# design 1

Fig. 1: design 1, M4 wires
Scale: 4 px per um. Supply wires on this layer in grey.
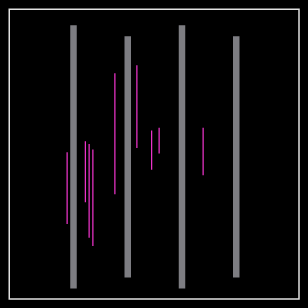

### config.mk
export PLATFORM = sky130hd
export DESIGN_NAME = pipe_ctrl_unit
export DESIGN_NICKNAME = d
export VERILOG_FILES = /design/src/rtl/pipe_ctrl_pkg.sv /design/src/rtl/pipe_ctrl_unit_decode.sv /design/src/rtl/pipe_ctrl_unit.sv
export SDC_FILE = /design/constraint.sdc
export NUM_CORES = 1
export LEC_CHECK = 0
export ABC_CLOCK_PERIOD_IN_PS = 2000
export CAP_MARGIN = 25
export CORE_MARGIN = 2
export CORE_UTILIZATION = 43
export CTS_BUF_LIST = sky130_fd_sc_hd__clkbuf_16
export CTS_CLUSTER_DIAMETER = 40
export DETAILED_ROUTE_END_ITERATION = 8
export GPL_TIMING_DRIVEN = 0
export PLACE_DENSITY = 0.76
export SYNTH_ARGS = -nofsm -noshare
export SYNTH_HDL_FRONTEND = slang
export SYNTH_SLANG_ARGS = --single-unit
export TNS_END_PERCENT = 100
### constraint.sdc
create_clock -name clk -period 2 [get_ports clk]
set_clock_uncertainty 0.15 [all_clocks]
set_input_delay 0.2 -clock clk [delete_from_list [all_inputs] [get_ports clk]]
set_output_delay 0.2 -clock clk [all_outputs]
set_load 0.02 [all_outputs]
### src/rtl/pipe_ctrl_pkg.sv
// Shared opcode, ALU-op and control-bundle definitions for the pipelined
// MIPS control unit.
package pipe_ctrl_pkg;

   localparam logic [5:0] OP_RTYPE = 6'b000000;
   localparam logic [5:0] OP_LW    = 6'b100011;
   localparam logic [5:0] OP_SW    = 6'b101011;
   localparam logic [5:0] OP_BEQ   = 6'b000100;
   localparam logic [5:0] OP_J     = 6'b000010;
   localparam logic [5:0] OP_JAL   = 6'b000011;
   localparam logic [5:0] OP_ADDI  = 6'b001000;
   localparam logic [5:0] OP_ORI   = 6'b001101;

   localparam logic [1:0] ALU_ADD   = 2'b00;
   localparam logic [1:0] ALU_SUB   = 2'b01;
   localparam logic [1:0] ALU_FUNCT = 2'b10;
   localparam logic [1:0] ALU_OR    = 2'b11;

   typedef struct packed {
      logic       reg_dst;
      logic       alu_src;
      logic [1:0] alu_op;
      logic       branch;
      logic       jump;
      logic       mem_read;
      logic       mem_write;
      logic       mem_to_reg;
      logic       reg_write;
      logic       link;
   } ctrl_t;

   // Later stages only carry the fields they still consume.
   typedef struct packed {
      logic mem_read;
      logic mem_write;
      logic mem_to_reg;
      logic reg_write;
      logic link;
   } mem_ctrl_t;

   typedef struct packed {
      logic mem_to_reg;
      logic reg_write;
      logic link;
   } wb_ctrl_t;

   localparam ctrl_t     CTRL_BUBBLE = '0;
   localparam mem_ctrl_t MEM_BUBBLE  = '0;
   localparam wb_ctrl_t  WB_BUBBLE   = '0;

endpackage

### src/rtl/pipe_ctrl_unit_decode.sv
// Combinational ID-stage decoder: opcode to control bundle, destination
// register, source-use flags and illegal-opcode flag.
module ctrl_decode
   import pipe_ctrl_pkg::*;
#(
   parameter int REG_AW = 5
) (
   input  logic              valid,
   input  logic [5:0]        opcode,
   input  logic [REG_AW-1:0] rt,
   input  logic [REG_AW-1:0] rd,
   output ctrl_t             ctrl,
   output logic [REG_AW-1:0] wr_reg,
   output logic              rs_use,
   output logic              rt_use,
   output logic              illegal
);

   always_comb begin
      ctrl    = CTRL_BUBBLE;
      wr_reg  = '0;
      rs_use  = 1'b0;
      rt_use  = 1'b0;
      illegal = 1'b0;
      if (valid) begin
         unique case (opcode)
            OP_RTYPE: begin
               ctrl.reg_dst   = 1'b1;
               ctrl.alu_op    = ALU_FUNCT;
               ctrl.reg_write = 1'b1;
               wr_reg         = rd;
               rs_use         = 1'b1;
               rt_use         = 1'b1;
            end
            OP_LW: begin
               ctrl.alu_src    = 1'b1;
               ctrl.alu_op     = ALU_ADD;
               ctrl.mem_read   = 1'b1;
               ctrl.mem_to_reg = 1'b1;
               ctrl.reg_write  = 1'b1;
               wr_reg          = rt;
               rs_use          = 1'b1;
            end
            OP_SW: begin
               ctrl.alu_src   = 1'b1;
               ctrl.alu_op    = ALU_ADD;
               ctrl.mem_write = 1'b1;
               rs_use         = 1'b1;
               rt_use         = 1'b1;
            end
            OP_BEQ: begin
               ctrl.branch = 1'b1;
               ctrl.alu_op = ALU_SUB;
               rs_use      = 1'b1;
               rt_use      = 1'b1;
            end
            OP_J: begin
               ctrl.jump = 1'b1;
            end
            OP_JAL: begin
               ctrl.jump      = 1'b1;
               ctrl.reg_write = 1'b1;
               ctrl.link      = 1'b1;
               wr_reg         = REG_AW'(31);
            end
            OP_ADDI: begin
               ctrl.alu_src   = 1'b1;
               ctrl.alu_op    = ALU_ADD;
               ctrl.reg_write = 1'b1;
               wr_reg         = rt;
               rs_use         = 1'b1;
            end
            OP_ORI: begin
               ctrl.alu_src   = 1'b1;
               ctrl.alu_op    = ALU_OR;
               ctrl.reg_write = 1'b1;
               wr_reg         = rt;
               rs_use         = 1'b1;
            end
            default: illegal = 1'b1;
         endcase
      end
   end

endmodule

### src/rtl/pipe_ctrl_unit.sv
// Pipelined control unit: decode, ID/EX -> EX/MEM -> MEM/WB control
// registers, load-use/branch/jump/freeze hazard control, illegal counter.
module pipe_ctrl_unit
   import pipe_ctrl_pkg::*;
#(
   parameter int REG_AW         = 5,
   parameter int CNT_W          = 8,
   parameter bit LOAD_USE_STALL = 1'b1
) (
   input  logic              clk,
   input  logic              rst,
   input  logic              id_valid,
   input  logic [5:0]        id_opcode,
   input  logic [REG_AW-1:0] id_rs,
   input  logic [REG_AW-1:0] id_rt,
   input  logic [REG_AW-1:0] id_rd,
   input  logic              ex_branch_taken,
   input  logic              stall_ext,
   output logic              pc_write,
   output logic              ifid_write,
   output logic              ifid_flush,
   output logic              id_jump,
   output logic              ex_alu_src,
   output logic              ex_branch,
   output logic [1:0]        ex_alu_op,
   output logic [REG_AW-1:0] ex_wr_reg,
   output logic              mem_read,
   output logic              mem_write,
   output logic              wb_reg_write,
   output logic              wb_mem_to_reg,
   output logic              wb_link,
   output logic [REG_AW-1:0] wb_wr_reg,
   output logic              illegal_op,
   output logic [CNT_W-1:0]  illegal_cnt
);

   ctrl_t             dec_ctrl;
   logic [REG_AW-1:0] dec_wr_reg;
   logic              dec_rs_use;
   logic              dec_rt_use;
   logic              dec_illegal;

   ctrl_decode #(.REG_AW(REG_AW)) u_decode (
      .valid   (id_valid),
      .opcode  (id_opcode),
      .rt      (id_rt),
      .rd      (id_rd),
      .ctrl    (dec_ctrl),
      .wr_reg  (dec_wr_reg),
      .rs_use  (dec_rs_use),
      .rt_use  (dec_rt_use),
      .illegal (dec_illegal)
   );

   ctrl_t             idex;
   logic [REG_AW-1:0] idex_wr_reg;
   mem_ctrl_t         exmem;
   logic [REG_AW-1:0] exmem_wr_reg;
   wb_ctrl_t          memwb;
   logic [REG_AW-1:0] memwb_wr_reg;
   logic [CNT_W-1:0]  cnt;

   logic load_use;
   logic flush_br;
   logic idex_bubble;

   always_comb begin
      flush_br = idex.branch && ex_branch_taken;
      load_use = LOAD_USE_STALL && idex.mem_read && (idex_wr_reg != '0) &&
                 ((dec_rs_use && (idex_wr_reg == id_rs)) ||
                  (dec_rt_use && (idex_wr_reg == id_rt)));
      idex_bubble = flush_br || load_use;
   end

   // Hazard priority: reset, freeze, taken branch, load-use, normal.
   always_comb begin
      pc_write   = 1'b0;
      ifid_write = 1'b0;
      ifid_flush = 1'b0;
      id_jump    = 1'b0;
      illegal_op = 1'b0;
      if (rst) begin
         ifid_flush = 1'b1;
      end else if (stall_ext) begin
         pc_write = 1'b0;
      end else if (flush_br) begin
         pc_write   = 1'b1;
         ifid_write = 1'b1;
         ifid_flush = 1'b1;
      end else if (load_use) begin
         pc_write = 1'b0;
      end else begin
         pc_write   = 1'b1;
         ifid_write = 1'b1;
         ifid_flush = dec_ctrl.jump;
         id_jump    = dec_ctrl.jump;
         illegal_op = dec_illegal;
      end
   end

   always_ff @(posedge clk) begin
      if (rst) begin
         idex         <= CTRL_BUBBLE;
         idex_wr_reg  <= '0;
         exmem        <= MEM_BUBBLE;
         exmem_wr_reg <= '0;
         memwb        <= WB_BUBBLE;
         memwb_wr_reg <= '0;
      end else if (!stall_ext) begin
         idex         <= idex_bubble ? CTRL_BUBBLE : dec_ctrl;
         idex_wr_reg  <= idex_bubble ? '0 : dec_wr_reg;
         exmem        <= '{mem_read:   idex.mem_read,
                           mem_write:  idex.mem_write,
                           mem_to_reg: idex.mem_to_reg,
                           reg_write:  idex.reg_write,
                           link:       idex.link};
         exmem_wr_reg <= idex_wr_reg;
         memwb        <= '{mem_to_reg: exmem.mem_to_reg,
                           reg_write:  exmem.reg_write,
                           link:       exmem.link};
         memwb_wr_reg <= exmem_wr_reg;
      end
   end

   always_ff @(posedge clk) begin
      if (rst)
         cnt <= '0;
      else if (illegal_op && (cnt != {CNT_W{1'b1}}))
         cnt <= cnt + 1'b1;
   end

   // reg_dst and jump are fully resolved in ID (wr_reg, id_jump).
   logic idex_unused;
   assign idex_unused = idex.reg_dst | idex.jump;

   assign ex_alu_src    = idex.alu_src;
   assign ex_branch     = idex.branch;
   assign ex_alu_op     = idex.alu_op;
   assign ex_wr_reg     = idex_wr_reg;
   assign mem_read      = exmem.mem_read;
   assign mem_write     = exmem.mem_write;
   assign wb_reg_write  = memwb.reg_write;
   assign wb_mem_to_reg = memwb.mem_to_reg;
   assign wb_link       = memwb.link;
   assign wb_wr_reg     = memwb_wr_reg;
   assign illegal_cnt   = cnt;

endmodule

# design 2

--- src/rtl/flex_enable_conv_if.sv ---
// Enable-conversion bus: slow-side inputs, flush/clear controls and fast-side outputs.
interface flex_enable_conv_if #(
  parameter int unsigned NUM_CH = 4
) ();
  logic [NUM_CH-1:0] slow_enable;
  logic              clr;
  logic              clr_ovf;
  logic [NUM_CH-1:0] fast_enable;
  logic [NUM_CH-1:0] pending_nz;
  logic [NUM_CH-1:0] overflow;

  modport master (
    output slow_enable, clr, clr_ovf,
    input  fast_enable, pending_nz, overflow
  );

  modport slave (
    input  slow_enable, clr, clr_ovf,
    output fast_enable, pending_nz, overflow
  );
endinterface

--- src/rtl/flex_enable_conv.sv ---
// Per-channel slow-enable to fast one-cycle pulse converter with event queueing,
// minimum pulse spacing and sticky overflow reporting.
module flex_enable_conv #(
  parameter int unsigned NUM_CH      = 4,
  parameter int unsigned SYNC_STAGES = 2,
  parameter int unsigned EDGE_MODE   = 0,
  parameter int unsigned MIN_GAP     = 0,
  parameter int unsigned PEND_DEPTH  = 7
) (
  input logic            clk,
  input logic            rst,
  flex_enable_conv_if.slave bus
);

  localparam int unsigned PEND_W = $clog2(PEND_DEPTH + 1);
  localparam int unsigned GAP_W  = (MIN_GAP > 0) ? $clog2(MIN_GAP + 1) : 1;

  logic [NUM_CH-1:0] sync_out;
  logic [NUM_CH-1:0] prev_q;
  logic [NUM_CH-1:0] edge_c;
  logic [NUM_CH-1:0] event_q;
  logic [NUM_CH-1:0] issue_c;
  logic [NUM_CH-1:0] ovf_set_c;
  logic [NUM_CH-1:0] fast_q;
  logic [NUM_CH-1:0] pnz_q;
  logic [NUM_CH-1:0] ovf_q;
  logic [PEND_W-1:0] pend_q [NUM_CH];
  logic [PEND_W-1:0] pend_d [NUM_CH];
  logic [GAP_W-1:0]  gap_q  [NUM_CH];
  logic [GAP_W-1:0]  gap_d  [NUM_CH];

  generate
    if (SYNC_STAGES == 0) begin : g_nosync
      assign sync_out = bus.slow_enable;
    end else begin : g_sync
      logic [NUM_CH-1:0] sync_q [SYNC_STAGES];

      // Input synchronizer shift chain
      always_ff @(posedge clk) begin
        if (rst) begin
          for (int s = 0; s < SYNC_STAGES; s++) begin
            sync_q[s] <= '0;
          end
        end else begin
          sync_q[0] <= bus.slow_enable;
          for (int s = 1; s < SYNC_STAGES; s++) begin
            sync_q[s] <= sync_q[s-1];
          end
        end
      end

      assign sync_out = sync_q[SYNC_STAGES-1];
    end
  endgenerate

  // Edge detection against the previous sample in the selected direction
  always_comb begin
    edge_c = '0;
    case (EDGE_MODE)
      0:       edge_c = sync_out & ~prev_q;
      1:       edge_c = ~sync_out & prev_q;
      default: edge_c = sync_out ^ prev_q;
    endcase
  end

  // Issue decision plus pending and gap counter next-state per channel
  always_comb begin
    issue_c   = '0;
    ovf_set_c = '0;
    for (int ch = 0; ch < NUM_CH; ch++) begin
      pend_d[ch] = pend_q[ch];
      gap_d[ch]  = gap_q[ch];
      if (bus.clr) begin
        pend_d[ch] = '0;
        gap_d[ch]  = '0;
      end else begin
        issue_c[ch] = (event_q[ch] || (pend_q[ch] != '0)) && (gap_q[ch] == '0);
        if (issue_c[ch]) begin
          gap_d[ch] = GAP_W'(MIN_GAP);
        end else if (gap_q[ch] != '0) begin
          gap_d[ch] = gap_q[ch] - GAP_W'(1);
        end
        if (event_q[ch] && !issue_c[ch]) begin
          if (pend_q[ch] == PEND_W'(PEND_DEPTH)) begin
            ovf_set_c[ch] = 1'b1;
          end else begin
            pend_d[ch] = pend_q[ch] + PEND_W'(1);
          end
        end else if (!event_q[ch] && issue_c[ch]) begin
          pend_d[ch] = pend_q[ch] - PEND_W'(1);
        end
      end
    end
  end

  // Channel state and registered outputs; a new overflow beats clr_ovf
  always_ff @(posedge clk) begin
    if (rst) begin
      prev_q  <= '0;
      event_q <= '0;
      fast_q  <= '0;
      pnz_q   <= '0;
      ovf_q   <= '0;
      for (int ch = 0; ch < NUM_CH; ch++) begin
        pend_q[ch] <= '0;
        gap_q[ch]  <= '0;
      end
    end else begin
      prev_q  <= sync_out;
      event_q <= edge_c;
      fast_q  <= issue_c;
      ovf_q   <= ovf_set_c | (ovf_q & ~{NUM_CH{bus.clr_ovf}});
      for (int ch = 0; ch < NUM_CH; ch++) begin
        pend_q[ch] <= pend_d[ch];
        gap_q[ch]  <= gap_d[ch];
        pnz_q[ch]  <= (pend_d[ch] != '0);
      end
    end
  end

  assign bus.fast_enable = fast_q;
  assign bus.pending_nz  = pnz_q;
  assign bus.overflow    = ovf_q;

endmodule
--- src/flat_wrapper.sv ---
// flat-port wrapper written by rule: the top's interface ports become plain ports
module flex_enable_conv_flat 
#(
  parameter int unsigned NUM_CH      = 4,
  parameter int unsigned SYNC_STAGES = 2,
  parameter int unsigned EDGE_MODE   = 0,
  parameter int unsigned MIN_GAP     = 0,
  parameter int unsigned PEND_DEPTH  = 7
)
  (clk, rst, bus_slow_enable, bus_clr, bus_clr_ovf, bus_fast_enable, bus_pending_nz, bus_overflow);
  flex_enable_conv_if #(.NUM_CH(NUM_CH)) bus_i ();
  input logic clk;
  input logic rst;
  input wire logic [$bits(bus_i.slow_enable)-1:0] bus_slow_enable;
  input wire logic [$bits(bus_i.clr)-1:0] bus_clr;
  input wire logic [$bits(bus_i.clr_ovf)-1:0] bus_clr_ovf;
  output wire logic [$bits(bus_i.fast_enable)-1:0] bus_fast_enable;
  output wire logic [$bits(bus_i.pending_nz)-1:0] bus_pending_nz;
  output wire logic [$bits(bus_i.overflow)-1:0] bus_overflow;
  assign bus_i.slow_enable = bus_slow_enable;
  assign bus_i.clr = bus_clr;
  assign bus_i.clr_ovf = bus_clr_ovf;
  assign bus_fast_enable = bus_i.fast_enable;
  assign bus_pending_nz = bus_i.pending_nz;
  assign bus_overflow = bus_i.overflow;
  flex_enable_conv #(.NUM_CH(NUM_CH), .SYNC_STAGES(SYNC_STAGES), .EDGE_MODE(EDGE_MODE), .MIN_GAP(MIN_GAP), .PEND_DEPTH(PEND_DEPTH)) u_core (.clk(clk), .rst(rst), .bus(bus_i));
endmodule
--- config.mk ---
export PLATFORM = sky130hd
export DESIGN_NAME = flex_enable_conv_flat
export DESIGN_NICKNAME = d
export VERILOG_FILES = /design/src/rtl/flex_enable_conv_if.sv /design/src/rtl/flex_enable_conv.sv /design/src/flat_wrapper.sv
export SDC_FILE = /design/constraint.sdc
export NUM_CORES = 1
export LEC_CHECK = 0
export ABC_AREA = 1
export CORE_ASPECT_RATIO = 1.2
export CORE_MARGIN = 10
export CORE_UTILIZATION = 55
export CTS_BUF_LIST = sky130_fd_sc_hd__clkbuf_4 sky130_fd_sc_hd__clkbuf_8
export DETAILED_ROUTE_END_ITERATION = 8
export GPL_TIMING_DRIVEN = 1
export PLACE_DENSITY = 0.79
export REMOVE_ABC_BUFFERS = 1
export SKIP_CTS_REPAIR_TIMING = 1
export SLEW_MARGIN = 25
export SYNTH_ARGS = -nofsm -noshare
export SYNTH_HDL_FRONTEND = slang
export SYNTH_SLANG_ARGS = --single-unit
--- constraint.sdc ---
create_clock -name clk -period 1.35 [get_ports clk]
set_input_delay 0.27 -clock clk [delete_from_list [all_inputs] [get_ports clk]]
set_output_delay 0.27 -clock clk [all_outputs]
set_load 0.03 [all_outputs]
# design 3

$ cat config.mk
export PLATFORM = sky130hd
export DESIGN_NAME = encoder_7seg_scan
export DESIGN_NICKNAME = d
export VERILOG_FILES = /design/src/rtl/seg7_pkg.sv /design/src/rtl/encoder_7seg_pattern.sv /design/src/rtl/encoder_7seg_scan.sv
export SDC_FILE = /design/constraint.sdc
export NUM_CORES = 1
export LEC_CHECK = 0
export CORE_UTILIZATION = 60
export DETAILED_ROUTE_END_ITERATION = 10
export GPL_TIMING_DRIVEN = 0
export PLACE_DENSITY = 0.85
export SETUP_SLACK_MARGIN = 0.02
export SLEW_MARGIN = 5
export SYNTH_ARGS = -nofsm -noshare
export SYNTH_HDL_FRONTEND = slang
export SYNTH_HIERARCHICAL = 1
export SYNTH_SLANG_ARGS = --single-unit
$ cat constraint.sdc
create_clock -name clk -period 6.6 [get_ports clk]
set_input_delay 1.32 -clock clk [delete_from_list [all_inputs] [get_ports clk]]
set_output_delay 1.32 -clock clk [all_outputs]
set_load 0.02 [all_outputs]
$ cat src/rtl/seg7_pkg.sv
// Purpose: shared 7-segment types and glyph constants (bit6=top .. bit0=middle, 1=lit).
// Latency: none (declarations only).
// Backpressure: none.
package seg7_pkg;

    typedef logic [6:0] seg7_pattern_t;

    localparam seg7_pattern_t SEG7_GLYPH_0 = 7'b1111110;
    localparam seg7_pattern_t SEG7_GLYPH_1 = 7'b0110000;
    localparam seg7_pattern_t SEG7_GLYPH_2 = 7'b1101101;
    localparam seg7_pattern_t SEG7_GLYPH_3 = 7'b1111001;
    localparam seg7_pattern_t SEG7_GLYPH_4 = 7'b0110011;
    localparam seg7_pattern_t SEG7_GLYPH_5 = 7'b1011011;
    localparam seg7_pattern_t SEG7_GLYPH_6 = 7'b1011111;
    localparam seg7_pattern_t SEG7_GLYPH_7 = 7'b1110000;
    localparam seg7_pattern_t SEG7_GLYPH_8 = 7'b1111111;
    localparam seg7_pattern_t SEG7_GLYPH_9 = 7'b1111011;
    localparam seg7_pattern_t SEG7_GLYPH_A = 7'b1110111;
    localparam seg7_pattern_t SEG7_GLYPH_B = 7'b0011111;
    localparam seg7_pattern_t SEG7_GLYPH_C = 7'b1001110;
    localparam seg7_pattern_t SEG7_GLYPH_D = 7'b0111101;
    localparam seg7_pattern_t SEG7_GLYPH_E = 7'b1001111;
    localparam seg7_pattern_t SEG7_GLYPH_F = 7'b1000111;
    localparam seg7_pattern_t SEG7_BLANK   = 7'b0000000;

    // Scanner tracking state: WAIT = counting towards a commit, HELD = current pair already committed.
    typedef enum logic {
        SCAN_WAIT = 1'b0,
        SCAN_HELD = 1'b1
    } scan_state_t;

endpackage

$ cat src/rtl/encoder_7seg_pattern.sv
// Purpose: combinational lookup of a 7-segment pattern to (hex nibble, glyph hit, blank).
// Latency: 0 cycles, purely combinational.
// Backpressure: none.
module encoder_7seg_pattern
    import seg7_pkg::*;
(
    input  logic [6:0] pattern_i,
    output logic [3:0] nibble_o,
    output logic       hit_o,
    output logic       blank_o
);

    // Match the pattern against the sixteen hex glyphs; anything else is a miss.
    always_comb begin
        nibble_o = 4'h0;
        hit_o    = 1'b1;
        blank_o  = 1'b0;
        case (pattern_i)
            SEG7_GLYPH_0: nibble_o = 4'h0;
            SEG7_GLYPH_1: nibble_o = 4'h1;
            SEG7_GLYPH_2: nibble_o = 4'h2;
            SEG7_GLYPH_3: nibble_o = 4'h3;
            SEG7_GLYPH_4: nibble_o = 4'h4;
            SEG7_GLYPH_5: nibble_o = 4'h5;
            SEG7_GLYPH_6: nibble_o = 4'h6;
            SEG7_GLYPH_7: nibble_o = 4'h7;
            SEG7_GLYPH_8: nibble_o = 4'h8;
            SEG7_GLYPH_9: nibble_o = 4'h9;
            SEG7_GLYPH_A: nibble_o = 4'hA;
            SEG7_GLYPH_B: nibble_o = 4'hB;
            SEG7_GLYPH_C: nibble_o = 4'hC;
            SEG7_GLYPH_D: nibble_o = 4'hD;
            SEG7_GLYPH_E: nibble_o = 4'hE;
            SEG7_GLYPH_F: nibble_o = 4'hF;
            SEG7_BLANK: begin
                hit_o   = 1'b0;
                blank_o = 1'b1;
            end
            default: hit_o = 1'b0;
        endcase
    end

endmodule

$ cat src/rtl/encoder_7seg_scan.sv
// Purpose: recover hex digits from an observed multiplexed 7-segment scan (optional ENCODER_7SEG_ACTIVE_LOW_EN inverts seg/sel).
// Latency: value/digit_valid update STABLE_CYCLES edges after a stable pair appears; update/err one edge later.
// Backpressure: none; the observed display is free-running and every cycle is sampled.
module encoder_7seg_scan
    import seg7_pkg::*;
#(
    parameter int DIGITS        = 4,
    parameter int STABLE_CYCLES = 4
)
(
    input  logic                  clk,
    input  logic                  reset,
    input  logic [6:0]            seg,
    input  logic [DIGITS-1:0]     sel,
    output logic [4*DIGITS-1:0]   value,
    output logic [DIGITS-1:0]     digit_valid,
    output logic                  update,
    output logic                  err
);

    localparam int                IDX_W      = (DIGITS > 1) ? $clog2(DIGITS) : 1;
    localparam logic [7:0]        CNT_MAX    = 8'(STABLE_CYCLES - 1);
    localparam logic [7:0]        CNT_COMMIT = 8'(STABLE_CYCLES - 2);
    localparam logic [DIGITS-1:0] SEL_ONE    = DIGITS'(1);

    // Polarity-normalised inputs: everything downstream sees 1 = lit / selected.
    logic [6:0]        seg_in;
    logic [DIGITS-1:0] sel_in;

`ifdef ENCODER_7SEG_ACTIVE_LOW_EN
    assign seg_in = ~seg;
    assign sel_in = ~sel;
`else
    assign seg_in = seg;
    assign sel_in = sel;
`endif

    logic [6:0]        seg_q;
    logic [DIGITS-1:0] sel_q;
    logic [7:0]        cnt_q, cnt_d;
    scan_state_t       state_q;
    logic [4*DIGITS-1:0] value_q;
    logic [DIGITS-1:0] valid_q;
    logic              upd_pend_q, err_pend_q;
    logic              update_q, err_q;

    logic              same_pair, sel_onehot, stable, commit;
    logic [IDX_W-1:0]  sel_idx;
    logic [3:0]        dec_nib, old_nib, new_nib;
    logic              dec_hit, dec_blank;
    logic              old_vld, new_vld, bad_glyph, altered;

    assign same_pair  = (seg_in == seg_q) && (sel_in == sel_q);
    assign sel_onehot = (sel_in != '0) && ((sel_in & (sel_in - SEL_ONE)) == '0);
    assign stable     = same_pair && sel_onehot;

    // Saturating count of consecutive edges on which the pair repeated.
    always_comb begin
        cnt_d = cnt_q;
        if (!stable) begin
            cnt_d = 8'd0;
        end else if (cnt_q != CNT_MAX) begin
            cnt_d = cnt_q + 8'd1;
        end
    end

    // Sample stage and stability counter.
    always_ff @(posedge clk) begin
        if (reset) begin
            seg_q <= 7'd0;
            sel_q <= '0;
            cnt_q <= 8'd0;
        end else begin
            seg_q <= seg_in;
            sel_q <= sel_in;
            cnt_q <= cnt_d;
        end
    end

    // Position of the single set select bit (only meaningful when sel is one-hot).
    always_comb begin
        sel_idx = '0;
        for (int i = 0; i < DIGITS; i++) begin
            if (sel_in[i]) begin
                sel_idx = IDX_W'(i);
            end
        end
    end

    encoder_7seg_pattern u_pattern (
        .pattern_i (seg_in),
        .nibble_o  (dec_nib),
        .hit_o     (dec_hit),
        .blank_o   (dec_blank)
    );

    assign old_nib = value_q[4*sel_idx +: 4];
    assign old_vld = valid_q[sel_idx];

    // Slot contents a commit would write; blank and bad patterns keep the old nibble.
    always_comb begin
        new_nib   = old_nib;
        new_vld   = 1'b0;
        bad_glyph = 1'b0;
        if (dec_hit) begin
            new_nib = dec_nib;
            new_vld = 1'b1;
        end else if (!dec_blank) begin
            bad_glyph = 1'b1;
        end
    end

    assign altered = (new_nib != old_nib) || (new_vld != old_vld);

    // The edge that completes STABLE_CYCLES identical one-hot samples commits once.
    assign commit = (state_q == SCAN_WAIT) && stable && (cnt_q == CNT_COMMIT);

    // WAIT/HELD tracker with registered slot updates; update/err are delayed one edge via pending flags.
    always_ff @(posedge clk) begin
        if (reset) begin
            state_q    <= SCAN_WAIT;
            value_q    <= '0;
            valid_q    <= '0;
            upd_pend_q <= 1'b0;
            err_pend_q <= 1'b0;
            update_q   <= 1'b0;
            err_q      <= 1'b0;
        end else begin
            update_q   <= upd_pend_q;
            err_q      <= err_pend_q;
            upd_pend_q <= 1'b0;
            err_pend_q <= 1'b0;
            case (state_q)
                SCAN_WAIT: begin
                    if (commit) begin
                        state_q                <= SCAN_HELD;
                        value_q[4*sel_idx +: 4] <= new_nib;
                        valid_q[sel_idx]       <= new_vld;
                        upd_pend_q             <= altered;
                        err_pend_q             <= bad_glyph;
                    end
                end
                SCAN_HELD: begin
                    if (!stable) begin
                        state_q <= SCAN_WAIT;
                    end
                end
                default: state_q <= SCAN_WAIT;
            endcase
        end
    end

    assign value       = value_q;
    assign digit_valid = valid_q;
    assign update      = update_q;
    assign err         = err_q;

endmodule

# design 4

===== src/rtl/mem_wb_stage.sv =====
// MEM/WB pipeline register: captures MEM results, aligns/extends load data, applies stall/flush.
// Optional MW_BYPASS_EN adds combinational write-back forwarding toward the ID stage.
module mem_wb_stage #(
  parameter int DW = 32,
  parameter int AW = 5
) (
  input  logic          clk,
  input  logic          rstn,
  input  logic          stall,
  input  logic          flush,
  input  logic          valid_m,
  input  logic          reg_write_m,
  input  logic          mem_to_reg_m,
  input  logic          fp_operation_m,
  input  logic [AW-1:0] rd_addr_m,
  input  logic [DW-1:0] alu_out_m,
  input  logic [DW-1:0] mem_rdata_m,
  input  logic [1:0]    load_size_m,
  input  logic          load_unsigned_m,
  output logic          valid_mw,
  output logic          reg_write_mw,
  output logic          mem_to_reg_mw,
  output logic          fp_operation_mw,
  output logic [AW-1:0] rd_addr_mw,
  output logic [DW-1:0] alu_out_mw,
  output logic [DW-1:0] mem_data_to_reg,
  output logic          misalign_mw,
  output logic [31:0]   wb_count
`ifdef MW_BYPASS_EN
  ,
  input  logic [AW-1:0] rs_addr_d,
  input  logic [AW-1:0] rt_addr_d,
  output logic          rs_fwd_hit,
  output logic          rt_fwd_hit,
  output logic [DW-1:0] wb_fwd_data
`endif
);

  logic [7:0]    byte_s;
  logic [15:0]   half_s;
  logic [DW-1:0] ext_s;
  logic [DW-1:0] load_data_s;
  logic          mis_s;
  logic          wb_commit_s;

  // Lane select and extension of the raw little-endian memory word
  always_comb begin
    byte_s      = 8'h00;
    half_s      = 16'h0000;
    ext_s       = {DW{1'b0}};
    mis_s       = 1'b0;
    load_data_s = {DW{1'b0}};
    case (alu_out_m[1:0])
      2'b00:   byte_s = mem_rdata_m[7:0];
      2'b01:   byte_s = mem_rdata_m[15:8];
      2'b10:   byte_s = mem_rdata_m[23:16];
      2'b11:   byte_s = mem_rdata_m[31:24];
      default: byte_s = 8'h00;
    endcase
    if (alu_out_m[1]) begin
      half_s = mem_rdata_m[31:16];
    end else begin
      half_s = mem_rdata_m[15:0];
    end
    // Reserved size 2'b11 falls into the word path on purpose
    case (load_size_m)
      2'b01: begin
        mis_s = alu_out_m[0];
        if (load_unsigned_m) begin
          ext_s = {{(DW-16){1'b0}}, half_s};
        end else begin
          ext_s = {{(DW-16){half_s[15]}}, half_s};
        end
      end
      2'b10: begin
        mis_s = 1'b0;
        if (load_unsigned_m) begin
          ext_s = {{(DW-8){1'b0}}, byte_s};
        end else begin
          ext_s = {{(DW-8){byte_s[7]}}, byte_s};
        end
      end
      default: begin
        mis_s = (alu_out_m[1:0] != 2'b00);
        ext_s = mem_rdata_m;
      end
    endcase
    if (mem_to_reg_m) begin
      load_data_s = ext_s;
    end else begin
      load_data_s = {DW{1'b0}};
    end
  end

  assign wb_commit_s = reg_write_mw & ~fp_operation_mw & (rd_addr_mw != {AW{1'b0}});

  // Pipeline register with flush > stall > capture; commit counter follows the departing write
  always_ff @(posedge clk or negedge rstn) begin
    if (!rstn) begin
      valid_mw        <= 1'b0;
      reg_write_mw    <= 1'b0;
      mem_to_reg_mw   <= 1'b0;
      fp_operation_mw <= 1'b0;
      rd_addr_mw      <= {AW{1'b0}};
      alu_out_mw      <= {DW{1'b0}};
      mem_data_to_reg <= {DW{1'b0}};
      misalign_mw     <= 1'b0;
      wb_count        <= 32'd0;
    end else begin
      if ((flush || !stall) && wb_commit_s) begin
        wb_count <= wb_count + 32'd1;
      end
      if (flush) begin
        valid_mw        <= 1'b0;
        reg_write_mw    <= 1'b0;
        mem_to_reg_mw   <= 1'b0;
        fp_operation_mw <= 1'b0;
        rd_addr_mw      <= {AW{1'b0}};
        alu_out_mw      <= {DW{1'b0}};
        mem_data_to_reg <= {DW{1'b0}};
        misalign_mw     <= 1'b0;
      end else if (!stall) begin
        valid_mw        <= valid_m;
        reg_write_mw    <= reg_write_m & valid_m & ~mis_s;
        mem_to_reg_mw   <= mem_to_reg_m;
        fp_operation_mw <= fp_operation_m;
        rd_addr_mw      <= rd_addr_m;
        alu_out_mw      <= alu_out_m;
        mem_data_to_reg <= load_data_s;
        misalign_mw     <= valid_m & mem_to_reg_m & mis_s;
      end
    end
  end

`ifdef MW_BYPASS_EN
  // Same-cycle RF write/read forwarding toward decode
  always_comb begin
    rs_fwd_hit  = wb_commit_s & (rd_addr_mw == rs_addr_d);
    rt_fwd_hit  = wb_commit_s & (rd_addr_mw == rt_addr_d);
    if (mem_to_reg_mw) begin
      wb_fwd_data = mem_data_to_reg;
    end else begin
      wb_fwd_data = alu_out_mw;
    end
  end
`endif

endmodule


===== config.mk =====
export PLATFORM = sky130hd
export DESIGN_NAME = mem_wb_stage
export DESIGN_NICKNAME = d
export VERILOG_FILES = /design/src/rtl/mem_wb_stage.sv
export SDC_FILE = /design/constraint.sdc
export NUM_CORES = 1
export LEC_CHECK = 0
export CORE_MARGIN = 2
export CORE_UTILIZATION = 40
export DETAILED_ROUTE_END_ITERATION = 16
export PLACE_DENSITY = 0.76
export SLEW_MARGIN = 0
export SYNTH_ARGS = -nofsm -noshare
export SYNTH_HDL_FRONTEND = slang
export SYNTH_SLANG_ARGS = --single-unit
export TNS_END_PERCENT = 100

===== constraint.sdc =====
create_clock -name clk -period 1.5 [get_ports clk]
set_input_delay 0.15 -clock clk [delete_from_list [all_inputs] [get_ports clk]]
set_output_delay 0.15 -clock clk [all_outputs]
set_load 0.02 [all_outputs]


==> screenshots <==
Local utilization.
(a)
Scale: 4 px per um. 7 x 8 tiles, from dark blue (low) to red (high), 0 to 100% covered.
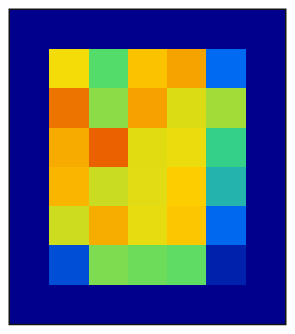
(b)
Scale: 6 px per um. 7 x 7 tiles, from dark blue (low) to red (high), 0 to 100% covered.
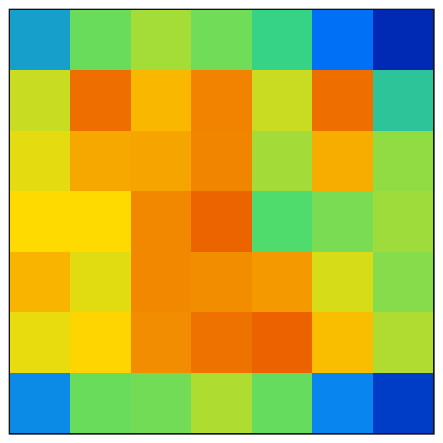
(c)
Scale: 4 px per um. 7 x 7 tiles, from dark blue (low) to red (high), 0 to 100% covered.
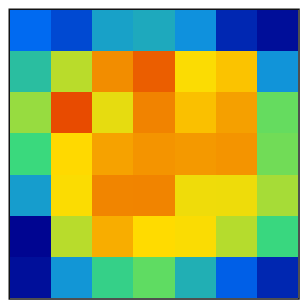
(d)
Scale: 3 px per um. 11 x 11 tiles, from dark blue (low) to red (high), 0 to 100% covered.
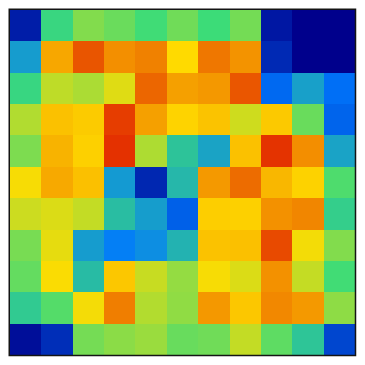
Of these, largest die: (d)
- (a) = design 2
- (c) = design 1
- (b) = design 3
- (d) = design 4

Key to (b):
mean over tiles: 66%
tiles over 75% full: 43%
fullest tile: 89%

Fig. 2: design 3, M4 wires
Scale: 6 px per um. Supply wires on this layer in grey.
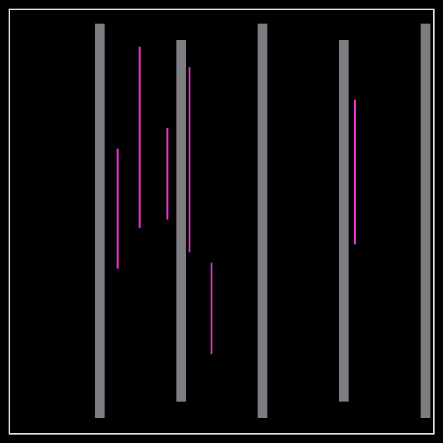
main direction: vertical
wire length on this layer: 134 um
share of all routed wire: 2.1%
WL final: 6540 um
Vias: 2,499

==> impl_metrics.json, design 3 <==
{
  "status": "finished with violations",
  "violations": "DRC",
  "crit_path_max_incr_delay_ns": 0.58,
  "viasPerCell": 6.05,
  "synth_flop_count": 44,
  "reg2reg_from": "cnt_q[2]",
  "drc": 4,
  "htree_levels": 2,
  "nNonClkInverters": 11,
  "path_clk_slew_ns": 0.09,
  "synthArstFlopShare_pct": 0,
  "synth.logic.top_family": "simple AND/OR/NAND/NOR gates",
  "arrival_ns": 4.45,
  "layoutNonFillerInstCount": 413,
  "initial_core_util_pct": 63.3,
  "drt-pass1-iter-count": 7,
  "met2_usage_pct": 46.7,
  "p_leak_nw": 1.26,
  "post_cts_buffers": 0,
  "timing.rr.end": "value[10]",
  "logic_gate_count": 248,
  "crit_family": "buffers and inverters",
  "required_ns": 6.85,
  "max_freq_ghz": 0.238,
  "edf_count": 0,
  "p_per_area_mw_per_mm2": 170,
  "finalCritPeriodShare_pct": 63.7,
  "n_clock_buffer": 5,
  "endpoint": "value[10]",
  "io_pins": 35,
  "ys_warn_count": 6,
  "n_antenna_cell": 0,
  "logic_area_sq_mm": 0.00181,
  "nFlopsAndLatches": 44,
  "detail_route.wl_per_cell_um": 15.8,
  "period_needed_ns": 4.20,
  "path_buffers": 4,
  "slew_headroom_pct": 50.3
}
design 3: power groups by stage:
stage,Sequential (mW),Combinational [mW],Clock [mW]
finish,0.270,0.0815,0.213
global route,0.271,0.0896,0.227
CTS,0.270,0.0802,0.215
detailed placement,0.277,0.0796,0
global placement,0.277,0.0779,0
floorplan,0.276,0.0551,0
design 3: cells in the mapped netlist (6+ instances only):
cell      instances  area [sq um]
ha_1              7          87.6
xor2_1           15           131
nor3_1            8          40.0
o21ai_0           6          30.0
nor4_1            9          56.3
a21oi_1          11          55.1
clkbuf_1          7          26.3
dfxtp_1          44           881
inv_1            11          41.3
nand2_1          25          93.8
nand2b_1         23           144
nand3_1          12          60.1
buf_2             7          35.0
nor2b_1          15          93.8
mux2i_1          18           180
nor2_1           14          52.6
o211ai_1          8          60.1
design 3: flip-flops by register name, indices dropped and copies added, names as in the netlist:
name         flops
err              1
upd_pend_q       1
err_pend_q       1
seg_q            7
digit_valid      4
value           16
update           1
sel_q            4
state_q          1
cnt_q            8
design 3: routing by layer:
metal	vias to the layer above	part of all wire, %
li1	1241	-
met3	15	5.5
met4	0	2.0
met1	1156	45
met2	87	48
met5	-	0
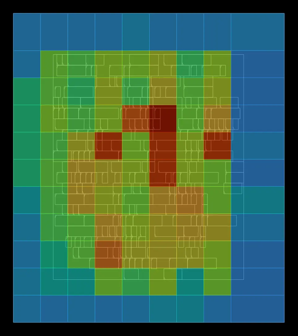
Fig. 3. Track usage over the die (design 2).
most used routing layer in global routing: met2
GR Util met1: 9.69%
Total GRT Usage: 11.1%
met3 GRT Util: 4.26%
WL/cell: 10.8 um

==> impl_metrics.json, design 2 <==
{
  "crit_cells": 1,
  "htree_levels": 2,
  "netlist_area_sq_mm": 0.00157,
  "whs_endpoint": "u_core.event_q[3]",
  "crit_path_max_incr_delay_ns": 0.34,
  "timing.rr.end": "u_core.bus.pending_nz[3]",
  "finalCritPeriodShare_pct": 91.8,
  "viasPerCell": 4.75,
  "num_vias": 1179,
  "dpl_cell_area_sq_mm": 0.00178,
  "reg2reg_from": "u_core.pend_q[0][9]",
  "drt-pass1-iter-count": 4,
  "antenna_found_initial": 0,
  "final.setup.tns_ns": 0,
  "power_mw": 1.78,
  "clk_path_buf_depth": 2,
  "status": "finished, final reports clean"
}
-- design 2: synthesized netlist by cell type (all sizes together) --
master | n | area share (%)
a21oi | 3 | 0.96
nor3 | 4 | 1.3
inv | 52 | 12
dfxtp | 40 | 51
o21ai | 4 | 1.3
ha | 8 | 6.4
nand2 | 34 | 8.1
buf | 3 | 2.0
nor2 | 17 | 5.1
nand3 | 25 | 11
or2 | 1 | 0.40
-- design 2: per-layer routing --
metal	part of all wire, %	up-vias	track usage (%)
met5	0	-	0
met3	7.0	5	4.26
li1	-	613	-
met1	37	538	9.69
met4	1.9	0	6.72
met2	54	23	20.1
-- design 2: cell type report --
type / instances / area [sq um] / share of cell area (%)
timing repair buffer: 21 / 235 / 12.7
sequential: 40 / 801 / 43.3
clock buffer: 5 / 37.5 / 2.03
tap: 34 / 42.5 / 2.30
multi-input combinational: 96 / 539 / 29.1
inverter: 52 / 195 / 10.5
-- design 2: worst reg2reg max path: stages, from the launching register on --
cell and delay [ns]:
dfxtp_1 0.36, inv_1 0.09, ha_1 0.22, nand2_1 0.13
nand2_1 0.10, nand2_1 0.08, nand3_1 0.10, nand3_2 0.10
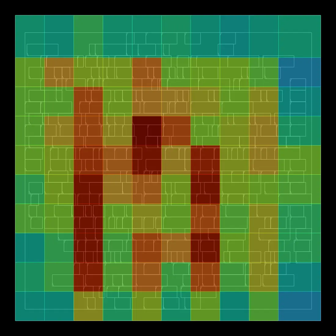
Fig. 4. Track usage over the die (design 1).
most used routing layer in global routing: met2
met3 GRT Util: 4.31%
Util after Layout: 67.7%
grt met2 use: 35.2%
WL/cell: 16.3 um

About Fig. 1:
main direction: vertical
share of all routed wire: 2.8%
Vias: 1,897
WL final: 5540 um

==> impl_metrics.json, design 1 <==
{
  "n_clock_buffer": 5,
  "switching_share_pct": 24.8,
  "layoutNonFillerInstCount": 339,
  "violations": "setup timing",
  "grt_usage_pct": 21.5,
  "core_sq_mm": 0.00441,
  "setup_ws_ns": -0.282,
  "drt-met1-wl_um": 2460,
  "synthArstFlopShare_pct": 0,
  "status": "finished with violations",
  "reg2reg_from": "ex_wr_reg[3]",
  "required_ns": 1.65,
  "place_inst": 318,
  "avgSynthCellArea_sq_um": 9.40,
  "lay_top_cells": "39 x clkdlybuf4s50_1, 33 x dfxtp_1, 31 x nor2_1, 18 x buf_4, 17 x mux2i_1",
  "initial_core_util_pct": 45.2,
  "clk_path_buf_depth": 2,
  "irDropWorstVdd_uv": 299,
  "worstHoldStart": "id_opcode[4]",
  "place.gp.congestion": 0.820,
  "nFlopsAndLatches": 38,
  "edf_count": 0,
  "p_leak_nw": 1.14,
  "logic_area_sq_mm": 0.00126,
  "route.met3.wl_um": 278,
  "finalSetupViolCount": 17,
  "clockRootBuffer": "clkbuf_16",
  "rows": 24,
  "use_met1_pct": 28.1
}
==> design 1: repair_timing <==
| item | in CTS | in global routing |
|---|---|---|
| setup endpoints to repair | 26 | 24 |
| endpoints found under the hold margin | 0 | 0 |
| gates resized | 64 | 11 |
| setup buffers | 10 | 3 |
| hold buffers | 0 | 0 |
| pin swaps | 19 | 4 |
==> design 1: cells in the mapped netlist (2+ instances only) <==
library cell / instances / area share [%]
a21oi_1: 3 / 0.75
xor2_1: 4 / 1.8
mux2i_1: 17 / 8.5
nand3_1: 4 / 1.0
nor4_2: 2 / 1.3
buf_2: 3 / 0.75
nor3_1: 3 / 0.75
a22o_1: 8 / 3.5
and3_1: 2 / 0.63
o2111ai_1: 2 / 0.88
nor4_1: 2 / 0.63
a31oi_1: 2 / 0.63
inv_1: 3 / 0.56
nand4_1: 2 / 0.63
buf_4: 5 / 1.9
dfxtp_1: 38 / 38
nand2_1: 10 / 1.9
o21ai_0: 7 / 1.8
a221o_1: 5 / 2.5
a32o_1: 2 / 1.0
nand2b_1: 2 / 0.63
nor2b_1: 4 / 1.3
buf_1: 2 / 0.38
xnor2_1: 12 / 5.3
o31ai_1: 3 / 1.1
clkbuf_1: 5 / 0.94
nor2_1: 33 / 6.2
Fig. 5: design 4, nets reached from selected ports
Scale: 2 px per um.
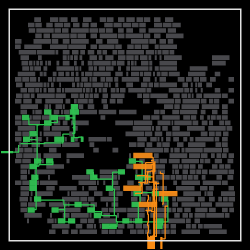
[orange] rd_addr_mw | direction: output | edge: bottom | end cells: 5 | wire: 264 um
[green] stall | direction: input | edge: left | end cells: 43 | wire: 378 um
port buffer count: 185
IO Pins: 186

Fig. 6: design 4, track usage over the die
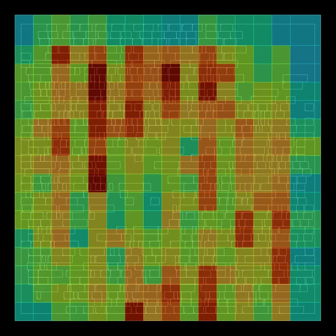
Total GRT Usage: 22.2%
Util after Layout: 66.9%

==> impl_metrics.json, design 4 <==
{
  "topCellsByArea": "dfrtp_1 54%, mux2i_1 7.7%, xnor2_1 4.8%, nor2_1 4.0%, a221o_1 3.3%",
  "synthTopCellsByCount": "106 x dfrtp_1, 53 x nor2_1, 38 x mux2i_1, 27 x xnor2_1, 26 x clkbuf_1",
  "setup_ws_ns": -0.191,
  "violations": "setup timing",
  "r2r_slack_ns": -0.19,
  "top_area_cell": "dfrtp_1",
  "top_usage_layer": "met2",
  "fp.dieH_um": 115,
  "drv_cap": 0,
  "area_growth_pct": 63.2,
  "initial_core_util_pct": 41.0,
  "n_antenna_cell": 0,
  "die_w_um": 115,
  "arrival_ns": 1.96,
  "num_vias": 4376,
  "edf_count": 0,
  "status": "finished with violations",
  "use_met1_pct": 29.8,
  "switching_share_pct": 26.1,
  "htree_levels": 3,
  "final_nets": 767,
  "drc": 0,
  "required_ns": 1.77,
  "dpl_cell_area_sq_mm": 0.00750,
  "crit_slowest_cell": "or4_4",
  "cts_resized": 67,
  "clk_path_buf_depth": 2,
  "finalSetupViolCount": 32,
  "routed_wl_um": 14400,
  "powerSeq_mw": 3.06,
  "irDropWorstVdd_uv": 527,
  "place.gp.congestion": 0.882,
  "slew_viol_final": 0,
  "core_sq_mm": 0.0120
}
-- design 4: cell type report --
class	instances	area [sq um]	area share [%]
Inverter	6	22.5	0.280
Clock buffer	11	243	3.02
Tap cell	147	184	2.29
Clock inverter	5	53.8	0.670
Timing Repair Buffer	260	2510	31.3
Multi-Input combinational cell	301	2350	29.2
Sequential cell	106	2670	33.2
-- design 4: critical path, delay by kind of cell, from the launching register on --
kind | cells | cell delay (ns)
buffers and inverters | 2 | 0.26
and+or+nand+nor | 4 | 0.82
xor gates and xnor gates | 1 | 0.12
DFF | 1 | 0.40
-- design 4: cell families after synthesis --
family          share of synthesized area [%]
simple gates                             15.9
flops                                    53.9
compound gates                           10.1
mux                                      10.5
buf+inv                                  3.38
xor+xnor                                 5.51
fa+ha+maj                               0.762
-- design 4: worst max path at each step --
stage | slack (ns) | from | end
floorplan | -0.27 | wb_count[2] | wb_count[29]
global placement | -0.53 | flush | wb_count[29]
detailed placement | -0.59 | flush | mem_data_to_reg[18]
CTS | -0.19 | rd_addr_mw[0] | wb_count[13]
global route | -0.28 | wb_count[2] | wb_count[31]
finish | -0.19 | rd_addr_mw[0] | wb_count[28]

# design 5

<file path="config.mk">
export PLATFORM = sky130hd
export DESIGN_NAME = mem_port_arbiter
export DESIGN_NICKNAME = d
export VERILOG_FILES = /design/src/rtl/mem_port_arbiter.sv
export SDC_FILE = /design/constraint.sdc
export NUM_CORES = 1
export LEC_CHECK = 0
export ABC_AREA = 1
export CAP_MARGIN = 10
export CORE_ASPECT_RATIO = 0.9
export CORE_UTILIZATION = 42
export DETAILED_ROUTE_END_ITERATION = 7
export PLACE_DENSITY = 0.88
export SLEW_MARGIN = 20
export SYNTH_ARGS = -nofsm -noshare
export SYNTH_HDL_FRONTEND = slang
export SYNTH_SLANG_ARGS = --single-unit
</file>
<file path="constraint.sdc">
create_clock -name clk -period 6.01 [get_ports clk]
set_input_delay 1.202 -clock clk [delete_from_list [all_inputs] [get_ports clk]]
set_output_delay 1.202 -clock clk [all_outputs]
set_load 0.02 [all_outputs]
</file>
<file path="src/rtl/mem_port_arbiter.sv">
//======================================================================
// Module : mem_port_arbiter
// Shares one memory port between fetch and load/store, sequencing each
// access as a bus transaction. Optional watchdog: MEM_ARB_TIMEOUT_EN.
// Rev    : 1.0
//======================================================================
`default_nettype none

module mem_port_arbiter #(
    parameter int ADDR_W      = 32,
    parameter int DATA_W      = 32,
    parameter int TIMEOUT_CYC = 255
) (
    input  logic              clk,
    input  logic              rst,
    input  logic              if_req,
    input  logic [ADDR_W-1:0] if_addr,
    output logic [DATA_W-1:0] if_rdata,
    output logic              if_valid,
    input  logic              flush,
    input  logic              mem_req,
    input  logic              mem_we,
    input  logic [3:0]        mem_be,
    input  logic [ADDR_W-1:0] mem_addr,
    input  logic [DATA_W-1:0] mem_wdata,
    output logic [DATA_W-1:0] mem_rdata,
    output logic              mem_valid,
    output logic              bus_req,
    output logic              bus_we,
    output logic [3:0]        bus_be,
    output logic [ADDR_W-1:0] bus_addr,
    output logic [DATA_W-1:0] bus_wdata,
    input  logic              bus_ready,
    input  logic [DATA_W-1:0] bus_rdata,
    output logic              stall_if,
    output logic              stall_mem,
    output logic              bus_err
);

    typedef enum logic [1:0] {
        IDLE    = 2'd0,
        BUS_IF  = 2'd1,
        BUS_MEM = 2'd2,
        RESP    = 2'd3
    } state_t;

    state_t              r_state;
    state_t              w_next;
    logic                r_is_mem;
    logic                r_drop;
    logic                r_we;
    logic [3:0]          r_be;
    logic [ADDR_W-1:0]   r_addr;
    logic [DATA_W-1:0]   r_wdata;
    logic [DATA_W-1:0]   r_if_rdata;
    logic [DATA_W-1:0]   r_mem_rdata;
    logic                w_busy;
    logic                w_grant_mem;
    logic                w_grant_if;
    logic                w_done;
    logic                w_timeout;
    logic                w_if_valid;
    logic                w_mem_valid;

    assign w_busy      = (r_state == BUS_IF) || (r_state == BUS_MEM);
    assign w_grant_mem = (r_state == IDLE) && mem_req;
    assign w_grant_if  = (r_state == IDLE) && !mem_req && if_req && !flush;
    assign w_done      = w_busy && (bus_ready || w_timeout);

`ifdef MEM_ARB_TIMEOUT_EN
    localparam int CNT_W = (TIMEOUT_CYC > 1) ? $clog2(TIMEOUT_CYC) : 1;
    localparam logic [CNT_W-1:0] C_LIMIT = CNT_W'(TIMEOUT_CYC - 1);

    logic [CNT_W-1:0] r_wait;
    logic             r_bus_err;

    // r_wait counts wait cycles already elapsed; the cycle that would make
    // it TIMEOUT_CYC is the one that gives up.
    assign w_timeout = !bus_ready && (r_wait == C_LIMIT);

    always_ff @(posedge clk or posedge rst) begin
        if (rst) begin
            r_wait    <= '0;
            r_bus_err <= 1'b0;
        end else begin
            r_bus_err <= w_busy && w_timeout;
            if (w_grant_mem || w_grant_if) begin
                r_wait <= '0;
            end else if (w_busy && !bus_ready && !w_timeout) begin
                r_wait <= r_wait + 1'b1;
            end
        end
    end

    assign bus_err = r_bus_err;
`else
    logic w_unused_timeout;
    assign w_unused_timeout = (TIMEOUT_CYC == 0);
    assign w_timeout        = 1'b0;
    assign bus_err          = 1'b0;
`endif

    always_comb begin
        w_next = r_state;
        case (r_state)
            IDLE: begin
                if (mem_req) begin
                    w_next = BUS_MEM;
                end else if (if_req && !flush) begin
                    w_next = BUS_IF;
                end
            end
            BUS_IF, BUS_MEM: begin
                if (w_done) begin
                    w_next = RESP;
                end
            end
            RESP:    w_next = IDLE;
            default: w_next = IDLE;
        endcase
    end

    always_ff @(posedge clk or posedge rst) begin
        if (rst) begin
            r_state     <= IDLE;
            r_is_mem    <= 1'b0;
            r_drop      <= 1'b0;
            r_we        <= 1'b0;
            r_be        <= 4'h0;
            r_addr      <= '0;
            r_wdata     <= '0;
            r_if_rdata  <= '0;
            r_mem_rdata <= '0;
        end else begin
            r_state <= w_next;
            if (w_grant_mem) begin
                r_is_mem <= 1'b1;
                r_addr   <= mem_addr;
                r_we     <= mem_we;
                r_be     <= mem_we ? mem_be : 4'hF;
                r_wdata  <= mem_wdata;
            end else if (w_grant_if) begin
                r_is_mem <= 1'b0;
                r_addr   <= if_addr;
                r_we     <= 1'b0;
                r_be     <= 4'hF;
            end
            if (w_done) begin
                if (r_is_mem) begin
                    if (w_timeout) begin
                        r_mem_rdata <= '0;
                    end else if (!r_we) begin
                        r_mem_rdata <= bus_rdata;
                    end
                end else begin
                    r_if_rdata <= w_timeout ? '0 : bus_rdata;
                end
            end
            // A squashed fetch still finishes on the bus; only delivery is dropped.
            if (r_state == RESP) begin
                r_drop <= 1'b0;
            end else if (flush && (r_state == BUS_IF)) begin
                r_drop <= 1'b1;
            end
        end
    end

    assign w_mem_valid = (r_state == RESP) && r_is_mem;
    assign w_if_valid  = (r_state == RESP) && !r_is_mem && !r_drop && !flush;

    assign if_valid  = w_if_valid;
    assign mem_valid = w_mem_valid;
    assign if_rdata  = r_if_rdata;
    assign mem_rdata = r_mem_rdata;

    assign bus_req   = w_busy;
    assign bus_we    = (r_state == BUS_MEM) && r_we;
    assign bus_be    = w_busy ? r_be    : 4'h0;
    assign bus_addr  = w_busy ? r_addr  : '0;
    assign bus_wdata = w_busy ? r_wdata : '0;

    assign stall_mem = mem_req && !w_mem_valid;
    assign stall_if  = stall_mem || (if_req && !w_if_valid);

endmodule

`default_nettype wire

</file>
# design 6

==> src/rtl/mem_march_ctrl.sv <==
// March C- self-test sequencer and RAM port arbiter for the DFFRAM-backed
// Wishbone memory. When idle the host path reaches the RAM macro directly.
// When started, the controller runs
//   w0 ; up(r0,w1) ; up(r1,w0) ; down(r0,w1) ; down(r1,w0) ; up(r0)
// over every word and records pass/fail, a saturating mismatch count and the
// first failing location.
module mem_march_ctrl #(
    parameter int ADR_WIDTH = 8,
    parameter int ERR_W     = 8
) (
    input  logic                 wb_clk_i,
    input  logic                 wb_rst_ni,
    input  logic                 start_i,
    input  logic                 abort_i,
    input  logic [31:0]          bg_i,
    input  logic                 h_ena_i,
    input  logic [3:0]           h_wen_i,
    input  logic [ADR_WIDTH-1:0] h_addr_i,
    input  logic [31:0]          h_wdata_i,
    output logic                 h_gnt_o,
    output logic                 ram_ena_o,
    output logic [3:0]           ram_wen_o,
    output logic [ADR_WIDTH-1:0] ram_addr_o,
    output logic [31:0]          ram_wdata_o,
    input  logic [31:0]          ram_rdata_i,
    output logic                 busy_o,
    output logic                 done_o,
    output logic                 fail_o,
    output logic [ERR_W-1:0]     err_cnt_o,
    output logic [ADR_WIDTH-1:0] fail_addr_o,
    output logic [31:0]          fail_exp_o,
    output logic [31:0]          fail_act_o
);

    typedef enum logic [2:0] {
        S_IDLE,
        S_M0,
        S_M1,
        S_M2,
        S_M3,
        S_M4,
        S_M5,
        S_DONE
    } state_t;

    localparam logic [ADR_WIDTH-1:0] ADDR_LAST = '1;

    state_t                 state;
    logic                   phase;      // 0: read cycle, 1: write/compare cycle
    logic [ADR_WIDTH-1:0]   addr;
    logic [31:0]            bg;

    logic                   bist_ena;
    logic [3:0]             bist_wen;
    logic [31:0]            bist_wdata;
    logic                   cmp_en;
    logic [31:0]            exp_word;
    logic                   mismatch;
    logic                   count_down;
    logic                   addr_end;

    // Decode the current march element and phase into RAM strobes and the compare target.
    always_comb begin
        bist_ena   = 1'b0;
        bist_wen   = '0;
        bist_wdata = '0;
        cmp_en     = 1'b0;
        exp_word   = bg;
        count_down = (state == S_M3) || (state == S_M4);
        addr_end   = count_down ? (addr == '0) : (addr == ADDR_LAST);
        case (state)
            S_M0: begin
                bist_ena   = 1'b1;
                bist_wen   = '1;
                bist_wdata = bg;
            end
            S_M1, S_M3: begin
                bist_ena = 1'b1;
                exp_word = bg;
                if (phase) begin
                    bist_wen   = '1;
                    bist_wdata = ~bg;
                    cmp_en     = 1'b1;
                end
            end
            S_M2, S_M4: begin
                bist_ena = 1'b1;
                exp_word = ~bg;
                if (phase) begin
                    bist_wen   = '1;
                    bist_wdata = bg;
                    cmp_en     = 1'b1;
                end
            end
            S_M5: begin
                // Final r0 pass: the second cycle only compares, the RAM is left idle.
                bist_ena = !phase;
                exp_word = bg;
                cmp_en   = phase;
            end
            default: ;
        endcase
        mismatch = cmp_en && (ram_rdata_i != exp_word);
    end

    // RAM port mux: host passes straight through unless the test owns the port.
    always_comb begin
        if (busy_o) begin
            ram_ena_o   = bist_ena;
            ram_wen_o   = bist_wen;
            ram_addr_o  = addr;
            ram_wdata_o = bist_wdata;
        end else begin
            ram_ena_o   = h_ena_i;
            ram_wen_o   = h_wen_i;
            ram_addr_o  = h_addr_i;
            ram_wdata_o = h_wdata_i;
        end
    end

    assign h_gnt_o = !busy_o;

    // March sequencer with registered status and error capture.
    always_ff @(posedge wb_clk_i or negedge wb_rst_ni) begin
        if (!wb_rst_ni) begin
            state       <= S_IDLE;
            phase       <= 1'b0;
            addr        <= '0;
            bg          <= '0;
            busy_o      <= 1'b0;
            done_o      <= 1'b0;
            fail_o      <= 1'b0;
            err_cnt_o   <= '0;
            fail_addr_o <= '0;
            fail_exp_o  <= '0;
            fail_act_o  <= '0;
        end else begin
            case (state)
                S_IDLE: begin
                    if (start_i) begin
                        bg          <= bg_i;
                        done_o      <= 1'b0;
                        fail_o      <= 1'b0;
                        err_cnt_o   <= '0;
                        fail_addr_o <= '0;
                        fail_exp_o  <= '0;
                        fail_act_o  <= '0;
                        addr        <= '0;
                        phase       <= 1'b0;
                        busy_o      <= 1'b1;
                        state       <= S_M0;
                    end
                end
                S_DONE: begin
                    state <= S_IDLE;
                end
                default: begin
                    if (abort_i) begin
                        // The RAM access of this cycle still happens; its compare is dropped.
                        state  <= S_IDLE;
                        busy_o <= 1'b0;
                        phase  <= 1'b0;
                        addr   <= '0;
                    end else begin
                        if (mismatch) begin
                            if (err_cnt_o != '1) begin
                                err_cnt_o <= err_cnt_o + 1'b1;
                            end
                            fail_o <= 1'b1;
                            if (!fail_o) begin
                                fail_addr_o <= addr;
                                fail_exp_o  <= exp_word;
                                fail_act_o  <= ram_rdata_i;
                            end
                        end
                        if ((state == S_M0) || phase) begin
                            phase <= 1'b0;
                            if (addr_end) begin
                                case (state)
                                    S_M0: begin
                                        state <= S_M1;
                                        addr  <= '0;
                                    end
                                    S_M1: begin
                                        state <= S_M2;
                                        addr  <= '0;
                                    end
                                    S_M2: begin
                                        state <= S_M3;
                                        addr  <= ADDR_LAST;
                                    end
                                    S_M3: begin
                                        state <= S_M4;
                                        addr  <= ADDR_LAST;
                                    end
                                    S_M4: begin
                                        state <= S_M5;
                                        addr  <= '0;
                                    end
                                    default: begin
                                        state  <= S_DONE;
                                        addr   <= '0;
                                        busy_o <= 1'b0;
                                        done_o <= 1'b1;
                                    end
                                endcase
                            end else if (count_down) begin
                                addr <= addr - 1'b1;
                            end else begin
                                addr <= addr + 1'b1;
                            end
                        end else begin
                            phase <= 1'b1;
                        end
                    end
                end
            endcase
        end
    end

endmodule

==> config.mk <==
export PLATFORM = sky130hd
export DESIGN_NAME = mem_march_ctrl
export DESIGN_NICKNAME = d
export VERILOG_FILES = /design/src/rtl/mem_march_ctrl.sv
export SDC_FILE = /design/constraint.sdc
export NUM_CORES = 1
export LEC_CHECK = 0
export ABC_AREA = 0
export CAP_MARGIN = 20
export CORE_MARGIN = 3
export CORE_UTILIZATION = 40
export CTS_BUF_LIST = sky130_fd_sc_hd__clkbuf_8
export CTS_CLUSTER_SIZE = 25
export DETAILED_ROUTE_END_ITERATION = 8
export PLACE_DENSITY = 0.8
export REMOVE_ABC_BUFFERS = 1
export SYNTH_ARGS = -nofsm -noshare
export SYNTH_HDL_FRONTEND = slang
export SYNTH_SLANG_ARGS = --single-unit
==> constraint.sdc <==
create_clock -name wb_clk_i -period 2.95 [get_ports wb_clk_i]
set_input_delay 0.295 -clock wb_clk_i [delete_from_list [all_inputs] [get_ports wb_clk_i]]
set_output_delay 0.295 -clock wb_clk_i [all_outputs]
set_load 0.03 [all_outputs]
# design 7

[config.mk]
export PLATFORM = sky130hd
export DESIGN_NAME = rtc_stopwatch_ctrl
export DESIGN_NICKNAME = d
export VERILOG_FILES = /design/src/rtl/rtc_ctrl_pkg.sv /design/src/rtl/rtc_button_debounce.sv /design/src/rtl/rtc_stopwatch_ctrl.sv
export SDC_FILE = /design/constraint.sdc
export NUM_CORES = 1
export LEC_CHECK = 0
export CAP_MARGIN = 20
export CORE_MARGIN = 2
export CORE_UTILIZATION = 55
export DETAILED_ROUTE_END_ITERATION = 8
export GPL_TIMING_DRIVEN = 1
export PLACE_DENSITY = 0.72
export SYNTH_ARGS = -nofsm -noshare
export SYNTH_HDL_FRONTEND = slang
export SYNTH_SLANG_ARGS = --single-unit
[constraint.sdc]
create_clock -name i_sclk -period 2.5 [get_ports i_sclk]
set_input_delay 0.5 -clock i_sclk [delete_from_list [all_inputs] [get_ports i_sclk]]
set_output_delay 0.5 -clock i_sclk [all_outputs]
set_load 0.02 [all_outputs]
[src/rtl/rtc_ctrl_pkg.sv]
// Shared types for the stopwatch controller: FSM state encoding, per-state output decode,
// and the default debounce length.
package rtc_ctrl_pkg;

   localparam int unsigned DEBOUNCE_CYCLES_DEF = 20;

   typedef enum logic [2:0] {
      ST_INIT = 3'd0,
      ST_IDLE = 3'd1,
      ST_RUN  = 3'd2,
      ST_LAP  = 3'd3,
      ST_STOP = 3'd4
   } state_e;

   typedef struct packed {
      logic countinit;
      logic countenb;
      logic latchcount;
      logic lap_active;
   } ctrl_out_t;

   localparam ctrl_out_t OUT_INIT = 4'b1010;
   localparam ctrl_out_t OUT_IDLE = 4'b0010;
   localparam ctrl_out_t OUT_RUN  = 4'b0110;
   localparam ctrl_out_t OUT_LAP  = 4'b0101;
   localparam ctrl_out_t OUT_STOP = 4'b0010;

   function automatic ctrl_out_t decode_outputs(input state_e s);
      ctrl_out_t o;
      case (s)
         ST_INIT: o = OUT_INIT;
         ST_IDLE: o = OUT_IDLE;
         ST_RUN:  o = OUT_RUN;
         ST_LAP:  o = OUT_LAP;
         ST_STOP: o = OUT_STOP;
         default: o = OUT_INIT;
      endcase
      return o;
   endfunction

endpackage

[src/rtl/rtc_button_debounce.sv]
// One push-button path: 2-flop synchroniser, stable-count debounce, one-cycle press pulse.
// Press pulse is high in the cycle after edge DEBOUNCE_CYCLES+3 counted from the first raw-high sample.
module rtc_button_debounce
   import rtc_ctrl_pkg::*;
#(
   parameter int unsigned DEBOUNCE_CYCLES = DEBOUNCE_CYCLES_DEF
) (
   input  logic i_sclk,
   input  logic i_reset_n,
   input  logic i_btn,
   output logic o_press
);

   localparam int unsigned      CNT_W    = 16;
   localparam logic [CNT_W-1:0] CNT_LAST = CNT_W'(DEBOUNCE_CYCLES - 1);

   logic             sync1_q, sync1_d;
   logic             sync2_q, sync2_d;
   logic [CNT_W-1:0] cnt_q, cnt_d;
   logic             level_q, level_d;
   logic             level_prev_q, level_prev_d;
   logic             press_q, press_d;
   logic [1:0]       warm_q, warm_d;
   logic             armed_q, armed_d;

   always_comb begin
      sync1_d      = i_btn;
      sync2_d      = sync1_q;
      cnt_d        = '0;
      level_d      = level_q;
      level_prev_d = level_q;
      warm_d       = {warm_q[0], 1'b1};
      // A button held through reset stays disarmed until it is seen released.
      armed_d      = armed_q | (warm_q[1] & ~sync2_q);
      if (sync2_q != level_q) begin
         if (cnt_q == CNT_LAST) begin
            level_d = ~level_q;
         end else begin
            cnt_d = cnt_q + 1'b1;
         end
      end
      press_d = level_q & ~level_prev_q & armed_q;
   end

   always_ff @(posedge i_sclk or negedge i_reset_n) begin
      if (!i_reset_n) begin
         sync1_q      <= 1'b0;
         sync2_q      <= 1'b0;
         cnt_q        <= '0;
         level_q      <= 1'b0;
         level_prev_q <= 1'b0;
         press_q      <= 1'b0;
         warm_q       <= 2'b00;
         armed_q      <= 1'b0;
      end else begin
         sync1_q      <= sync1_d;
         sync2_q      <= sync2_d;
         cnt_q        <= cnt_d;
         level_q      <= level_d;
         level_prev_q <= level_prev_d;
         press_q      <= press_d;
         warm_q       <= warm_d;
         armed_q      <= armed_d;
      end
   end

   assign o_press = press_q;

endmodule

[src/rtl/rtc_stopwatch_ctrl.sv]
// Stopwatch mode FSM (INIT/IDLE/RUN/LAP/STOP) with registered counter/display controls and lap count.
// Define RTC_STOPWATCH_LAP_EN to build the LAP state and lap counter; otherwise they are compiled out.
module rtc_stopwatch_ctrl
   import rtc_ctrl_pkg::*;
#(
   parameter int unsigned DEBOUNCE_CYCLES = DEBOUNCE_CYCLES_DEF,
   parameter int unsigned LAP_W           = 4
) (
   input  logic             i_sclk,
   input  logic             i_reset_n,
   input  logic             i_start_stop,
   input  logic             i_lap_reset,
   output logic             o_countinit,
   output logic             o_countenb,
   output logic             o_latchcount,
   output logic             o_lap_active,
   output logic [LAP_W-1:0] o_lap_count
);

   logic      ss_press;
   logic      lr_press;
   state_e    state_q, state_d;
   ctrl_out_t ctrl_q, ctrl_d;

   rtc_button_debounce #(.DEBOUNCE_CYCLES(DEBOUNCE_CYCLES)) u_ss_db (
      .i_sclk    (i_sclk),
      .i_reset_n (i_reset_n),
      .i_btn     (i_start_stop),
      .o_press   (ss_press)
   );

   rtc_button_debounce #(.DEBOUNCE_CYCLES(DEBOUNCE_CYCLES)) u_lr_db (
      .i_sclk    (i_sclk),
      .i_reset_n (i_reset_n),
      .i_btn     (i_lap_reset),
      .o_press   (lr_press)
   );

   // start/stop is tested first everywhere, so it wins a same-cycle collision.
   always_comb begin
      state_d = state_q;
      case (state_q)
         ST_INIT: state_d = ST_IDLE;
         ST_IDLE: begin
            if (ss_press)      state_d = ST_RUN;
            else if (lr_press) state_d = ST_INIT;
         end
         ST_RUN: begin
            if (ss_press)      state_d = ST_STOP;
`ifdef RTC_STOPWATCH_LAP_EN
            else if (lr_press) state_d = ST_LAP;
`endif
         end
`ifdef RTC_STOPWATCH_LAP_EN
         ST_LAP: begin
            if (ss_press)      state_d = ST_STOP;
            else if (lr_press) state_d = ST_RUN;
         end
`endif
         ST_STOP: begin
            if (ss_press)      state_d = ST_RUN;
            else if (lr_press) state_d = ST_INIT;
         end
         default: state_d = ST_INIT;
      endcase

      ctrl_d = decode_outputs(state_d);
`ifndef RTC_STOPWATCH_LAP_EN
      ctrl_d.lap_active = 1'b0;
`endif
   end

   always_ff @(posedge i_sclk or negedge i_reset_n) begin
      if (!i_reset_n) begin
         state_q <= ST_INIT;
         ctrl_q  <= OUT_INIT;
      end else begin
         state_q <= state_d;
         ctrl_q  <= ctrl_d;
      end
   end

   assign o_countinit  = ctrl_q.countinit;
   assign o_countenb   = ctrl_q.countenb;
   assign o_latchcount = ctrl_q.latchcount;
   assign o_lap_active = ctrl_q.lap_active;

`ifdef RTC_STOPWATCH_LAP_EN
   logic [LAP_W-1:0] lap_cnt_q, lap_cnt_d;

   always_comb begin
      lap_cnt_d = lap_cnt_q;
      if (state_d == ST_INIT) begin
         lap_cnt_d = '0;
      end else if ((state_q == ST_RUN) && (state_d == ST_LAP) && (lap_cnt_q != {LAP_W{1'b1}})) begin
         lap_cnt_d = lap_cnt_q + 1'b1;
      end
   end

   always_ff @(posedge i_sclk or negedge i_reset_n) begin
      if (!i_reset_n) lap_cnt_q <= '0;
      else            lap_cnt_q <= lap_cnt_d;
   end

   assign o_lap_count = lap_cnt_q;
`else
   assign o_lap_count = '0;
`endif

endmodule
# design 8

==> config.mk <==
export PLATFORM = sky130hd
export DESIGN_NAME = cop_regbank
export DESIGN_NICKNAME = d
export VERILOG_FILES = /design/src/rtl/cop_regbank_pkg.sv /design/src/rtl/cop_timer.sv /design/src/rtl/cop_regbank.sv
export SDC_FILE = /design/constraint.sdc
export NUM_CORES = 1
export LEC_CHECK = 0
export CORE_MARGIN = 10
export CORE_UTILIZATION = 50
export CTS_CLUSTER_DIAMETER = 50
export DETAILED_ROUTE_END_ITERATION = 8
export MAX_ROUTING_LAYER = met4
export PLACE_DENSITY = 0.75
export SLEW_MARGIN = 0
export SYNTH_ARGS = -nofsm -noshare
export SYNTH_HDL_FRONTEND = slang
export SYNTH_HIERARCHICAL = 1
export SYNTH_SLANG_ARGS = --single-unit
==> constraint.sdc <==
create_clock -name SYSCLK -period 4.4 [get_ports SYSCLK]
set_clock_uncertainty 0.05 [all_clocks]
set_input_delay 0.66 -clock SYSCLK [delete_from_list [all_inputs] [get_ports SYSCLK]]
set_output_delay 0.66 -clock SYSCLK [all_outputs]
set_load 0.005 [all_outputs]
==> src/rtl/cop_regbank_pkg.sv <==
// rtl/cop_regbank_pkg.sv - shared control-register indices, bit positions and timer state encoding
package cop_regbank_pkg;

  localparam logic [4:0] C_CTRL   = 5'd0;
  localparam logic [4:0] C_STATUS = 5'd1;
  localparam logic [4:0] C_LIMIT  = 5'd2;
  localparam logic [4:0] C_COUNT  = 5'd3;

  localparam int B_START = 0;
  localparam int B_AUTO  = 1;
  localparam int B_STOP  = 2;
  localparam int B_BUSY  = 0;
  localparam int B_DONE  = 1;

  typedef enum logic [1:0] {
    ST_IDLE   = 2'd0,
    ST_RUN    = 2'd1,
    ST_EXPIRE = 2'd2
  } state_t;

endpackage

==> src/rtl/cop_timer.sv <==
// rtl/cop_timer.sv - interval timer FSM with CTRL/STATUS/LIMIT/COUNT registers
// Instantiated by cop_regbank only when COP_REGBANK_TIMER_EN is defined.
module cop_timer
  import cop_regbank_pkg::*;
#(
  parameter int CNT_W = 32
) (
  input  logic        clk,
  input  logic        rst_n,
  input  logic        hold,
  input  logic        wr_con,
  input  logic [4:0]  wr_addr,
  input  logic [31:0] wr_data,
  input  logic [4:0]  rd_addr,
  output logic [31:0] rd_data,
  output logic        condinn,
  output logic        irq
);

  state_t           state, state_nx;
  logic [CNT_W-1:0] count, count_nx, limit, limit_nx;
  logic             auto_q, auto_nx, done, done_nx, irq_nx, set_done;
  logic             ctrl_wr, start, stop, clr_done;

  assign ctrl_wr  = wr_con && (wr_addr == C_CTRL);
  assign start    = ctrl_wr && wr_data[B_START];
  assign stop     = ctrl_wr && wr_data[B_STOP];
  assign clr_done = wr_con && (wr_addr == C_STATUS) && wr_data[B_DONE];

  always_ff @(posedge clk or negedge rst_n) begin
    if (!rst_n) begin
      state  <= ST_IDLE;
      count  <= '0;
      limit  <= '0;
      auto_q <= 1'b0;
      done   <= 1'b0;
      irq    <= 1'b0;
    end else begin
      state  <= state_nx;
      count  <= count_nx;
      limit  <= limit_nx;
      auto_q <= auto_nx;
      done   <= done_nx;
      irq    <= irq_nx;
    end
  end

  always_comb begin
    state_nx = state;
    count_nx = count;
    limit_nx = limit;
    auto_nx  = auto_q;
    set_done = 1'b0;
    if (ctrl_wr) auto_nx = wr_data[B_AUTO];
    if (wr_con && (wr_addr == C_LIMIT)) limit_nx = wr_data[CNT_W-1:0];
    // STOP beats START; a (re)start with LIMIT=0 completes immediately without running
    if (stop) begin
      state_nx = ST_IDLE;
    end else if (start) begin
      if (limit != '0) begin
        count_nx = limit;
        state_nx = ST_RUN;
      end else begin
        set_done = 1'b1;
        state_nx = ST_IDLE;
      end
    end else begin
      unique case (state)
        ST_RUN: begin
          if (!hold) begin
            if (count == CNT_W'(1)) begin
              count_nx = '0;
              set_done = 1'b1;
              state_nx = ST_EXPIRE;
            end else begin
              count_nx = count - CNT_W'(1);
            end
          end
        end
        ST_EXPIRE: begin
          if (auto_q && (limit != '0)) begin
            count_nx = limit;
            state_nx = ST_RUN;
          end else begin
            state_nx = ST_IDLE;
          end
        end
        default: state_nx = ST_IDLE;
      endcase
    end
    // a set landing together with the W1C clear wins
    done_nx = set_done | (done & ~clr_done);
    irq_nx  = set_done;
  end

  always_comb begin
    rd_data = '0;
    case (rd_addr)
      C_CTRL:   rd_data[B_AUTO] = auto_q;
      C_STATUS: begin
        rd_data[B_BUSY] = (state != ST_IDLE);
        rd_data[B_DONE] = done;
      end
      C_LIMIT:  rd_data[CNT_W-1:0] = limit;
      C_COUNT:  rd_data[CNT_W-1:0] = count;
      default:  rd_data = '0;
    endcase
  end

  assign condinn = ~done;

endmodule

==> src/rtl/cop_regbank.sv <==
// rtl/cop_regbank.sv - coprocessor register bank: general registers, read mux, optional timer
// The timer and control registers exist only when COP_REGBANK_TIMER_EN is defined.
module cop_regbank
  import cop_regbank_pkg::*;
#(
  parameter int GEN_REGS = 32,
  parameter int CNT_W    = 32
) (
  input  logic        SYSCLK,
  input  logic        RESET_D1_R_N,
  input  logic        RHOLD,
  input  logic [4:0]  CRDADDR,
  input  logic        CRDGEN,
  input  logic        CRDCON,
  output logic [31:0] CRDDATA,
  input  logic [4:0]  CWRADDR_R,
  input  logic        CWRGEN_R,
  input  logic        CWRCON_R,
  input  logic [31:0] CWRDATA_R,
  output logic        CONDINN,
  output logic        TIMER_IRQ_R
);

  localparam int AW = (GEN_REGS > 1) ? $clog2(GEN_REGS) : 1;

  logic [31:0] g_regs [GEN_REGS];
  logic [31:0] con_rdata;
  logic        rd_hit, wr_hit;

  assign rd_hit = ({1'b0, CRDADDR} < 6'(GEN_REGS));
  assign wr_hit = ({1'b0, CWRADDR_R} < 6'(GEN_REGS));

  always_ff @(posedge SYSCLK or negedge RESET_D1_R_N) begin
    if (!RESET_D1_R_N) begin
      for (int i = 0; i < GEN_REGS; i++) g_regs[i] <= '0;
    end else if (CWRGEN_R && wr_hit) begin
      g_regs[CWRADDR_R[AW-1:0]] <= CWRDATA_R;
    end
  end

  // General read wins when both selects are high
  always_comb begin
    CRDDATA = '0;
    if (CRDGEN) begin
      if (rd_hit) CRDDATA = g_regs[CRDADDR[AW-1:0]];
    end else if (CRDCON) begin
      CRDDATA = con_rdata;
    end
  end

`ifdef COP_REGBANK_TIMER_EN
  cop_timer #(
    .CNT_W(CNT_W)
  ) u_timer (
    .clk     (SYSCLK),
    .rst_n   (RESET_D1_R_N),
    .hold    (RHOLD),
    .wr_con  (CWRCON_R),
    .wr_addr (CWRADDR_R),
    .wr_data (CWRDATA_R),
    .rd_addr (CRDADDR),
    .rd_data (con_rdata),
    .condinn (CONDINN),
    .irq     (TIMER_IRQ_R)
  );
`else
  logic unused_timer_inputs;
  assign unused_timer_inputs = ^{RHOLD, CWRCON_R};
  assign con_rdata   = '0;
  assign CONDINN     = 1'b1;
  assign TIMER_IRQ_R = 1'b0;
`endif

endmodule

Fig. 7: design 8, M4 wires
Scale: 1 px per um. Supply wires on this layer in grey.
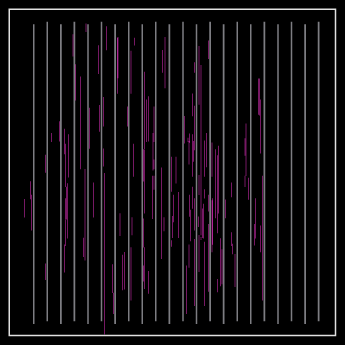
share of all routed wire: 3.6%
longest straight run: 170 um
WL final: 121,000 um
Vias: 26,600

Fig. 8: design 8, track usage over the die
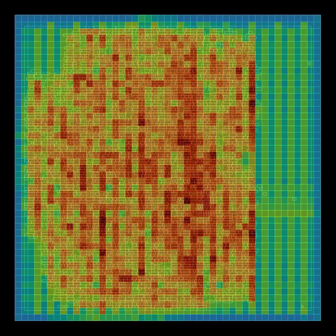
met3 GRT Util: 4.18%
Total GRT Usage: 23.4%

==> impl_metrics.json, design 8 <==
{
  "status": "finished, final reports clean",
  "drive_above_1_share_pct": 54.6,
  "stdcell_area_sq_mm": 0.0526,
  "post_cts_buffers": 0,
  "grt_pass1_wl_um": 185000,
  "path_max_fanout": 30,
  "rows": 111,
  "reg_top3": "g_regs: 1024 flops",
  "drt-pass1-iter-count": 5,
  "top_cell": "mux2_2",
  "regArea_sq_mm": 0.0256,
  "min_path_type": "primary input to asynchronous set/reset pin",
  "crit_path_max_incr_delay_ns": 0.69,
  "drt_iter0_markers": 1961,
  "place_ws_ns": 0.450,
  "avgSynthCellArea_sq_um": 15.9,
  "use_met1_pct": 28.8,
  "grt_pass1_vias": 29300,
  "route.met3.wl_um": 7020,
  "dp_hpwl_um": 73300,
  "initial_core_util_pct": 50.5,
  "hold_viol": 0,
  "clockRootBuffer": "clkbuf_16",
  "crit_slowest_cell": "nor2_4",
  "synth_top_area_share_pct": 55.2,
  "power_frac_seq_pct": 48.3,
  "synthArstFlopShare_pct": 100,
  "htree_levels": 3,
  "die_w_um": 325,
  "crit_path_end_kind": "primary output",
  "maxPowerGroup": "registers",
  "synthTopCellsByCount": "1,079 x mux2_2, 1,024 x dfrtp_1, 224 x mux4_2, 133 x clkbuf_1, 80 x buf_2",
  "warnings": 39,
  "power_mw": 25.2,
  "ys_seq_share_pct": 55.2,
  "top_area_cell": "dfrtp_1",
  "crit_start": "CRDADDR[1]",
  "met2_usage_pct": 38.5,
  "final_core_util_pct": 57.2,
  "cts_resized": 0,
  "lay_top_cells": "1,079 x mux2_2, 1,024 x dfrtp_1, 224 x mux4_2, 107 x clkbuf_16, 89 x buf_4",
  "antenna_found_initial": 8,
  "viasPerCell": 6.22,
  "place_inst": 4078,
  "setup_ws_ns": 0.420
}
## design 8: final timing paths
| path | end | slack, ns | depth (start not counted) |
|---|---|---|---|
| worst max-delay path | CRDDATA[30] | 0.42 | 8 |
| worst min register to register | g_regs[625] | 0.44 | 1 |
| worst max register to register | g_regs[638] | 3.55 | 1 |
| worst min-delay path | g_regs[94] | 0.04 | 1 |
| max in group asynchronous | g_regs[165] | 3.08 | 2 |
| min in group SYSCLK | g_regs[625] | 0.44 | 1 |
## design 8: critical path: cells and delay by family
family	cells	cell delay, ns
compound gates	3	0.59
buf+inv	4	1.30
simple gates	1	0.69
## design 8: kinds of logic (layout without fill, tap and decap cells)
logic type,after synthesis,after routing,synth area share (%)
muxes,1376,1376,38.6
DFF,1024,1024,55.2
buffers and inverters,293,400,2.93
AOI/OAI and AO/OA,151,151,2.40
and+or+nand+nor,75,75,0.803
other,2,9,0.0162
## design 8: layout make-up
type | instances | share of cell area (%)
Antenna cell | 7 | 0.0333
Timing Repair Buffer | 206 | 4.28
Clock buffer | 151 | 5.86
Sequential cell | 1024 | 48.7
Inverter | 1 | 0.00952
Multi-Input combinational cell | 1604 | 37.2
Tap cell | 1243 | 2.96
Clock inverter | 42 | 0.899
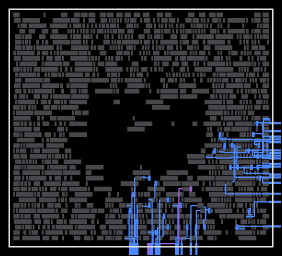
Fig. 9. Nets reached from selected ports (design 5).
Scale: 2 px per um.
[blue] mem_wdata | direction: input | edge: 17 right, 15 bottom | end cells: 32 | wire: 737 um
[purple] mem_we | direction: input | edge: bottom | end cells: 1 | wire: 45.9 um

==> impl_metrics.json, design 5 <==
{
  "ys_cells": 832,
  "reg2reg_from": "r_state[1]",
  "nNonClkInverters": 116,
  "switching_share_pct": 41.7,
  "slew_viol_final": 0,
  "whs_endpoint": "r_wdata[14]",
  "synth.logic.top_family": "simple AND/OR/NAND/NOR gates",
  "antenna_found_initial": 0,
  "area_growth_pct": 54.9,
  "r2r_slack_ns": 3.18,
  "post_cts_buffers": 0,
  "powerSeq_mw": 1.60,
  "status": "finished, final reports clean",
  "synth.distinct_cells": 20,
  "power_switching_mw": 2.34,
  "synthArstFlopShare_pct": 100,
  "final.setup.tns_ns": 0,
  "arrival_ns": 2.87,
  "synth-simple-area-share_pct": 28.7,
  "nWellTaps": 198,
  "xor_share_pct": 0,
  "drt-pass1-iter-count": 5,
  "logic_gate_count": 534,
  "grt_usage_pct": 23.7,
  "timing.rr.end": "mem_rdata[20]",
  "holdBufCountCts": 0
}
## design 5: metrics by stage
stage	hold WS (ns)	std cells	power (mW)
floorplan	0.449	832	3.24
global placement	0.461	1267	4.51
detailed placement	0.465	1267	4.58
CTS	0.480	1299	5.67
global route	0.501	1299	6.03
finish	0.479	1299	5.63
## design 5: Yosys cell counts (2+ instances only)
| cell type | n | area share, % |
|---|---|---|
| o21ai_0 | 62 | 4.9 |
| o21ai_1 | 4 | 0.32 |
| dfrtp_1 | 137 | 55 |
| nand3_1 | 35 | 2.8 |
| buf_2 | 15 | 1.2 |
| buf_1 | 3 | 0.18 |
| nor2_1 | 13 | 0.78 |
| nand2_1 | 409 | 24 |
| inv_1 | 115 | 6.9 |
| buf_4 | 4 | 0.48 |
| buf_6 | 2 | 0.36 |
| clkbuf_1 | 21 | 1.3 |
| ha_1 | 5 | 1.0 |
## design 5: metal layers
layer	vias up	GRT usage, %	routed length [um]
li1	2979	-	-
met1	2803	25.9	7050
met2	234	40.8	8730
met3	18	10.6	1880
met4	0	6.75	265
met5	-	0	0
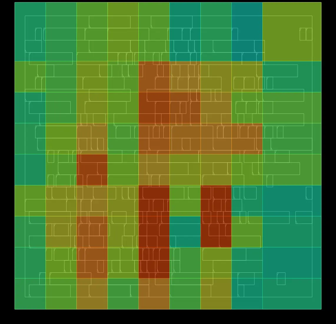
Fig. 10. Track usage over the die (design 7).
WL/cell: 13.7 um
GR Util met1: 23.2%
most used routing layer in global routing: met2

==> impl_metrics.json, design 7 <==
{
  "status": "finished, final reports clean",
  "min_path_type": "primary input to asynchronous set/reset pin",
  "crit_start": "o_latchcount",
  "viasPerCell": 5.52,
  "pwr-share-clk_pct": 38.5,
  "power_frac_comb_pct": 3.7,
  "synthTopCellsByCount": "50 x dfrtp_1, 34 x nor2_1, 20 x xnor2_1, 12 x nand2_1",
  "synth-simple-area-share_pct": 22.9,
  "grt_pass1_wl_um": 6550,
  "synth_top_area_share_pct": 55.1,
  "io_pins": 12,
  "irDropWorstVdd_uv": 383,
  "r2r_slack_ns": 0.67,
  "critPathLaunchType": "flip-flop",
  "edf_count": 0,
  "top_area_cell": "dfrtp_1",
  "rsz0062_at_grt": "no",
  "regArea_sq_mm": 0.00130,
  "worst-r2r-cell-count": 5,
  "endpoint": "o_latchcount",
  "p_leak_nw": 1.04,
  "path_clk_slew_ns": 0.09,
  "place_inst": 265
}
-- design 7: flip-flops by register name, indices dropped and copies added (netlist names) --
| name | count |
|---|---|
| u_ss_db.cnt_q | 16 |
| u_lr_db.cnt_q | 16 |
| u_ss_db.sync2_q | 1 |
| o_latchcount | 1 |
| u_ss_db.sync1_q | 1 |
| u_ss_db.level_prev_q | 1 |
| u_ss_db.armed_q | 1 |
| u_ss_db.level_prev_d | 1 |
| u_lr_db.sync2_q | 1 |
| u_lr_db.warm_q | 2 |
| state_q | 3 |
| u_ss_db.o_press | 1 |
| o_countinit | 1 |
| u_lr_db.o_press | 1 |
| u_lr_db.level_prev_d | 1 |
| u_lr_db.armed_q | 1 |
| u_lr_db.sync1_q | 1 |
| u_lr_db.level_prev_q | 1 |
| o_countenb | 1 |
-- design 7: final cells by class --
class	instances	area share (%)
sequential	52	52.6
clock buffer	6	2.93
clock inverter	2	1.57
inverter	7	1.06
multi-input combinational	148	36.5
timing repair buffer	8	2.83
tap	50	2.53
-- design 7: cell families after synthesis --
group                    count (synthesis)
adder cells (fa/ha/maj)                  2
flip-flops                              52
AND/OR/NAND/NOR                         99
other                                    2
AND-OR/OR-AND                           10
XOR/XNOR                                30
buffers and inverters                   17
Fig. 11: design 6, clock network drawn from the DEF
Scale: 2 px per um.
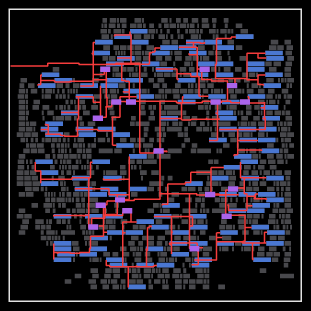
[blue] flip-flops | count: 127
[red] clock wires | length: 1,780 um
[purple] clock drivers | count: 17
routed clock nets: 18

Fig. 12: design 6, M4 wires
Scale: 2 px per um. Supply wires on this layer in grey.
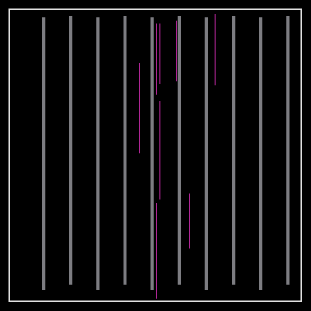
wire length on this layer: 299 um
nets with wire on the layer: 7
main direction: vertical
share of all routed wire: 1.3%
Vias: 6,723
WL final: 23,000 um

==> impl_metrics.json, design 6 <==
{
  "synth_top_area_share_pct": 41.0,
  "antenna_found_initial": 1,
  "core_sq_mm": 0.0189,
  "avgSynthCellArea_sq_um": 9.40,
  "edf_count": 0,
  "worst-r2r-cell-count": 9,
  "period_needed_ns": 2.79,
  "finalSetupViolCount": 0,
  "logic_area_sq_mm": 0.00395,
  "comb_cell_power_mw": 2.32,
  "irDropWorstVdd_uv": 298,
  "slew_viol_final": 0,
  "rows": 50,
  "powerSeq_mw": 2.32,
  "n_clock_buffer": 22,
  "status": "finished, final reports clean",
  "drive_above_1_share_pct": 13.8,
  "n_all_buffers": 271,
  "detail_route.wl_per_cell_um": 17.3,
  "dieArea_sq_mm": 0.0211,
  "power_frac_seq_pct": 38.2,
  "crit_top_cell": "a21oi_1",
  "logic_gate_count": 590,
  "htree_levels": 4,
  "slew_headroom_pct": 54.3,
  "overflow": 0,
  "grt_max_degree": 58,
  "switching_share_pct": 37.9,
  "ys_seq_share_pct": 41.0,
  "flop_cell": "dfrtp_1",
  "rsz0062_at_grt": "no",
  "nWellTaps": 260,
  "ys_chip_area_sq_mm": 0.00776,
  "netlist_area_sq_mm": 0.00776,
  "mostFrequentLayoutCell": "clkdlybuf4s50_1",
  "power_mw": 6.07,
  "clk_path_buf_depth": 2,
  "stdcell_area_sq_mm": 0.0107,
  "p_leak_nw": 5.06,
  "p_int_mw": 3.77,
  "drt-pass1-iter-count": 5,
  "top_area_cell": "dfrtp_1",
  "final_nets": 1179,
  "finalCritPeriodShare_pct": 94.7,
  "crit_family": "buffers and inverters"
}
-- design 6: what timing repair did --
action / in CTS / in global routing
gates resized: 1 / 4
setup buffers: 0 / 2
endpoints found under the hold margin: 54 / 0
pin swaps: 0 / 1
hold buffers: 1 / 0
gates cloned: 0 / 1
endpoints found under the setup margin: 1 / 3
-- design 6: routing by layer --
metal,share of wire (%),track usage (%),up-vias
met5,0.057,0,-
met4,1.3,5.75,2
met1,43,27.5,3235
met2,49,36.1,212
li1,-,-,3254
met3,6.3,5.78,20
-- design 6: cell families (layout without fill, tap and decap cells) --
group                    after synthesis  in the layout  synth area share [%]
adder cells (fa/ha/maj)                9              9                  1.52
AND-OR/OR-AND                        136            136                  10.6
AND/OR/NAND/NOR                      262            262                  15.1
XOR/XNOR                              64             64                  7.32
flip-flops                           127            127                  41.0
buffers and inverters                108            352                  8.47
multiplexers                         119            119                  16.0
-- design 6: registers in the layout, indices dropped and copies added (netlist names) --
name,count
fail_exp_o,32
fail_o,1
err_cnt_o,8
state,3
addr,8
bg,32
busy_o,1
fail_act_o,32
done_o,1
fail_addr_o,8
phase,1

==> screenshots <==
Local utilization.
picture 1
Scale: 3 px per um. 13 x 12 tiles, from dark blue (low) to red (high), 0 to 100% covered.
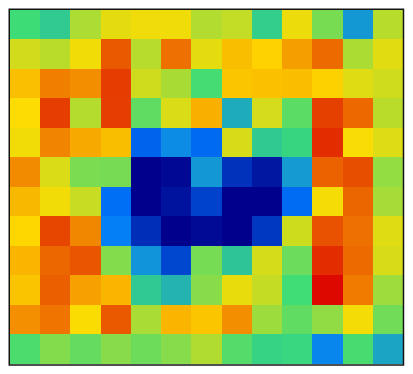
picture 2
Scale: 6 px per um. 7 x 7 tiles, from dark blue (low) to red (high), 0 to 100% covered.
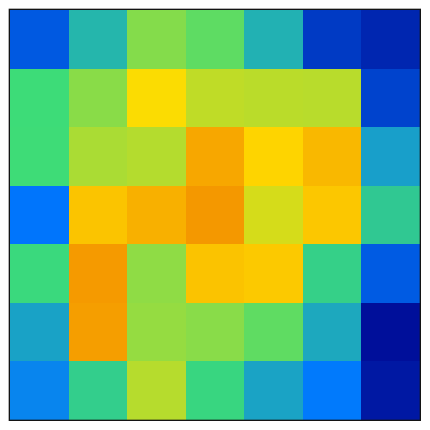
picture 3
Scale: 1 px per um. 32 x 32 tiles, from dark blue (low) to red (high), 0 to 100% covered.
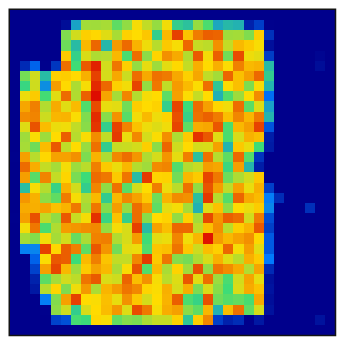
picture 4
Scale: 2 px per um. 15 x 15 tiles, from dark blue (low) to red (high), 0 to 100% covered.
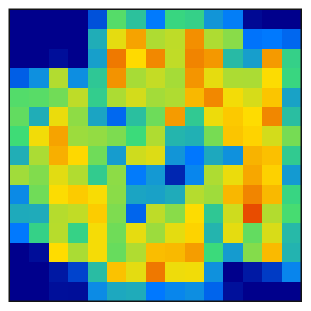
Design 8 is picture 3.
Design 6 is picture 4.
Design 7 is picture 2.
Design 5 is picture 1.


# design 9

Fig. 13: design 9, M4 wires
Scale: 2 px per um. Supply wires on this layer in grey.
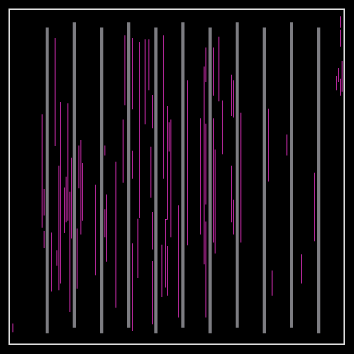

## src/rtl/axis_write_2d.sv

```systemverilog
// axis_write_2d: writes an AXI-Stream into memory as a 2D strided region over AXI4 write bursts.
// Define AXIS_WRITE_2D_BRESP_EN to track B responses (RESP state, sticky error); otherwise bready=1, error=0.
module axis_write_2d #(
  parameter int CONFIG_ID      = 1,
  parameter int CONFIG_ADDR    = 23,
  parameter int CONFIG_DATA    = 24,
  parameter int CONFIG_AWIDTH  = 5,
  parameter int CONFIG_DWIDTH  = 32,
  parameter int AXI_LEN_WIDTH  = 8,
  parameter int AXI_ADDR_WIDTH = 32,
  parameter int AXI_DATA_WIDTH = 64,
  parameter int BURST_MAX      = 16
) (
  input  logic                      clk,
  input  logic                      rst,
  input  logic [CONFIG_AWIDTH-1:0]  cfg_addr,
  input  logic [CONFIG_DWIDTH-1:0]  cfg_data,
  input  logic                      cfg_valid,
  output logic [AXI_ADDR_WIDTH-1:0] axi_awaddr,
  output logic [AXI_LEN_WIDTH-1:0]  axi_awlen,
  output logic                      axi_awvalid,
  input  logic                      axi_awready,
  output logic [AXI_DATA_WIDTH-1:0] axi_wdata,
  output logic                      axi_wlast,
  output logic                      axi_wvalid,
  input  logic                      axi_wready,
  input  logic [1:0]                axi_bresp,
  input  logic                      axi_bvalid,
  output logic                      axi_bready,
  input  logic [AXI_DATA_WIDTH-1:0] data,
  input  logic                      valid,
  output logic                      ready,
  output logic                      busy,
  output logic                      done,
  output logic                      error
);

  localparam int BYTE_SHIFT = $clog2(AXI_DATA_WIDTH / 8);
  localparam int CNT_W      = $clog2(BURST_MAX) + 1;

  typedef enum logic [2:0] {IDLE, CONFIG, ADDR, DATA, RESP, DONE} state_t;
  state_t state;

  logic [CONFIG_AWIDTH-1:0]  cfg_addr_q;
  logic [CONFIG_DWIDTH-1:0]  cfg_data_q;
  logic                      cfg_valid_q;
  logic [1:0]                word_idx;
  logic [AXI_ADDR_WIDTH-1:0] row_base, cur_addr, stride;
  logic [CONFIG_DWIDTH-1:0]  row_len, rows_left, beats_left;
  logic [CNT_W-1:0]          beat_cnt, burst_beats;
  logic [12:0]               page_left;
  logic [CONFIG_DWIDTH-1:0]  beats_to_page, burst_sel;
  logic                      cmd_hit, word_hit, w_fire;

  always_ff @(posedge clk) begin
    if (rst) begin
      cfg_addr_q  <= '0;
      cfg_data_q  <= '0;
      cfg_valid_q <= 1'b0;
    end else begin
      cfg_addr_q  <= cfg_addr;
      cfg_data_q  <= cfg_data;
      cfg_valid_q <= cfg_valid;
    end
  end

  assign cmd_hit  = cfg_valid_q && cfg_addr_q == CONFIG_AWIDTH'(CONFIG_ADDR)
                    && cfg_data_q == CONFIG_DWIDTH'(CONFIG_ID);
  assign word_hit = cfg_valid_q && cfg_addr_q == CONFIG_AWIDTH'(CONFIG_DATA);
  assign w_fire   = (state == DATA) && valid && axi_wready;

  // Burst size is the smallest of the cap, the rest of the row and the room left in the 4 KB page.
  always_comb begin
    page_left     = 13'd4096 - {1'b0, cur_addr[11:0]};
    beats_to_page = CONFIG_DWIDTH'(page_left >> BYTE_SHIFT);
    burst_sel     = CONFIG_DWIDTH'(BURST_MAX);
    if (beats_left < burst_sel) burst_sel = beats_left;
    if (beats_to_page < burst_sel) burst_sel = beats_to_page;
    burst_beats   = burst_sel[CNT_W-1:0];
  end

  assign axi_awaddr = cur_addr;
  assign axi_awlen  = AXI_LEN_WIDTH'(burst_beats - 1'b1);
  assign axi_wdata  = data;
  assign axi_wvalid = (state == DATA) && valid;
  assign ready      = (state == DATA) && axi_wready;
  assign axi_wlast  = (state == DATA) && beat_cnt == CNT_W'(1);

`ifdef AXIS_WRITE_2D_BRESP_EN
  logic [15:0] outstanding;
  logic        aw_fire, b_fire, unused_bresp;

  assign aw_fire      = axi_awvalid && axi_awready;
  assign b_fire       = axi_bvalid && axi_bready;
  assign axi_bready   = busy;
  assign unused_bresp = axi_bresp[0];

  always_ff @(posedge clk) begin
    if (rst) begin
      outstanding <= '0;
      error       <= 1'b0;
    end else begin
      if (aw_fire && !b_fire) outstanding <= outstanding + 16'd1;
      else if (b_fire && !aw_fire) outstanding <= outstanding - 16'd1;
      if (state == IDLE && cmd_hit) error <= 1'b0;
      else if (b_fire && axi_bresp[1]) error <= 1'b1;
    end
  end
`else
  logic unused_b;
  assign axi_bready = 1'b1;
  assign error      = 1'b0;
  assign unused_b   = ^{axi_bresp, axi_bvalid};
`endif

  // Control FSM; busy, done and awvalid are set on the transition into their state.
  always_ff @(posedge clk) begin
    if (rst) begin
      state       <= IDLE;
      busy        <= 1'b0;
      done        <= 1'b0;
      axi_awvalid <= 1'b0;
      word_idx    <= '0;
      row_base    <= '0;
      cur_addr    <= '0;
      stride      <= '0;
      row_len     <= '0;
      rows_left   <= '0;
      beats_left  <= '0;
      beat_cnt    <= '0;
    end else begin
      done <= 1'b0;
      case (state)
        IDLE: if (cmd_hit) begin
          state    <= CONFIG;
          busy     <= 1'b1;
          word_idx <= '0;
        end
        CONFIG: if (word_hit) begin
          word_idx <= word_idx + 2'd1;
          case (word_idx)
            2'd0: row_base  <= AXI_ADDR_WIDTH'(cfg_data_q);
            2'd1: row_len   <= cfg_data_q;
            2'd2: rows_left <= cfg_data_q;
            default: begin
              stride     <= AXI_ADDR_WIDTH'(cfg_data_q);
              cur_addr   <= row_base;
              beats_left <= row_len;
              if (row_len == '0 || rows_left == '0) begin
                state <= DONE;
                done  <= 1'b1;
              end else begin
                state       <= ADDR;
                axi_awvalid <= 1'b1;
              end
            end
          endcase
        end
        ADDR: if (axi_awready) begin
          axi_awvalid <= 1'b0;
          beat_cnt    <= burst_beats;
          cur_addr    <= cur_addr + (AXI_ADDR_WIDTH'(burst_beats) << BYTE_SHIFT);
          beats_left  <= beats_left - CONFIG_DWIDTH'(burst_beats);
          state       <= DATA;
        end
        DATA: if (w_fire) begin
          beat_cnt <= beat_cnt - 1'b1;
          if (beat_cnt == CNT_W'(1)) begin
            if (beats_left != '0) begin
              state       <= ADDR;
              axi_awvalid <= 1'b1;
            end else if (rows_left != CONFIG_DWIDTH'(1)) begin
              rows_left   <= rows_left - 1'b1;
              row_base    <= row_base + stride;
              cur_addr    <= row_base + stride;
              beats_left  <= row_len;
              state       <= ADDR;
              axi_awvalid <= 1'b1;
            end else begin
`ifdef AXIS_WRITE_2D_BRESP_EN
              state <= RESP;
`else
              state <= DONE;
              done  <= 1'b1;
`endif
            end
          end
        end
`ifdef AXIS_WRITE_2D_BRESP_EN
        RESP: if (outstanding == '0) begin
          state <= DONE;
          done  <= 1'b1;
        end
`endif
        DONE: begin
          state <= IDLE;
          busy  <= 1'b0;
        end
        default: state <= IDLE;
      endcase
    end
  end

endmodule
```

## config.mk

```make
export PLATFORM = sky130hd
export DESIGN_NAME = axis_write_2d
export DESIGN_NICKNAME = d
export VERILOG_FILES = /design/src/rtl/axis_write_2d.sv
export SDC_FILE = /design/constraint.sdc
export NUM_CORES = 1
export LEC_CHECK = 0
export ABC_AREA = 0
export CAP_MARGIN = 30
export CORE_MARGIN = 5
export CORE_UTILIZATION = 60
export DETAILED_ROUTE_END_ITERATION = 10
export PLACE_DENSITY_LB_ADDON = 0.05
export SLEW_MARGIN = 15
export SYNTH_ARGS = -nofsm -noshare
export SYNTH_HDL_FRONTEND = slang
export SYNTH_SLANG_ARGS = --single-unit
```

## constraint.sdc

```tcl
create_clock -name clk -period 16.02 [get_ports clk]
set_clock_uncertainty 0.1 [all_clocks]
set_input_delay 3.204 -clock clk [delete_from_list [all_inputs] [get_ports clk]]
set_output_delay 3.204 -clock clk [all_outputs]
set_load 0.01 [all_outputs]
```

# design 10

==> src/rtl/mips_register_file_if.sv <==
// Register-file access bundle: two read-index/read-data pairs and one write port.
// The master side (decode/write-back) drives indices and write data; the slave side returns read data.
interface mips_register_file_if #(
    parameter int DATA_WIDTH = 32,
    parameter int ADDR_WIDTH = 5
);
    logic [ADDR_WIDTH-1:0] rs;
    logic [ADDR_WIDTH-1:0] rt;
    logic [ADDR_WIDTH-1:0] rd;
    logic                  regWrite;
    logic [DATA_WIDTH-1:0] writeData;
    logic [DATA_WIDTH-1:0] readData1;
    logic [DATA_WIDTH-1:0] readData2;

    modport master (
        output rs, rt, rd, regWrite, writeData,
        input  readData1, readData2
    );

    modport slave (
        input  rs, rt, rd, regWrite, writeData,
        output readData1, readData2
    );
endinterface

==> src/rtl/mips_register_file.sv <==
// 32-entry MIPS register file: two combinational read ports, one clocked write port, $zero hardwired.
// Define RF_BYPASS_EN to forward same-cycle write data onto matching read ports.
module mips_register_file #(
    parameter int DATA_WIDTH = 32,
    parameter int ADDR_WIDTH = 5
) (
    input  logic                 clk,
    input  logic                 rst_n,
    mips_register_file_if.slave  bus
);
    localparam int DEPTH = 2 ** ADDR_WIDTH;

    logic [DATA_WIDTH-1:0] regs [DEPTH];
    logic                  wr_en;
    logic [DATA_WIDTH-1:0] stored1;
    logic [DATA_WIDTH-1:0] stored2;

    // A write to $zero is dropped here so entry 0 keeps its reset value forever.
    assign wr_en = bus.regWrite && (bus.rd != '0);

    always_ff @(posedge clk or negedge rst_n) begin
        if (!rst_n) begin
            for (int i = 0; i < DEPTH; i++) begin
                regs[i] <= '0;
            end
        end else if (wr_en) begin
            regs[bus.rd] <= bus.writeData;
        end
    end

    always_comb begin
        stored1 = '0;
        stored2 = '0;
        if (bus.rs != '0) stored1 = regs[bus.rs];
        if (bus.rt != '0) stored2 = regs[bus.rt];
    end

`ifdef RF_BYPASS_EN
    always_comb begin
        bus.readData1 = stored1;
        bus.readData2 = stored2;
        if (wr_en && (bus.rs == bus.rd)) bus.readData1 = bus.writeData;
        if (wr_en && (bus.rt == bus.rd)) bus.readData2 = bus.writeData;
    end
`else
    assign bus.readData1 = stored1;
    assign bus.readData2 = stored2;
`endif

endmodule

==> src/flat_wrapper.sv <==
// flat-port wrapper written by rule: the top's interface ports become plain ports
module mips_register_file_flat 
#(
    parameter int DATA_WIDTH = 32,
    parameter int ADDR_WIDTH = 5
)
  (clk, rst_n, bus_rs, bus_rt, bus_rd, bus_regWrite, bus_writeData, bus_readData1, bus_readData2);
  mips_register_file_if #(.DATA_WIDTH(DATA_WIDTH), .ADDR_WIDTH(ADDR_WIDTH)) bus_i ();
  input  logic clk;
  input  logic rst_n;
  input wire logic [$bits(bus_i.rs)-1:0] bus_rs;
  input wire logic [$bits(bus_i.rt)-1:0] bus_rt;
  input wire logic [$bits(bus_i.rd)-1:0] bus_rd;
  input wire logic [$bits(bus_i.regWrite)-1:0] bus_regWrite;
  input wire logic [$bits(bus_i.writeData)-1:0] bus_writeData;
  output wire logic [$bits(bus_i.readData1)-1:0] bus_readData1;
  output wire logic [$bits(bus_i.readData2)-1:0] bus_readData2;
  assign bus_i.rs = bus_rs;
  assign bus_i.rt = bus_rt;
  assign bus_i.rd = bus_rd;
  assign bus_i.regWrite = bus_regWrite;
  assign bus_i.writeData = bus_writeData;
  assign bus_readData1 = bus_i.readData1;
  assign bus_readData2 = bus_i.readData2;
  mips_register_file #(.DATA_WIDTH(DATA_WIDTH), .ADDR_WIDTH(ADDR_WIDTH)) u_core (.clk(clk), .rst_n(rst_n), .bus(bus_i));
endmodule
==> config.mk <==
export PLATFORM = sky130hd
export DESIGN_NAME = mips_register_file_flat
export DESIGN_NICKNAME = d
export VERILOG_FILES = /design/src/rtl/mips_register_file_if.sv /design/src/rtl/mips_register_file.sv /design/src/flat_wrapper.sv
export SDC_FILE = /design/constraint.sdc
export NUM_CORES = 2
export LEC_CHECK = 0
export ABC_CLOCK_PERIOD_IN_PS = 3200
export CAP_MARGIN = 25
export CELL_PAD_IN_SITES_DETAIL_PLACEMENT = 1
export CELL_PAD_IN_SITES_GLOBAL_PLACEMENT = 1
export CORE_ASPECT_RATIO = 0.6
export CORE_MARGIN = 8
export CORE_UTILIZATION = 40
export DETAILED_ROUTE_END_ITERATION = 10
export PLACE_DENSITY = 0.71
export SLEW_MARGIN = 10
export SYNTH_ARGS = -nofsm -noshare
export SYNTH_HDL_FRONTEND = slang
export SYNTH_SLANG_ARGS = --single-unit
==> constraint.sdc <==
create_clock -name clk -period 3.2 [get_ports clk]
set_input_delay 0.64 -clock clk [delete_from_list [all_inputs] [get_ports clk]]
set_output_delay 0.64 -clock clk [all_outputs]
set_load 0.03 [all_outputs]
# design 11

### config.mk
export PLATFORM = sky130hd
export DESIGN_NAME = i4_grant_sched
export DESIGN_NICKNAME = d
export VERILOG_FILES = /design/src/rtl/i4_pkg.sv /design/src/rtl/i4_rr_pick.sv /design/src/rtl/i4_grant_sched.sv
export SDC_FILE = /design/constraint.sdc
export NUM_CORES = 1
export LEC_CHECK = 0
export CAP_MARGIN = 20
export CORE_ASPECT_RATIO = 0.5
export CORE_MARGIN = 2
export CORE_UTILIZATION = 55
export DETAILED_ROUTE_END_ITERATION = 7
export DONT_BUFFER_PORTS = 1
export GPL_TIMING_DRIVEN = 0
export PLACE_DENSITY = 0.7
export SETUP_SLACK_MARGIN = 0.3
export SYNTH_ARGS = -nofsm -noshare
export SYNTH_HDL_FRONTEND = slang
export SYNTH_SLANG_ARGS = --single-unit
export TNS_END_PERCENT = 5
### constraint.sdc
create_clock -name clk -period 2.95 [get_ports clk]
set_clock_uncertainty 0.05 [all_clocks]
set_input_delay 0.7375 -clock clk [delete_from_list [all_inputs] [get_ports clk]]
set_output_delay 0.7375 -clock clk [all_outputs]
set_load 0.02 [all_outputs]
### src/rtl/i4_pkg.sv
// Shared types and constants for the i4 priority-match schedulers.
package i4_pkg;

   localparam int unsigned NCH      = 4;
   localparam int unsigned REQ_W    = 8;
   localparam int unsigned HOLD_MAX = 15;
   localparam int unsigned HOLD_W   = 4;

   typedef enum logic [1:0] {
      IDLE  = 2'd0,
      EVAL  = 2'd1,
      GRANT = 2'd2
   } state_t;

   typedef logic [1:0] ch_idx_t;

   // Grant payload offered to the downstream service logic
   typedef struct packed {
      ch_idx_t          ch;
      logic [REQ_W-1:0] hits;
   } gnt_t;

endpackage

### src/rtl/i4_rr_pick.sv
// Round-robin selector: first set hit bit at or above ptr, wrapping to 0.
module i4_rr_pick
   import i4_pkg::*;
(
   input  logic [NCH-1:0] hit,
   input  ch_idx_t        ptr,
   output ch_idx_t        idx,
   output logic           found
);

   ch_idx_t cand;

   always_comb begin
      idx   = '0;
      found = 1'b0;
      cand  = '0;
      for (int unsigned i = 0; i < NCH; i++) begin
         cand = ptr + ch_idx_t'(i);
         if (!found && hit[cand]) begin
            found = 1'b1;
            idx   = cand;
         end
      end
   end

endmodule

### src/rtl/i4_grant_sched.sv
// Four-channel masked-match scheduler issuing round-robin grants over valid/ready.
module i4_grant_sched
   import i4_pkg::*;
(
   input  logic                   clk,
   input  logic                   rst_n,
   input  logic [NCH*REQ_W-1:0]   req_a,
   input  logic [NCH*REQ_W-1:0]   req_b,
   input  logic                   cfg_we,
   input  logic [1:0]             cfg_ch,
   input  logic [REQ_W-1:0]       cfg_mask,
   output logic                   gnt_valid,
   input  logic                   gnt_ready,
   output logic [1:0]             gnt_ch,
   output logic [REQ_W-1:0]       gnt_hits,
   output logic                   timeout,
   output logic                   busy
);

   logic [REQ_W-1:0]  mask_q [NCH];
   logic [REQ_W-1:0]  and_v  [NCH];
   logic [NCH-1:0]    hit;

   state_t            state_q, state_d;
   ch_idx_t           rr_q, rr_d;
   logic [HOLD_W-1:0] hold_q, hold_d;
   gnt_t              gnt_q, gnt_d;
   logic              valid_d, timeout_d, busy_d;

   ch_idx_t           pick_idx;
   logic              pick_found;

   // Per-channel masked match and its OR-reduced hit flag
   always_comb begin
      for (int unsigned c = 0; c < NCH; c++) begin
         and_v[c] = req_a[c*REQ_W +: REQ_W] & req_b[c*REQ_W +: REQ_W] & mask_q[c];
         hit[c]   = |and_v[c];
      end
   end

   // Mask writes land at the edge, so an EVAL in the same cycle still sees the old mask
   always_ff @(posedge clk or negedge rst_n) begin
      if (!rst_n) begin
         for (int unsigned c = 0; c < NCH; c++) mask_q[c] <= '1;
      end else if (cfg_we) begin
         mask_q[cfg_ch] <= cfg_mask;
      end
   end

   i4_rr_pick u_pick (
      .hit   (hit),
      .ptr   (rr_q),
      .idx   (pick_idx),
      .found (pick_found)
   );

   always_ff @(posedge clk or negedge rst_n) begin
      if (!rst_n) begin
         state_q   <= IDLE;
         rr_q      <= '0;
         hold_q    <= '0;
         gnt_q     <= '0;
         gnt_valid <= 1'b0;
         timeout   <= 1'b0;
         busy      <= 1'b0;
      end else begin
         state_q   <= state_d;
         rr_q      <= rr_d;
         hold_q    <= hold_d;
         gnt_q     <= gnt_d;
         gnt_valid <= valid_d;
         timeout   <= timeout_d;
         busy      <= busy_d;
      end
   end

   // Next-state and next-output logic
   always_comb begin
      state_d   = state_q;
      rr_d      = rr_q;
      hold_d    = hold_q;
      gnt_d     = gnt_q;
      valid_d   = gnt_valid;
      timeout_d = 1'b0;

      case (state_q)
         IDLE: begin
            if (|hit) state_d = EVAL;
         end
         EVAL: begin
            if (pick_found) begin
               gnt_d.ch   = pick_idx;
               gnt_d.hits = and_v[pick_idx];
               valid_d    = 1'b1;
               hold_d     = '0;
               state_d    = GRANT;
            end else begin
               state_d    = IDLE;
            end
         end
         GRANT: begin
            // Acceptance takes precedence over an expiring hold counter
            if (gnt_ready) begin
               valid_d = 1'b0;
               rr_d    = gnt_q.ch + ch_idx_t'(1);
               state_d = IDLE;
            end else if (hold_q == HOLD_W'(HOLD_MAX)) begin
               timeout_d = 1'b1;
               valid_d   = 1'b0;
               rr_d      = gnt_q.ch + ch_idx_t'(1);
               state_d   = IDLE;
            end else begin
               hold_d = hold_q + HOLD_W'(1);
            end
         end
         default: begin
            valid_d = 1'b0;
            state_d = IDLE;
         end
      endcase

      busy_d = (state_d != IDLE);
   end

   assign gnt_ch   = gnt_q.ch;
   assign gnt_hits = gnt_q.hits;

endmodule

# design 12

[config.mk]
export PLATFORM = sky130hd
export DESIGN_NAME = mem_access_unit
export DESIGN_NICKNAME = d
export VERILOG_FILES = /design/src/rtl/mem_access_unit.sv
export SDC_FILE = /design/constraint.sdc
export NUM_CORES = 1
export LEC_CHECK = 0
export ABC_AREA = 0
export ABC_CLOCK_PERIOD_IN_PS = 1800
export CORE_MARGIN = 2
export CORE_UTILIZATION = 39
export CTS_BUF_LIST = sky130_fd_sc_hd__clkbuf_4 sky130_fd_sc_hd__clkbuf_8 sky130_fd_sc_hd__clkbuf_16
export CTS_CLUSTER_SIZE = 14
export DETAILED_ROUTE_END_ITERATION = 10
export PLACE_DENSITY = 0.77
export SLEW_MARGIN = 30
export SYNTH_ARGS = -nofsm -noshare
export SYNTH_HDL_FRONTEND = slang
export SYNTH_SLANG_ARGS = --single-unit
[constraint.sdc]
create_clock -name clock -period 1.8 [get_ports clock]
set_clock_uncertainty 0.1 [all_clocks]
set_input_delay 0.36 -clock clock [delete_from_list [all_inputs] [get_ports clock]]
set_output_delay 0.36 -clock clock [all_outputs]
set_load 0.02 [all_outputs]
[src/rtl/mem_access_unit.sv]
// mem_access_unit: MEM-stage load/store unit with busywait handshake to data memory
module mem_access_unit #(
    parameter int ADDR_WIDTH = 32
) (
    input  logic                  clock,
    input  logic                  reset,
    input  logic                  mem_read,
    input  logic                  mem_write,
    input  logic [2:0]            func3,
    input  logic [ADDR_WIDTH-1:0] address,
    input  logic [31:0]           store_data,
    output logic                  busywait,
    output logic                  access_error,
    output logic [31:0]           load_data,
    output logic                  dmem_read,
    output logic                  dmem_write,
    output logic [ADDR_WIDTH-3:0] dmem_address,
    output logic [31:0]           dmem_writedata,
    output logic [3:0]            dmem_byteen,
    input  logic [31:0]           dmem_readdata,
    input  logic                  dmem_busywait
);
    typedef enum logic [1:0] {IDLE, ACCESS, DONE} state_t;

    state_t                state_q, state_d;
    logic                  first_q, first_d;
    logic [1:0]            offset_q, offset_d;
    logic [31:0]           load_data_q, load_data_d;
    logic                  dmem_read_q, dmem_read_d;
    logic                  dmem_write_q, dmem_write_d;
    logic [ADDR_WIDTH-3:0] dmem_address_q, dmem_address_d;
    logic [31:0]           dmem_writedata_q, dmem_writedata_d;
    logic [3:0]            dmem_byteen_q, dmem_byteen_d;
    logic [1:0]            offset;
    logic                  req, legal, legal_req;

    always_comb begin
        offset = address[1:0];
        req = mem_read ^ mem_write;
        legal = mem_read
            ? (func3 == 3'b000 || func3 == 3'b100 ||
               ((func3 == 3'b001 || func3 == 3'b101) && !offset[0]) ||
               (func3 == 3'b010 && offset == 2'b00))
            : (func3 == 3'b000 ||
               (func3 == 3'b001 && !offset[0]) ||
               (func3 == 3'b010 && offset == 2'b00));
        legal_req = req && legal;
        access_error = !reset && state_q == IDLE && (mem_read || mem_write) && !legal_req;
        busywait = !reset && ((state_q == IDLE && legal_req) || state_q == ACCESS);
        state_d = state_q;
        first_d = first_q;
        offset_d = offset_q;
        load_data_d = load_data_q;
        dmem_read_d = dmem_read_q;
        dmem_write_d = dmem_write_q;
        dmem_address_d = dmem_address_q;
        dmem_writedata_d = dmem_writedata_q;
        dmem_byteen_d = dmem_byteen_q;
        case (state_q)
            IDLE: if (legal_req) begin
                state_d = ACCESS;
                first_d = 1'b1;
                offset_d = offset;
                dmem_address_d = address[ADDR_WIDTH-1:2];
                dmem_read_d = mem_read;
                dmem_write_d = mem_write;
                dmem_byteen_d = !mem_write ? 4'b0000 :
                                func3[1] ? 4'b1111 :
                                func3[0] ? 4'b0011 << offset : 4'b0001 << offset;
                dmem_writedata_d = !mem_write ? dmem_writedata_q :
                                   func3[1] ? store_data :
                                   func3[0] ? {2{store_data[15:0]}} : {4{store_data[7:0]}};
            end
            ACCESS: begin
                first_d = 1'b0;
                // memory busywait lags the strobe by a cycle, so the first cycle cannot complete
                if (!first_q && !dmem_busywait) begin
                    state_d = DONE;
                    load_data_d = dmem_read_q ? dmem_readdata >> {offset_q, 3'b000} : load_data_q;
                    dmem_read_d = 1'b0;
                    dmem_write_d = 1'b0;
                end
            end
            default: state_d = IDLE;
        endcase
    end

    always_ff @(posedge clock) begin
        if (reset) begin
            state_q <= IDLE;
            first_q <= 1'b0;
            offset_q <= 2'b00;
            load_data_q <= '0;
            dmem_read_q <= 1'b0;
            dmem_write_q <= 1'b0;
            dmem_address_q <= '0;
            dmem_writedata_q <= '0;
            dmem_byteen_q <= '0;
        end else begin
            state_q <= state_d;
            first_q <= first_d;
            offset_q <= offset_d;
            load_data_q <= load_data_d;
            dmem_read_q <= dmem_read_d;
            dmem_write_q <= dmem_write_d;
            dmem_address_q <= dmem_address_d;
            dmem_writedata_q <= dmem_writedata_d;
            dmem_byteen_q <= dmem_byteen_d;
        end
    end

    assign load_data = load_data_q;
    assign dmem_read = dmem_read_q;
    assign dmem_write = dmem_write_q;
    assign dmem_address = dmem_address_q;
    assign dmem_writedata = dmem_writedata_q;
    assign dmem_byteen = dmem_byteen_q;
endmodule

==> screenshots <==
Nets reached from selected ports.
shot_01.png
Scale: 1.5 px per um.
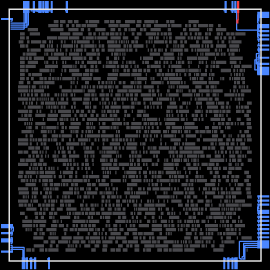
shot_02.png
Scale: 4 px per um.
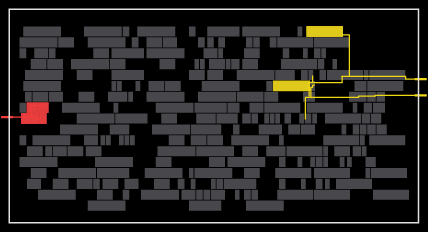
shot_03.png
Scale: 2 px per um.
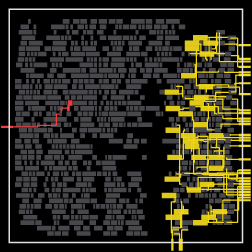
shot_04.png
Scale: 1 px per um.
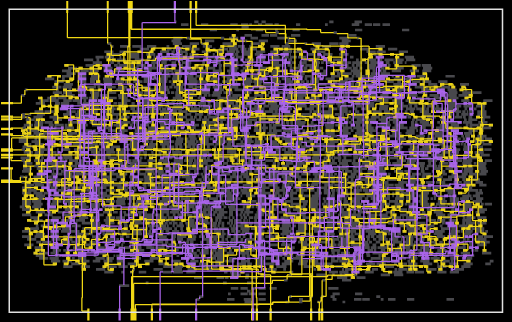
shot_01.png -> design 9
shot_04.png -> design 10
shot_02.png -> design 11
shot_03.png -> design 12
Of these, largest die: shot_04.png
Of these, most cells: shot_04.png

Fig. 14: design 12, M4 wires
Scale: 3 px per um. Supply wires on this layer in grey.
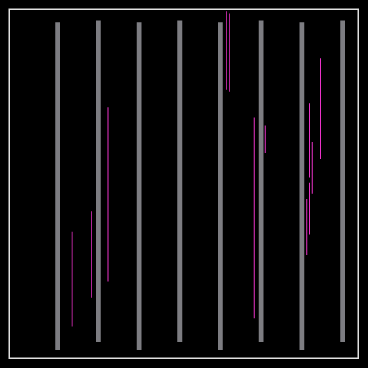
main direction: vertical
wire length on this layer: 355 um
longest straight run: 66.6 um
nets with wire on the layer: 10
share of all routed wire: 2.1%

==> impl_metrics.json, design 12 <==
{
  "ys_seq_share_pct": 43.1,
  "crit_type": "primary input to primary output",
  "port_buffers": 205,
  "flop_cell": "dfxtp_1",
  "max_freq_ghz": 0.533,
  "status": "finished with violations",
  "drt-met1-wl_um": 6690,
  "crit_cells": 7,
  "num-fill-cells": 985,
  "place.gp.congestion": 0.865,
  "whs_endpoint": "dmem_byteen[0]",
  "reg2reg_from": "state_q[1]",
  "violations": "setup timing",
  "cts_made_buffers": 9,
  "num_vias": 5307,
  "worstHoldStart": "reset",
  "synthTopCellsByCount": "105 x dfxtp_1, 79 x a21oi_1, 70 x o21ai_0, 50 x nand3_1",
  "initial_core_util_pct": 40.3,
  "irDropWorstVdd_uv": 409,
  "finalSetupViolCount": 2,
  "rsz0062_at_grt": "yes",
  "use_met1_pct": 28.6,
  "topCellsByArea": "dfxtp_1 43%, a21oi_1 8.1%, o21ai_0 7.2%, mux2i_1 5.1%, nand3_1 5.1%",
  "clk_path_buf_depth": 2,
  "powerSeq_mw": 2.43,
  "p_leak_nw": 3.59,
  "min_path_type": "primary input to flip-flop",
  "p_int_mw": 3.92,
  "ys_cells": 585,
  "htree_levels": 3,
  "area_growth_pct": 63.7,
  "p_per_area_mw_per_mm2": 682,
  "final_nets": 915,
  "warnings": 29,
  "crit_family": "buffers and inverters",
  "worst-r2r-cell-count": 6,
  "lay_top_cells": "142 x clkdlybuf4s50_1, 103 x dfxtp_1, 76 x a21oi_1, 69 x o21ai_0, 59 x buf_4",
  "path_max_fanout": 3,
  "setup_ws_ns": -0.0757,
  "required_ns": 1.34,
  "ys_chip_area_sq_mm": 0.00488,
  "crit_slowest_cell": "ha_4",
  "numClockSinks": 105
}
[design 12: logic make-up (layout without fill, tap and decap cells)]
group | Yosys count | in the layout | synth area share, %
AND/OR/NAND/NOR | 188 | 188 | 19.8
other | 0 | 1 | 0
AND-OR/OR-AND | 196 | 196 | 24.3
adder cells (fa/ha/maj) | 1 | 1 | 0.256
buffers and inverters | 62 | 292 | 5.64
multiplexers | 33 | 33 | 6.97
flip-flops | 105 | 105 | 43.1
[design 12: cell type report]
type,instances,area (sq um),share of cell area (%)
diodes,1,2.50,0.0313
inverters,4,18.8,0.235
repair buffers,272,2760,34.5
well taps,168,210,2.63
clock inverters,7,55.1,0.689
flip-flops and latches,105,2100,26.3
clock buffers,9,225,2.82
multi-input cells,418,2610,32.7
[design 12: sequential cells by signal (all words and copies together), names as in the netlist]
signal and count:
dmem_write 1, state_q 2, load_data 32, dmem_byteen 4
offset_q 2, dmem_address 30, dmem_read 1, first_q 1
dmem_writedata 32
[design 12: timing repair]
action                     4_1_cts  5_1_grt
resized                         57       54
cloned                           1        1
setup endpoints to repair       83      102
setup buffers                    7        0
pin swaps                        5        1
hold buffers                     0        0
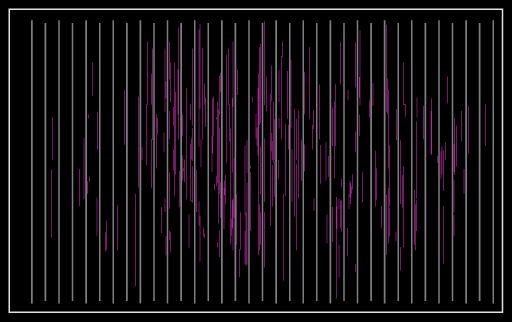
Fig. 15. M4 wires (design 10).
Scale: 1 px per um. Supply wires on this layer in grey.
main direction: vertical
wire length on this layer: 9,460 um
longest straight run: 132 um
Vias: 40,300
WL final: 230,000 um

==> impl_metrics.json, design 10 <==
{
  "regMostFlops": "u_core.regs",
  "drive_above_1_share_pct": 61.8,
  "viasPerCell": 6.64,
  "dp_hpwl_um": 142000,
  "p_per_area_mw_per_mm2": 581,
  "reg2reg_from": "u_core.regs[647]",
  "endpoint": "bus_readData1[30]",
  "ys_seq_share_pct": 47.1,
  "final_core_util_pct": 52.5,
  "whs_endpoint": "u_core.regs[1008]",
  "clockRootBuffer": "clkbuf_16",
  "violations": "setup timing",
  "reg_top3": "u_core.regs: 1024 flops",
  "die_w_um": 492,
  "synth_flop_count": 1024,
  "core_sq_mm": 0.134,
  "clock_area_share_pct": 4.68,
  "crit_path_max_incr_delay_ns": 0.63,
  "cts_made_buffers": 98,
  "seq-cell-share_pct": 36.3,
  "setup_ws_ns": -0.179,
  "netlist_instances": 3699,
  "met2_length_um": 97100,
  "whs_path_depth": 0,
  "topCellsByArea": "dfrtp_1 47%, mux2_2 21%, mux4_2 15%, mux2i_1 5.7%, clkbuf_1 1.8%",
  "drt_iter0_markers": 4747,
  "drt-pass1-iter-count": 5,
  "logic_area_sq_mm": 0.0293,
  "syn_nets": 3749,
  "final_nets": 4235,
  "nWellTaps": 1802,
  "timing.rr.end": "u_core.regs[647]",
  "io_pins": 114,
  "htree_levels": 3,
  "crit_start": "bus_rs[0]",
  "clock_skew_ns": 0,
  "status": "finished with violations",
  "top_usage_layer": "met1",
  "worstHoldStart": "u_core.regs[1008]",
  "finalSetupViolCount": 44,
  "worst-r2r-cell-count": 2,
  "p_leak_nw": 30.6,
  "numClockSinks": 1024,
  "area_growth_pct": 29.9
}
-- design 10: repair_timing --
item                                   4_1_cts  5_1_grt
pin swaps                                   95      139
setup endpoints to repair                   64       64
endpoints found under the hold margin       24        0
setup buffers                              100      121
hold buffers                                 1        0
gates cloned                                22        8
resized                                    369      250
-- design 10: logic make-up (layout without fill, tap and decap cells) --
family                 count (synthesis)  count (layout)  synth area share (%)
flip-flops                          1024            1024                  47.1
multiplexers                        1692            1692                  42.1
other                                  0               4                     0
AND/OR/NAND/NOR                      174             174                  1.76
buffers and inverters                433            1001                  3.68
AND-OR/OR-AND                        376             376                  5.35
-- design 10: worst max-delay path, delay by kind of cell --
family	cells	cell delay, ns
compound gates	2	0.26
buf+inv	5	0.75
simple gates	1	0.63
mux	1	0.40
-- design 10: through the flow --
| step | TNS, ns | instances |
|---|---|---|
| after detailed placement | -26.59 | 5682 |
| after floorplan | 0 | 3699 |
| after global placement | -26.91 | 5680 |
| after CTS | -4.13 | 5968 |
| final | -3.65 | 6073 |
| after global routing | -5.13 | 6070 |
-- design 10: report_power, final --
part	total (mW)	switching [mW]	internal, mW
clock network	12.4	5.58	6.85
logic	10.9	4.95	5.98
registers	17.7	2.28	15.4
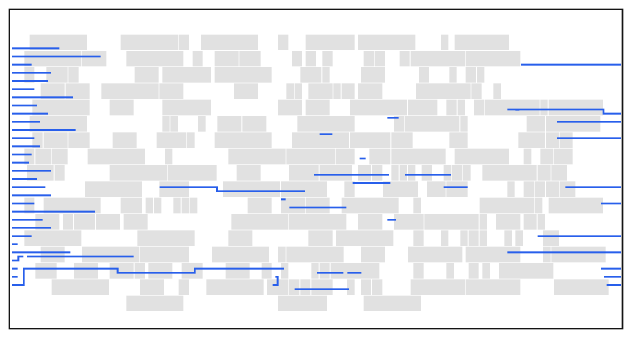
Fig. 16. Signal wires on met3 (design 11).
Scale: 6 px per um.
nets with wire on the layer: 49
share of all routed wire: 6.9%
wire length on this layer: 415 um
main direction: horizontal
longest straight run: 18.6 um
Vias: 1,828
WL final: 6010 um
met3 GRT Util: 7.27%

Fig. 17: design 11, local utilization
Scale: 4 px per um. 10 x 5 tiles, from dark blue (low) to red (high), 0 to 100% covered.
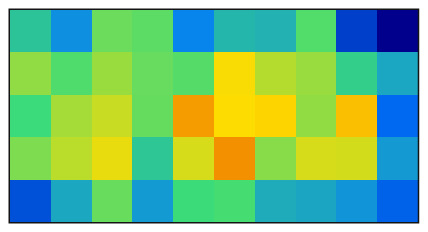
emptiest ninth of the die: upper right
mean over tiles: 51%
tiles over 75% full: 8.0%

==> impl_metrics.json, design 11 <==
{
  "status": "finished, final reports clean",
  "port_buffers": 0,
  "synth_flop_count": 53,
  "p_clk_mw": 0.387,
  "synth.logic.top_family": "multiplexers",
  "reg2reg_from": "mask_q[10]",
  "drive_above_1_share_pct": 44.4,
  "critPathLaunchType": "primary input",
  "tightestPinTransition_ns": 0.820,
  "slew_headroom_pct": 45.1,
  "nFlopsAndLatches": 53,
  "comb_area_share_pct": 45.5,
  "slew_viol_final": 0,
  "synth.distinct_cells": 37,
  "netlist_instances": 214,
  "power_frac_seq_pct": 50.7,
  "detail_route.wl_per_cell_um": 20.8,
  "synthArstFlopShare_pct": 100,
  "period_needed_ns": 2.62,
  "overflow": 0,
  "viasPerCell": 6.33,
  "ys_warn_count": 0,
  "finalCritPeriodShare_pct": 88.9,
  "max_freq_ghz": 0.381,
  "crit_path_end_kind": "flip-flop"
}
-- design 11: repair_timing --
item / 4_1_cts / 5_1_grt
setup endpoints to repair: 4 / 8
pin swaps: 1 / 1
hold buffers: 0 / 0
cloned: 0 / 1
-- design 11: routing by layer --
layer,up-vias,global-route usage [%],wire length (um)
li1,816,-,-
met1,934,34.0,2870
met2,71,37.6,2680
met3,7,7.27,415
met4,0,5.33,47
met5,-,0,0
-- design 11: critical path: stages --
cell,delay (ns)
nand3_1,0.11
nand2_1,0.12
nor4_1,0.71
o21ba_4,0.25
o221ai_2,0.21
mux4_2,0.53
o21ai_1,0.13
-- design 11: through the flow --
step | power [mW] | worst slack [ns] | setup TNS, ns
global route | 2.42 | 0.286 | 0
CTS | 2.26 | 0.308 | 0
detailed placement | 1.87 | -0.0355 | -0.132
finish | 2.28 | 0.328 | 0
global placement | 1.84 | 0.00268 | 0
floorplan | 1.69 | 0.303 | 0
-- design 11: kinds of logic (layout without fill, tap and decap cells) --
family,after synthesis,in the layout
buffers and inverters,5,13
AND/OR/NAND/NOR,90,90
multiplexers,41,41
flip-flops,53,53
adder cells (fa/ha/maj),1,1
XOR/XNOR,3,3
AND-OR/OR-AND,21,22
Fig. 18: design 9, clock network drawn from the DEF
Scale: 2 px per um.
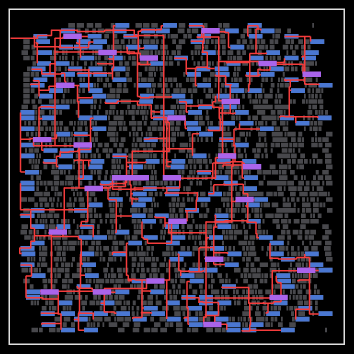
[purple] clock drivers | count: 27
[blue] flip-flops | count: 243
[red] clock wires | length: 3,160 um
flops lie: all over the die
routed clock nets: 28
clock group share of total power: 48.5%
clock-net power: 0.631 mW
clk latency late pin: 0.54 ns

About Fig. 13:
share of all routed wire: 5.4%
nets with wire on the layer: 54
Vias: 14,400
WL final: 45,300 um

==> impl_metrics.json, design 9 <==
{
  "status": "finished, final reports clean",
  "synth.distinct_cells": 87,
  "avgSynthCellArea_sq_um": 7.65,
  "switching_share_pct": 22.5,
  "numClockSinks": 243,
  "timing.rr.end": "axi_awaddr[29]",
  "p_per_area_mw_per_mm2": 80.4,
  "fp.dieH_um": 167,
  "path_clk_slew_ns": 0.06,
  "place_ws_ns": 7.19,
  "whs_endpoint": "stride[25]",
  "comb_cell_power_mw": 0.0495,
  "top_area_cell": "dfxtp_1",
  "core_sq_mm": 0.0242,
  "synth.area.mux_share_pct": 0.483,
  "dpl_cell_area_sq_mm": 0.0153,
  "n_antenna_cell": 0,
  "max_freq_ghz": 0.105,
  "crit_start": "axi_awaddr[3]",
  "slew_viol_final": 0,
  "xor_share_pct": 2.73,
  "place.gp.congestion": 0.935,
  "grt_pass1_wl_um": 72100,
  "power_frac_seq_pct": 47.7,
  "critPathLaunchType": "flip-flop",
  "rsz0062_at_grt": "no",
  "irDropWorstVdd_uv": 88.7,
  "rows": 57
}
==> design 9: critical path, stage by stage (launching register included) <==
cell             delay (ns)
dfxtp_1                0.35
or4_1                  0.68
or3_1                  0.47
or2_2                  0.33
nor3_1                 0.26
nand2b_1               0.16
nor3_1                 0.24
nor2_1                 0.10
ha_1                   0.30
and4_1                 0.20
o2111ai_1              0.27
o22ai_1                0.63
and3_1                 0.38
or2_2                  0.19
inv_1                  0.09
ha_1                   0.22
nand2_1                0.06
nor2_1                 0.05
xnor2_1                0.13
clkdlybuf4s50_1        0.55
==> design 9: area by class of cell <==
class / instances / area share (%)
Clock buffer: 41 / 4.99
Clock inverter: 8 / 0.580
Inverter: 46 / 1.07
Multi-Input combinational cell: 1457 / 54.2
Sequential cell: 243 / 30.0
Tap cell: 324 / 2.50
Timing Repair Buffer: 112 / 6.65
==> design 9: registers in the layout (all words and copies together) (netlist names) <==
name and cells:
axi_awaddr 32, axi_awvalid 1, beat_cnt 5, beats_left 32, busy 1, cfg_addr_q 5, cfg_data_q 32, cfg_valid_q 1
done 1, row_base 32, row_len 32, rows_left 32, state 3, stride 32, word_idx 2

# design 13

Fig. 19: design 13, clock network drawn from the DEF
Scale: 2 px per um.
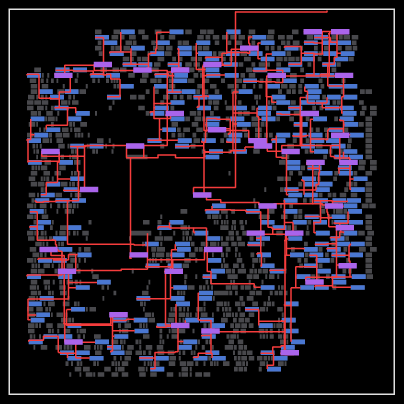

==> src/rtl/systolic_feeder.sv <==
// Feeds one weight tile and a stream of skewed activation vectors into a
// ROWS x COLS systolic array; all outputs come straight from flops.
module systolic_feeder #(
    parameter int ROWS = 4,
    parameter int COLS = 4,
    parameter int DW   = 16
) (
    input  logic                 clk,
    input  logic                 rst,
    input  logic                 start,
    input  logic [15:0]          num_vecs,
    input  logic                 mode_fp16_in,
    input  logic                 signed_mode_in,
    input  logic                 w_valid,
    output logic                 w_ready,
    input  logic [COLS*DW-1:0]   w_data,
    input  logic                 act_valid,
    output logic                 act_ready,
    input  logic [ROWS*DW-1:0]   act_data,
    output logic                 mode_fp16,
    output logic                 signed_mode,
    output logic [ROWS-1:0]      load_b,
    output logic [COLS*DW-1:0]   b_out,
    output logic [ROWS*DW-1:0]   a_out,
    output logic [ROWS-1:0]      a_valid,
    output logic                 busy,
    output logic                 done
);

    // state  | meaning
    // IDLE   | waiting for start
    // LOAD_W | accepting ROWS weight rows, one load_b strobe per row
    // STREAM | accepting num_vecs activation vectors
    // FLUSH  | ROWS cycles draining the skew pipeline
    // DONE   | one-cycle done pulse
    localparam logic [2:0] IDLE   = 3'd0;
    localparam logic [2:0] LOAD_W = 3'd1;
    localparam logic [2:0] STREAM = 3'd2;
    localparam logic [2:0] FLUSH  = 3'd3;
    localparam logic [2:0] DONE   = 3'd4;

    localparam int CW = (ROWS > 1) ? $clog2(ROWS) : 1;
    localparam logic [CW-1:0] LAST_ROW = CW'(ROWS - 1);

    logic [2:0]         state_q, state_d;
    logic [CW-1:0]      w_cnt_q, w_cnt_d;
    logic [CW-1:0]      flush_cnt_q, flush_cnt_d;
    logic [15:0]        vec_cnt_q, vec_cnt_d;
    logic [15:0]        nv_q, nv_d;
    logic               mode_fp16_q, mode_fp16_d;
    logic               signed_q, signed_d;
    logic [ROWS-1:0]    load_b_q, load_b_d;
    logic [COLS*DW-1:0] b_out_q, b_out_d;
    logic               w_ready_q, act_ready_q, busy_q, done_q;
    logic               w_acc, act_acc;

    assign w_acc   = (state_q == LOAD_W) && w_valid;
    assign act_acc = (state_q == STREAM) && act_valid;

    always_comb begin
        state_d     = state_q;
        w_cnt_d     = w_cnt_q;
        flush_cnt_d = flush_cnt_q;
        vec_cnt_d   = vec_cnt_q;
        nv_d        = nv_q;
        mode_fp16_d = mode_fp16_q;
        signed_d    = signed_q;
        load_b_d    = '0;
        b_out_d     = b_out_q;
        case (state_q)
            IDLE: begin
                if (start) begin
                    state_d     = LOAD_W;
                    nv_d        = num_vecs;
                    mode_fp16_d = mode_fp16_in;
                    signed_d    = signed_mode_in;
                    w_cnt_d     = '0;
                    vec_cnt_d   = '0;
                    flush_cnt_d = '0;
                end
            end
            LOAD_W: begin
                if (w_acc) begin
                    load_b_d[w_cnt_q] = 1'b1;
                    b_out_d           = w_data;
                    w_cnt_d           = w_cnt_q + 1'b1;
                    if (w_cnt_q == LAST_ROW) begin
                        state_d = (nv_q == 16'd0) ? DONE : STREAM;
                    end
                end
            end
            STREAM: begin
                if (act_acc) begin
                    vec_cnt_d = vec_cnt_q + 16'd1;
                    // nv_q is nonzero here, so nv_q-1 never wraps
                    if (vec_cnt_q == nv_q - 16'd1) begin
                        state_d     = FLUSH;
                        flush_cnt_d = LAST_ROW;
                    end
                end
            end
            FLUSH: begin
                if (flush_cnt_q == '0) begin
                    state_d = DONE;
                end else begin
                    flush_cnt_d = flush_cnt_q - 1'b1;
                end
            end
            DONE:    state_d = IDLE;
            default: state_d = IDLE;
        endcase
    end

    always_ff @(posedge clk) begin
        if (rst) begin
            state_q     <= IDLE;
            w_cnt_q     <= '0;
            flush_cnt_q <= '0;
            vec_cnt_q   <= '0;
            nv_q        <= '0;
            mode_fp16_q <= 1'b0;
            signed_q    <= 1'b0;
            load_b_q    <= '0;
            b_out_q     <= '0;
            w_ready_q   <= 1'b0;
            act_ready_q <= 1'b0;
            busy_q      <= 1'b0;
            done_q      <= 1'b0;
        end else begin
            state_q     <= state_d;
            w_cnt_q     <= w_cnt_d;
            flush_cnt_q <= flush_cnt_d;
            vec_cnt_q   <= vec_cnt_d;
            nv_q        <= nv_d;
            mode_fp16_q <= mode_fp16_d;
            signed_q    <= signed_d;
            load_b_q    <= load_b_d;
            b_out_q     <= b_out_d;
            w_ready_q   <= (state_d == LOAD_W);
            act_ready_q <= (state_d == STREAM);
            busy_q      <= (state_d != IDLE);
            done_q      <= (state_d == DONE);
        end
    end

    // Row r is a delay line of r+1 flops; idle cycles inject zero bubbles.
    for (genvar r = 0; r < ROWS; r++) begin : g_skew
        logic [DW-1:0] dl_q [0:r];
        logic [r:0]    vl_q;

        always_ff @(posedge clk) begin
            if (rst) begin
                for (int j = 0; j <= r; j++) dl_q[j] <= '0;
                vl_q <= '0;
            end else begin
                dl_q[0] <= act_acc ? act_data[r*DW +: DW] : '0;
                vl_q[0] <= act_acc;
                for (int j = 1; j <= r; j++) begin
                    dl_q[j] <= dl_q[j-1];
                    vl_q[j] <= vl_q[j-1];
                end
            end
        end

        assign a_out[r*DW +: DW] = dl_q[r];
        assign a_valid[r]        = vl_q[r];
    end

    assign w_ready     = w_ready_q;
    assign act_ready   = act_ready_q;
    assign busy        = busy_q;
    assign done        = done_q;
    assign load_b      = load_b_q;
    assign b_out       = b_out_q;
    assign mode_fp16   = mode_fp16_q;
    assign signed_mode = signed_q;

endmodule

==> config.mk <==
export PLATFORM = sky130hd
export DESIGN_NAME = systolic_feeder
export DESIGN_NICKNAME = d
export VERILOG_FILES = /design/src/rtl/systolic_feeder.sv
export SDC_FILE = /design/constraint.sdc
export NUM_CORES = 1
export LEC_CHECK = 0
export CAP_MARGIN = 30
export CORE_MARGIN = 8
export CORE_UTILIZATION = 30
export CTS_CLUSTER_SIZE = 8
export DETAILED_ROUTE_END_ITERATION = 8
export GPL_TIMING_DRIVEN = 0
export MAX_ROUTING_LAYER = met4
export SYNTH_ARGS = -nofsm -noshare
export SYNTH_HDL_FRONTEND = slang
export SYNTH_SLANG_ARGS = --single-unit
==> constraint.sdc <==
create_clock -name clk -period 2.5 [get_ports clk]
set_input_delay 0.375 -clock clk [delete_from_list [all_inputs] [get_ports clk]]
set_output_delay 0.375 -clock clk [all_outputs]
set_load 0.01 [all_outputs]
# design 14

$ cat config.mk
export PLATFORM = sky130hd
export DESIGN_NAME = dcache_ctrl
export DESIGN_NICKNAME = d
export VERILOG_FILES = /design/src/rtl/dcache_ctrl.sv
export SDC_FILE = /design/constraint.sdc
export NUM_CORES = 1
export LEC_CHECK = 0
export CAP_MARGIN = 20
export CORE_UTILIZATION = 61
export DETAILED_ROUTE_END_ITERATION = 8
export PLACE_DENSITY = 0.83
export SLEW_MARGIN = 30
export SYNTH_ARGS = -nofsm -noshare
export SYNTH_HDL_FRONTEND = slang
export SYNTH_SLANG_ARGS = --single-unit
$ cat constraint.sdc
create_clock -name clk -period 26.6 [get_ports clk]
set_input_delay 5.32 -clock clk [delete_from_list [all_inputs] [get_ports clk]]
set_output_delay 5.32 -clock clk [all_outputs]
set_load 0.02 [all_outputs]
$ cat src/rtl/dcache_ctrl.sv
// Direct-mapped write-back data cache controller sitting between a
// single-issue CPU port and a slow, strobe/mfc handshaked memory.
// Stores allocate without a fill; loads fill a full line (one word).
// All outputs are registered; cpu_ready pulses the cycle after RESP.
module dcache_ctrl #(
  parameter int LINES    = 8,
  parameter int MEMDELAY = 4
) (
  input  logic        clk,
  input  logic        reset,
  input  logic        cpu_req,
  input  logic        cpu_we,
  input  logic [15:0] cpu_addr,
  input  logic [15:0] cpu_wdata,
  output logic        cpu_ready,
  output logic [15:0] cpu_rdata,
  output logic        mem_strobe,
  output logic        mem_rnotw,
  output logic [15:0] mem_addr,
  output logic [15:0] mem_wdata,
  input  logic        mem_mfc,
  input  logic [15:0] mem_rdata,
  output logic [15:0] hit_count,
  output logic [15:0] miss_count
);

  localparam int IW = $clog2(LINES);

  // Index must be a clean bit slice of the address; MEMDELAY only shapes the memory model.
  if (LINES < 2 || (LINES & (LINES - 1)) != 0 || MEMDELAY < 1) begin : g_bad_param
    $error("dcache_ctrl: LINES must be a power of two >= 2 and MEMDELAY >= 1");
  end

  typedef enum logic [2:0] {S_IDLE, S_WB, S_RD, S_WAIT, S_RESP} state_t;

  // line = {valid, dirty, addr[15:0], data[15:0]}
  logic [33:0] lines_q [LINES];

  state_t      state_q, state_d;
  logic        cpu_ready_q, cpu_ready_d;
  logic [15:0] cpu_rdata_q, cpu_rdata_d;
  logic        mem_strobe_q, mem_strobe_d;
  logic        mem_rnotw_q, mem_rnotw_d;
  logic [15:0] mem_addr_q, mem_addr_d;
  logic [15:0] mem_wdata_q, mem_wdata_d;
  logic [15:0] hit_count_q, hit_count_d;
  logic [15:0] miss_count_q, miss_count_d;

  logic [IW-1:0] line_idx;
  logic [33:0]   line_rd, line_wd;
  logic          line_we, hit;

  assign line_idx = cpu_addr[IW-1:0];
  assign line_rd  = lines_q[line_idx];
  assign hit      = line_rd[33] && (line_rd[31:16] == cpu_addr);

  // Next-state, next-output and line-update decode for the miss/hit FSM.
  always_comb begin
    state_d      = state_q;
    cpu_ready_d  = (state_q == S_RESP);
    cpu_rdata_d  = cpu_rdata_q;
    mem_strobe_d = 1'b0;
    mem_rnotw_d  = 1'b1;
    mem_addr_d   = mem_addr_q;
    mem_wdata_d  = mem_wdata_q;
    hit_count_d  = hit_count_q;
    miss_count_d = miss_count_q;
    line_we      = 1'b0;
    line_wd      = line_rd;
    case (state_q)
      S_IDLE: begin
        // cpu_ready_q high means the previous request is still being retired.
        if (cpu_req && !cpu_ready_q) begin
          if (hit) begin
            hit_count_d = (hit_count_q == 16'hFFFF) ? hit_count_q : hit_count_q + 16'd1;
            state_d     = S_RESP;
            if (cpu_we) begin
              line_we = 1'b1;
              line_wd = {1'b1, 1'b1, cpu_addr, cpu_wdata};
            end else begin
              cpu_rdata_d = line_rd[15:0];
            end
          end else begin
            miss_count_d = (miss_count_q == 16'hFFFF) ? miss_count_q : miss_count_q + 16'd1;
            if (line_rd[33] && line_rd[32]) begin
              state_d      = S_WB;
              mem_strobe_d = 1'b1;
              mem_rnotw_d  = 1'b0;
              mem_addr_d   = line_rd[31:16];
              mem_wdata_d  = line_rd[15:0];
            end else if (cpu_we) begin
              line_we = 1'b1;
              line_wd = {1'b1, 1'b1, cpu_addr, cpu_wdata};
              state_d = S_RESP;
            end else begin
              state_d      = S_RD;
              mem_strobe_d = 1'b1;
              mem_addr_d   = cpu_addr;
            end
          end
        end
      end
      S_WB: begin
        // Victim is out; stores allocate directly, loads go fetch.
        if (cpu_we) begin
          line_we = 1'b1;
          line_wd = {1'b1, 1'b1, cpu_addr, cpu_wdata};
          state_d = S_RESP;
        end else begin
          state_d      = S_RD;
          mem_strobe_d = 1'b1;
          mem_addr_d   = cpu_addr;
        end
      end
      S_RD:   state_d = S_WAIT;
      S_WAIT: begin
        if (mem_mfc) begin
          line_we     = 1'b1;
          line_wd     = {1'b1, 1'b0, cpu_addr, mem_rdata};
          cpu_rdata_d = mem_rdata;
          state_d     = S_RESP;
        end
      end
      S_RESP:  state_d = S_IDLE;
      default: state_d = S_IDLE;
    endcase
  end

  // State, registered outputs and line storage; reset drops any in-flight miss.
  always_ff @(posedge clk or posedge reset) begin
    if (reset) begin
      state_q      <= S_IDLE;
      cpu_ready_q  <= 1'b0;
      cpu_rdata_q  <= '0;
      mem_strobe_q <= 1'b0;
      mem_rnotw_q  <= 1'b1;
      mem_addr_q   <= '0;
      mem_wdata_q  <= '0;
      hit_count_q  <= '0;
      miss_count_q <= '0;
      for (int i = 0; i < LINES; i++) lines_q[i] <= '0;
    end else begin
      state_q      <= state_d;
      cpu_ready_q  <= cpu_ready_d;
      cpu_rdata_q  <= cpu_rdata_d;
      mem_strobe_q <= mem_strobe_d;
      mem_rnotw_q  <= mem_rnotw_d;
      mem_addr_q   <= mem_addr_d;
      mem_wdata_q  <= mem_wdata_d;
      hit_count_q  <= hit_count_d;
      miss_count_q <= miss_count_d;
      if (line_we) lines_q[line_idx] <= line_wd;
    end
  end

  assign cpu_ready  = cpu_ready_q;
  assign cpu_rdata  = cpu_rdata_q;
  assign mem_strobe = mem_strobe_q;
  assign mem_rnotw  = mem_rnotw_q;
  assign mem_addr   = mem_addr_q;
  assign mem_wdata  = mem_wdata_q;
  assign hit_count  = hit_count_q;
  assign miss_count = miss_count_q;

endmodule

Fig. 20: design 14, local utilization
Scale: 2 px per um. 17 x 17 tiles, from dark blue (low) to red (high), 0 to 100% covered.
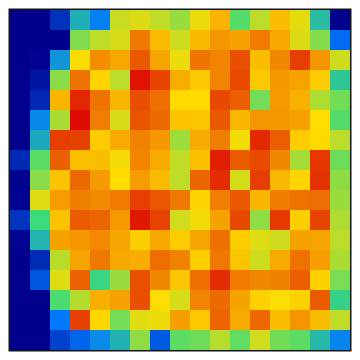
mean over tiles: 68%
nearly empty tiles: 8.0%
tiles over 75% full: 58%
fullest tile: 99%

==> impl_metrics.json, design 14 <==
{
  "met3_usage_pct": 6.53,
  "core_sq_mm": 0.0278,
  "drt_iter0_markers": 1154,
  "grt_usage_pct": 31.2,
  "largest_cell_class": "registers",
  "grt_pass1_vias": 12100,
  "synthTopCellsByCount": "357 x dfrtp_1, 271 x mux2_2, 66 x nand2_1, 59 x nor2_1, 53 x a21oi_1",
  "antenna_found_initial": 1,
  "max_freq_ghz": 0.0926,
  "n_all_buffers": 157,
  "ys_cells": 1345,
  "avgSynthCellArea_sq_um": 12.8,
  "syn_nets": 1400,
  "final_nets": 1505,
  "maxUsedRoutingLayer": "met4",
  "synthArstFlopShare_pct": 100,
  "grt_max_degree": 166,
  "clockRootBuffer": "clkbuf_16",
  "status": "finished, final reports clean",
  "initial_core_util_pct": 62.0,
  "crit_path_end_kind": "flip-flop",
  "finalCritPeriodShare_pct": 40.6,
  "clock_skew_ns": 0.0168,
  "ys_chip_area_sq_mm": 0.0172,
  "nWellTaps": 378,
  "dp_hpwl_um": 27900,
  "final.setup.tns_ns": 0,
  "cts_resized": 0
}
design 14: power by group:
part / internal, mW / switching (mW)
sequential: 0.763 / 0.130
clock: 0.309 / 0.212
combinational: 0.378 / 0.404
design 14: cell families (layout without fill, tap and decap cells):
kind of cell,count (synthesis),count (layout),share of synthesized area (%)
multiplexers,359,359,25.5
flip-flops,358,358,52.0
AND/OR/NAND/NOR,273,273,8.43
AND-OR/OR-AND,201,201,8.26
buffers and inverters,112,245,3.53
XOR/XNOR,40,40,2.04
adder cells (fa/ha/maj),2,2,0.145
other,0,1,0
design 14: path summary, 6_finish.rpt:
path | from | to | slack, ns
hold reg to reg | lines_q[67] | lines_q[67] | 0.46
max in group asynchronous | reset | lines_q[16] | 19.89
setup / recovery | cpu_addr[0] | lines_q[53] | 15.80
hold / removal | lines_q[67] | lines_q[67] | 0.46
setup reg to reg | lines_q[198] | lines_q[53] | 21.60
min in group asynchronous | reset | cpu_rdata[13] | 5.34
design 14: worst max-delay path: stages:
cell,delay (ns)
buf_4,0.50
buf_4,0.87
mux4_2,0.61
mux2i_1,0.51
xnor2_1,0.19
nor2_1,0.16
nand4_1,0.22
nor3_4,0.72
o31ai_4,0.34
nor4_4,0.81
buf_4,0.50
mux2_2,0.39
Fig. 21: design 13, local utilization
Scale: 2 px per um. 19 x 19 tiles, from dark blue (low) to red (high), 0 to 100% covered.
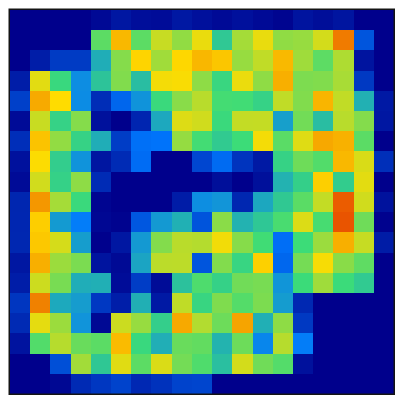
tiles over 75% full: 7.5%
fullest tile: 91%
emptiest ninth of the die: lower right
nearly empty tiles: 19%

About Fig. 19:
[red] clock wires | length: 3,730 um
[blue] flip-flops | count: 277
[purple] clock drivers | count: 40
routed clock nets: 41
flops lie: all over the die
Final Skew: 0.0120 ns
clock-net power: 4.70 mW

==> impl_metrics.json, design 13 <==
{
  "synthTopCellsByCount": "277 x dfxtp_1, 181 x nand2_1, 104 x nor2b_1, 90 x a21oi_1, 70 x and2_1",
  "place.gp.congestion": 0.772,
  "p_leak_nw": 5.17,
  "ys_seq_share_pct": 59.8,
  "initial_core_util_pct": 30.4,
  "final_nets": 1456,
  "crit_slowest_cell": "or4_1",
  "lay_top_cells": "291 x clkdlybuf4s50_1, 276 x dfxtp_1, 181 x nand2_1, 103 x nor2b_1, 90 x a21oi_1",
  "stdcell_area_sq_mm": 0.0138,
  "topCellsByArea": "dfxtp_1 60%, nand2_1 7.3%, nor2b_1 7.0%, a21oi_1 4.9%, and2_1 4.7%",
  "synth.area.mux_share_pct": 0.324,
  "routed_wl_um": 25900,
  "xor_share_pct": 3.02,
  "clk_latency_ns": 0.53,
  "antenna_left": 0,
  "status": "finished, final reports clean",
  "drv_cap": 0,
  "grt_usage_pct": 14.0,
  "grt_pass1_vias": 7229,
  "power_mw": 9.99,
  "synth_flop_count": 277,
  "max_freq_ghz": 0.429,
  "whs_endpoint": "b_out[42]",
  "dpl_cell_area_sq_mm": 0.0127,
  "die_w_um": 192,
  "crit_type": "flip-flop to flip-flop",
  "grt_pass1_wl_um": 39100,
  "rows": 64,
  "r2r_slack_ns": 0.17,
  "tritoncts": "yes",
  "top_area_cell": "dfxtp_1",
  "netlist_instances": 967,
  "holdBufCountCts": 0,
  "tightestPinTransition_ns": 0.652,
  "synth.distinct_cells": 46,
  "worst-r2r-cell-count": 8,
  "dieArea_sq_mm": 0.0368,
  "synthArstFlopShare_pct": 0,
  "cts_made_buffers": 40,
  "clockRootBuffer": "clkbuf_16",
  "timing.rr.end": "flush_cnt_q[1]",
  "crit_path_max_incr_delay_ns": 0.52,
  "top_cell": "dfxtp_1",
  "warnings": 29,
  "crit_family": "simple AND/OR/NAND/NOR gates"
}
design 13: metal layers:
metal  GRT usage (%)  part of all wire [%]  up-vias
met4            4.91                   2.5        0
met1            15.3                    41     3252
met5               -                     0        -
met2            22.8                    47      221
met3            5.50                   9.7       43
li1                -                     -     3685
design 13: final cells by class:
cell class / count / area (sq um)
well taps: 396 / 495
flip-flops and latches: 277 / 5550
clock inverters: 4 / 81.3
diodes: 2 / 5.00
plain buffers: 87 / 455
inverters: 6 / 22.5
repair buffers: 291 / 2910
multi-input cells: 595 / 3250
clock buffers: 40 / 1000
fillers: 2973 / 16700
design 13: sequential cells by signal (all words and copies together) (netlist names), 3 cells and up:
register     flops
vec_cnt_q       16
g_skew.vl_q      4
nv_q            16
load_b           4
g_skew.dl_q    160
b_out           64
state_q          3
design 13: what timing repair did:
item,CTS,global route
endpoints found under the setup margin,4,44
gates resized,2,6
buffers inserted,0,0
design 13: power by group:
group	internal, mW	switching (mW)
registers	4.50	0.0527
logic	0.412	0.332
clock network	2.84	1.86

==> layout pictures side by side <==
M4 wires.
Scale: 2 px per um. Supply wires on this layer in grey.
image #1
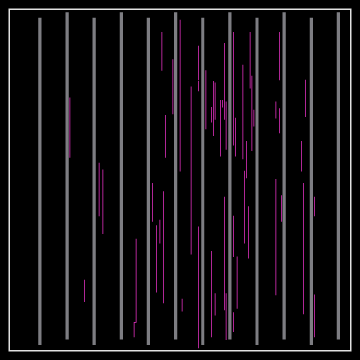
image #2
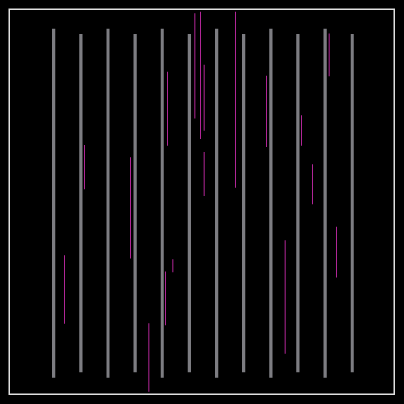
- largest die: image #2
- design 13 = image #2
- design 14 = image #1

Key to image #2:
share of all routed wire: 2.5%
nets with wire on the layer: 9
wire length on this layer: 640 um
longest straight run: 87.7 um
main direction: vertical


# design 15

Fig. 22: design 15, M4 wires
Scale: 2 px per um. Supply wires on this layer in grey.
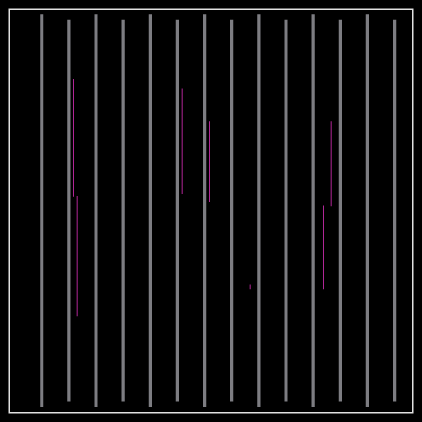

--- config.mk ---
export PLATFORM = sky130hd
export DESIGN_NAME = norm_sched_flat
export DESIGN_NICKNAME = d
export VERILOG_FILES = /design/src/rtl/norm_sched_if.sv /design/src/rtl/norm_sched.sv /design/src/flat_wrapper.sv
export SDC_FILE = /design/constraint.sdc
export NUM_CORES = 1
export LEC_CHECK = 0
export ABC_CLOCK_PERIOD_IN_PS = 3200
export CAP_MARGIN = 5
export CORE_MARGIN = 2
export CORE_UTILIZATION = 23
export CTS_CLUSTER_DIAMETER = 100
export CTS_CLUSTER_SIZE = 40
export DETAILED_ROUTE_END_ITERATION = 10
export HOLD_SLACK_MARGIN = 0.02
export MAX_ROUTING_LAYER = met4
export PLACE_DENSITY = 0.41
export RECOVER_POWER = 50
export SETUP_SLACK_MARGIN = 0.15
export SYNTH_ARGS = -nofsm -noshare
export SYNTH_HDL_FRONTEND = slang
export SYNTH_SLANG_ARGS = --single-unit
--- constraint.sdc ---
create_clock -name clk -period 3.2 [get_ports clk]
set_input_delay 0.64 -clock clk [delete_from_list [all_inputs] [get_ports clk]]
set_output_delay 0.64 -clock clk [all_outputs]
set_load 0.02 [all_outputs]
--- src/rtl/norm_sched_if.sv ---
// rtl/norm_sched_if.sv - request/result handshake bundle for norm_sched
interface norm_sched_if #(
  parameter int NREQ = 3,
  parameter int EW   = 8,
  parameter int IDW  = 2
);
  logic [NREQ-1:0]    req_valid;
  logic [NREQ-1:0]    req_ready;
  logic [NREQ-1:0]    req_sign;
  logic [NREQ*EW-1:0] req_exp;
  logic [NREQ*24-1:0] req_man;
  logic               out_valid;
  logic               out_ready;
  logic [IDW-1:0]     out_id;
  logic               out_sign;
  logic [EW-1:0]      out_exp;
  logic [23:0]        out_man;
  logic               out_zero;
  logic               out_uflow;

  modport master (
    output req_valid, req_sign, req_exp, req_man, out_ready,
    input  req_ready, out_valid, out_id, out_sign, out_exp, out_man, out_zero, out_uflow
  );

  modport slave (
    input  req_valid, req_sign, req_exp, req_man, out_ready,
    output req_ready, out_valid, out_id, out_sign, out_exp, out_man, out_zero, out_uflow
  );
endinterface

--- src/rtl/norm_sched.sv ---
// rtl/norm_sched.sv - round-robin share of one leading-zero normalizer with credit-gated result FIFO
module norm_sched #(
  parameter int NREQ   = 3,
  parameter int EW     = 8,
  parameter int IDW    = 2,
  parameter int ODEPTH = 4
) (
  input  logic        clk,
  input  logic        rst,
  norm_sched_if.slave bus,
  output logic [23:0] lz_v,
  input  logic [4:0]  lz_num,
  input  logic [23:0] lz_res,
  output logic        busy
);
  localparam int OW = $clog2(ODEPTH + 1);
  localparam int PW = (ODEPTH > 1) ? $clog2(ODEPTH) : 1;
  localparam int FW = IDW + 1 + EW + 24 + 2;

  logic [IDW-1:0] rr_ptr, gnt_id;
  logic           gnt_found, credit_ok, accept, push, pop, fifo_nempty;
  logic [OW-1:0]  occ, cnt;
  logic           sel_sign;
  logic [EW-1:0]  sel_exp;
  logic [23:0]    sel_man;

  // Two passes over the requesters: those above rr_ptr first, then wrap around.
  always_comb begin
    gnt_found = 1'b0;
    gnt_id    = '0;
    for (int i = 0; i < NREQ; i++) begin
      if (!gnt_found && bus.req_valid[i] && IDW'(i) > rr_ptr) begin
        gnt_found = 1'b1;
        gnt_id    = IDW'(i);
      end
    end
    for (int i = 0; i < NREQ; i++) begin
      if (!gnt_found && bus.req_valid[i] && IDW'(i) <= rr_ptr) begin
        gnt_found = 1'b1;
        gnt_id    = IDW'(i);
      end
    end
  end

  assign credit_ok = occ < OW'(ODEPTH);
  assign accept    = gnt_found && credit_ok;

  always_comb begin
    bus.req_ready = '0;
    sel_sign      = 1'b0;
    sel_exp       = '0;
    sel_man       = '0;
    for (int i = 0; i < NREQ; i++) begin
      if (gnt_id == IDW'(i)) begin
        bus.req_ready[i] = accept;
        sel_sign         = bus.req_sign[i];
        sel_exp          = bus.req_exp[i*EW +: EW];
        sel_man          = bus.req_man[i*24 +: 24];
      end
    end
  end

  logic           s1_valid, s2_valid, s1_sign, s2_sign;
  logic [IDW-1:0] s1_id, s2_id;
  logic [EW-1:0]  s1_exp, s2_exp;

  always_ff @(posedge clk or posedge rst) begin
    if (rst) begin
      rr_ptr   <= IDW'(NREQ - 1);
      s1_valid <= 1'b0;
      s2_valid <= 1'b0;
      s1_sign  <= 1'b0;
      s2_sign  <= 1'b0;
      s1_id    <= '0;
      s2_id    <= '0;
      s1_exp   <= '0;
      s2_exp   <= '0;
      lz_v     <= '0;
    end else begin
      s1_valid <= accept;
      s2_valid <= s1_valid;
      s2_sign  <= s1_sign;
      s2_id    <= s1_id;
      s2_exp   <= s1_exp;
      if (accept) begin
        rr_ptr  <= gnt_id;
        s1_id   <= gnt_id;
        s1_sign <= sel_sign;
        s1_exp  <= sel_exp;
        lz_v    <= sel_man;
      end
    end
  end

  logic [EW:0]   diff;
  logic          r_zero, r_uflow;
  logic [EW-1:0] r_exp;
  logic [23:0]   r_man;

  always_comb begin
    diff    = {1'b0, s2_exp} - {{(EW-4){1'b0}}, lz_num};
    r_zero  = 1'b0;
    r_uflow = 1'b0;
    r_exp   = diff[EW-1:0];
    r_man   = lz_res;
    if (lz_num == 5'd24) begin
      r_zero = 1'b1;
      r_exp  = '0;
      r_man  = '0;
    end else if (diff[EW] || diff == '0) begin
      r_uflow = 1'b1;
      r_exp   = '0;
      r_man   = '0;
    end
  end

  logic [FW-1:0] mem [ODEPTH];
  logic [PW-1:0] wr_ptr, rd_ptr;

  assign push        = s2_valid;
  assign fifo_nempty = cnt != '0;
  assign pop         = fifo_nempty && bus.out_ready;

  always_ff @(posedge clk) begin
    if (push) mem[wr_ptr] <= {s2_id, s2_sign, r_exp, r_man, r_zero, r_uflow};
  end

  // occ counts in-flight plus buffered entries, so a push always finds room.
  always_ff @(posedge clk or posedge rst) begin
    if (rst) begin
      wr_ptr <= '0;
      rd_ptr <= '0;
      cnt    <= '0;
      occ    <= '0;
    end else begin
      if (push) wr_ptr <= (wr_ptr == PW'(ODEPTH - 1)) ? '0 : wr_ptr + 1'b1;
      if (pop)  rd_ptr <= (rd_ptr == PW'(ODEPTH - 1)) ? '0 : rd_ptr + 1'b1;
      case ({push, pop})
        2'b10:   cnt <= cnt + 1'b1;
        2'b01:   cnt <= cnt - 1'b1;
        default: cnt <= cnt;
      endcase
      case ({accept, pop})
        2'b10:   occ <= occ + 1'b1;
        2'b01:   occ <= occ - 1'b1;
        default: occ <= occ;
      endcase
    end
  end

  always @(posedge clk) begin
    if (!rst && push) assert (cnt < OW'(ODEPTH));
  end

  assign bus.out_valid = fifo_nempty;
  assign {bus.out_id, bus.out_sign, bus.out_exp, bus.out_man, bus.out_zero, bus.out_uflow} =
         fifo_nempty ? mem[rd_ptr] : '0;
  assign busy = occ != '0;
endmodule

--- src/flat_wrapper.sv ---
// flat-port wrapper written by rule: the top's interface ports become plain ports
module norm_sched_flat 
#(
  parameter int NREQ   = 3,
  parameter int EW     = 8,
  parameter int IDW    = 2,
  parameter int ODEPTH = 4
)
  (clk, rst, lz_v, lz_num, lz_res, busy, bus_req_valid, bus_req_sign, bus_req_exp, bus_req_man, bus_out_ready, bus_req_ready, bus_out_valid, bus_out_id, bus_out_sign, bus_out_exp, bus_out_man, bus_out_zero, bus_out_uflow);
  norm_sched_if #(.NREQ(NREQ), .EW(EW), .IDW(IDW)) bus_i ();
  input  logic clk;
  input  logic rst;
  output logic [23:0] lz_v;
  input  logic [4:0] lz_num;
  input  logic [23:0] lz_res;
  output logic busy;
  input wire logic [$bits(bus_i.req_valid)-1:0] bus_req_valid;
  input wire logic [$bits(bus_i.req_sign)-1:0] bus_req_sign;
  input wire logic [$bits(bus_i.req_exp)-1:0] bus_req_exp;
  input wire logic [$bits(bus_i.req_man)-1:0] bus_req_man;
  input wire logic [$bits(bus_i.out_ready)-1:0] bus_out_ready;
  output wire logic [$bits(bus_i.req_ready)-1:0] bus_req_ready;
  output wire logic [$bits(bus_i.out_valid)-1:0] bus_out_valid;
  output wire logic [$bits(bus_i.out_id)-1:0] bus_out_id;
  output wire logic [$bits(bus_i.out_sign)-1:0] bus_out_sign;
  output wire logic [$bits(bus_i.out_exp)-1:0] bus_out_exp;
  output wire logic [$bits(bus_i.out_man)-1:0] bus_out_man;
  output wire logic [$bits(bus_i.out_zero)-1:0] bus_out_zero;
  output wire logic [$bits(bus_i.out_uflow)-1:0] bus_out_uflow;
  assign bus_i.req_valid = bus_req_valid;
  assign bus_i.req_sign = bus_req_sign;
  assign bus_i.req_exp = bus_req_exp;
  assign bus_i.req_man = bus_req_man;
  assign bus_i.out_ready = bus_out_ready;
  assign bus_req_ready = bus_i.req_ready;
  assign bus_out_valid = bus_i.out_valid;
  assign bus_out_id = bus_i.out_id;
  assign bus_out_sign = bus_i.out_sign;
  assign bus_out_exp = bus_i.out_exp;
  assign bus_out_man = bus_i.out_man;
  assign bus_out_zero = bus_i.out_zero;
  assign bus_out_uflow = bus_i.out_uflow;
  norm_sched #(.NREQ(NREQ), .EW(EW), .IDW(IDW), .ODEPTH(ODEPTH)) u_core (.clk(clk), .rst(rst), .bus(bus_i), .lz_v(lz_v), .lz_num(lz_num), .lz_res(lz_res), .busy(busy));
endmodule
# design 16

### src/rtl/score_keeper.sv
`default_nettype none
// ============================================================================
// Module      : score_keeper
// Description : Pong score keeper. Counts left/right points from wall hits,
//               runs the PLAY / POINT / OVER game state machine, asks for a
//               ball re-centre after each point and renders both scores as
//               seven-segment digits into a registered pixel_valid.
//
// Ports       : clk          system clock, all state on rising edge
//               rst          asynchronous active-low reset
//               hcount       current pixel column
//               vcount       current pixel row
//               vblank       vertical blanking level (frame tick source)
//               coll_wall    ball touching left/right wall (level)
//               ball_dir     1 = ball moving right, 0 = moving left
//               serve        debounced serve button (level)
//               score_left   left score, 0..WIN_SCORE
//               score_right  right score, 0..WIN_SCORE
//               freeze       ball/paddles must hold position
//               ball_reset   one-cycle re-centre request
//               game_over    high in OVER
//               winner       1 = right won, 0 = left won (valid in OVER)
//               pixel_valid  pixel lies on a lit score segment (1-cycle lat.)
//
// Options     : `define SCORE_BLINK_EN to blink the winning digit in OVER
//               (toggles every 16 frames).
//
// Revision    : 1.0 - initial release
// ============================================================================
module score_keeper #(
    parameter int unsigned WIN_SCORE     = 9,
    parameter int unsigned HOLD_FRAMES   = 60,
    parameter logic [10:0] LEFT_DIGIT_H  = 11'd256,
    parameter logic [10:0] RIGHT_DIGIT_H = 11'd368,
    parameter logic [10:0] DIGIT_V       = 11'd32,
    parameter logic [10:0] DIGIT_W       = 11'd32,
    parameter logic [10:0] DIGIT_H       = 11'd56,
    parameter logic [10:0] SEG_T         = 11'd6
) (
    input  logic        clk,
    input  logic        rst,
    input  logic [10:0] hcount,
    input  logic [10:0] vcount,
    input  logic        vblank,
    input  logic        coll_wall,
    input  logic        ball_dir,
    input  logic        serve,
    output logic [3:0]  score_left,
    output logic [3:0]  score_right,
    output logic        freeze,
    output logic        ball_reset,
    output logic        game_over,
    output logic        winner,
    output logic        pixel_valid
);

    localparam logic [3:0]  c_win_score = WIN_SCORE[3:0];
    localparam logic [7:0]  c_hold      = HOLD_FRAMES[7:0];
    localparam logic [10:0] c_half_h    = DIGIT_H >> 1;
    localparam logic [10:0] c_half_t    = SEG_T >> 1;

    typedef enum logic [1:0] {
        ST_PLAY  = 2'd0,
        ST_POINT = 2'd1,
        ST_OVER  = 2'd2
    } state_t;

    state_t      r_state;
    state_t      w_state_nxt;
    logic        r_coll_prev;
    logic        r_serve_prev;
    logic        r_vblank_prev;
    logic [7:0]  r_hold_cnt;
    logic [7:0]  w_hold_nxt;
    logic [3:0]  r_score_l;
    logic [3:0]  r_score_r;
    logic [3:0]  w_score_l_nxt;
    logic [3:0]  w_score_r_nxt;
    logic        r_ball_reset;
    logic        w_ball_reset_nxt;
    logic        r_winner;
    logic        w_winner_nxt;
    logic        r_pix;

    logic        w_coll_rise;
    logic        w_serve_rise;
    logic        w_vblank_rise;
    logic [3:0]  w_score_l_inc;
    logic [3:0]  w_score_r_inc;
    logic [3:0]  w_scorer_new;
    logic        w_lit_l;
    logic        w_lit_r;
    logic        w_hide_l;
    logic        w_hide_r;

    // ------------------------------------------------------------------
    // Edge detection: only the first cycle of a level counts.
    // ------------------------------------------------------------------
    assign w_coll_rise   = coll_wall & ~r_coll_prev;
    assign w_serve_rise  = serve     & ~r_serve_prev;
    assign w_vblank_rise = vblank    & ~r_vblank_prev;

    // Saturating increment: a score can never pass WIN_SCORE.
    assign w_score_l_inc = (r_score_l >= c_win_score) ? r_score_l : r_score_l + 4'd1;
    assign w_score_r_inc = (r_score_r >= c_win_score) ? r_score_r : r_score_r + 4'd1;
    // Ball moving right when it hits a wall means the right wall: left scores.
    assign w_scorer_new  = ball_dir ? w_score_l_inc : w_score_r_inc;

    // ------------------------------------------------------------------
    // State register and game counters
    // ------------------------------------------------------------------
    always_ff @(posedge clk or negedge rst) begin
        if (!rst) begin
            r_state       <= ST_PLAY;
            r_coll_prev   <= 1'b0;
            r_serve_prev  <= 1'b0;
            r_vblank_prev <= 1'b0;
            r_hold_cnt    <= 8'd0;
            r_score_l     <= 4'd0;
            r_score_r     <= 4'd0;
            r_ball_reset  <= 1'b0;
            r_winner      <= 1'b0;
        end else begin
            r_state       <= w_state_nxt;
            r_coll_prev   <= coll_wall;
            r_serve_prev  <= serve;
            r_vblank_prev <= vblank;
            r_hold_cnt    <= w_hold_nxt;
            r_score_l     <= w_score_l_nxt;
            r_score_r     <= w_score_r_nxt;
            r_ball_reset  <= w_ball_reset_nxt;
            r_winner      <= w_winner_nxt;
        end
    end

    // ------------------------------------------------------------------
    // Next-state logic. ball_reset is registered so it is high during the
    // first cycle spent in POINT, i.e. the cycle the state changes.
    // ------------------------------------------------------------------
    always_comb begin
        w_state_nxt      = r_state;
        w_hold_nxt       = r_hold_cnt;
        w_score_l_nxt    = r_score_l;
        w_score_r_nxt    = r_score_r;
        w_ball_reset_nxt = 1'b0;
        w_winner_nxt     = r_winner;
        case (r_state)
            ST_PLAY: begin
                if (w_coll_rise) begin
                    if (ball_dir) begin
                        w_score_l_nxt = w_score_l_inc;
                    end else begin
                        w_score_r_nxt = w_score_r_inc;
                    end
                    if (w_scorer_new == c_win_score) begin
                        w_state_nxt  = ST_OVER;
                        w_winner_nxt = ~ball_dir;
                    end else begin
                        w_state_nxt      = ST_POINT;
                        w_hold_nxt       = c_hold;
                        w_ball_reset_nxt = 1'b1;
                    end
                end
            end
            ST_POINT: begin
                if (w_vblank_rise) begin
                    if (r_hold_cnt <= 8'd1) begin
                        w_hold_nxt  = 8'd0;
                        w_state_nxt = ST_PLAY;
                    end else begin
                        w_hold_nxt = r_hold_cnt - 8'd1;
                    end
                end
            end
            ST_OVER: begin
                if (w_serve_rise) begin
                    w_score_l_nxt    = 4'd0;
                    w_score_r_nxt    = 4'd0;
                    w_ball_reset_nxt = 1'b1;
                    w_state_nxt      = ST_POINT;
                    w_hold_nxt       = c_hold;
                end
            end
            default: begin
                w_state_nxt = ST_PLAY;
            end
        endcase
    end

    // ------------------------------------------------------------------
    // Seven-segment rendering
    // ------------------------------------------------------------------
    // Segment pattern packed as {a,b,c,d,e,f,g}; out-of-range values blank.
    function automatic logic [6:0] seg_decode(input logic [3:0] val);
        case (val)
            4'd0:    seg_decode = 7'h7E;
            4'd1:    seg_decode = 7'h30;
            4'd2:    seg_decode = 7'h6D;
            4'd3:    seg_decode = 7'h79;
            4'd4:    seg_decode = 7'h33;
            4'd5:    seg_decode = 7'h5B;
            4'd6:    seg_decode = 7'h5F;
            4'd7:    seg_decode = 7'h70;
            4'd8:    seg_decode = 7'h7F;
            4'd9:    seg_decode = 7'h7B;
            default: seg_decode = 7'h00;
        endcase
    endfunction

    function automatic logic digit_lit(
        input logic [10:0] hc,
        input logic [10:0] vc,
        input logic [10:0] org,
        input logic [3:0]  val
    );
        logic [10:0] dx;
        logic [10:0] dy;
        logic [10:0] g_dist;
        logic        in_box;
        logic        upper;
        logic [6:0]  segs;
        dx     = hc - org;
        dy     = vc - DIGIT_V;
        // Coordinates left of / above the digit wrap to huge values; the
        // explicit >= tests keep that wrap from ever aliasing into the box.
        in_box = (hc >= org) && (vc >= DIGIT_V) && (dx < DIGIT_W) && (dy < DIGIT_H);
        upper  = (dy < c_half_h);
        g_dist = (dy >= c_half_h) ? (dy - c_half_h) : (c_half_h - dy);
        segs   = seg_decode(val);
        digit_lit = in_box && (
            (segs[6] && (dy < SEG_T))                          ||
            (segs[5] &&  upper && (dx >= DIGIT_W - SEG_T))     ||
            (segs[4] && !upper && (dx >= DIGIT_W - SEG_T))     ||
            (segs[3] && (dy >= DIGIT_H - SEG_T))               ||
            (segs[2] && !upper && (dx < SEG_T))                ||
            (segs[1] &&  upper && (dx < SEG_T))                ||
            (segs[0] && (g_dist < c_half_t)));
    endfunction

    assign w_lit_l = digit_lit(hcount, vcount, LEFT_DIGIT_H,  r_score_l) & ~w_hide_l;
    assign w_lit_r = digit_lit(hcount, vcount, RIGHT_DIGIT_H, r_score_r) & ~w_hide_r;

`ifdef SCORE_BLINK_EN
    logic [4:0] r_blink_cnt;

    // Free-running frame counter; restarted when a new game begins so the
    // next game-over blink always starts in the visible phase.
    always_ff @(posedge clk or negedge rst) begin
        if (!rst) begin
            r_blink_cnt <= 5'd0;
        end else if ((r_state == ST_OVER) && (w_state_nxt != ST_OVER)) begin
            r_blink_cnt <= 5'd0;
        end else if (w_vblank_rise) begin
            r_blink_cnt <= r_blink_cnt + 5'd1;
        end
    end

    assign w_hide_l = (r_state == ST_OVER) && r_blink_cnt[4] && !r_winner;
    assign w_hide_r = (r_state == ST_OVER) && r_blink_cnt[4] &&  r_winner;
`else
    assign w_hide_l = 1'b0;
    assign w_hide_r = 1'b0;
`endif

    always_ff @(posedge clk or negedge rst) begin
        if (!rst) begin
            r_pix <= 1'b0;
        end else begin
            r_pix <= ~vblank & (w_lit_l | w_lit_r);
        end
    end

    // ------------------------------------------------------------------
    // Outputs
    // ------------------------------------------------------------------
    assign score_left  = r_score_l;
    assign score_right = r_score_r;
    assign freeze      = (r_state != ST_PLAY);
    assign game_over   = (r_state == ST_OVER);
    assign ball_reset  = r_ball_reset;
    assign winner      = r_winner;
    assign pixel_valid = r_pix;

endmodule
`default_nettype wire

### config.mk
export PLATFORM = sky130hd
export DESIGN_NAME = score_keeper
export DESIGN_NICKNAME = d
export VERILOG_FILES = /design/src/rtl/score_keeper.sv
export SDC_FILE = /design/constraint.sdc
export NUM_CORES = 1
export LEC_CHECK = 0
export ABC_AREA = 1
export CORE_MARGIN = 8
export CORE_UTILIZATION = 50
export CTS_CLUSTER_DIAMETER = 120
export CTS_CLUSTER_SIZE = 25
export DETAILED_ROUTE_END_ITERATION = 12
export GPL_ROUTABILITY_DRIVEN = 0
export PLACE_DENSITY = 0.75
export SYNTH_ARGS = -nofsm -noshare
export SYNTH_HDL_FRONTEND = slang
export SYNTH_SLANG_ARGS = --single-unit
### constraint.sdc
create_clock -name clk -period 2.9 [get_ports clk]
set_input_delay 0.58 -clock clk [delete_from_list [all_inputs] [get_ports clk]]
set_output_delay 0.58 -clock clk [all_outputs]
set_load 0.05 [all_outputs]
# design 17

`src/rtl/keypad_scanner.sv`:
```
// -----------------------------------------------------------------------------
// keypad_scanner
//
// Scans a 4x4 active-low key matrix one row at a time. Each row is driven for
// SCAN_TICKS+1 clock cycles and the columns are sampled on the last cycle of
// that dwell. A key is accepted after DEBOUNCE_SCANS consecutive samples agree,
// and released after DEBOUNCE_SCANS consecutive all-high samples.
//
// key_valid is a one-cycle event strobe with no back-pressure: the consumer
// must take key_code on any cycle where key_valid is high, and key_code stays
// stable until the next acceptance.
//
// Optional feature: define KEYPAD_REPEAT_EN to add auto-repeat. A key held for
// REPEAT_SCANS samples then produces another key_valid pulse with the same
// key_code. Without the macro no repeat counter exists.
//
// Ports:
//   clk         in   system clock, rising edge
//   rst_n       in   synchronous active-low reset
//   row[3:0]    out  row drive, active-low, at most one bit low
//   col[3:0]    in   column sense, active-low, already synchronised to clk
//   key_code    out  accepted key {row_index, col_index}
//   key_valid   out  one-cycle pulse per accepted press (or repeat)
//   key_held    out  high from press acceptance until release acceptance
//   dbg_state_o out  current FSM state (0 SCAN, 1 DEBOUNCE, 2 HELD, 3 RELEASE)
// -----------------------------------------------------------------------------
module keypad_scanner #(
  parameter int SCAN_TICKS     = 1200,
  parameter int DEBOUNCE_SCANS = 4,
  parameter int REPEAT_SCANS   = 64
) (
  input  logic       clk,
  input  logic       rst_n,
  output logic [3:0] row,
  input  logic [3:0] col,
  output logic [3:0] key_code,
  output logic       key_valid,
  output logic       key_held,
  output logic [1:0] dbg_state_o
);

  localparam int TW = (SCAN_TICKS > 0) ? $clog2(SCAN_TICKS + 1) : 1;
  localparam int CW = $clog2(DEBOUNCE_SCANS + 1);
  localparam logic [TW-1:0] TIMER_LAST = TW'(SCAN_TICKS);
  localparam logic [CW-1:0] CNT_LAST   = CW'(DEBOUNCE_SCANS);
  localparam logic [CW-1:0] CNT_ONE    = CW'(1);

  typedef enum logic [1:0] {
    ST_SCAN     = 2'd0,
    ST_DEBOUNCE = 2'd1,
    ST_HELD     = 2'd2,
    ST_RELEASE  = 2'd3
  } state_e;

  state_e        state_q, state_d;
  logic [TW-1:0] timer_q, timer_d;
  logic [1:0]    row_idx_q, row_idx_d;
  logic [3:0]    cand_q, cand_d;
  logic [CW-1:0] cnt_q, cnt_d;
  logic [3:0]    key_code_q, key_code_d;
  logic          key_valid_q, key_valid_d;
  logic          key_held_q, key_held_d;

  logic          sample;
  logic          any_low;
  logic [1:0]    low_idx;
  logic [CW-1:0] cnt_inc;
  logic          accept;
  logic          let_go;

`ifdef KEYPAD_REPEAT_EN
  localparam int RW = $clog2(REPEAT_SCANS + 1);
  localparam logic [RW-1:0] REP_LAST = RW'(REPEAT_SCANS);
  logic [RW-1:0] rep_q, rep_d, rep_inc;
  assign rep_inc = rep_q + RW'(1);
`endif

  // Lowest-index low column wins when several keys share the driven row.
  function automatic logic [1:0] lowest_low(input logic [3:0] c);
    if (!c[0])      return 2'd0;
    else if (!c[1]) return 2'd1;
    else if (!c[2]) return 2'd2;
    else            return 2'd3;
  endfunction

  assign sample  = (timer_q == TIMER_LAST);
  assign any_low = (col != 4'hF);
  assign low_idx = lowest_low(col);
  assign cnt_inc = cnt_q + CNT_ONE;

  always_comb begin
    state_d     = state_q;
    timer_d     = sample ? '0 : timer_q + TW'(1);
    row_idx_d   = row_idx_q;
    cand_d      = cand_q;
    cnt_d       = cnt_q;
    key_code_d  = key_code_q;
    key_valid_d = 1'b0;
    key_held_d  = key_held_q;
    accept      = 1'b0;
    let_go      = 1'b0;
`ifdef KEYPAD_REPEAT_EN
    rep_d       = rep_q;
`endif

    if (sample) begin
      case (state_q)
        ST_SCAN: begin
          if (!any_low) begin
            row_idx_d = row_idx_q + 2'd1;
          end else begin
            cand_d = {row_idx_q, low_idx};
            cnt_d  = CNT_ONE;
            // A one-sample debounce accepts straight from SCAN.
            if (CNT_ONE == CNT_LAST) accept = 1'b1;
            else                     state_d = ST_DEBOUNCE;
          end
        end
        ST_DEBOUNCE: begin
          if (any_low && (low_idx == cand_q[1:0])) begin
            cnt_d = cnt_inc;
            if (cnt_inc == CNT_LAST) accept = 1'b1;
          end else begin
            state_d   = ST_SCAN;
            row_idx_d = row_idx_q + 2'd1;
            cnt_d     = '0;
          end
        end
        ST_HELD: begin
          if (!any_low) begin
            if (CNT_ONE == CNT_LAST) begin
              let_go = 1'b1;
            end else begin
              state_d = ST_RELEASE;
              cnt_d   = CNT_ONE;
            end
`ifdef KEYPAD_REPEAT_EN
            rep_d = '0;
          end else if (!col[cand_q[1:0]]) begin
            if (rep_inc == REP_LAST) begin
              rep_d       = '0;
              key_valid_d = !key_valid_q;
            end else begin
              rep_d = rep_inc;
            end
`else
            // No auto-repeat: a held key stays silent until it is released.
`endif
          end
        end
        ST_RELEASE: begin
          if (!any_low) begin
            cnt_d = cnt_inc;
            if (cnt_inc == CNT_LAST) let_go = 1'b1;
          end else begin
            // Bounce during release: back to HELD, no new event.
            state_d = ST_HELD;
            cnt_d   = '0;
          end
        end
        default: state_d = ST_SCAN;
      endcase
    end

    if (accept) begin
      key_code_d  = cand_d;
      // Gating on the current pulse keeps key_valid from ever lasting 2 cycles.
      key_valid_d = !key_valid_q;
      key_held_d  = 1'b1;
      state_d     = ST_HELD;
      cnt_d       = '0;
`ifdef KEYPAD_REPEAT_EN
      rep_d       = '0;
`endif
    end

    if (let_go) begin
      key_held_d = 1'b0;
      state_d    = ST_SCAN;
      row_idx_d  = row_idx_q + 2'd1;
      cnt_d      = '0;
    end
  end

  always_ff @(posedge clk) begin
    if (!rst_n) begin
      state_q     <= ST_SCAN;
      timer_q     <= '0;
      row_idx_q   <= 2'd0;
      cand_q      <= 4'h0;
      cnt_q       <= '0;
      key_code_q  <= 4'h0;
      key_valid_q <= 1'b0;
      key_held_q  <= 1'b0;
`ifdef KEYPAD_REPEAT_EN
      rep_q       <= '0;
`endif
    end else begin
      state_q     <= state_d;
      timer_q     <= timer_d;
      row_idx_q   <= row_idx_d;
      cand_q      <= cand_d;
      cnt_q       <= cnt_d;
      key_code_q  <= key_code_d;
      key_valid_q <= key_valid_d;
      key_held_q  <= key_held_d;
`ifdef KEYPAD_REPEAT_EN
      rep_q       <= rep_d;
`endif
    end
  end

  assign row         = ~(4'b0001 << row_idx_q);
  assign key_code    = key_code_q;
  assign key_valid   = key_valid_q;
  assign key_held    = key_held_q;
  assign dbg_state_o = state_q;

endmodule

```
`config.mk`:
```
export PLATFORM = sky130hd
export DESIGN_NAME = keypad_scanner
export DESIGN_NICKNAME = d
export VERILOG_FILES = /design/src/rtl/keypad_scanner.sv
export SDC_FILE = /design/constraint.sdc
export NUM_CORES = 1
export LEC_CHECK = 0
export ABC_AREA = 0
export CORE_MARGIN = 8
export CORE_UTILIZATION = 30
export CTS_CLUSTER_DIAMETER = 150
export DETAILED_ROUTE_END_ITERATION = 12
export GPL_ROUTABILITY_DRIVEN = 0
export HOLD_SLACK_MARGIN = 0.12
export PLACE_DENSITY = 0.59
export SYNTH_ARGS = -nofsm -noshare
export SYNTH_HDL_FRONTEND = slang
export SYNTH_SLANG_ARGS = --single-unit
```
`constraint.sdc`:
```
create_clock -name clk -period 5.75 [get_ports clk]
set_clock_uncertainty 0.1 [all_clocks]
set_input_delay 1.15 -clock clk [delete_from_list [all_inputs] [get_ports clk]]
set_output_delay 1.15 -clock clk [all_outputs]
set_load 0.1 [all_outputs]
```
# design 18

<file path="src/rtl/mod_mul_pipe.sv">
// -----------------------------------------------------------------------------
// mod_mul_pipe
//
// Pipelined modular multiplier for the NTT butterfly datapath. Forms the 24-bit
// product of two 12-bit operands and reduces it modulo Q (3329) with Barrett
// reduction over three register stages:
//   S1: c = a*b, tag, range flag
//   S2: t = (c*BARRETT_M) >> 24, r = c - t*Q   (r < 3Q)
//   S3: r minus 0, Q or 2Q -> out_data in 0..Q-1
//
// Handshake: a transfer happens on every rising edge where valid && ready is 1,
// on both the input and the output port. The producer holds in_valid and its
// payload until the transfer happens. in_ready depends only on out_ready and
// the stage valid bits and never on in_valid. Each stage loads when it is empty
// or when its content moves on in the same cycle, so bubbles collapse and a
// full pipeline shifts as a whole when out_ready is 1.
//
// Ports:
//   clk        rising-edge clock
//   rst        synchronous active-high reset; discards all in-flight work
//   in_valid   operand pair present
//   in_ready   block accepts the pair this cycle
//   in_a/in_b  12-bit operands (any value)
//   in_tag     sideband tag, returned unchanged with the result
//   out_valid  result present
//   out_ready  consumer accepts the result
//   out_data   (a*b) mod Q
//   out_tag    tag of this result
//   out_err    operand range flag
//
// Optional feature: define MOD_MUL_RANGE_CHECK_EN to flag operands >= Q on
// out_err. Without it no compare logic is built and out_err is always 0.
// -----------------------------------------------------------------------------
module mod_mul_pipe #(
    parameter int Q         = 3329,
    parameter int BARRETT_M = 5039,
    parameter int TAG_W     = 8
) (
    input  logic             clk,
    input  logic             rst,
    input  logic             in_valid,
    output logic             in_ready,
    input  logic [11:0]      in_a,
    input  logic [11:0]      in_b,
    input  logic [TAG_W-1:0] in_tag,
    output logic             out_valid,
    input  logic             out_ready,
    output logic [11:0]      out_data,
    output logic [TAG_W-1:0] out_tag,
    output logic             out_err
);

    // Stage registers
    logic             s1_valid;
    logic [23:0]      s1_c;
    logic [TAG_W-1:0] s1_tag;
    logic             s1_err;

    logic             s2_valid;
    logic [13:0]      s2_r;
    logic [TAG_W-1:0] s2_tag;
    logic             s2_err;

    logic             s3_valid;
    logic [11:0]      s3_data;
    logic [TAG_W-1:0] s3_tag;
    logic             s3_err;

    // Per-stage "can load this cycle" terms, chained back from the output.
    logic s1_ready;
    logic s2_ready;
    logic s3_ready;

    assign s3_ready = !s3_valid || out_ready;
    assign s2_ready = !s2_valid || s3_ready;
    assign s1_ready = !s1_valid || s2_ready;
    assign in_ready = s1_ready;

    // Operand range flag
    logic in_err;
`ifdef MOD_MUL_RANGE_CHECK_EN
    assign in_err = (in_a >= 12'(Q)) || (in_b >= 12'(Q));
`else
    assign in_err = 1'b0;
`endif

    // S2 combinational Barrett step. c < 2^24 and BARRETT_M < 2^13, so the
    // product needs 37 bits; the quotient estimate t fits in 13 bits. t may
    // undershoot the true quotient by up to 2, hence r < 3Q which fits 14 bits.
    logic [12:0] s2_t_next;
    logic [13:0] s2_r_next;

    assign s2_t_next = 13'((37'(s1_c) * 37'(BARRETT_M)) >> 24);
    assign s2_r_next = 14'(s1_c - 24'(s2_t_next) * 24'(Q));

    // S3 combinational final correction
    logic [11:0] s3_data_next;

    always_comb begin
        s3_data_next = s2_r[11:0];
        if (s2_r >= 14'(2 * Q)) begin
            s3_data_next = 12'(s2_r - 14'(2 * Q));
        end else if (s2_r >= 14'(Q)) begin
            s3_data_next = 12'(s2_r - 14'(Q));
        end
    end

    always_ff @(posedge clk) begin
        if (rst) begin
            s1_valid <= 1'b0;
            s1_c     <= '0;
            s1_tag   <= '0;
            s1_err   <= 1'b0;
            s2_valid <= 1'b0;
            s2_r     <= '0;
            s2_tag   <= '0;
            s2_err   <= 1'b0;
            s3_valid <= 1'b0;
            s3_data  <= '0;
            s3_tag   <= '0;
            s3_err   <= 1'b0;
        end else begin
            // Payload registers only load with valid content, so the
            // presented result stays stable while the output is stalled.
            if (s1_ready) begin
                s1_valid <= in_valid;
                if (in_valid) begin
                    s1_c   <= 24'(in_a) * 24'(in_b);
                    s1_tag <= in_tag;
                    s1_err <= in_err;
                end
            end
            if (s2_ready) begin
                s2_valid <= s1_valid;
                if (s1_valid) begin
                    s2_r   <= s2_r_next;
                    s2_tag <= s1_tag;
                    s2_err <= s1_err;
                end
            end
            if (s3_ready) begin
                s3_valid <= s2_valid;
                if (s2_valid) begin
                    s3_data <= s3_data_next;
                    s3_tag  <= s2_tag;
                    s3_err  <= s2_err;
                end
            end
        end
    end

    assign out_valid = s3_valid;
    assign out_data  = s3_data;
    assign out_tag   = s3_tag;
    assign out_err   = s3_err;

endmodule

</file>
<file path="config.mk">
export PLATFORM = sky130hd
export DESIGN_NAME = mod_mul_pipe
export DESIGN_NICKNAME = d
export VERILOG_FILES = /design/src/rtl/mod_mul_pipe.sv
export SDC_FILE = /design/constraint.sdc
export NUM_CORES = 1
export LEC_CHECK = 0
export CORE_UTILIZATION = 65
export CTS_BUF_LIST = sky130_fd_sc_hd__clkbuf_2 sky130_fd_sc_hd__clkbuf_4 sky130_fd_sc_hd__clkbuf_8
export CTS_CLUSTER_DIAMETER = 200
export DETAILED_ROUTE_END_ITERATION = 16
export PLACE_DENSITY_LB_ADDON = 0.2
export SLEW_MARGIN = 5
export SYNTH_ARGS = -nofsm -noshare
export SYNTH_HDL_FRONTEND = slang
export SYNTH_SLANG_ARGS = --single-unit
</file>
<file path="constraint.sdc">
create_clock -name clk -period 24.4 [get_ports clk]
set_input_delay 3.66 -clock clk [delete_from_list [all_inputs] [get_ports clk]]
set_output_delay 3.66 -clock clk [all_outputs]
set_load 0.02 [all_outputs]
</file>
Fig. 23: design 16, track usage over the die
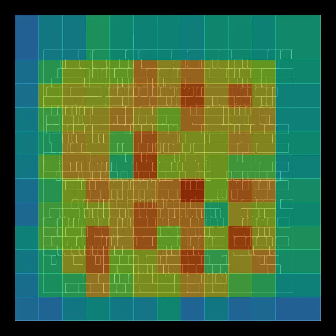
met3 GRT Util: 2.94%
WL/cell: 12.6 um

Fig. 24: design 16, signal wires on met3
Scale: 6 px per um.
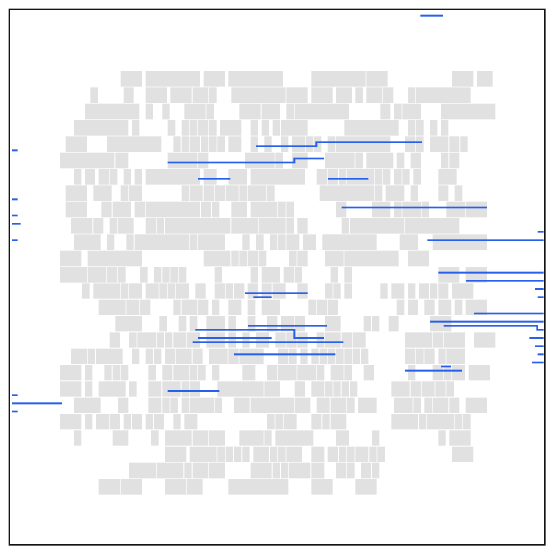
share of all routed wire: 5.1%
longest straight run: 24.8 um
main direction: horizontal
wire length on this layer: 331 um

==> impl_metrics.json, design 16 <==
{
  "regMostFlops": "r_hold_cnt",
  "post_cts_buffers": 0,
  "timing.rr.end": "r_hold_cnt[5]",
  "status": "finished, final reports clean",
  "slew_viol_final": 0,
  "path_max_fanout": 3,
  "logic_area_sq_mm": 0.00183,
  "drt_iter0_markers": 176,
  "ys_seq_share_pct": 22.5,
  "whs_path_depth": 2,
  "seq-cell-share_pct": 18.1,
  "nFlopsAndLatches": 24,
  "required_ns": 3.06,
  "clk_path_buf_depth": 2,
  "antenna_found_initial": 0,
  "r2r_slack_ns": 0.37,
  "tritoncts": "yes",
  "synthTopCellsByCount": "75 x nand2_1, 59 x inv_1, 54 x nor2_1, 39 x nand3_1, 24 x dfrtp_1",
  "drt-pass1-iter-count": 4,
  "dieArea_sq_mm": 0.00792,
  "synth.distinct_cells": 41,
  "hold_viol": 0,
  "avgSynthCellArea_sq_um": 6.75,
  "warnings": 39,
  "arrival_ns": 2.84,
  "ys_chip_area_sq_mm": 0.00267,
  "slew_headroom_pct": 60.6
}
design 16: cells by family (layout without fill, tap and decap cells):
logic type               Yosys count  in the layout  synth area share [%]
flip-flops                        24             24                  22.5
adder cells (fa/ha/maj)           22             22                  10.3
AND/OR/NAND/NOR                  214            214                  38.6
XOR/XNOR                          16             16                  5.96
AND-OR/OR-AND                     57             57                  13.5
buffers and inverters             62            119                  9.06
design 16: layout by cell type, fill, tap and decap left out, types with 4 or more instances in the layout:
| master | instances |
|---|---|
| nand2_2 | 5 |
| nand3_1 | 39 |
| nor2_2 | 5 |
| nand2_1 | 74 |
| a21oi_1 | 13 |
| inv_1 | 59 |
| xor2_1 | 11 |
| o21ai_0 | 15 |
| o22ai_1 | 5 |
| nor3_1 | 6 |
| nor2_1 | 54 |
| a31oi_1 | 4 |
| clkdlybuf4s50_1 | 40 |
| xnor2_1 | 4 |
| nand4_1 | 13 |
| buf_4 | 15 |
| or2_2 | 5 |
| dfrtp_1 | 24 |
| nand3b_1 | 5 |
| ha_1 | 22 |
design 16: metrics by stage:
stage,std cells,hold slack [ns]
after floorplan,395,0.284
after global placement,518,0.492
after detailed placement,518,0.499
after CTS,522,0.524
after global routing,522,0.578
final,522,0.513
Fig. 25: design 17, clock network drawn from the DEF
Scale: 4 px per um.
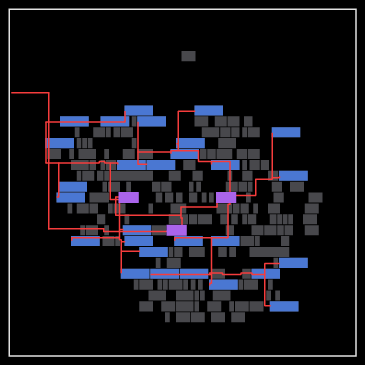
[red] clock wires | length: 402 um
[blue] flip-flops | count: 28
[purple] clock drivers | count: 3
routed clock nets: 4

==> impl_metrics.json, design 17 <==
{
  "viasPerCell": 4.74,
  "final.setup.tns_ns": 0,
  "top_cell": "dfxtp_1",
  "ys_warn_count": 0,
  "rsz0062_at_grt": "no",
  "grt_pass1_vias": 1174,
  "path_clk_slew_ns": 0.11,
  "clk_latency_ns": 0.29,
  "htree_levels": 1,
  "status": "finished, final reports clean",
  "worstHoldStart": "key_valid",
  "warnings": 31,
  "required_ns": 4.50,
  "top_area_cell": "dfxtp_1",
  "final_nets": 202,
  "top_usage_layer": "met2"
}
## design 17: logic make-up after synthesis
family | after synthesis | synth area share [%]
simple gates | 73 | 26.1
flops | 28 | 37.8
compound gates | 21 | 11.6
buf+inv | 19 | 4.81
xor+xnor | 10 | 5.90
mux | 10 | 7.00
fa+ha+maj | 8 | 6.75
## design 17: layout make-up
class,instances,share of cell area [%]
multi-input combinational,122,47.3
sequential,28,31.1
timing repair buffer,18,9.86
tap,67,4.65
inverter,15,3.12
clock buffer,3,2.29
clock inverter,1,1.67
## design 17: worst max path at each step
stage          slack [ns]     endpoint         start  depth (start not counted)
3_3_place_gp         2.34  key_code[3]        col[0]                          6
2_1_floorplan        2.97  key_code[2]        col[0]                          6
3_5_place_dp         2.37  key_code[2]        col[0]                          6
5_1_grt              2.23       row[0]  row_idx_q[0]                          4
4_1_cts              2.30       row[0]  row_idx_q[0]                          4
6_report             2.30       row[0]  row_idx_q[0]                          4
## design 17: state kept, by name, indices dropped and copies added (netlist names)
signal       flops
cand_q           4
cnt_q            3
dbg_state_o      2
key_code         4
key_held         1
key_valid        1
row_idx_q        2
timer_q         11
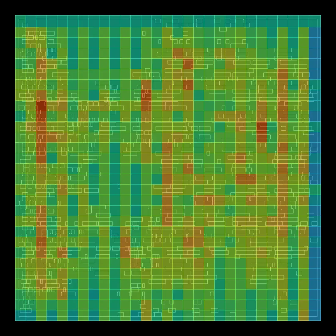
Fig. 26. Track usage over the die (design 15).
GR Util met1: 14.7%
Util after Layout: 31.9%

Fig. 27: design 15, local utilization
Scale: 2 px per um. 20 x 20 tiles, from dark blue (low) to red (high), 0 to 100% covered.
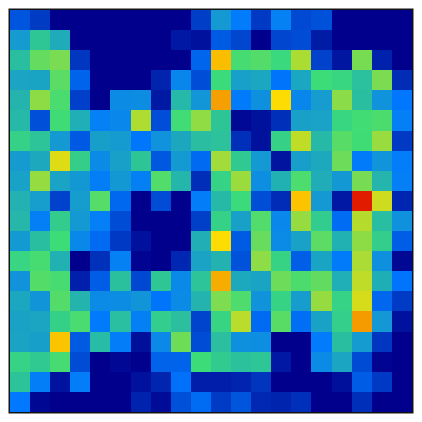
tiles over 75% full: 1.8%
mean over tiles: 29%
densest ninth of the die: middle right
fullest tile: 97%
nearly empty tiles: 17%

About Fig. 22:
main direction: vertical
share of all routed wire: 1.3%
wire length on this layer: 297 um
longest straight run: 59.8 um

==> impl_metrics.json, design 15 <==
{
  "synth-simple-area-share_pct": 9.70,
  "ys_warn_count": 0,
  "ys_chip_area_sq_mm": 0.00892,
  "clockRootBuffer": "clkbuf_16",
  "antenna_found_initial": 2,
  "routed_wl_um": 23300,
  "crit_type": "flip-flop to primary output",
  "top_cell": "edfxtp_1",
  "core_sq_mm": 0.0385,
  "holdBufCountCts": 0,
  "violations": "capacitance limit, slew limit",
  "period_needed_ns": 3.07,
  "synth_top_area_share_pct": 49.8,
  "r2r_slack_ns": 0.33,
  "ys_seq_share_pct": 66.4,
  "rows": 72,
  "status": "finished with violations",
  "avgSynthCellArea_sq_um": 15.2,
  "required_ns": 2.56,
  "numClockSinks": 207,
  "xor_share_pct": 1.08,
  "drv_cap": 1,
  "synth.logic.top_family": "multiplexers",
  "path_max_fanout": 10,
  "slew_viol_final": 24,
  "max_freq_ghz": 0.325,
  "top_area_cell": "edfxtp_1",
  "area_growth_pct": 37.3,
  "worst-r2r-cell-count": 4,
  "netlist_instances": 588,
  "final_nets": 959,
  "crit_top_cell": "buf_12",
  "setup_ws_ns": 0.126,
  "synth.area.mux_share_pct": 10.6,
  "regMostFlops": "u_core.mem",
  "place_inst": 1307,
  "warnings": 31,
  "crit_family": "buffers and inverters",
  "crit_slowest_cell": "clkdlybuf4s50_1",
  "largest_reg_flops": 148,
  "path_clk_slew_ns": 0.13,
  "path_buffers": 3
}
==> design 15: layout make-up <==
| type | count | area share, % |
|---|---|---|
| antenna | 2 | 0.0408 |
| clock buffer | 11 | 2.25 |
| clock inverter | 6 | 0.756 |
| inverter | 22 | 0.674 |
| multi-input combinational | 327 | 22.7 |
| sequential | 207 | 48.4 |
| tap | 518 | 5.29 |
| timing repair buffer | 241 | 19.9 |
==> design 15: through the flow <==
step / hold slack, ns / area, sq um
after floorplan: 0.331 / 8920
after global placement: 0.340 / 11800
after detailed placement: 0.335 / 11800
after CTS: 0.360 / 12200
after global routing: 0.387 / 12300
final: 0.358 / 12300
==> design 15: per-layer routing <==
metal  part of all wire (%)  GRT usage, %  wire length, um  vias to the layer above
met1                     44          14.7            10200                     2666
li1                       -             -                -                     2630
met3                    7.3          3.04             1690                       15
met4                    1.3          1.85              296                        0
met5                      0             -                0                        -
met2                     48          19.4            11100                      204
Fig. 28: design 18, track usage over the die
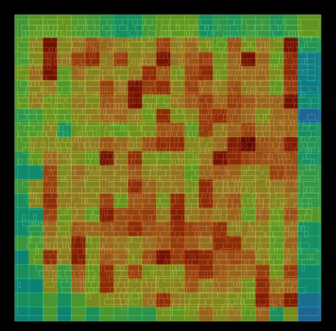
most used routing layer in global routing: met2
GR Util met1: 36.3%

==> impl_metrics.json, design 18 <==
{
  "clk_path_buf_depth": 2,
  "drc": 0,
  "area_growth_pct": 6.99,
  "path_clk_slew_ns": 0.09,
  "grt_pass1_vias": 10600,
  "avgSynthCellArea_sq_um": 9.07,
  "layoutNonFillerInstCount": 1851,
  "stdcell_area_sq_mm": 0.0151,
  "ys_seq_share_pct": 11.0,
  "status": "finished, final reports clean",
  "aoi_share_pct": 9.06,
  "finalSetupViolCount": 0,
  "logic_area_sq_mm": 0.0112,
  "synth.distinct_cells": 56,
  "fp.dieH_um": 149,
  "nNonClkInverters": 305,
  "min_path_type": "flip-flop to flip-flop",
  "drt_iter0_markers": 302,
  "synth.area.mux_share_pct": 0.427,
  "overflow": 0
}
design 18: worst max-delay path: stages:
cell and delay, ns:
clkdlybuf4s50_1 0.75, nand2_1 0.14, fa_1 0.56, inv_1 0.06, fa_1 0.43, fa_1 0.57
fa_1 0.44, fa_1 0.49, ha_1 0.38, a211oi_1 0.32, nand2b_1 0.09, a21oi_1 0.19
o31ai_1 0.22, a221o_1 0.37, a211oi_1 0.32, a21oi_1 0.13, xnor2_1 0.14, o31ai_1 0.17
design 18: path summary, 6_finish.rpt:
check / cells past startpoint / slack [ns] / endpoint / from
min reg2reg: 2 / 0.45 / out_tag[0] / s2_tag[0]
min: 2 / 0.45 / out_tag[0] / s2_tag[0]
max reg2reg: 31 / 15.31 / s2_r[13] / s1_c[12]
max: 18 / 15.26 / s1_c[23] / in_a[3]
design 18: per-layer routing:
layer	track usage, %	part of all wire (%)	vias to the layer above
li1	-	-	4917
met1	36.3	42	5139
met2	50.1	51	218
met3	5.29	5.5	37
met4	6.79	1.4	0
met5	0	0	-


==> screenshots <==
Clock network drawn from the DEF.
Plate I
Scale: 4 px per um.
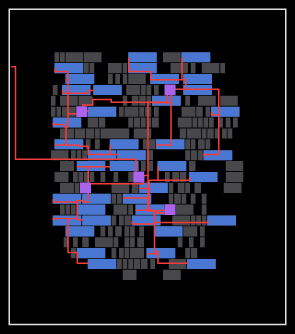
Plate II
Scale: 4 px per um.
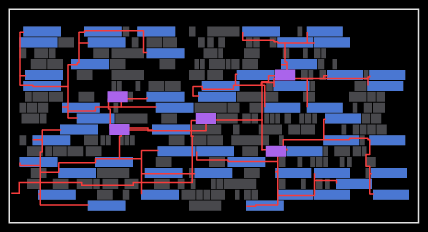
Plate III
Scale: 2 px per um.
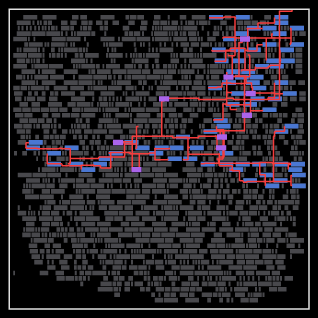
Plate IV
Scale: 6 px per um.
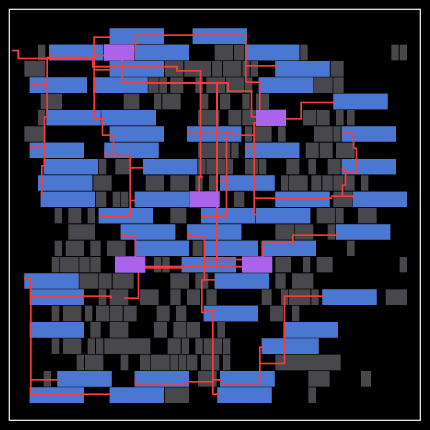
Plate V
Scale: 1 px per um.
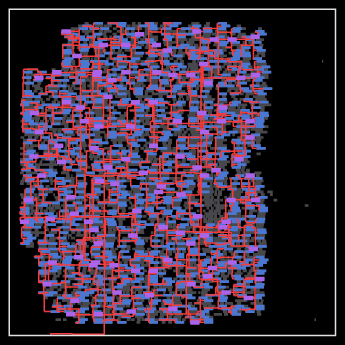
Plate VI
Scale: 4 px per um.
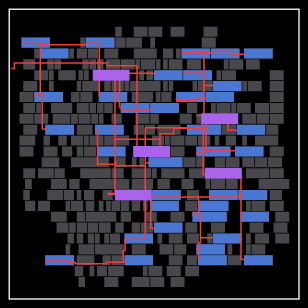
design 11: Plate II
design 2: Plate I
design 7: Plate IV
design 18: Plate III
design 8: Plate V
design 1: Plate VI
- most sequential cells: Plate V
- largest die: Plate V


==> screenshots <==
Signal wires on met3.
Scale: 6 px per um.
panel A
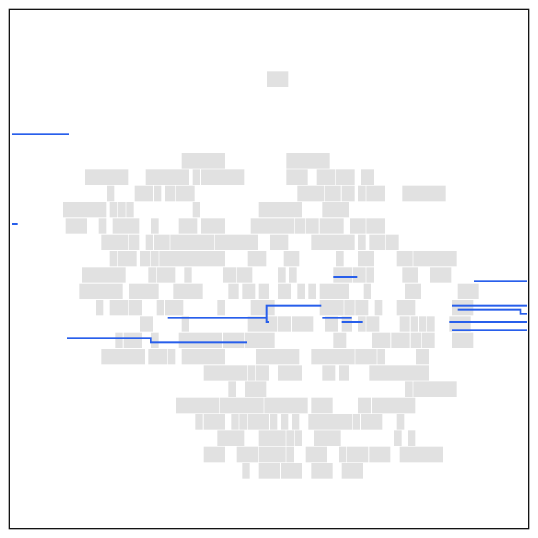
panel B
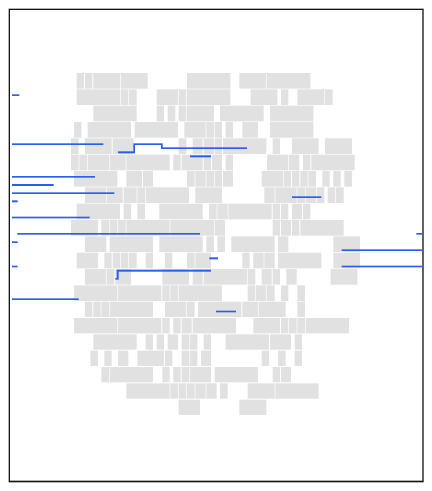
panel C
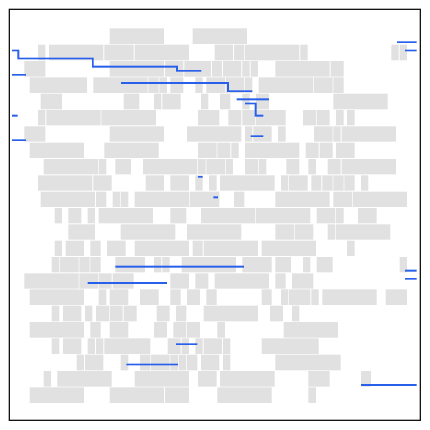
panel C: design 7
panel B: design 2
panel A: design 17
- smallest die: panel C

Power is estimated from default activity; no workload was simulated.
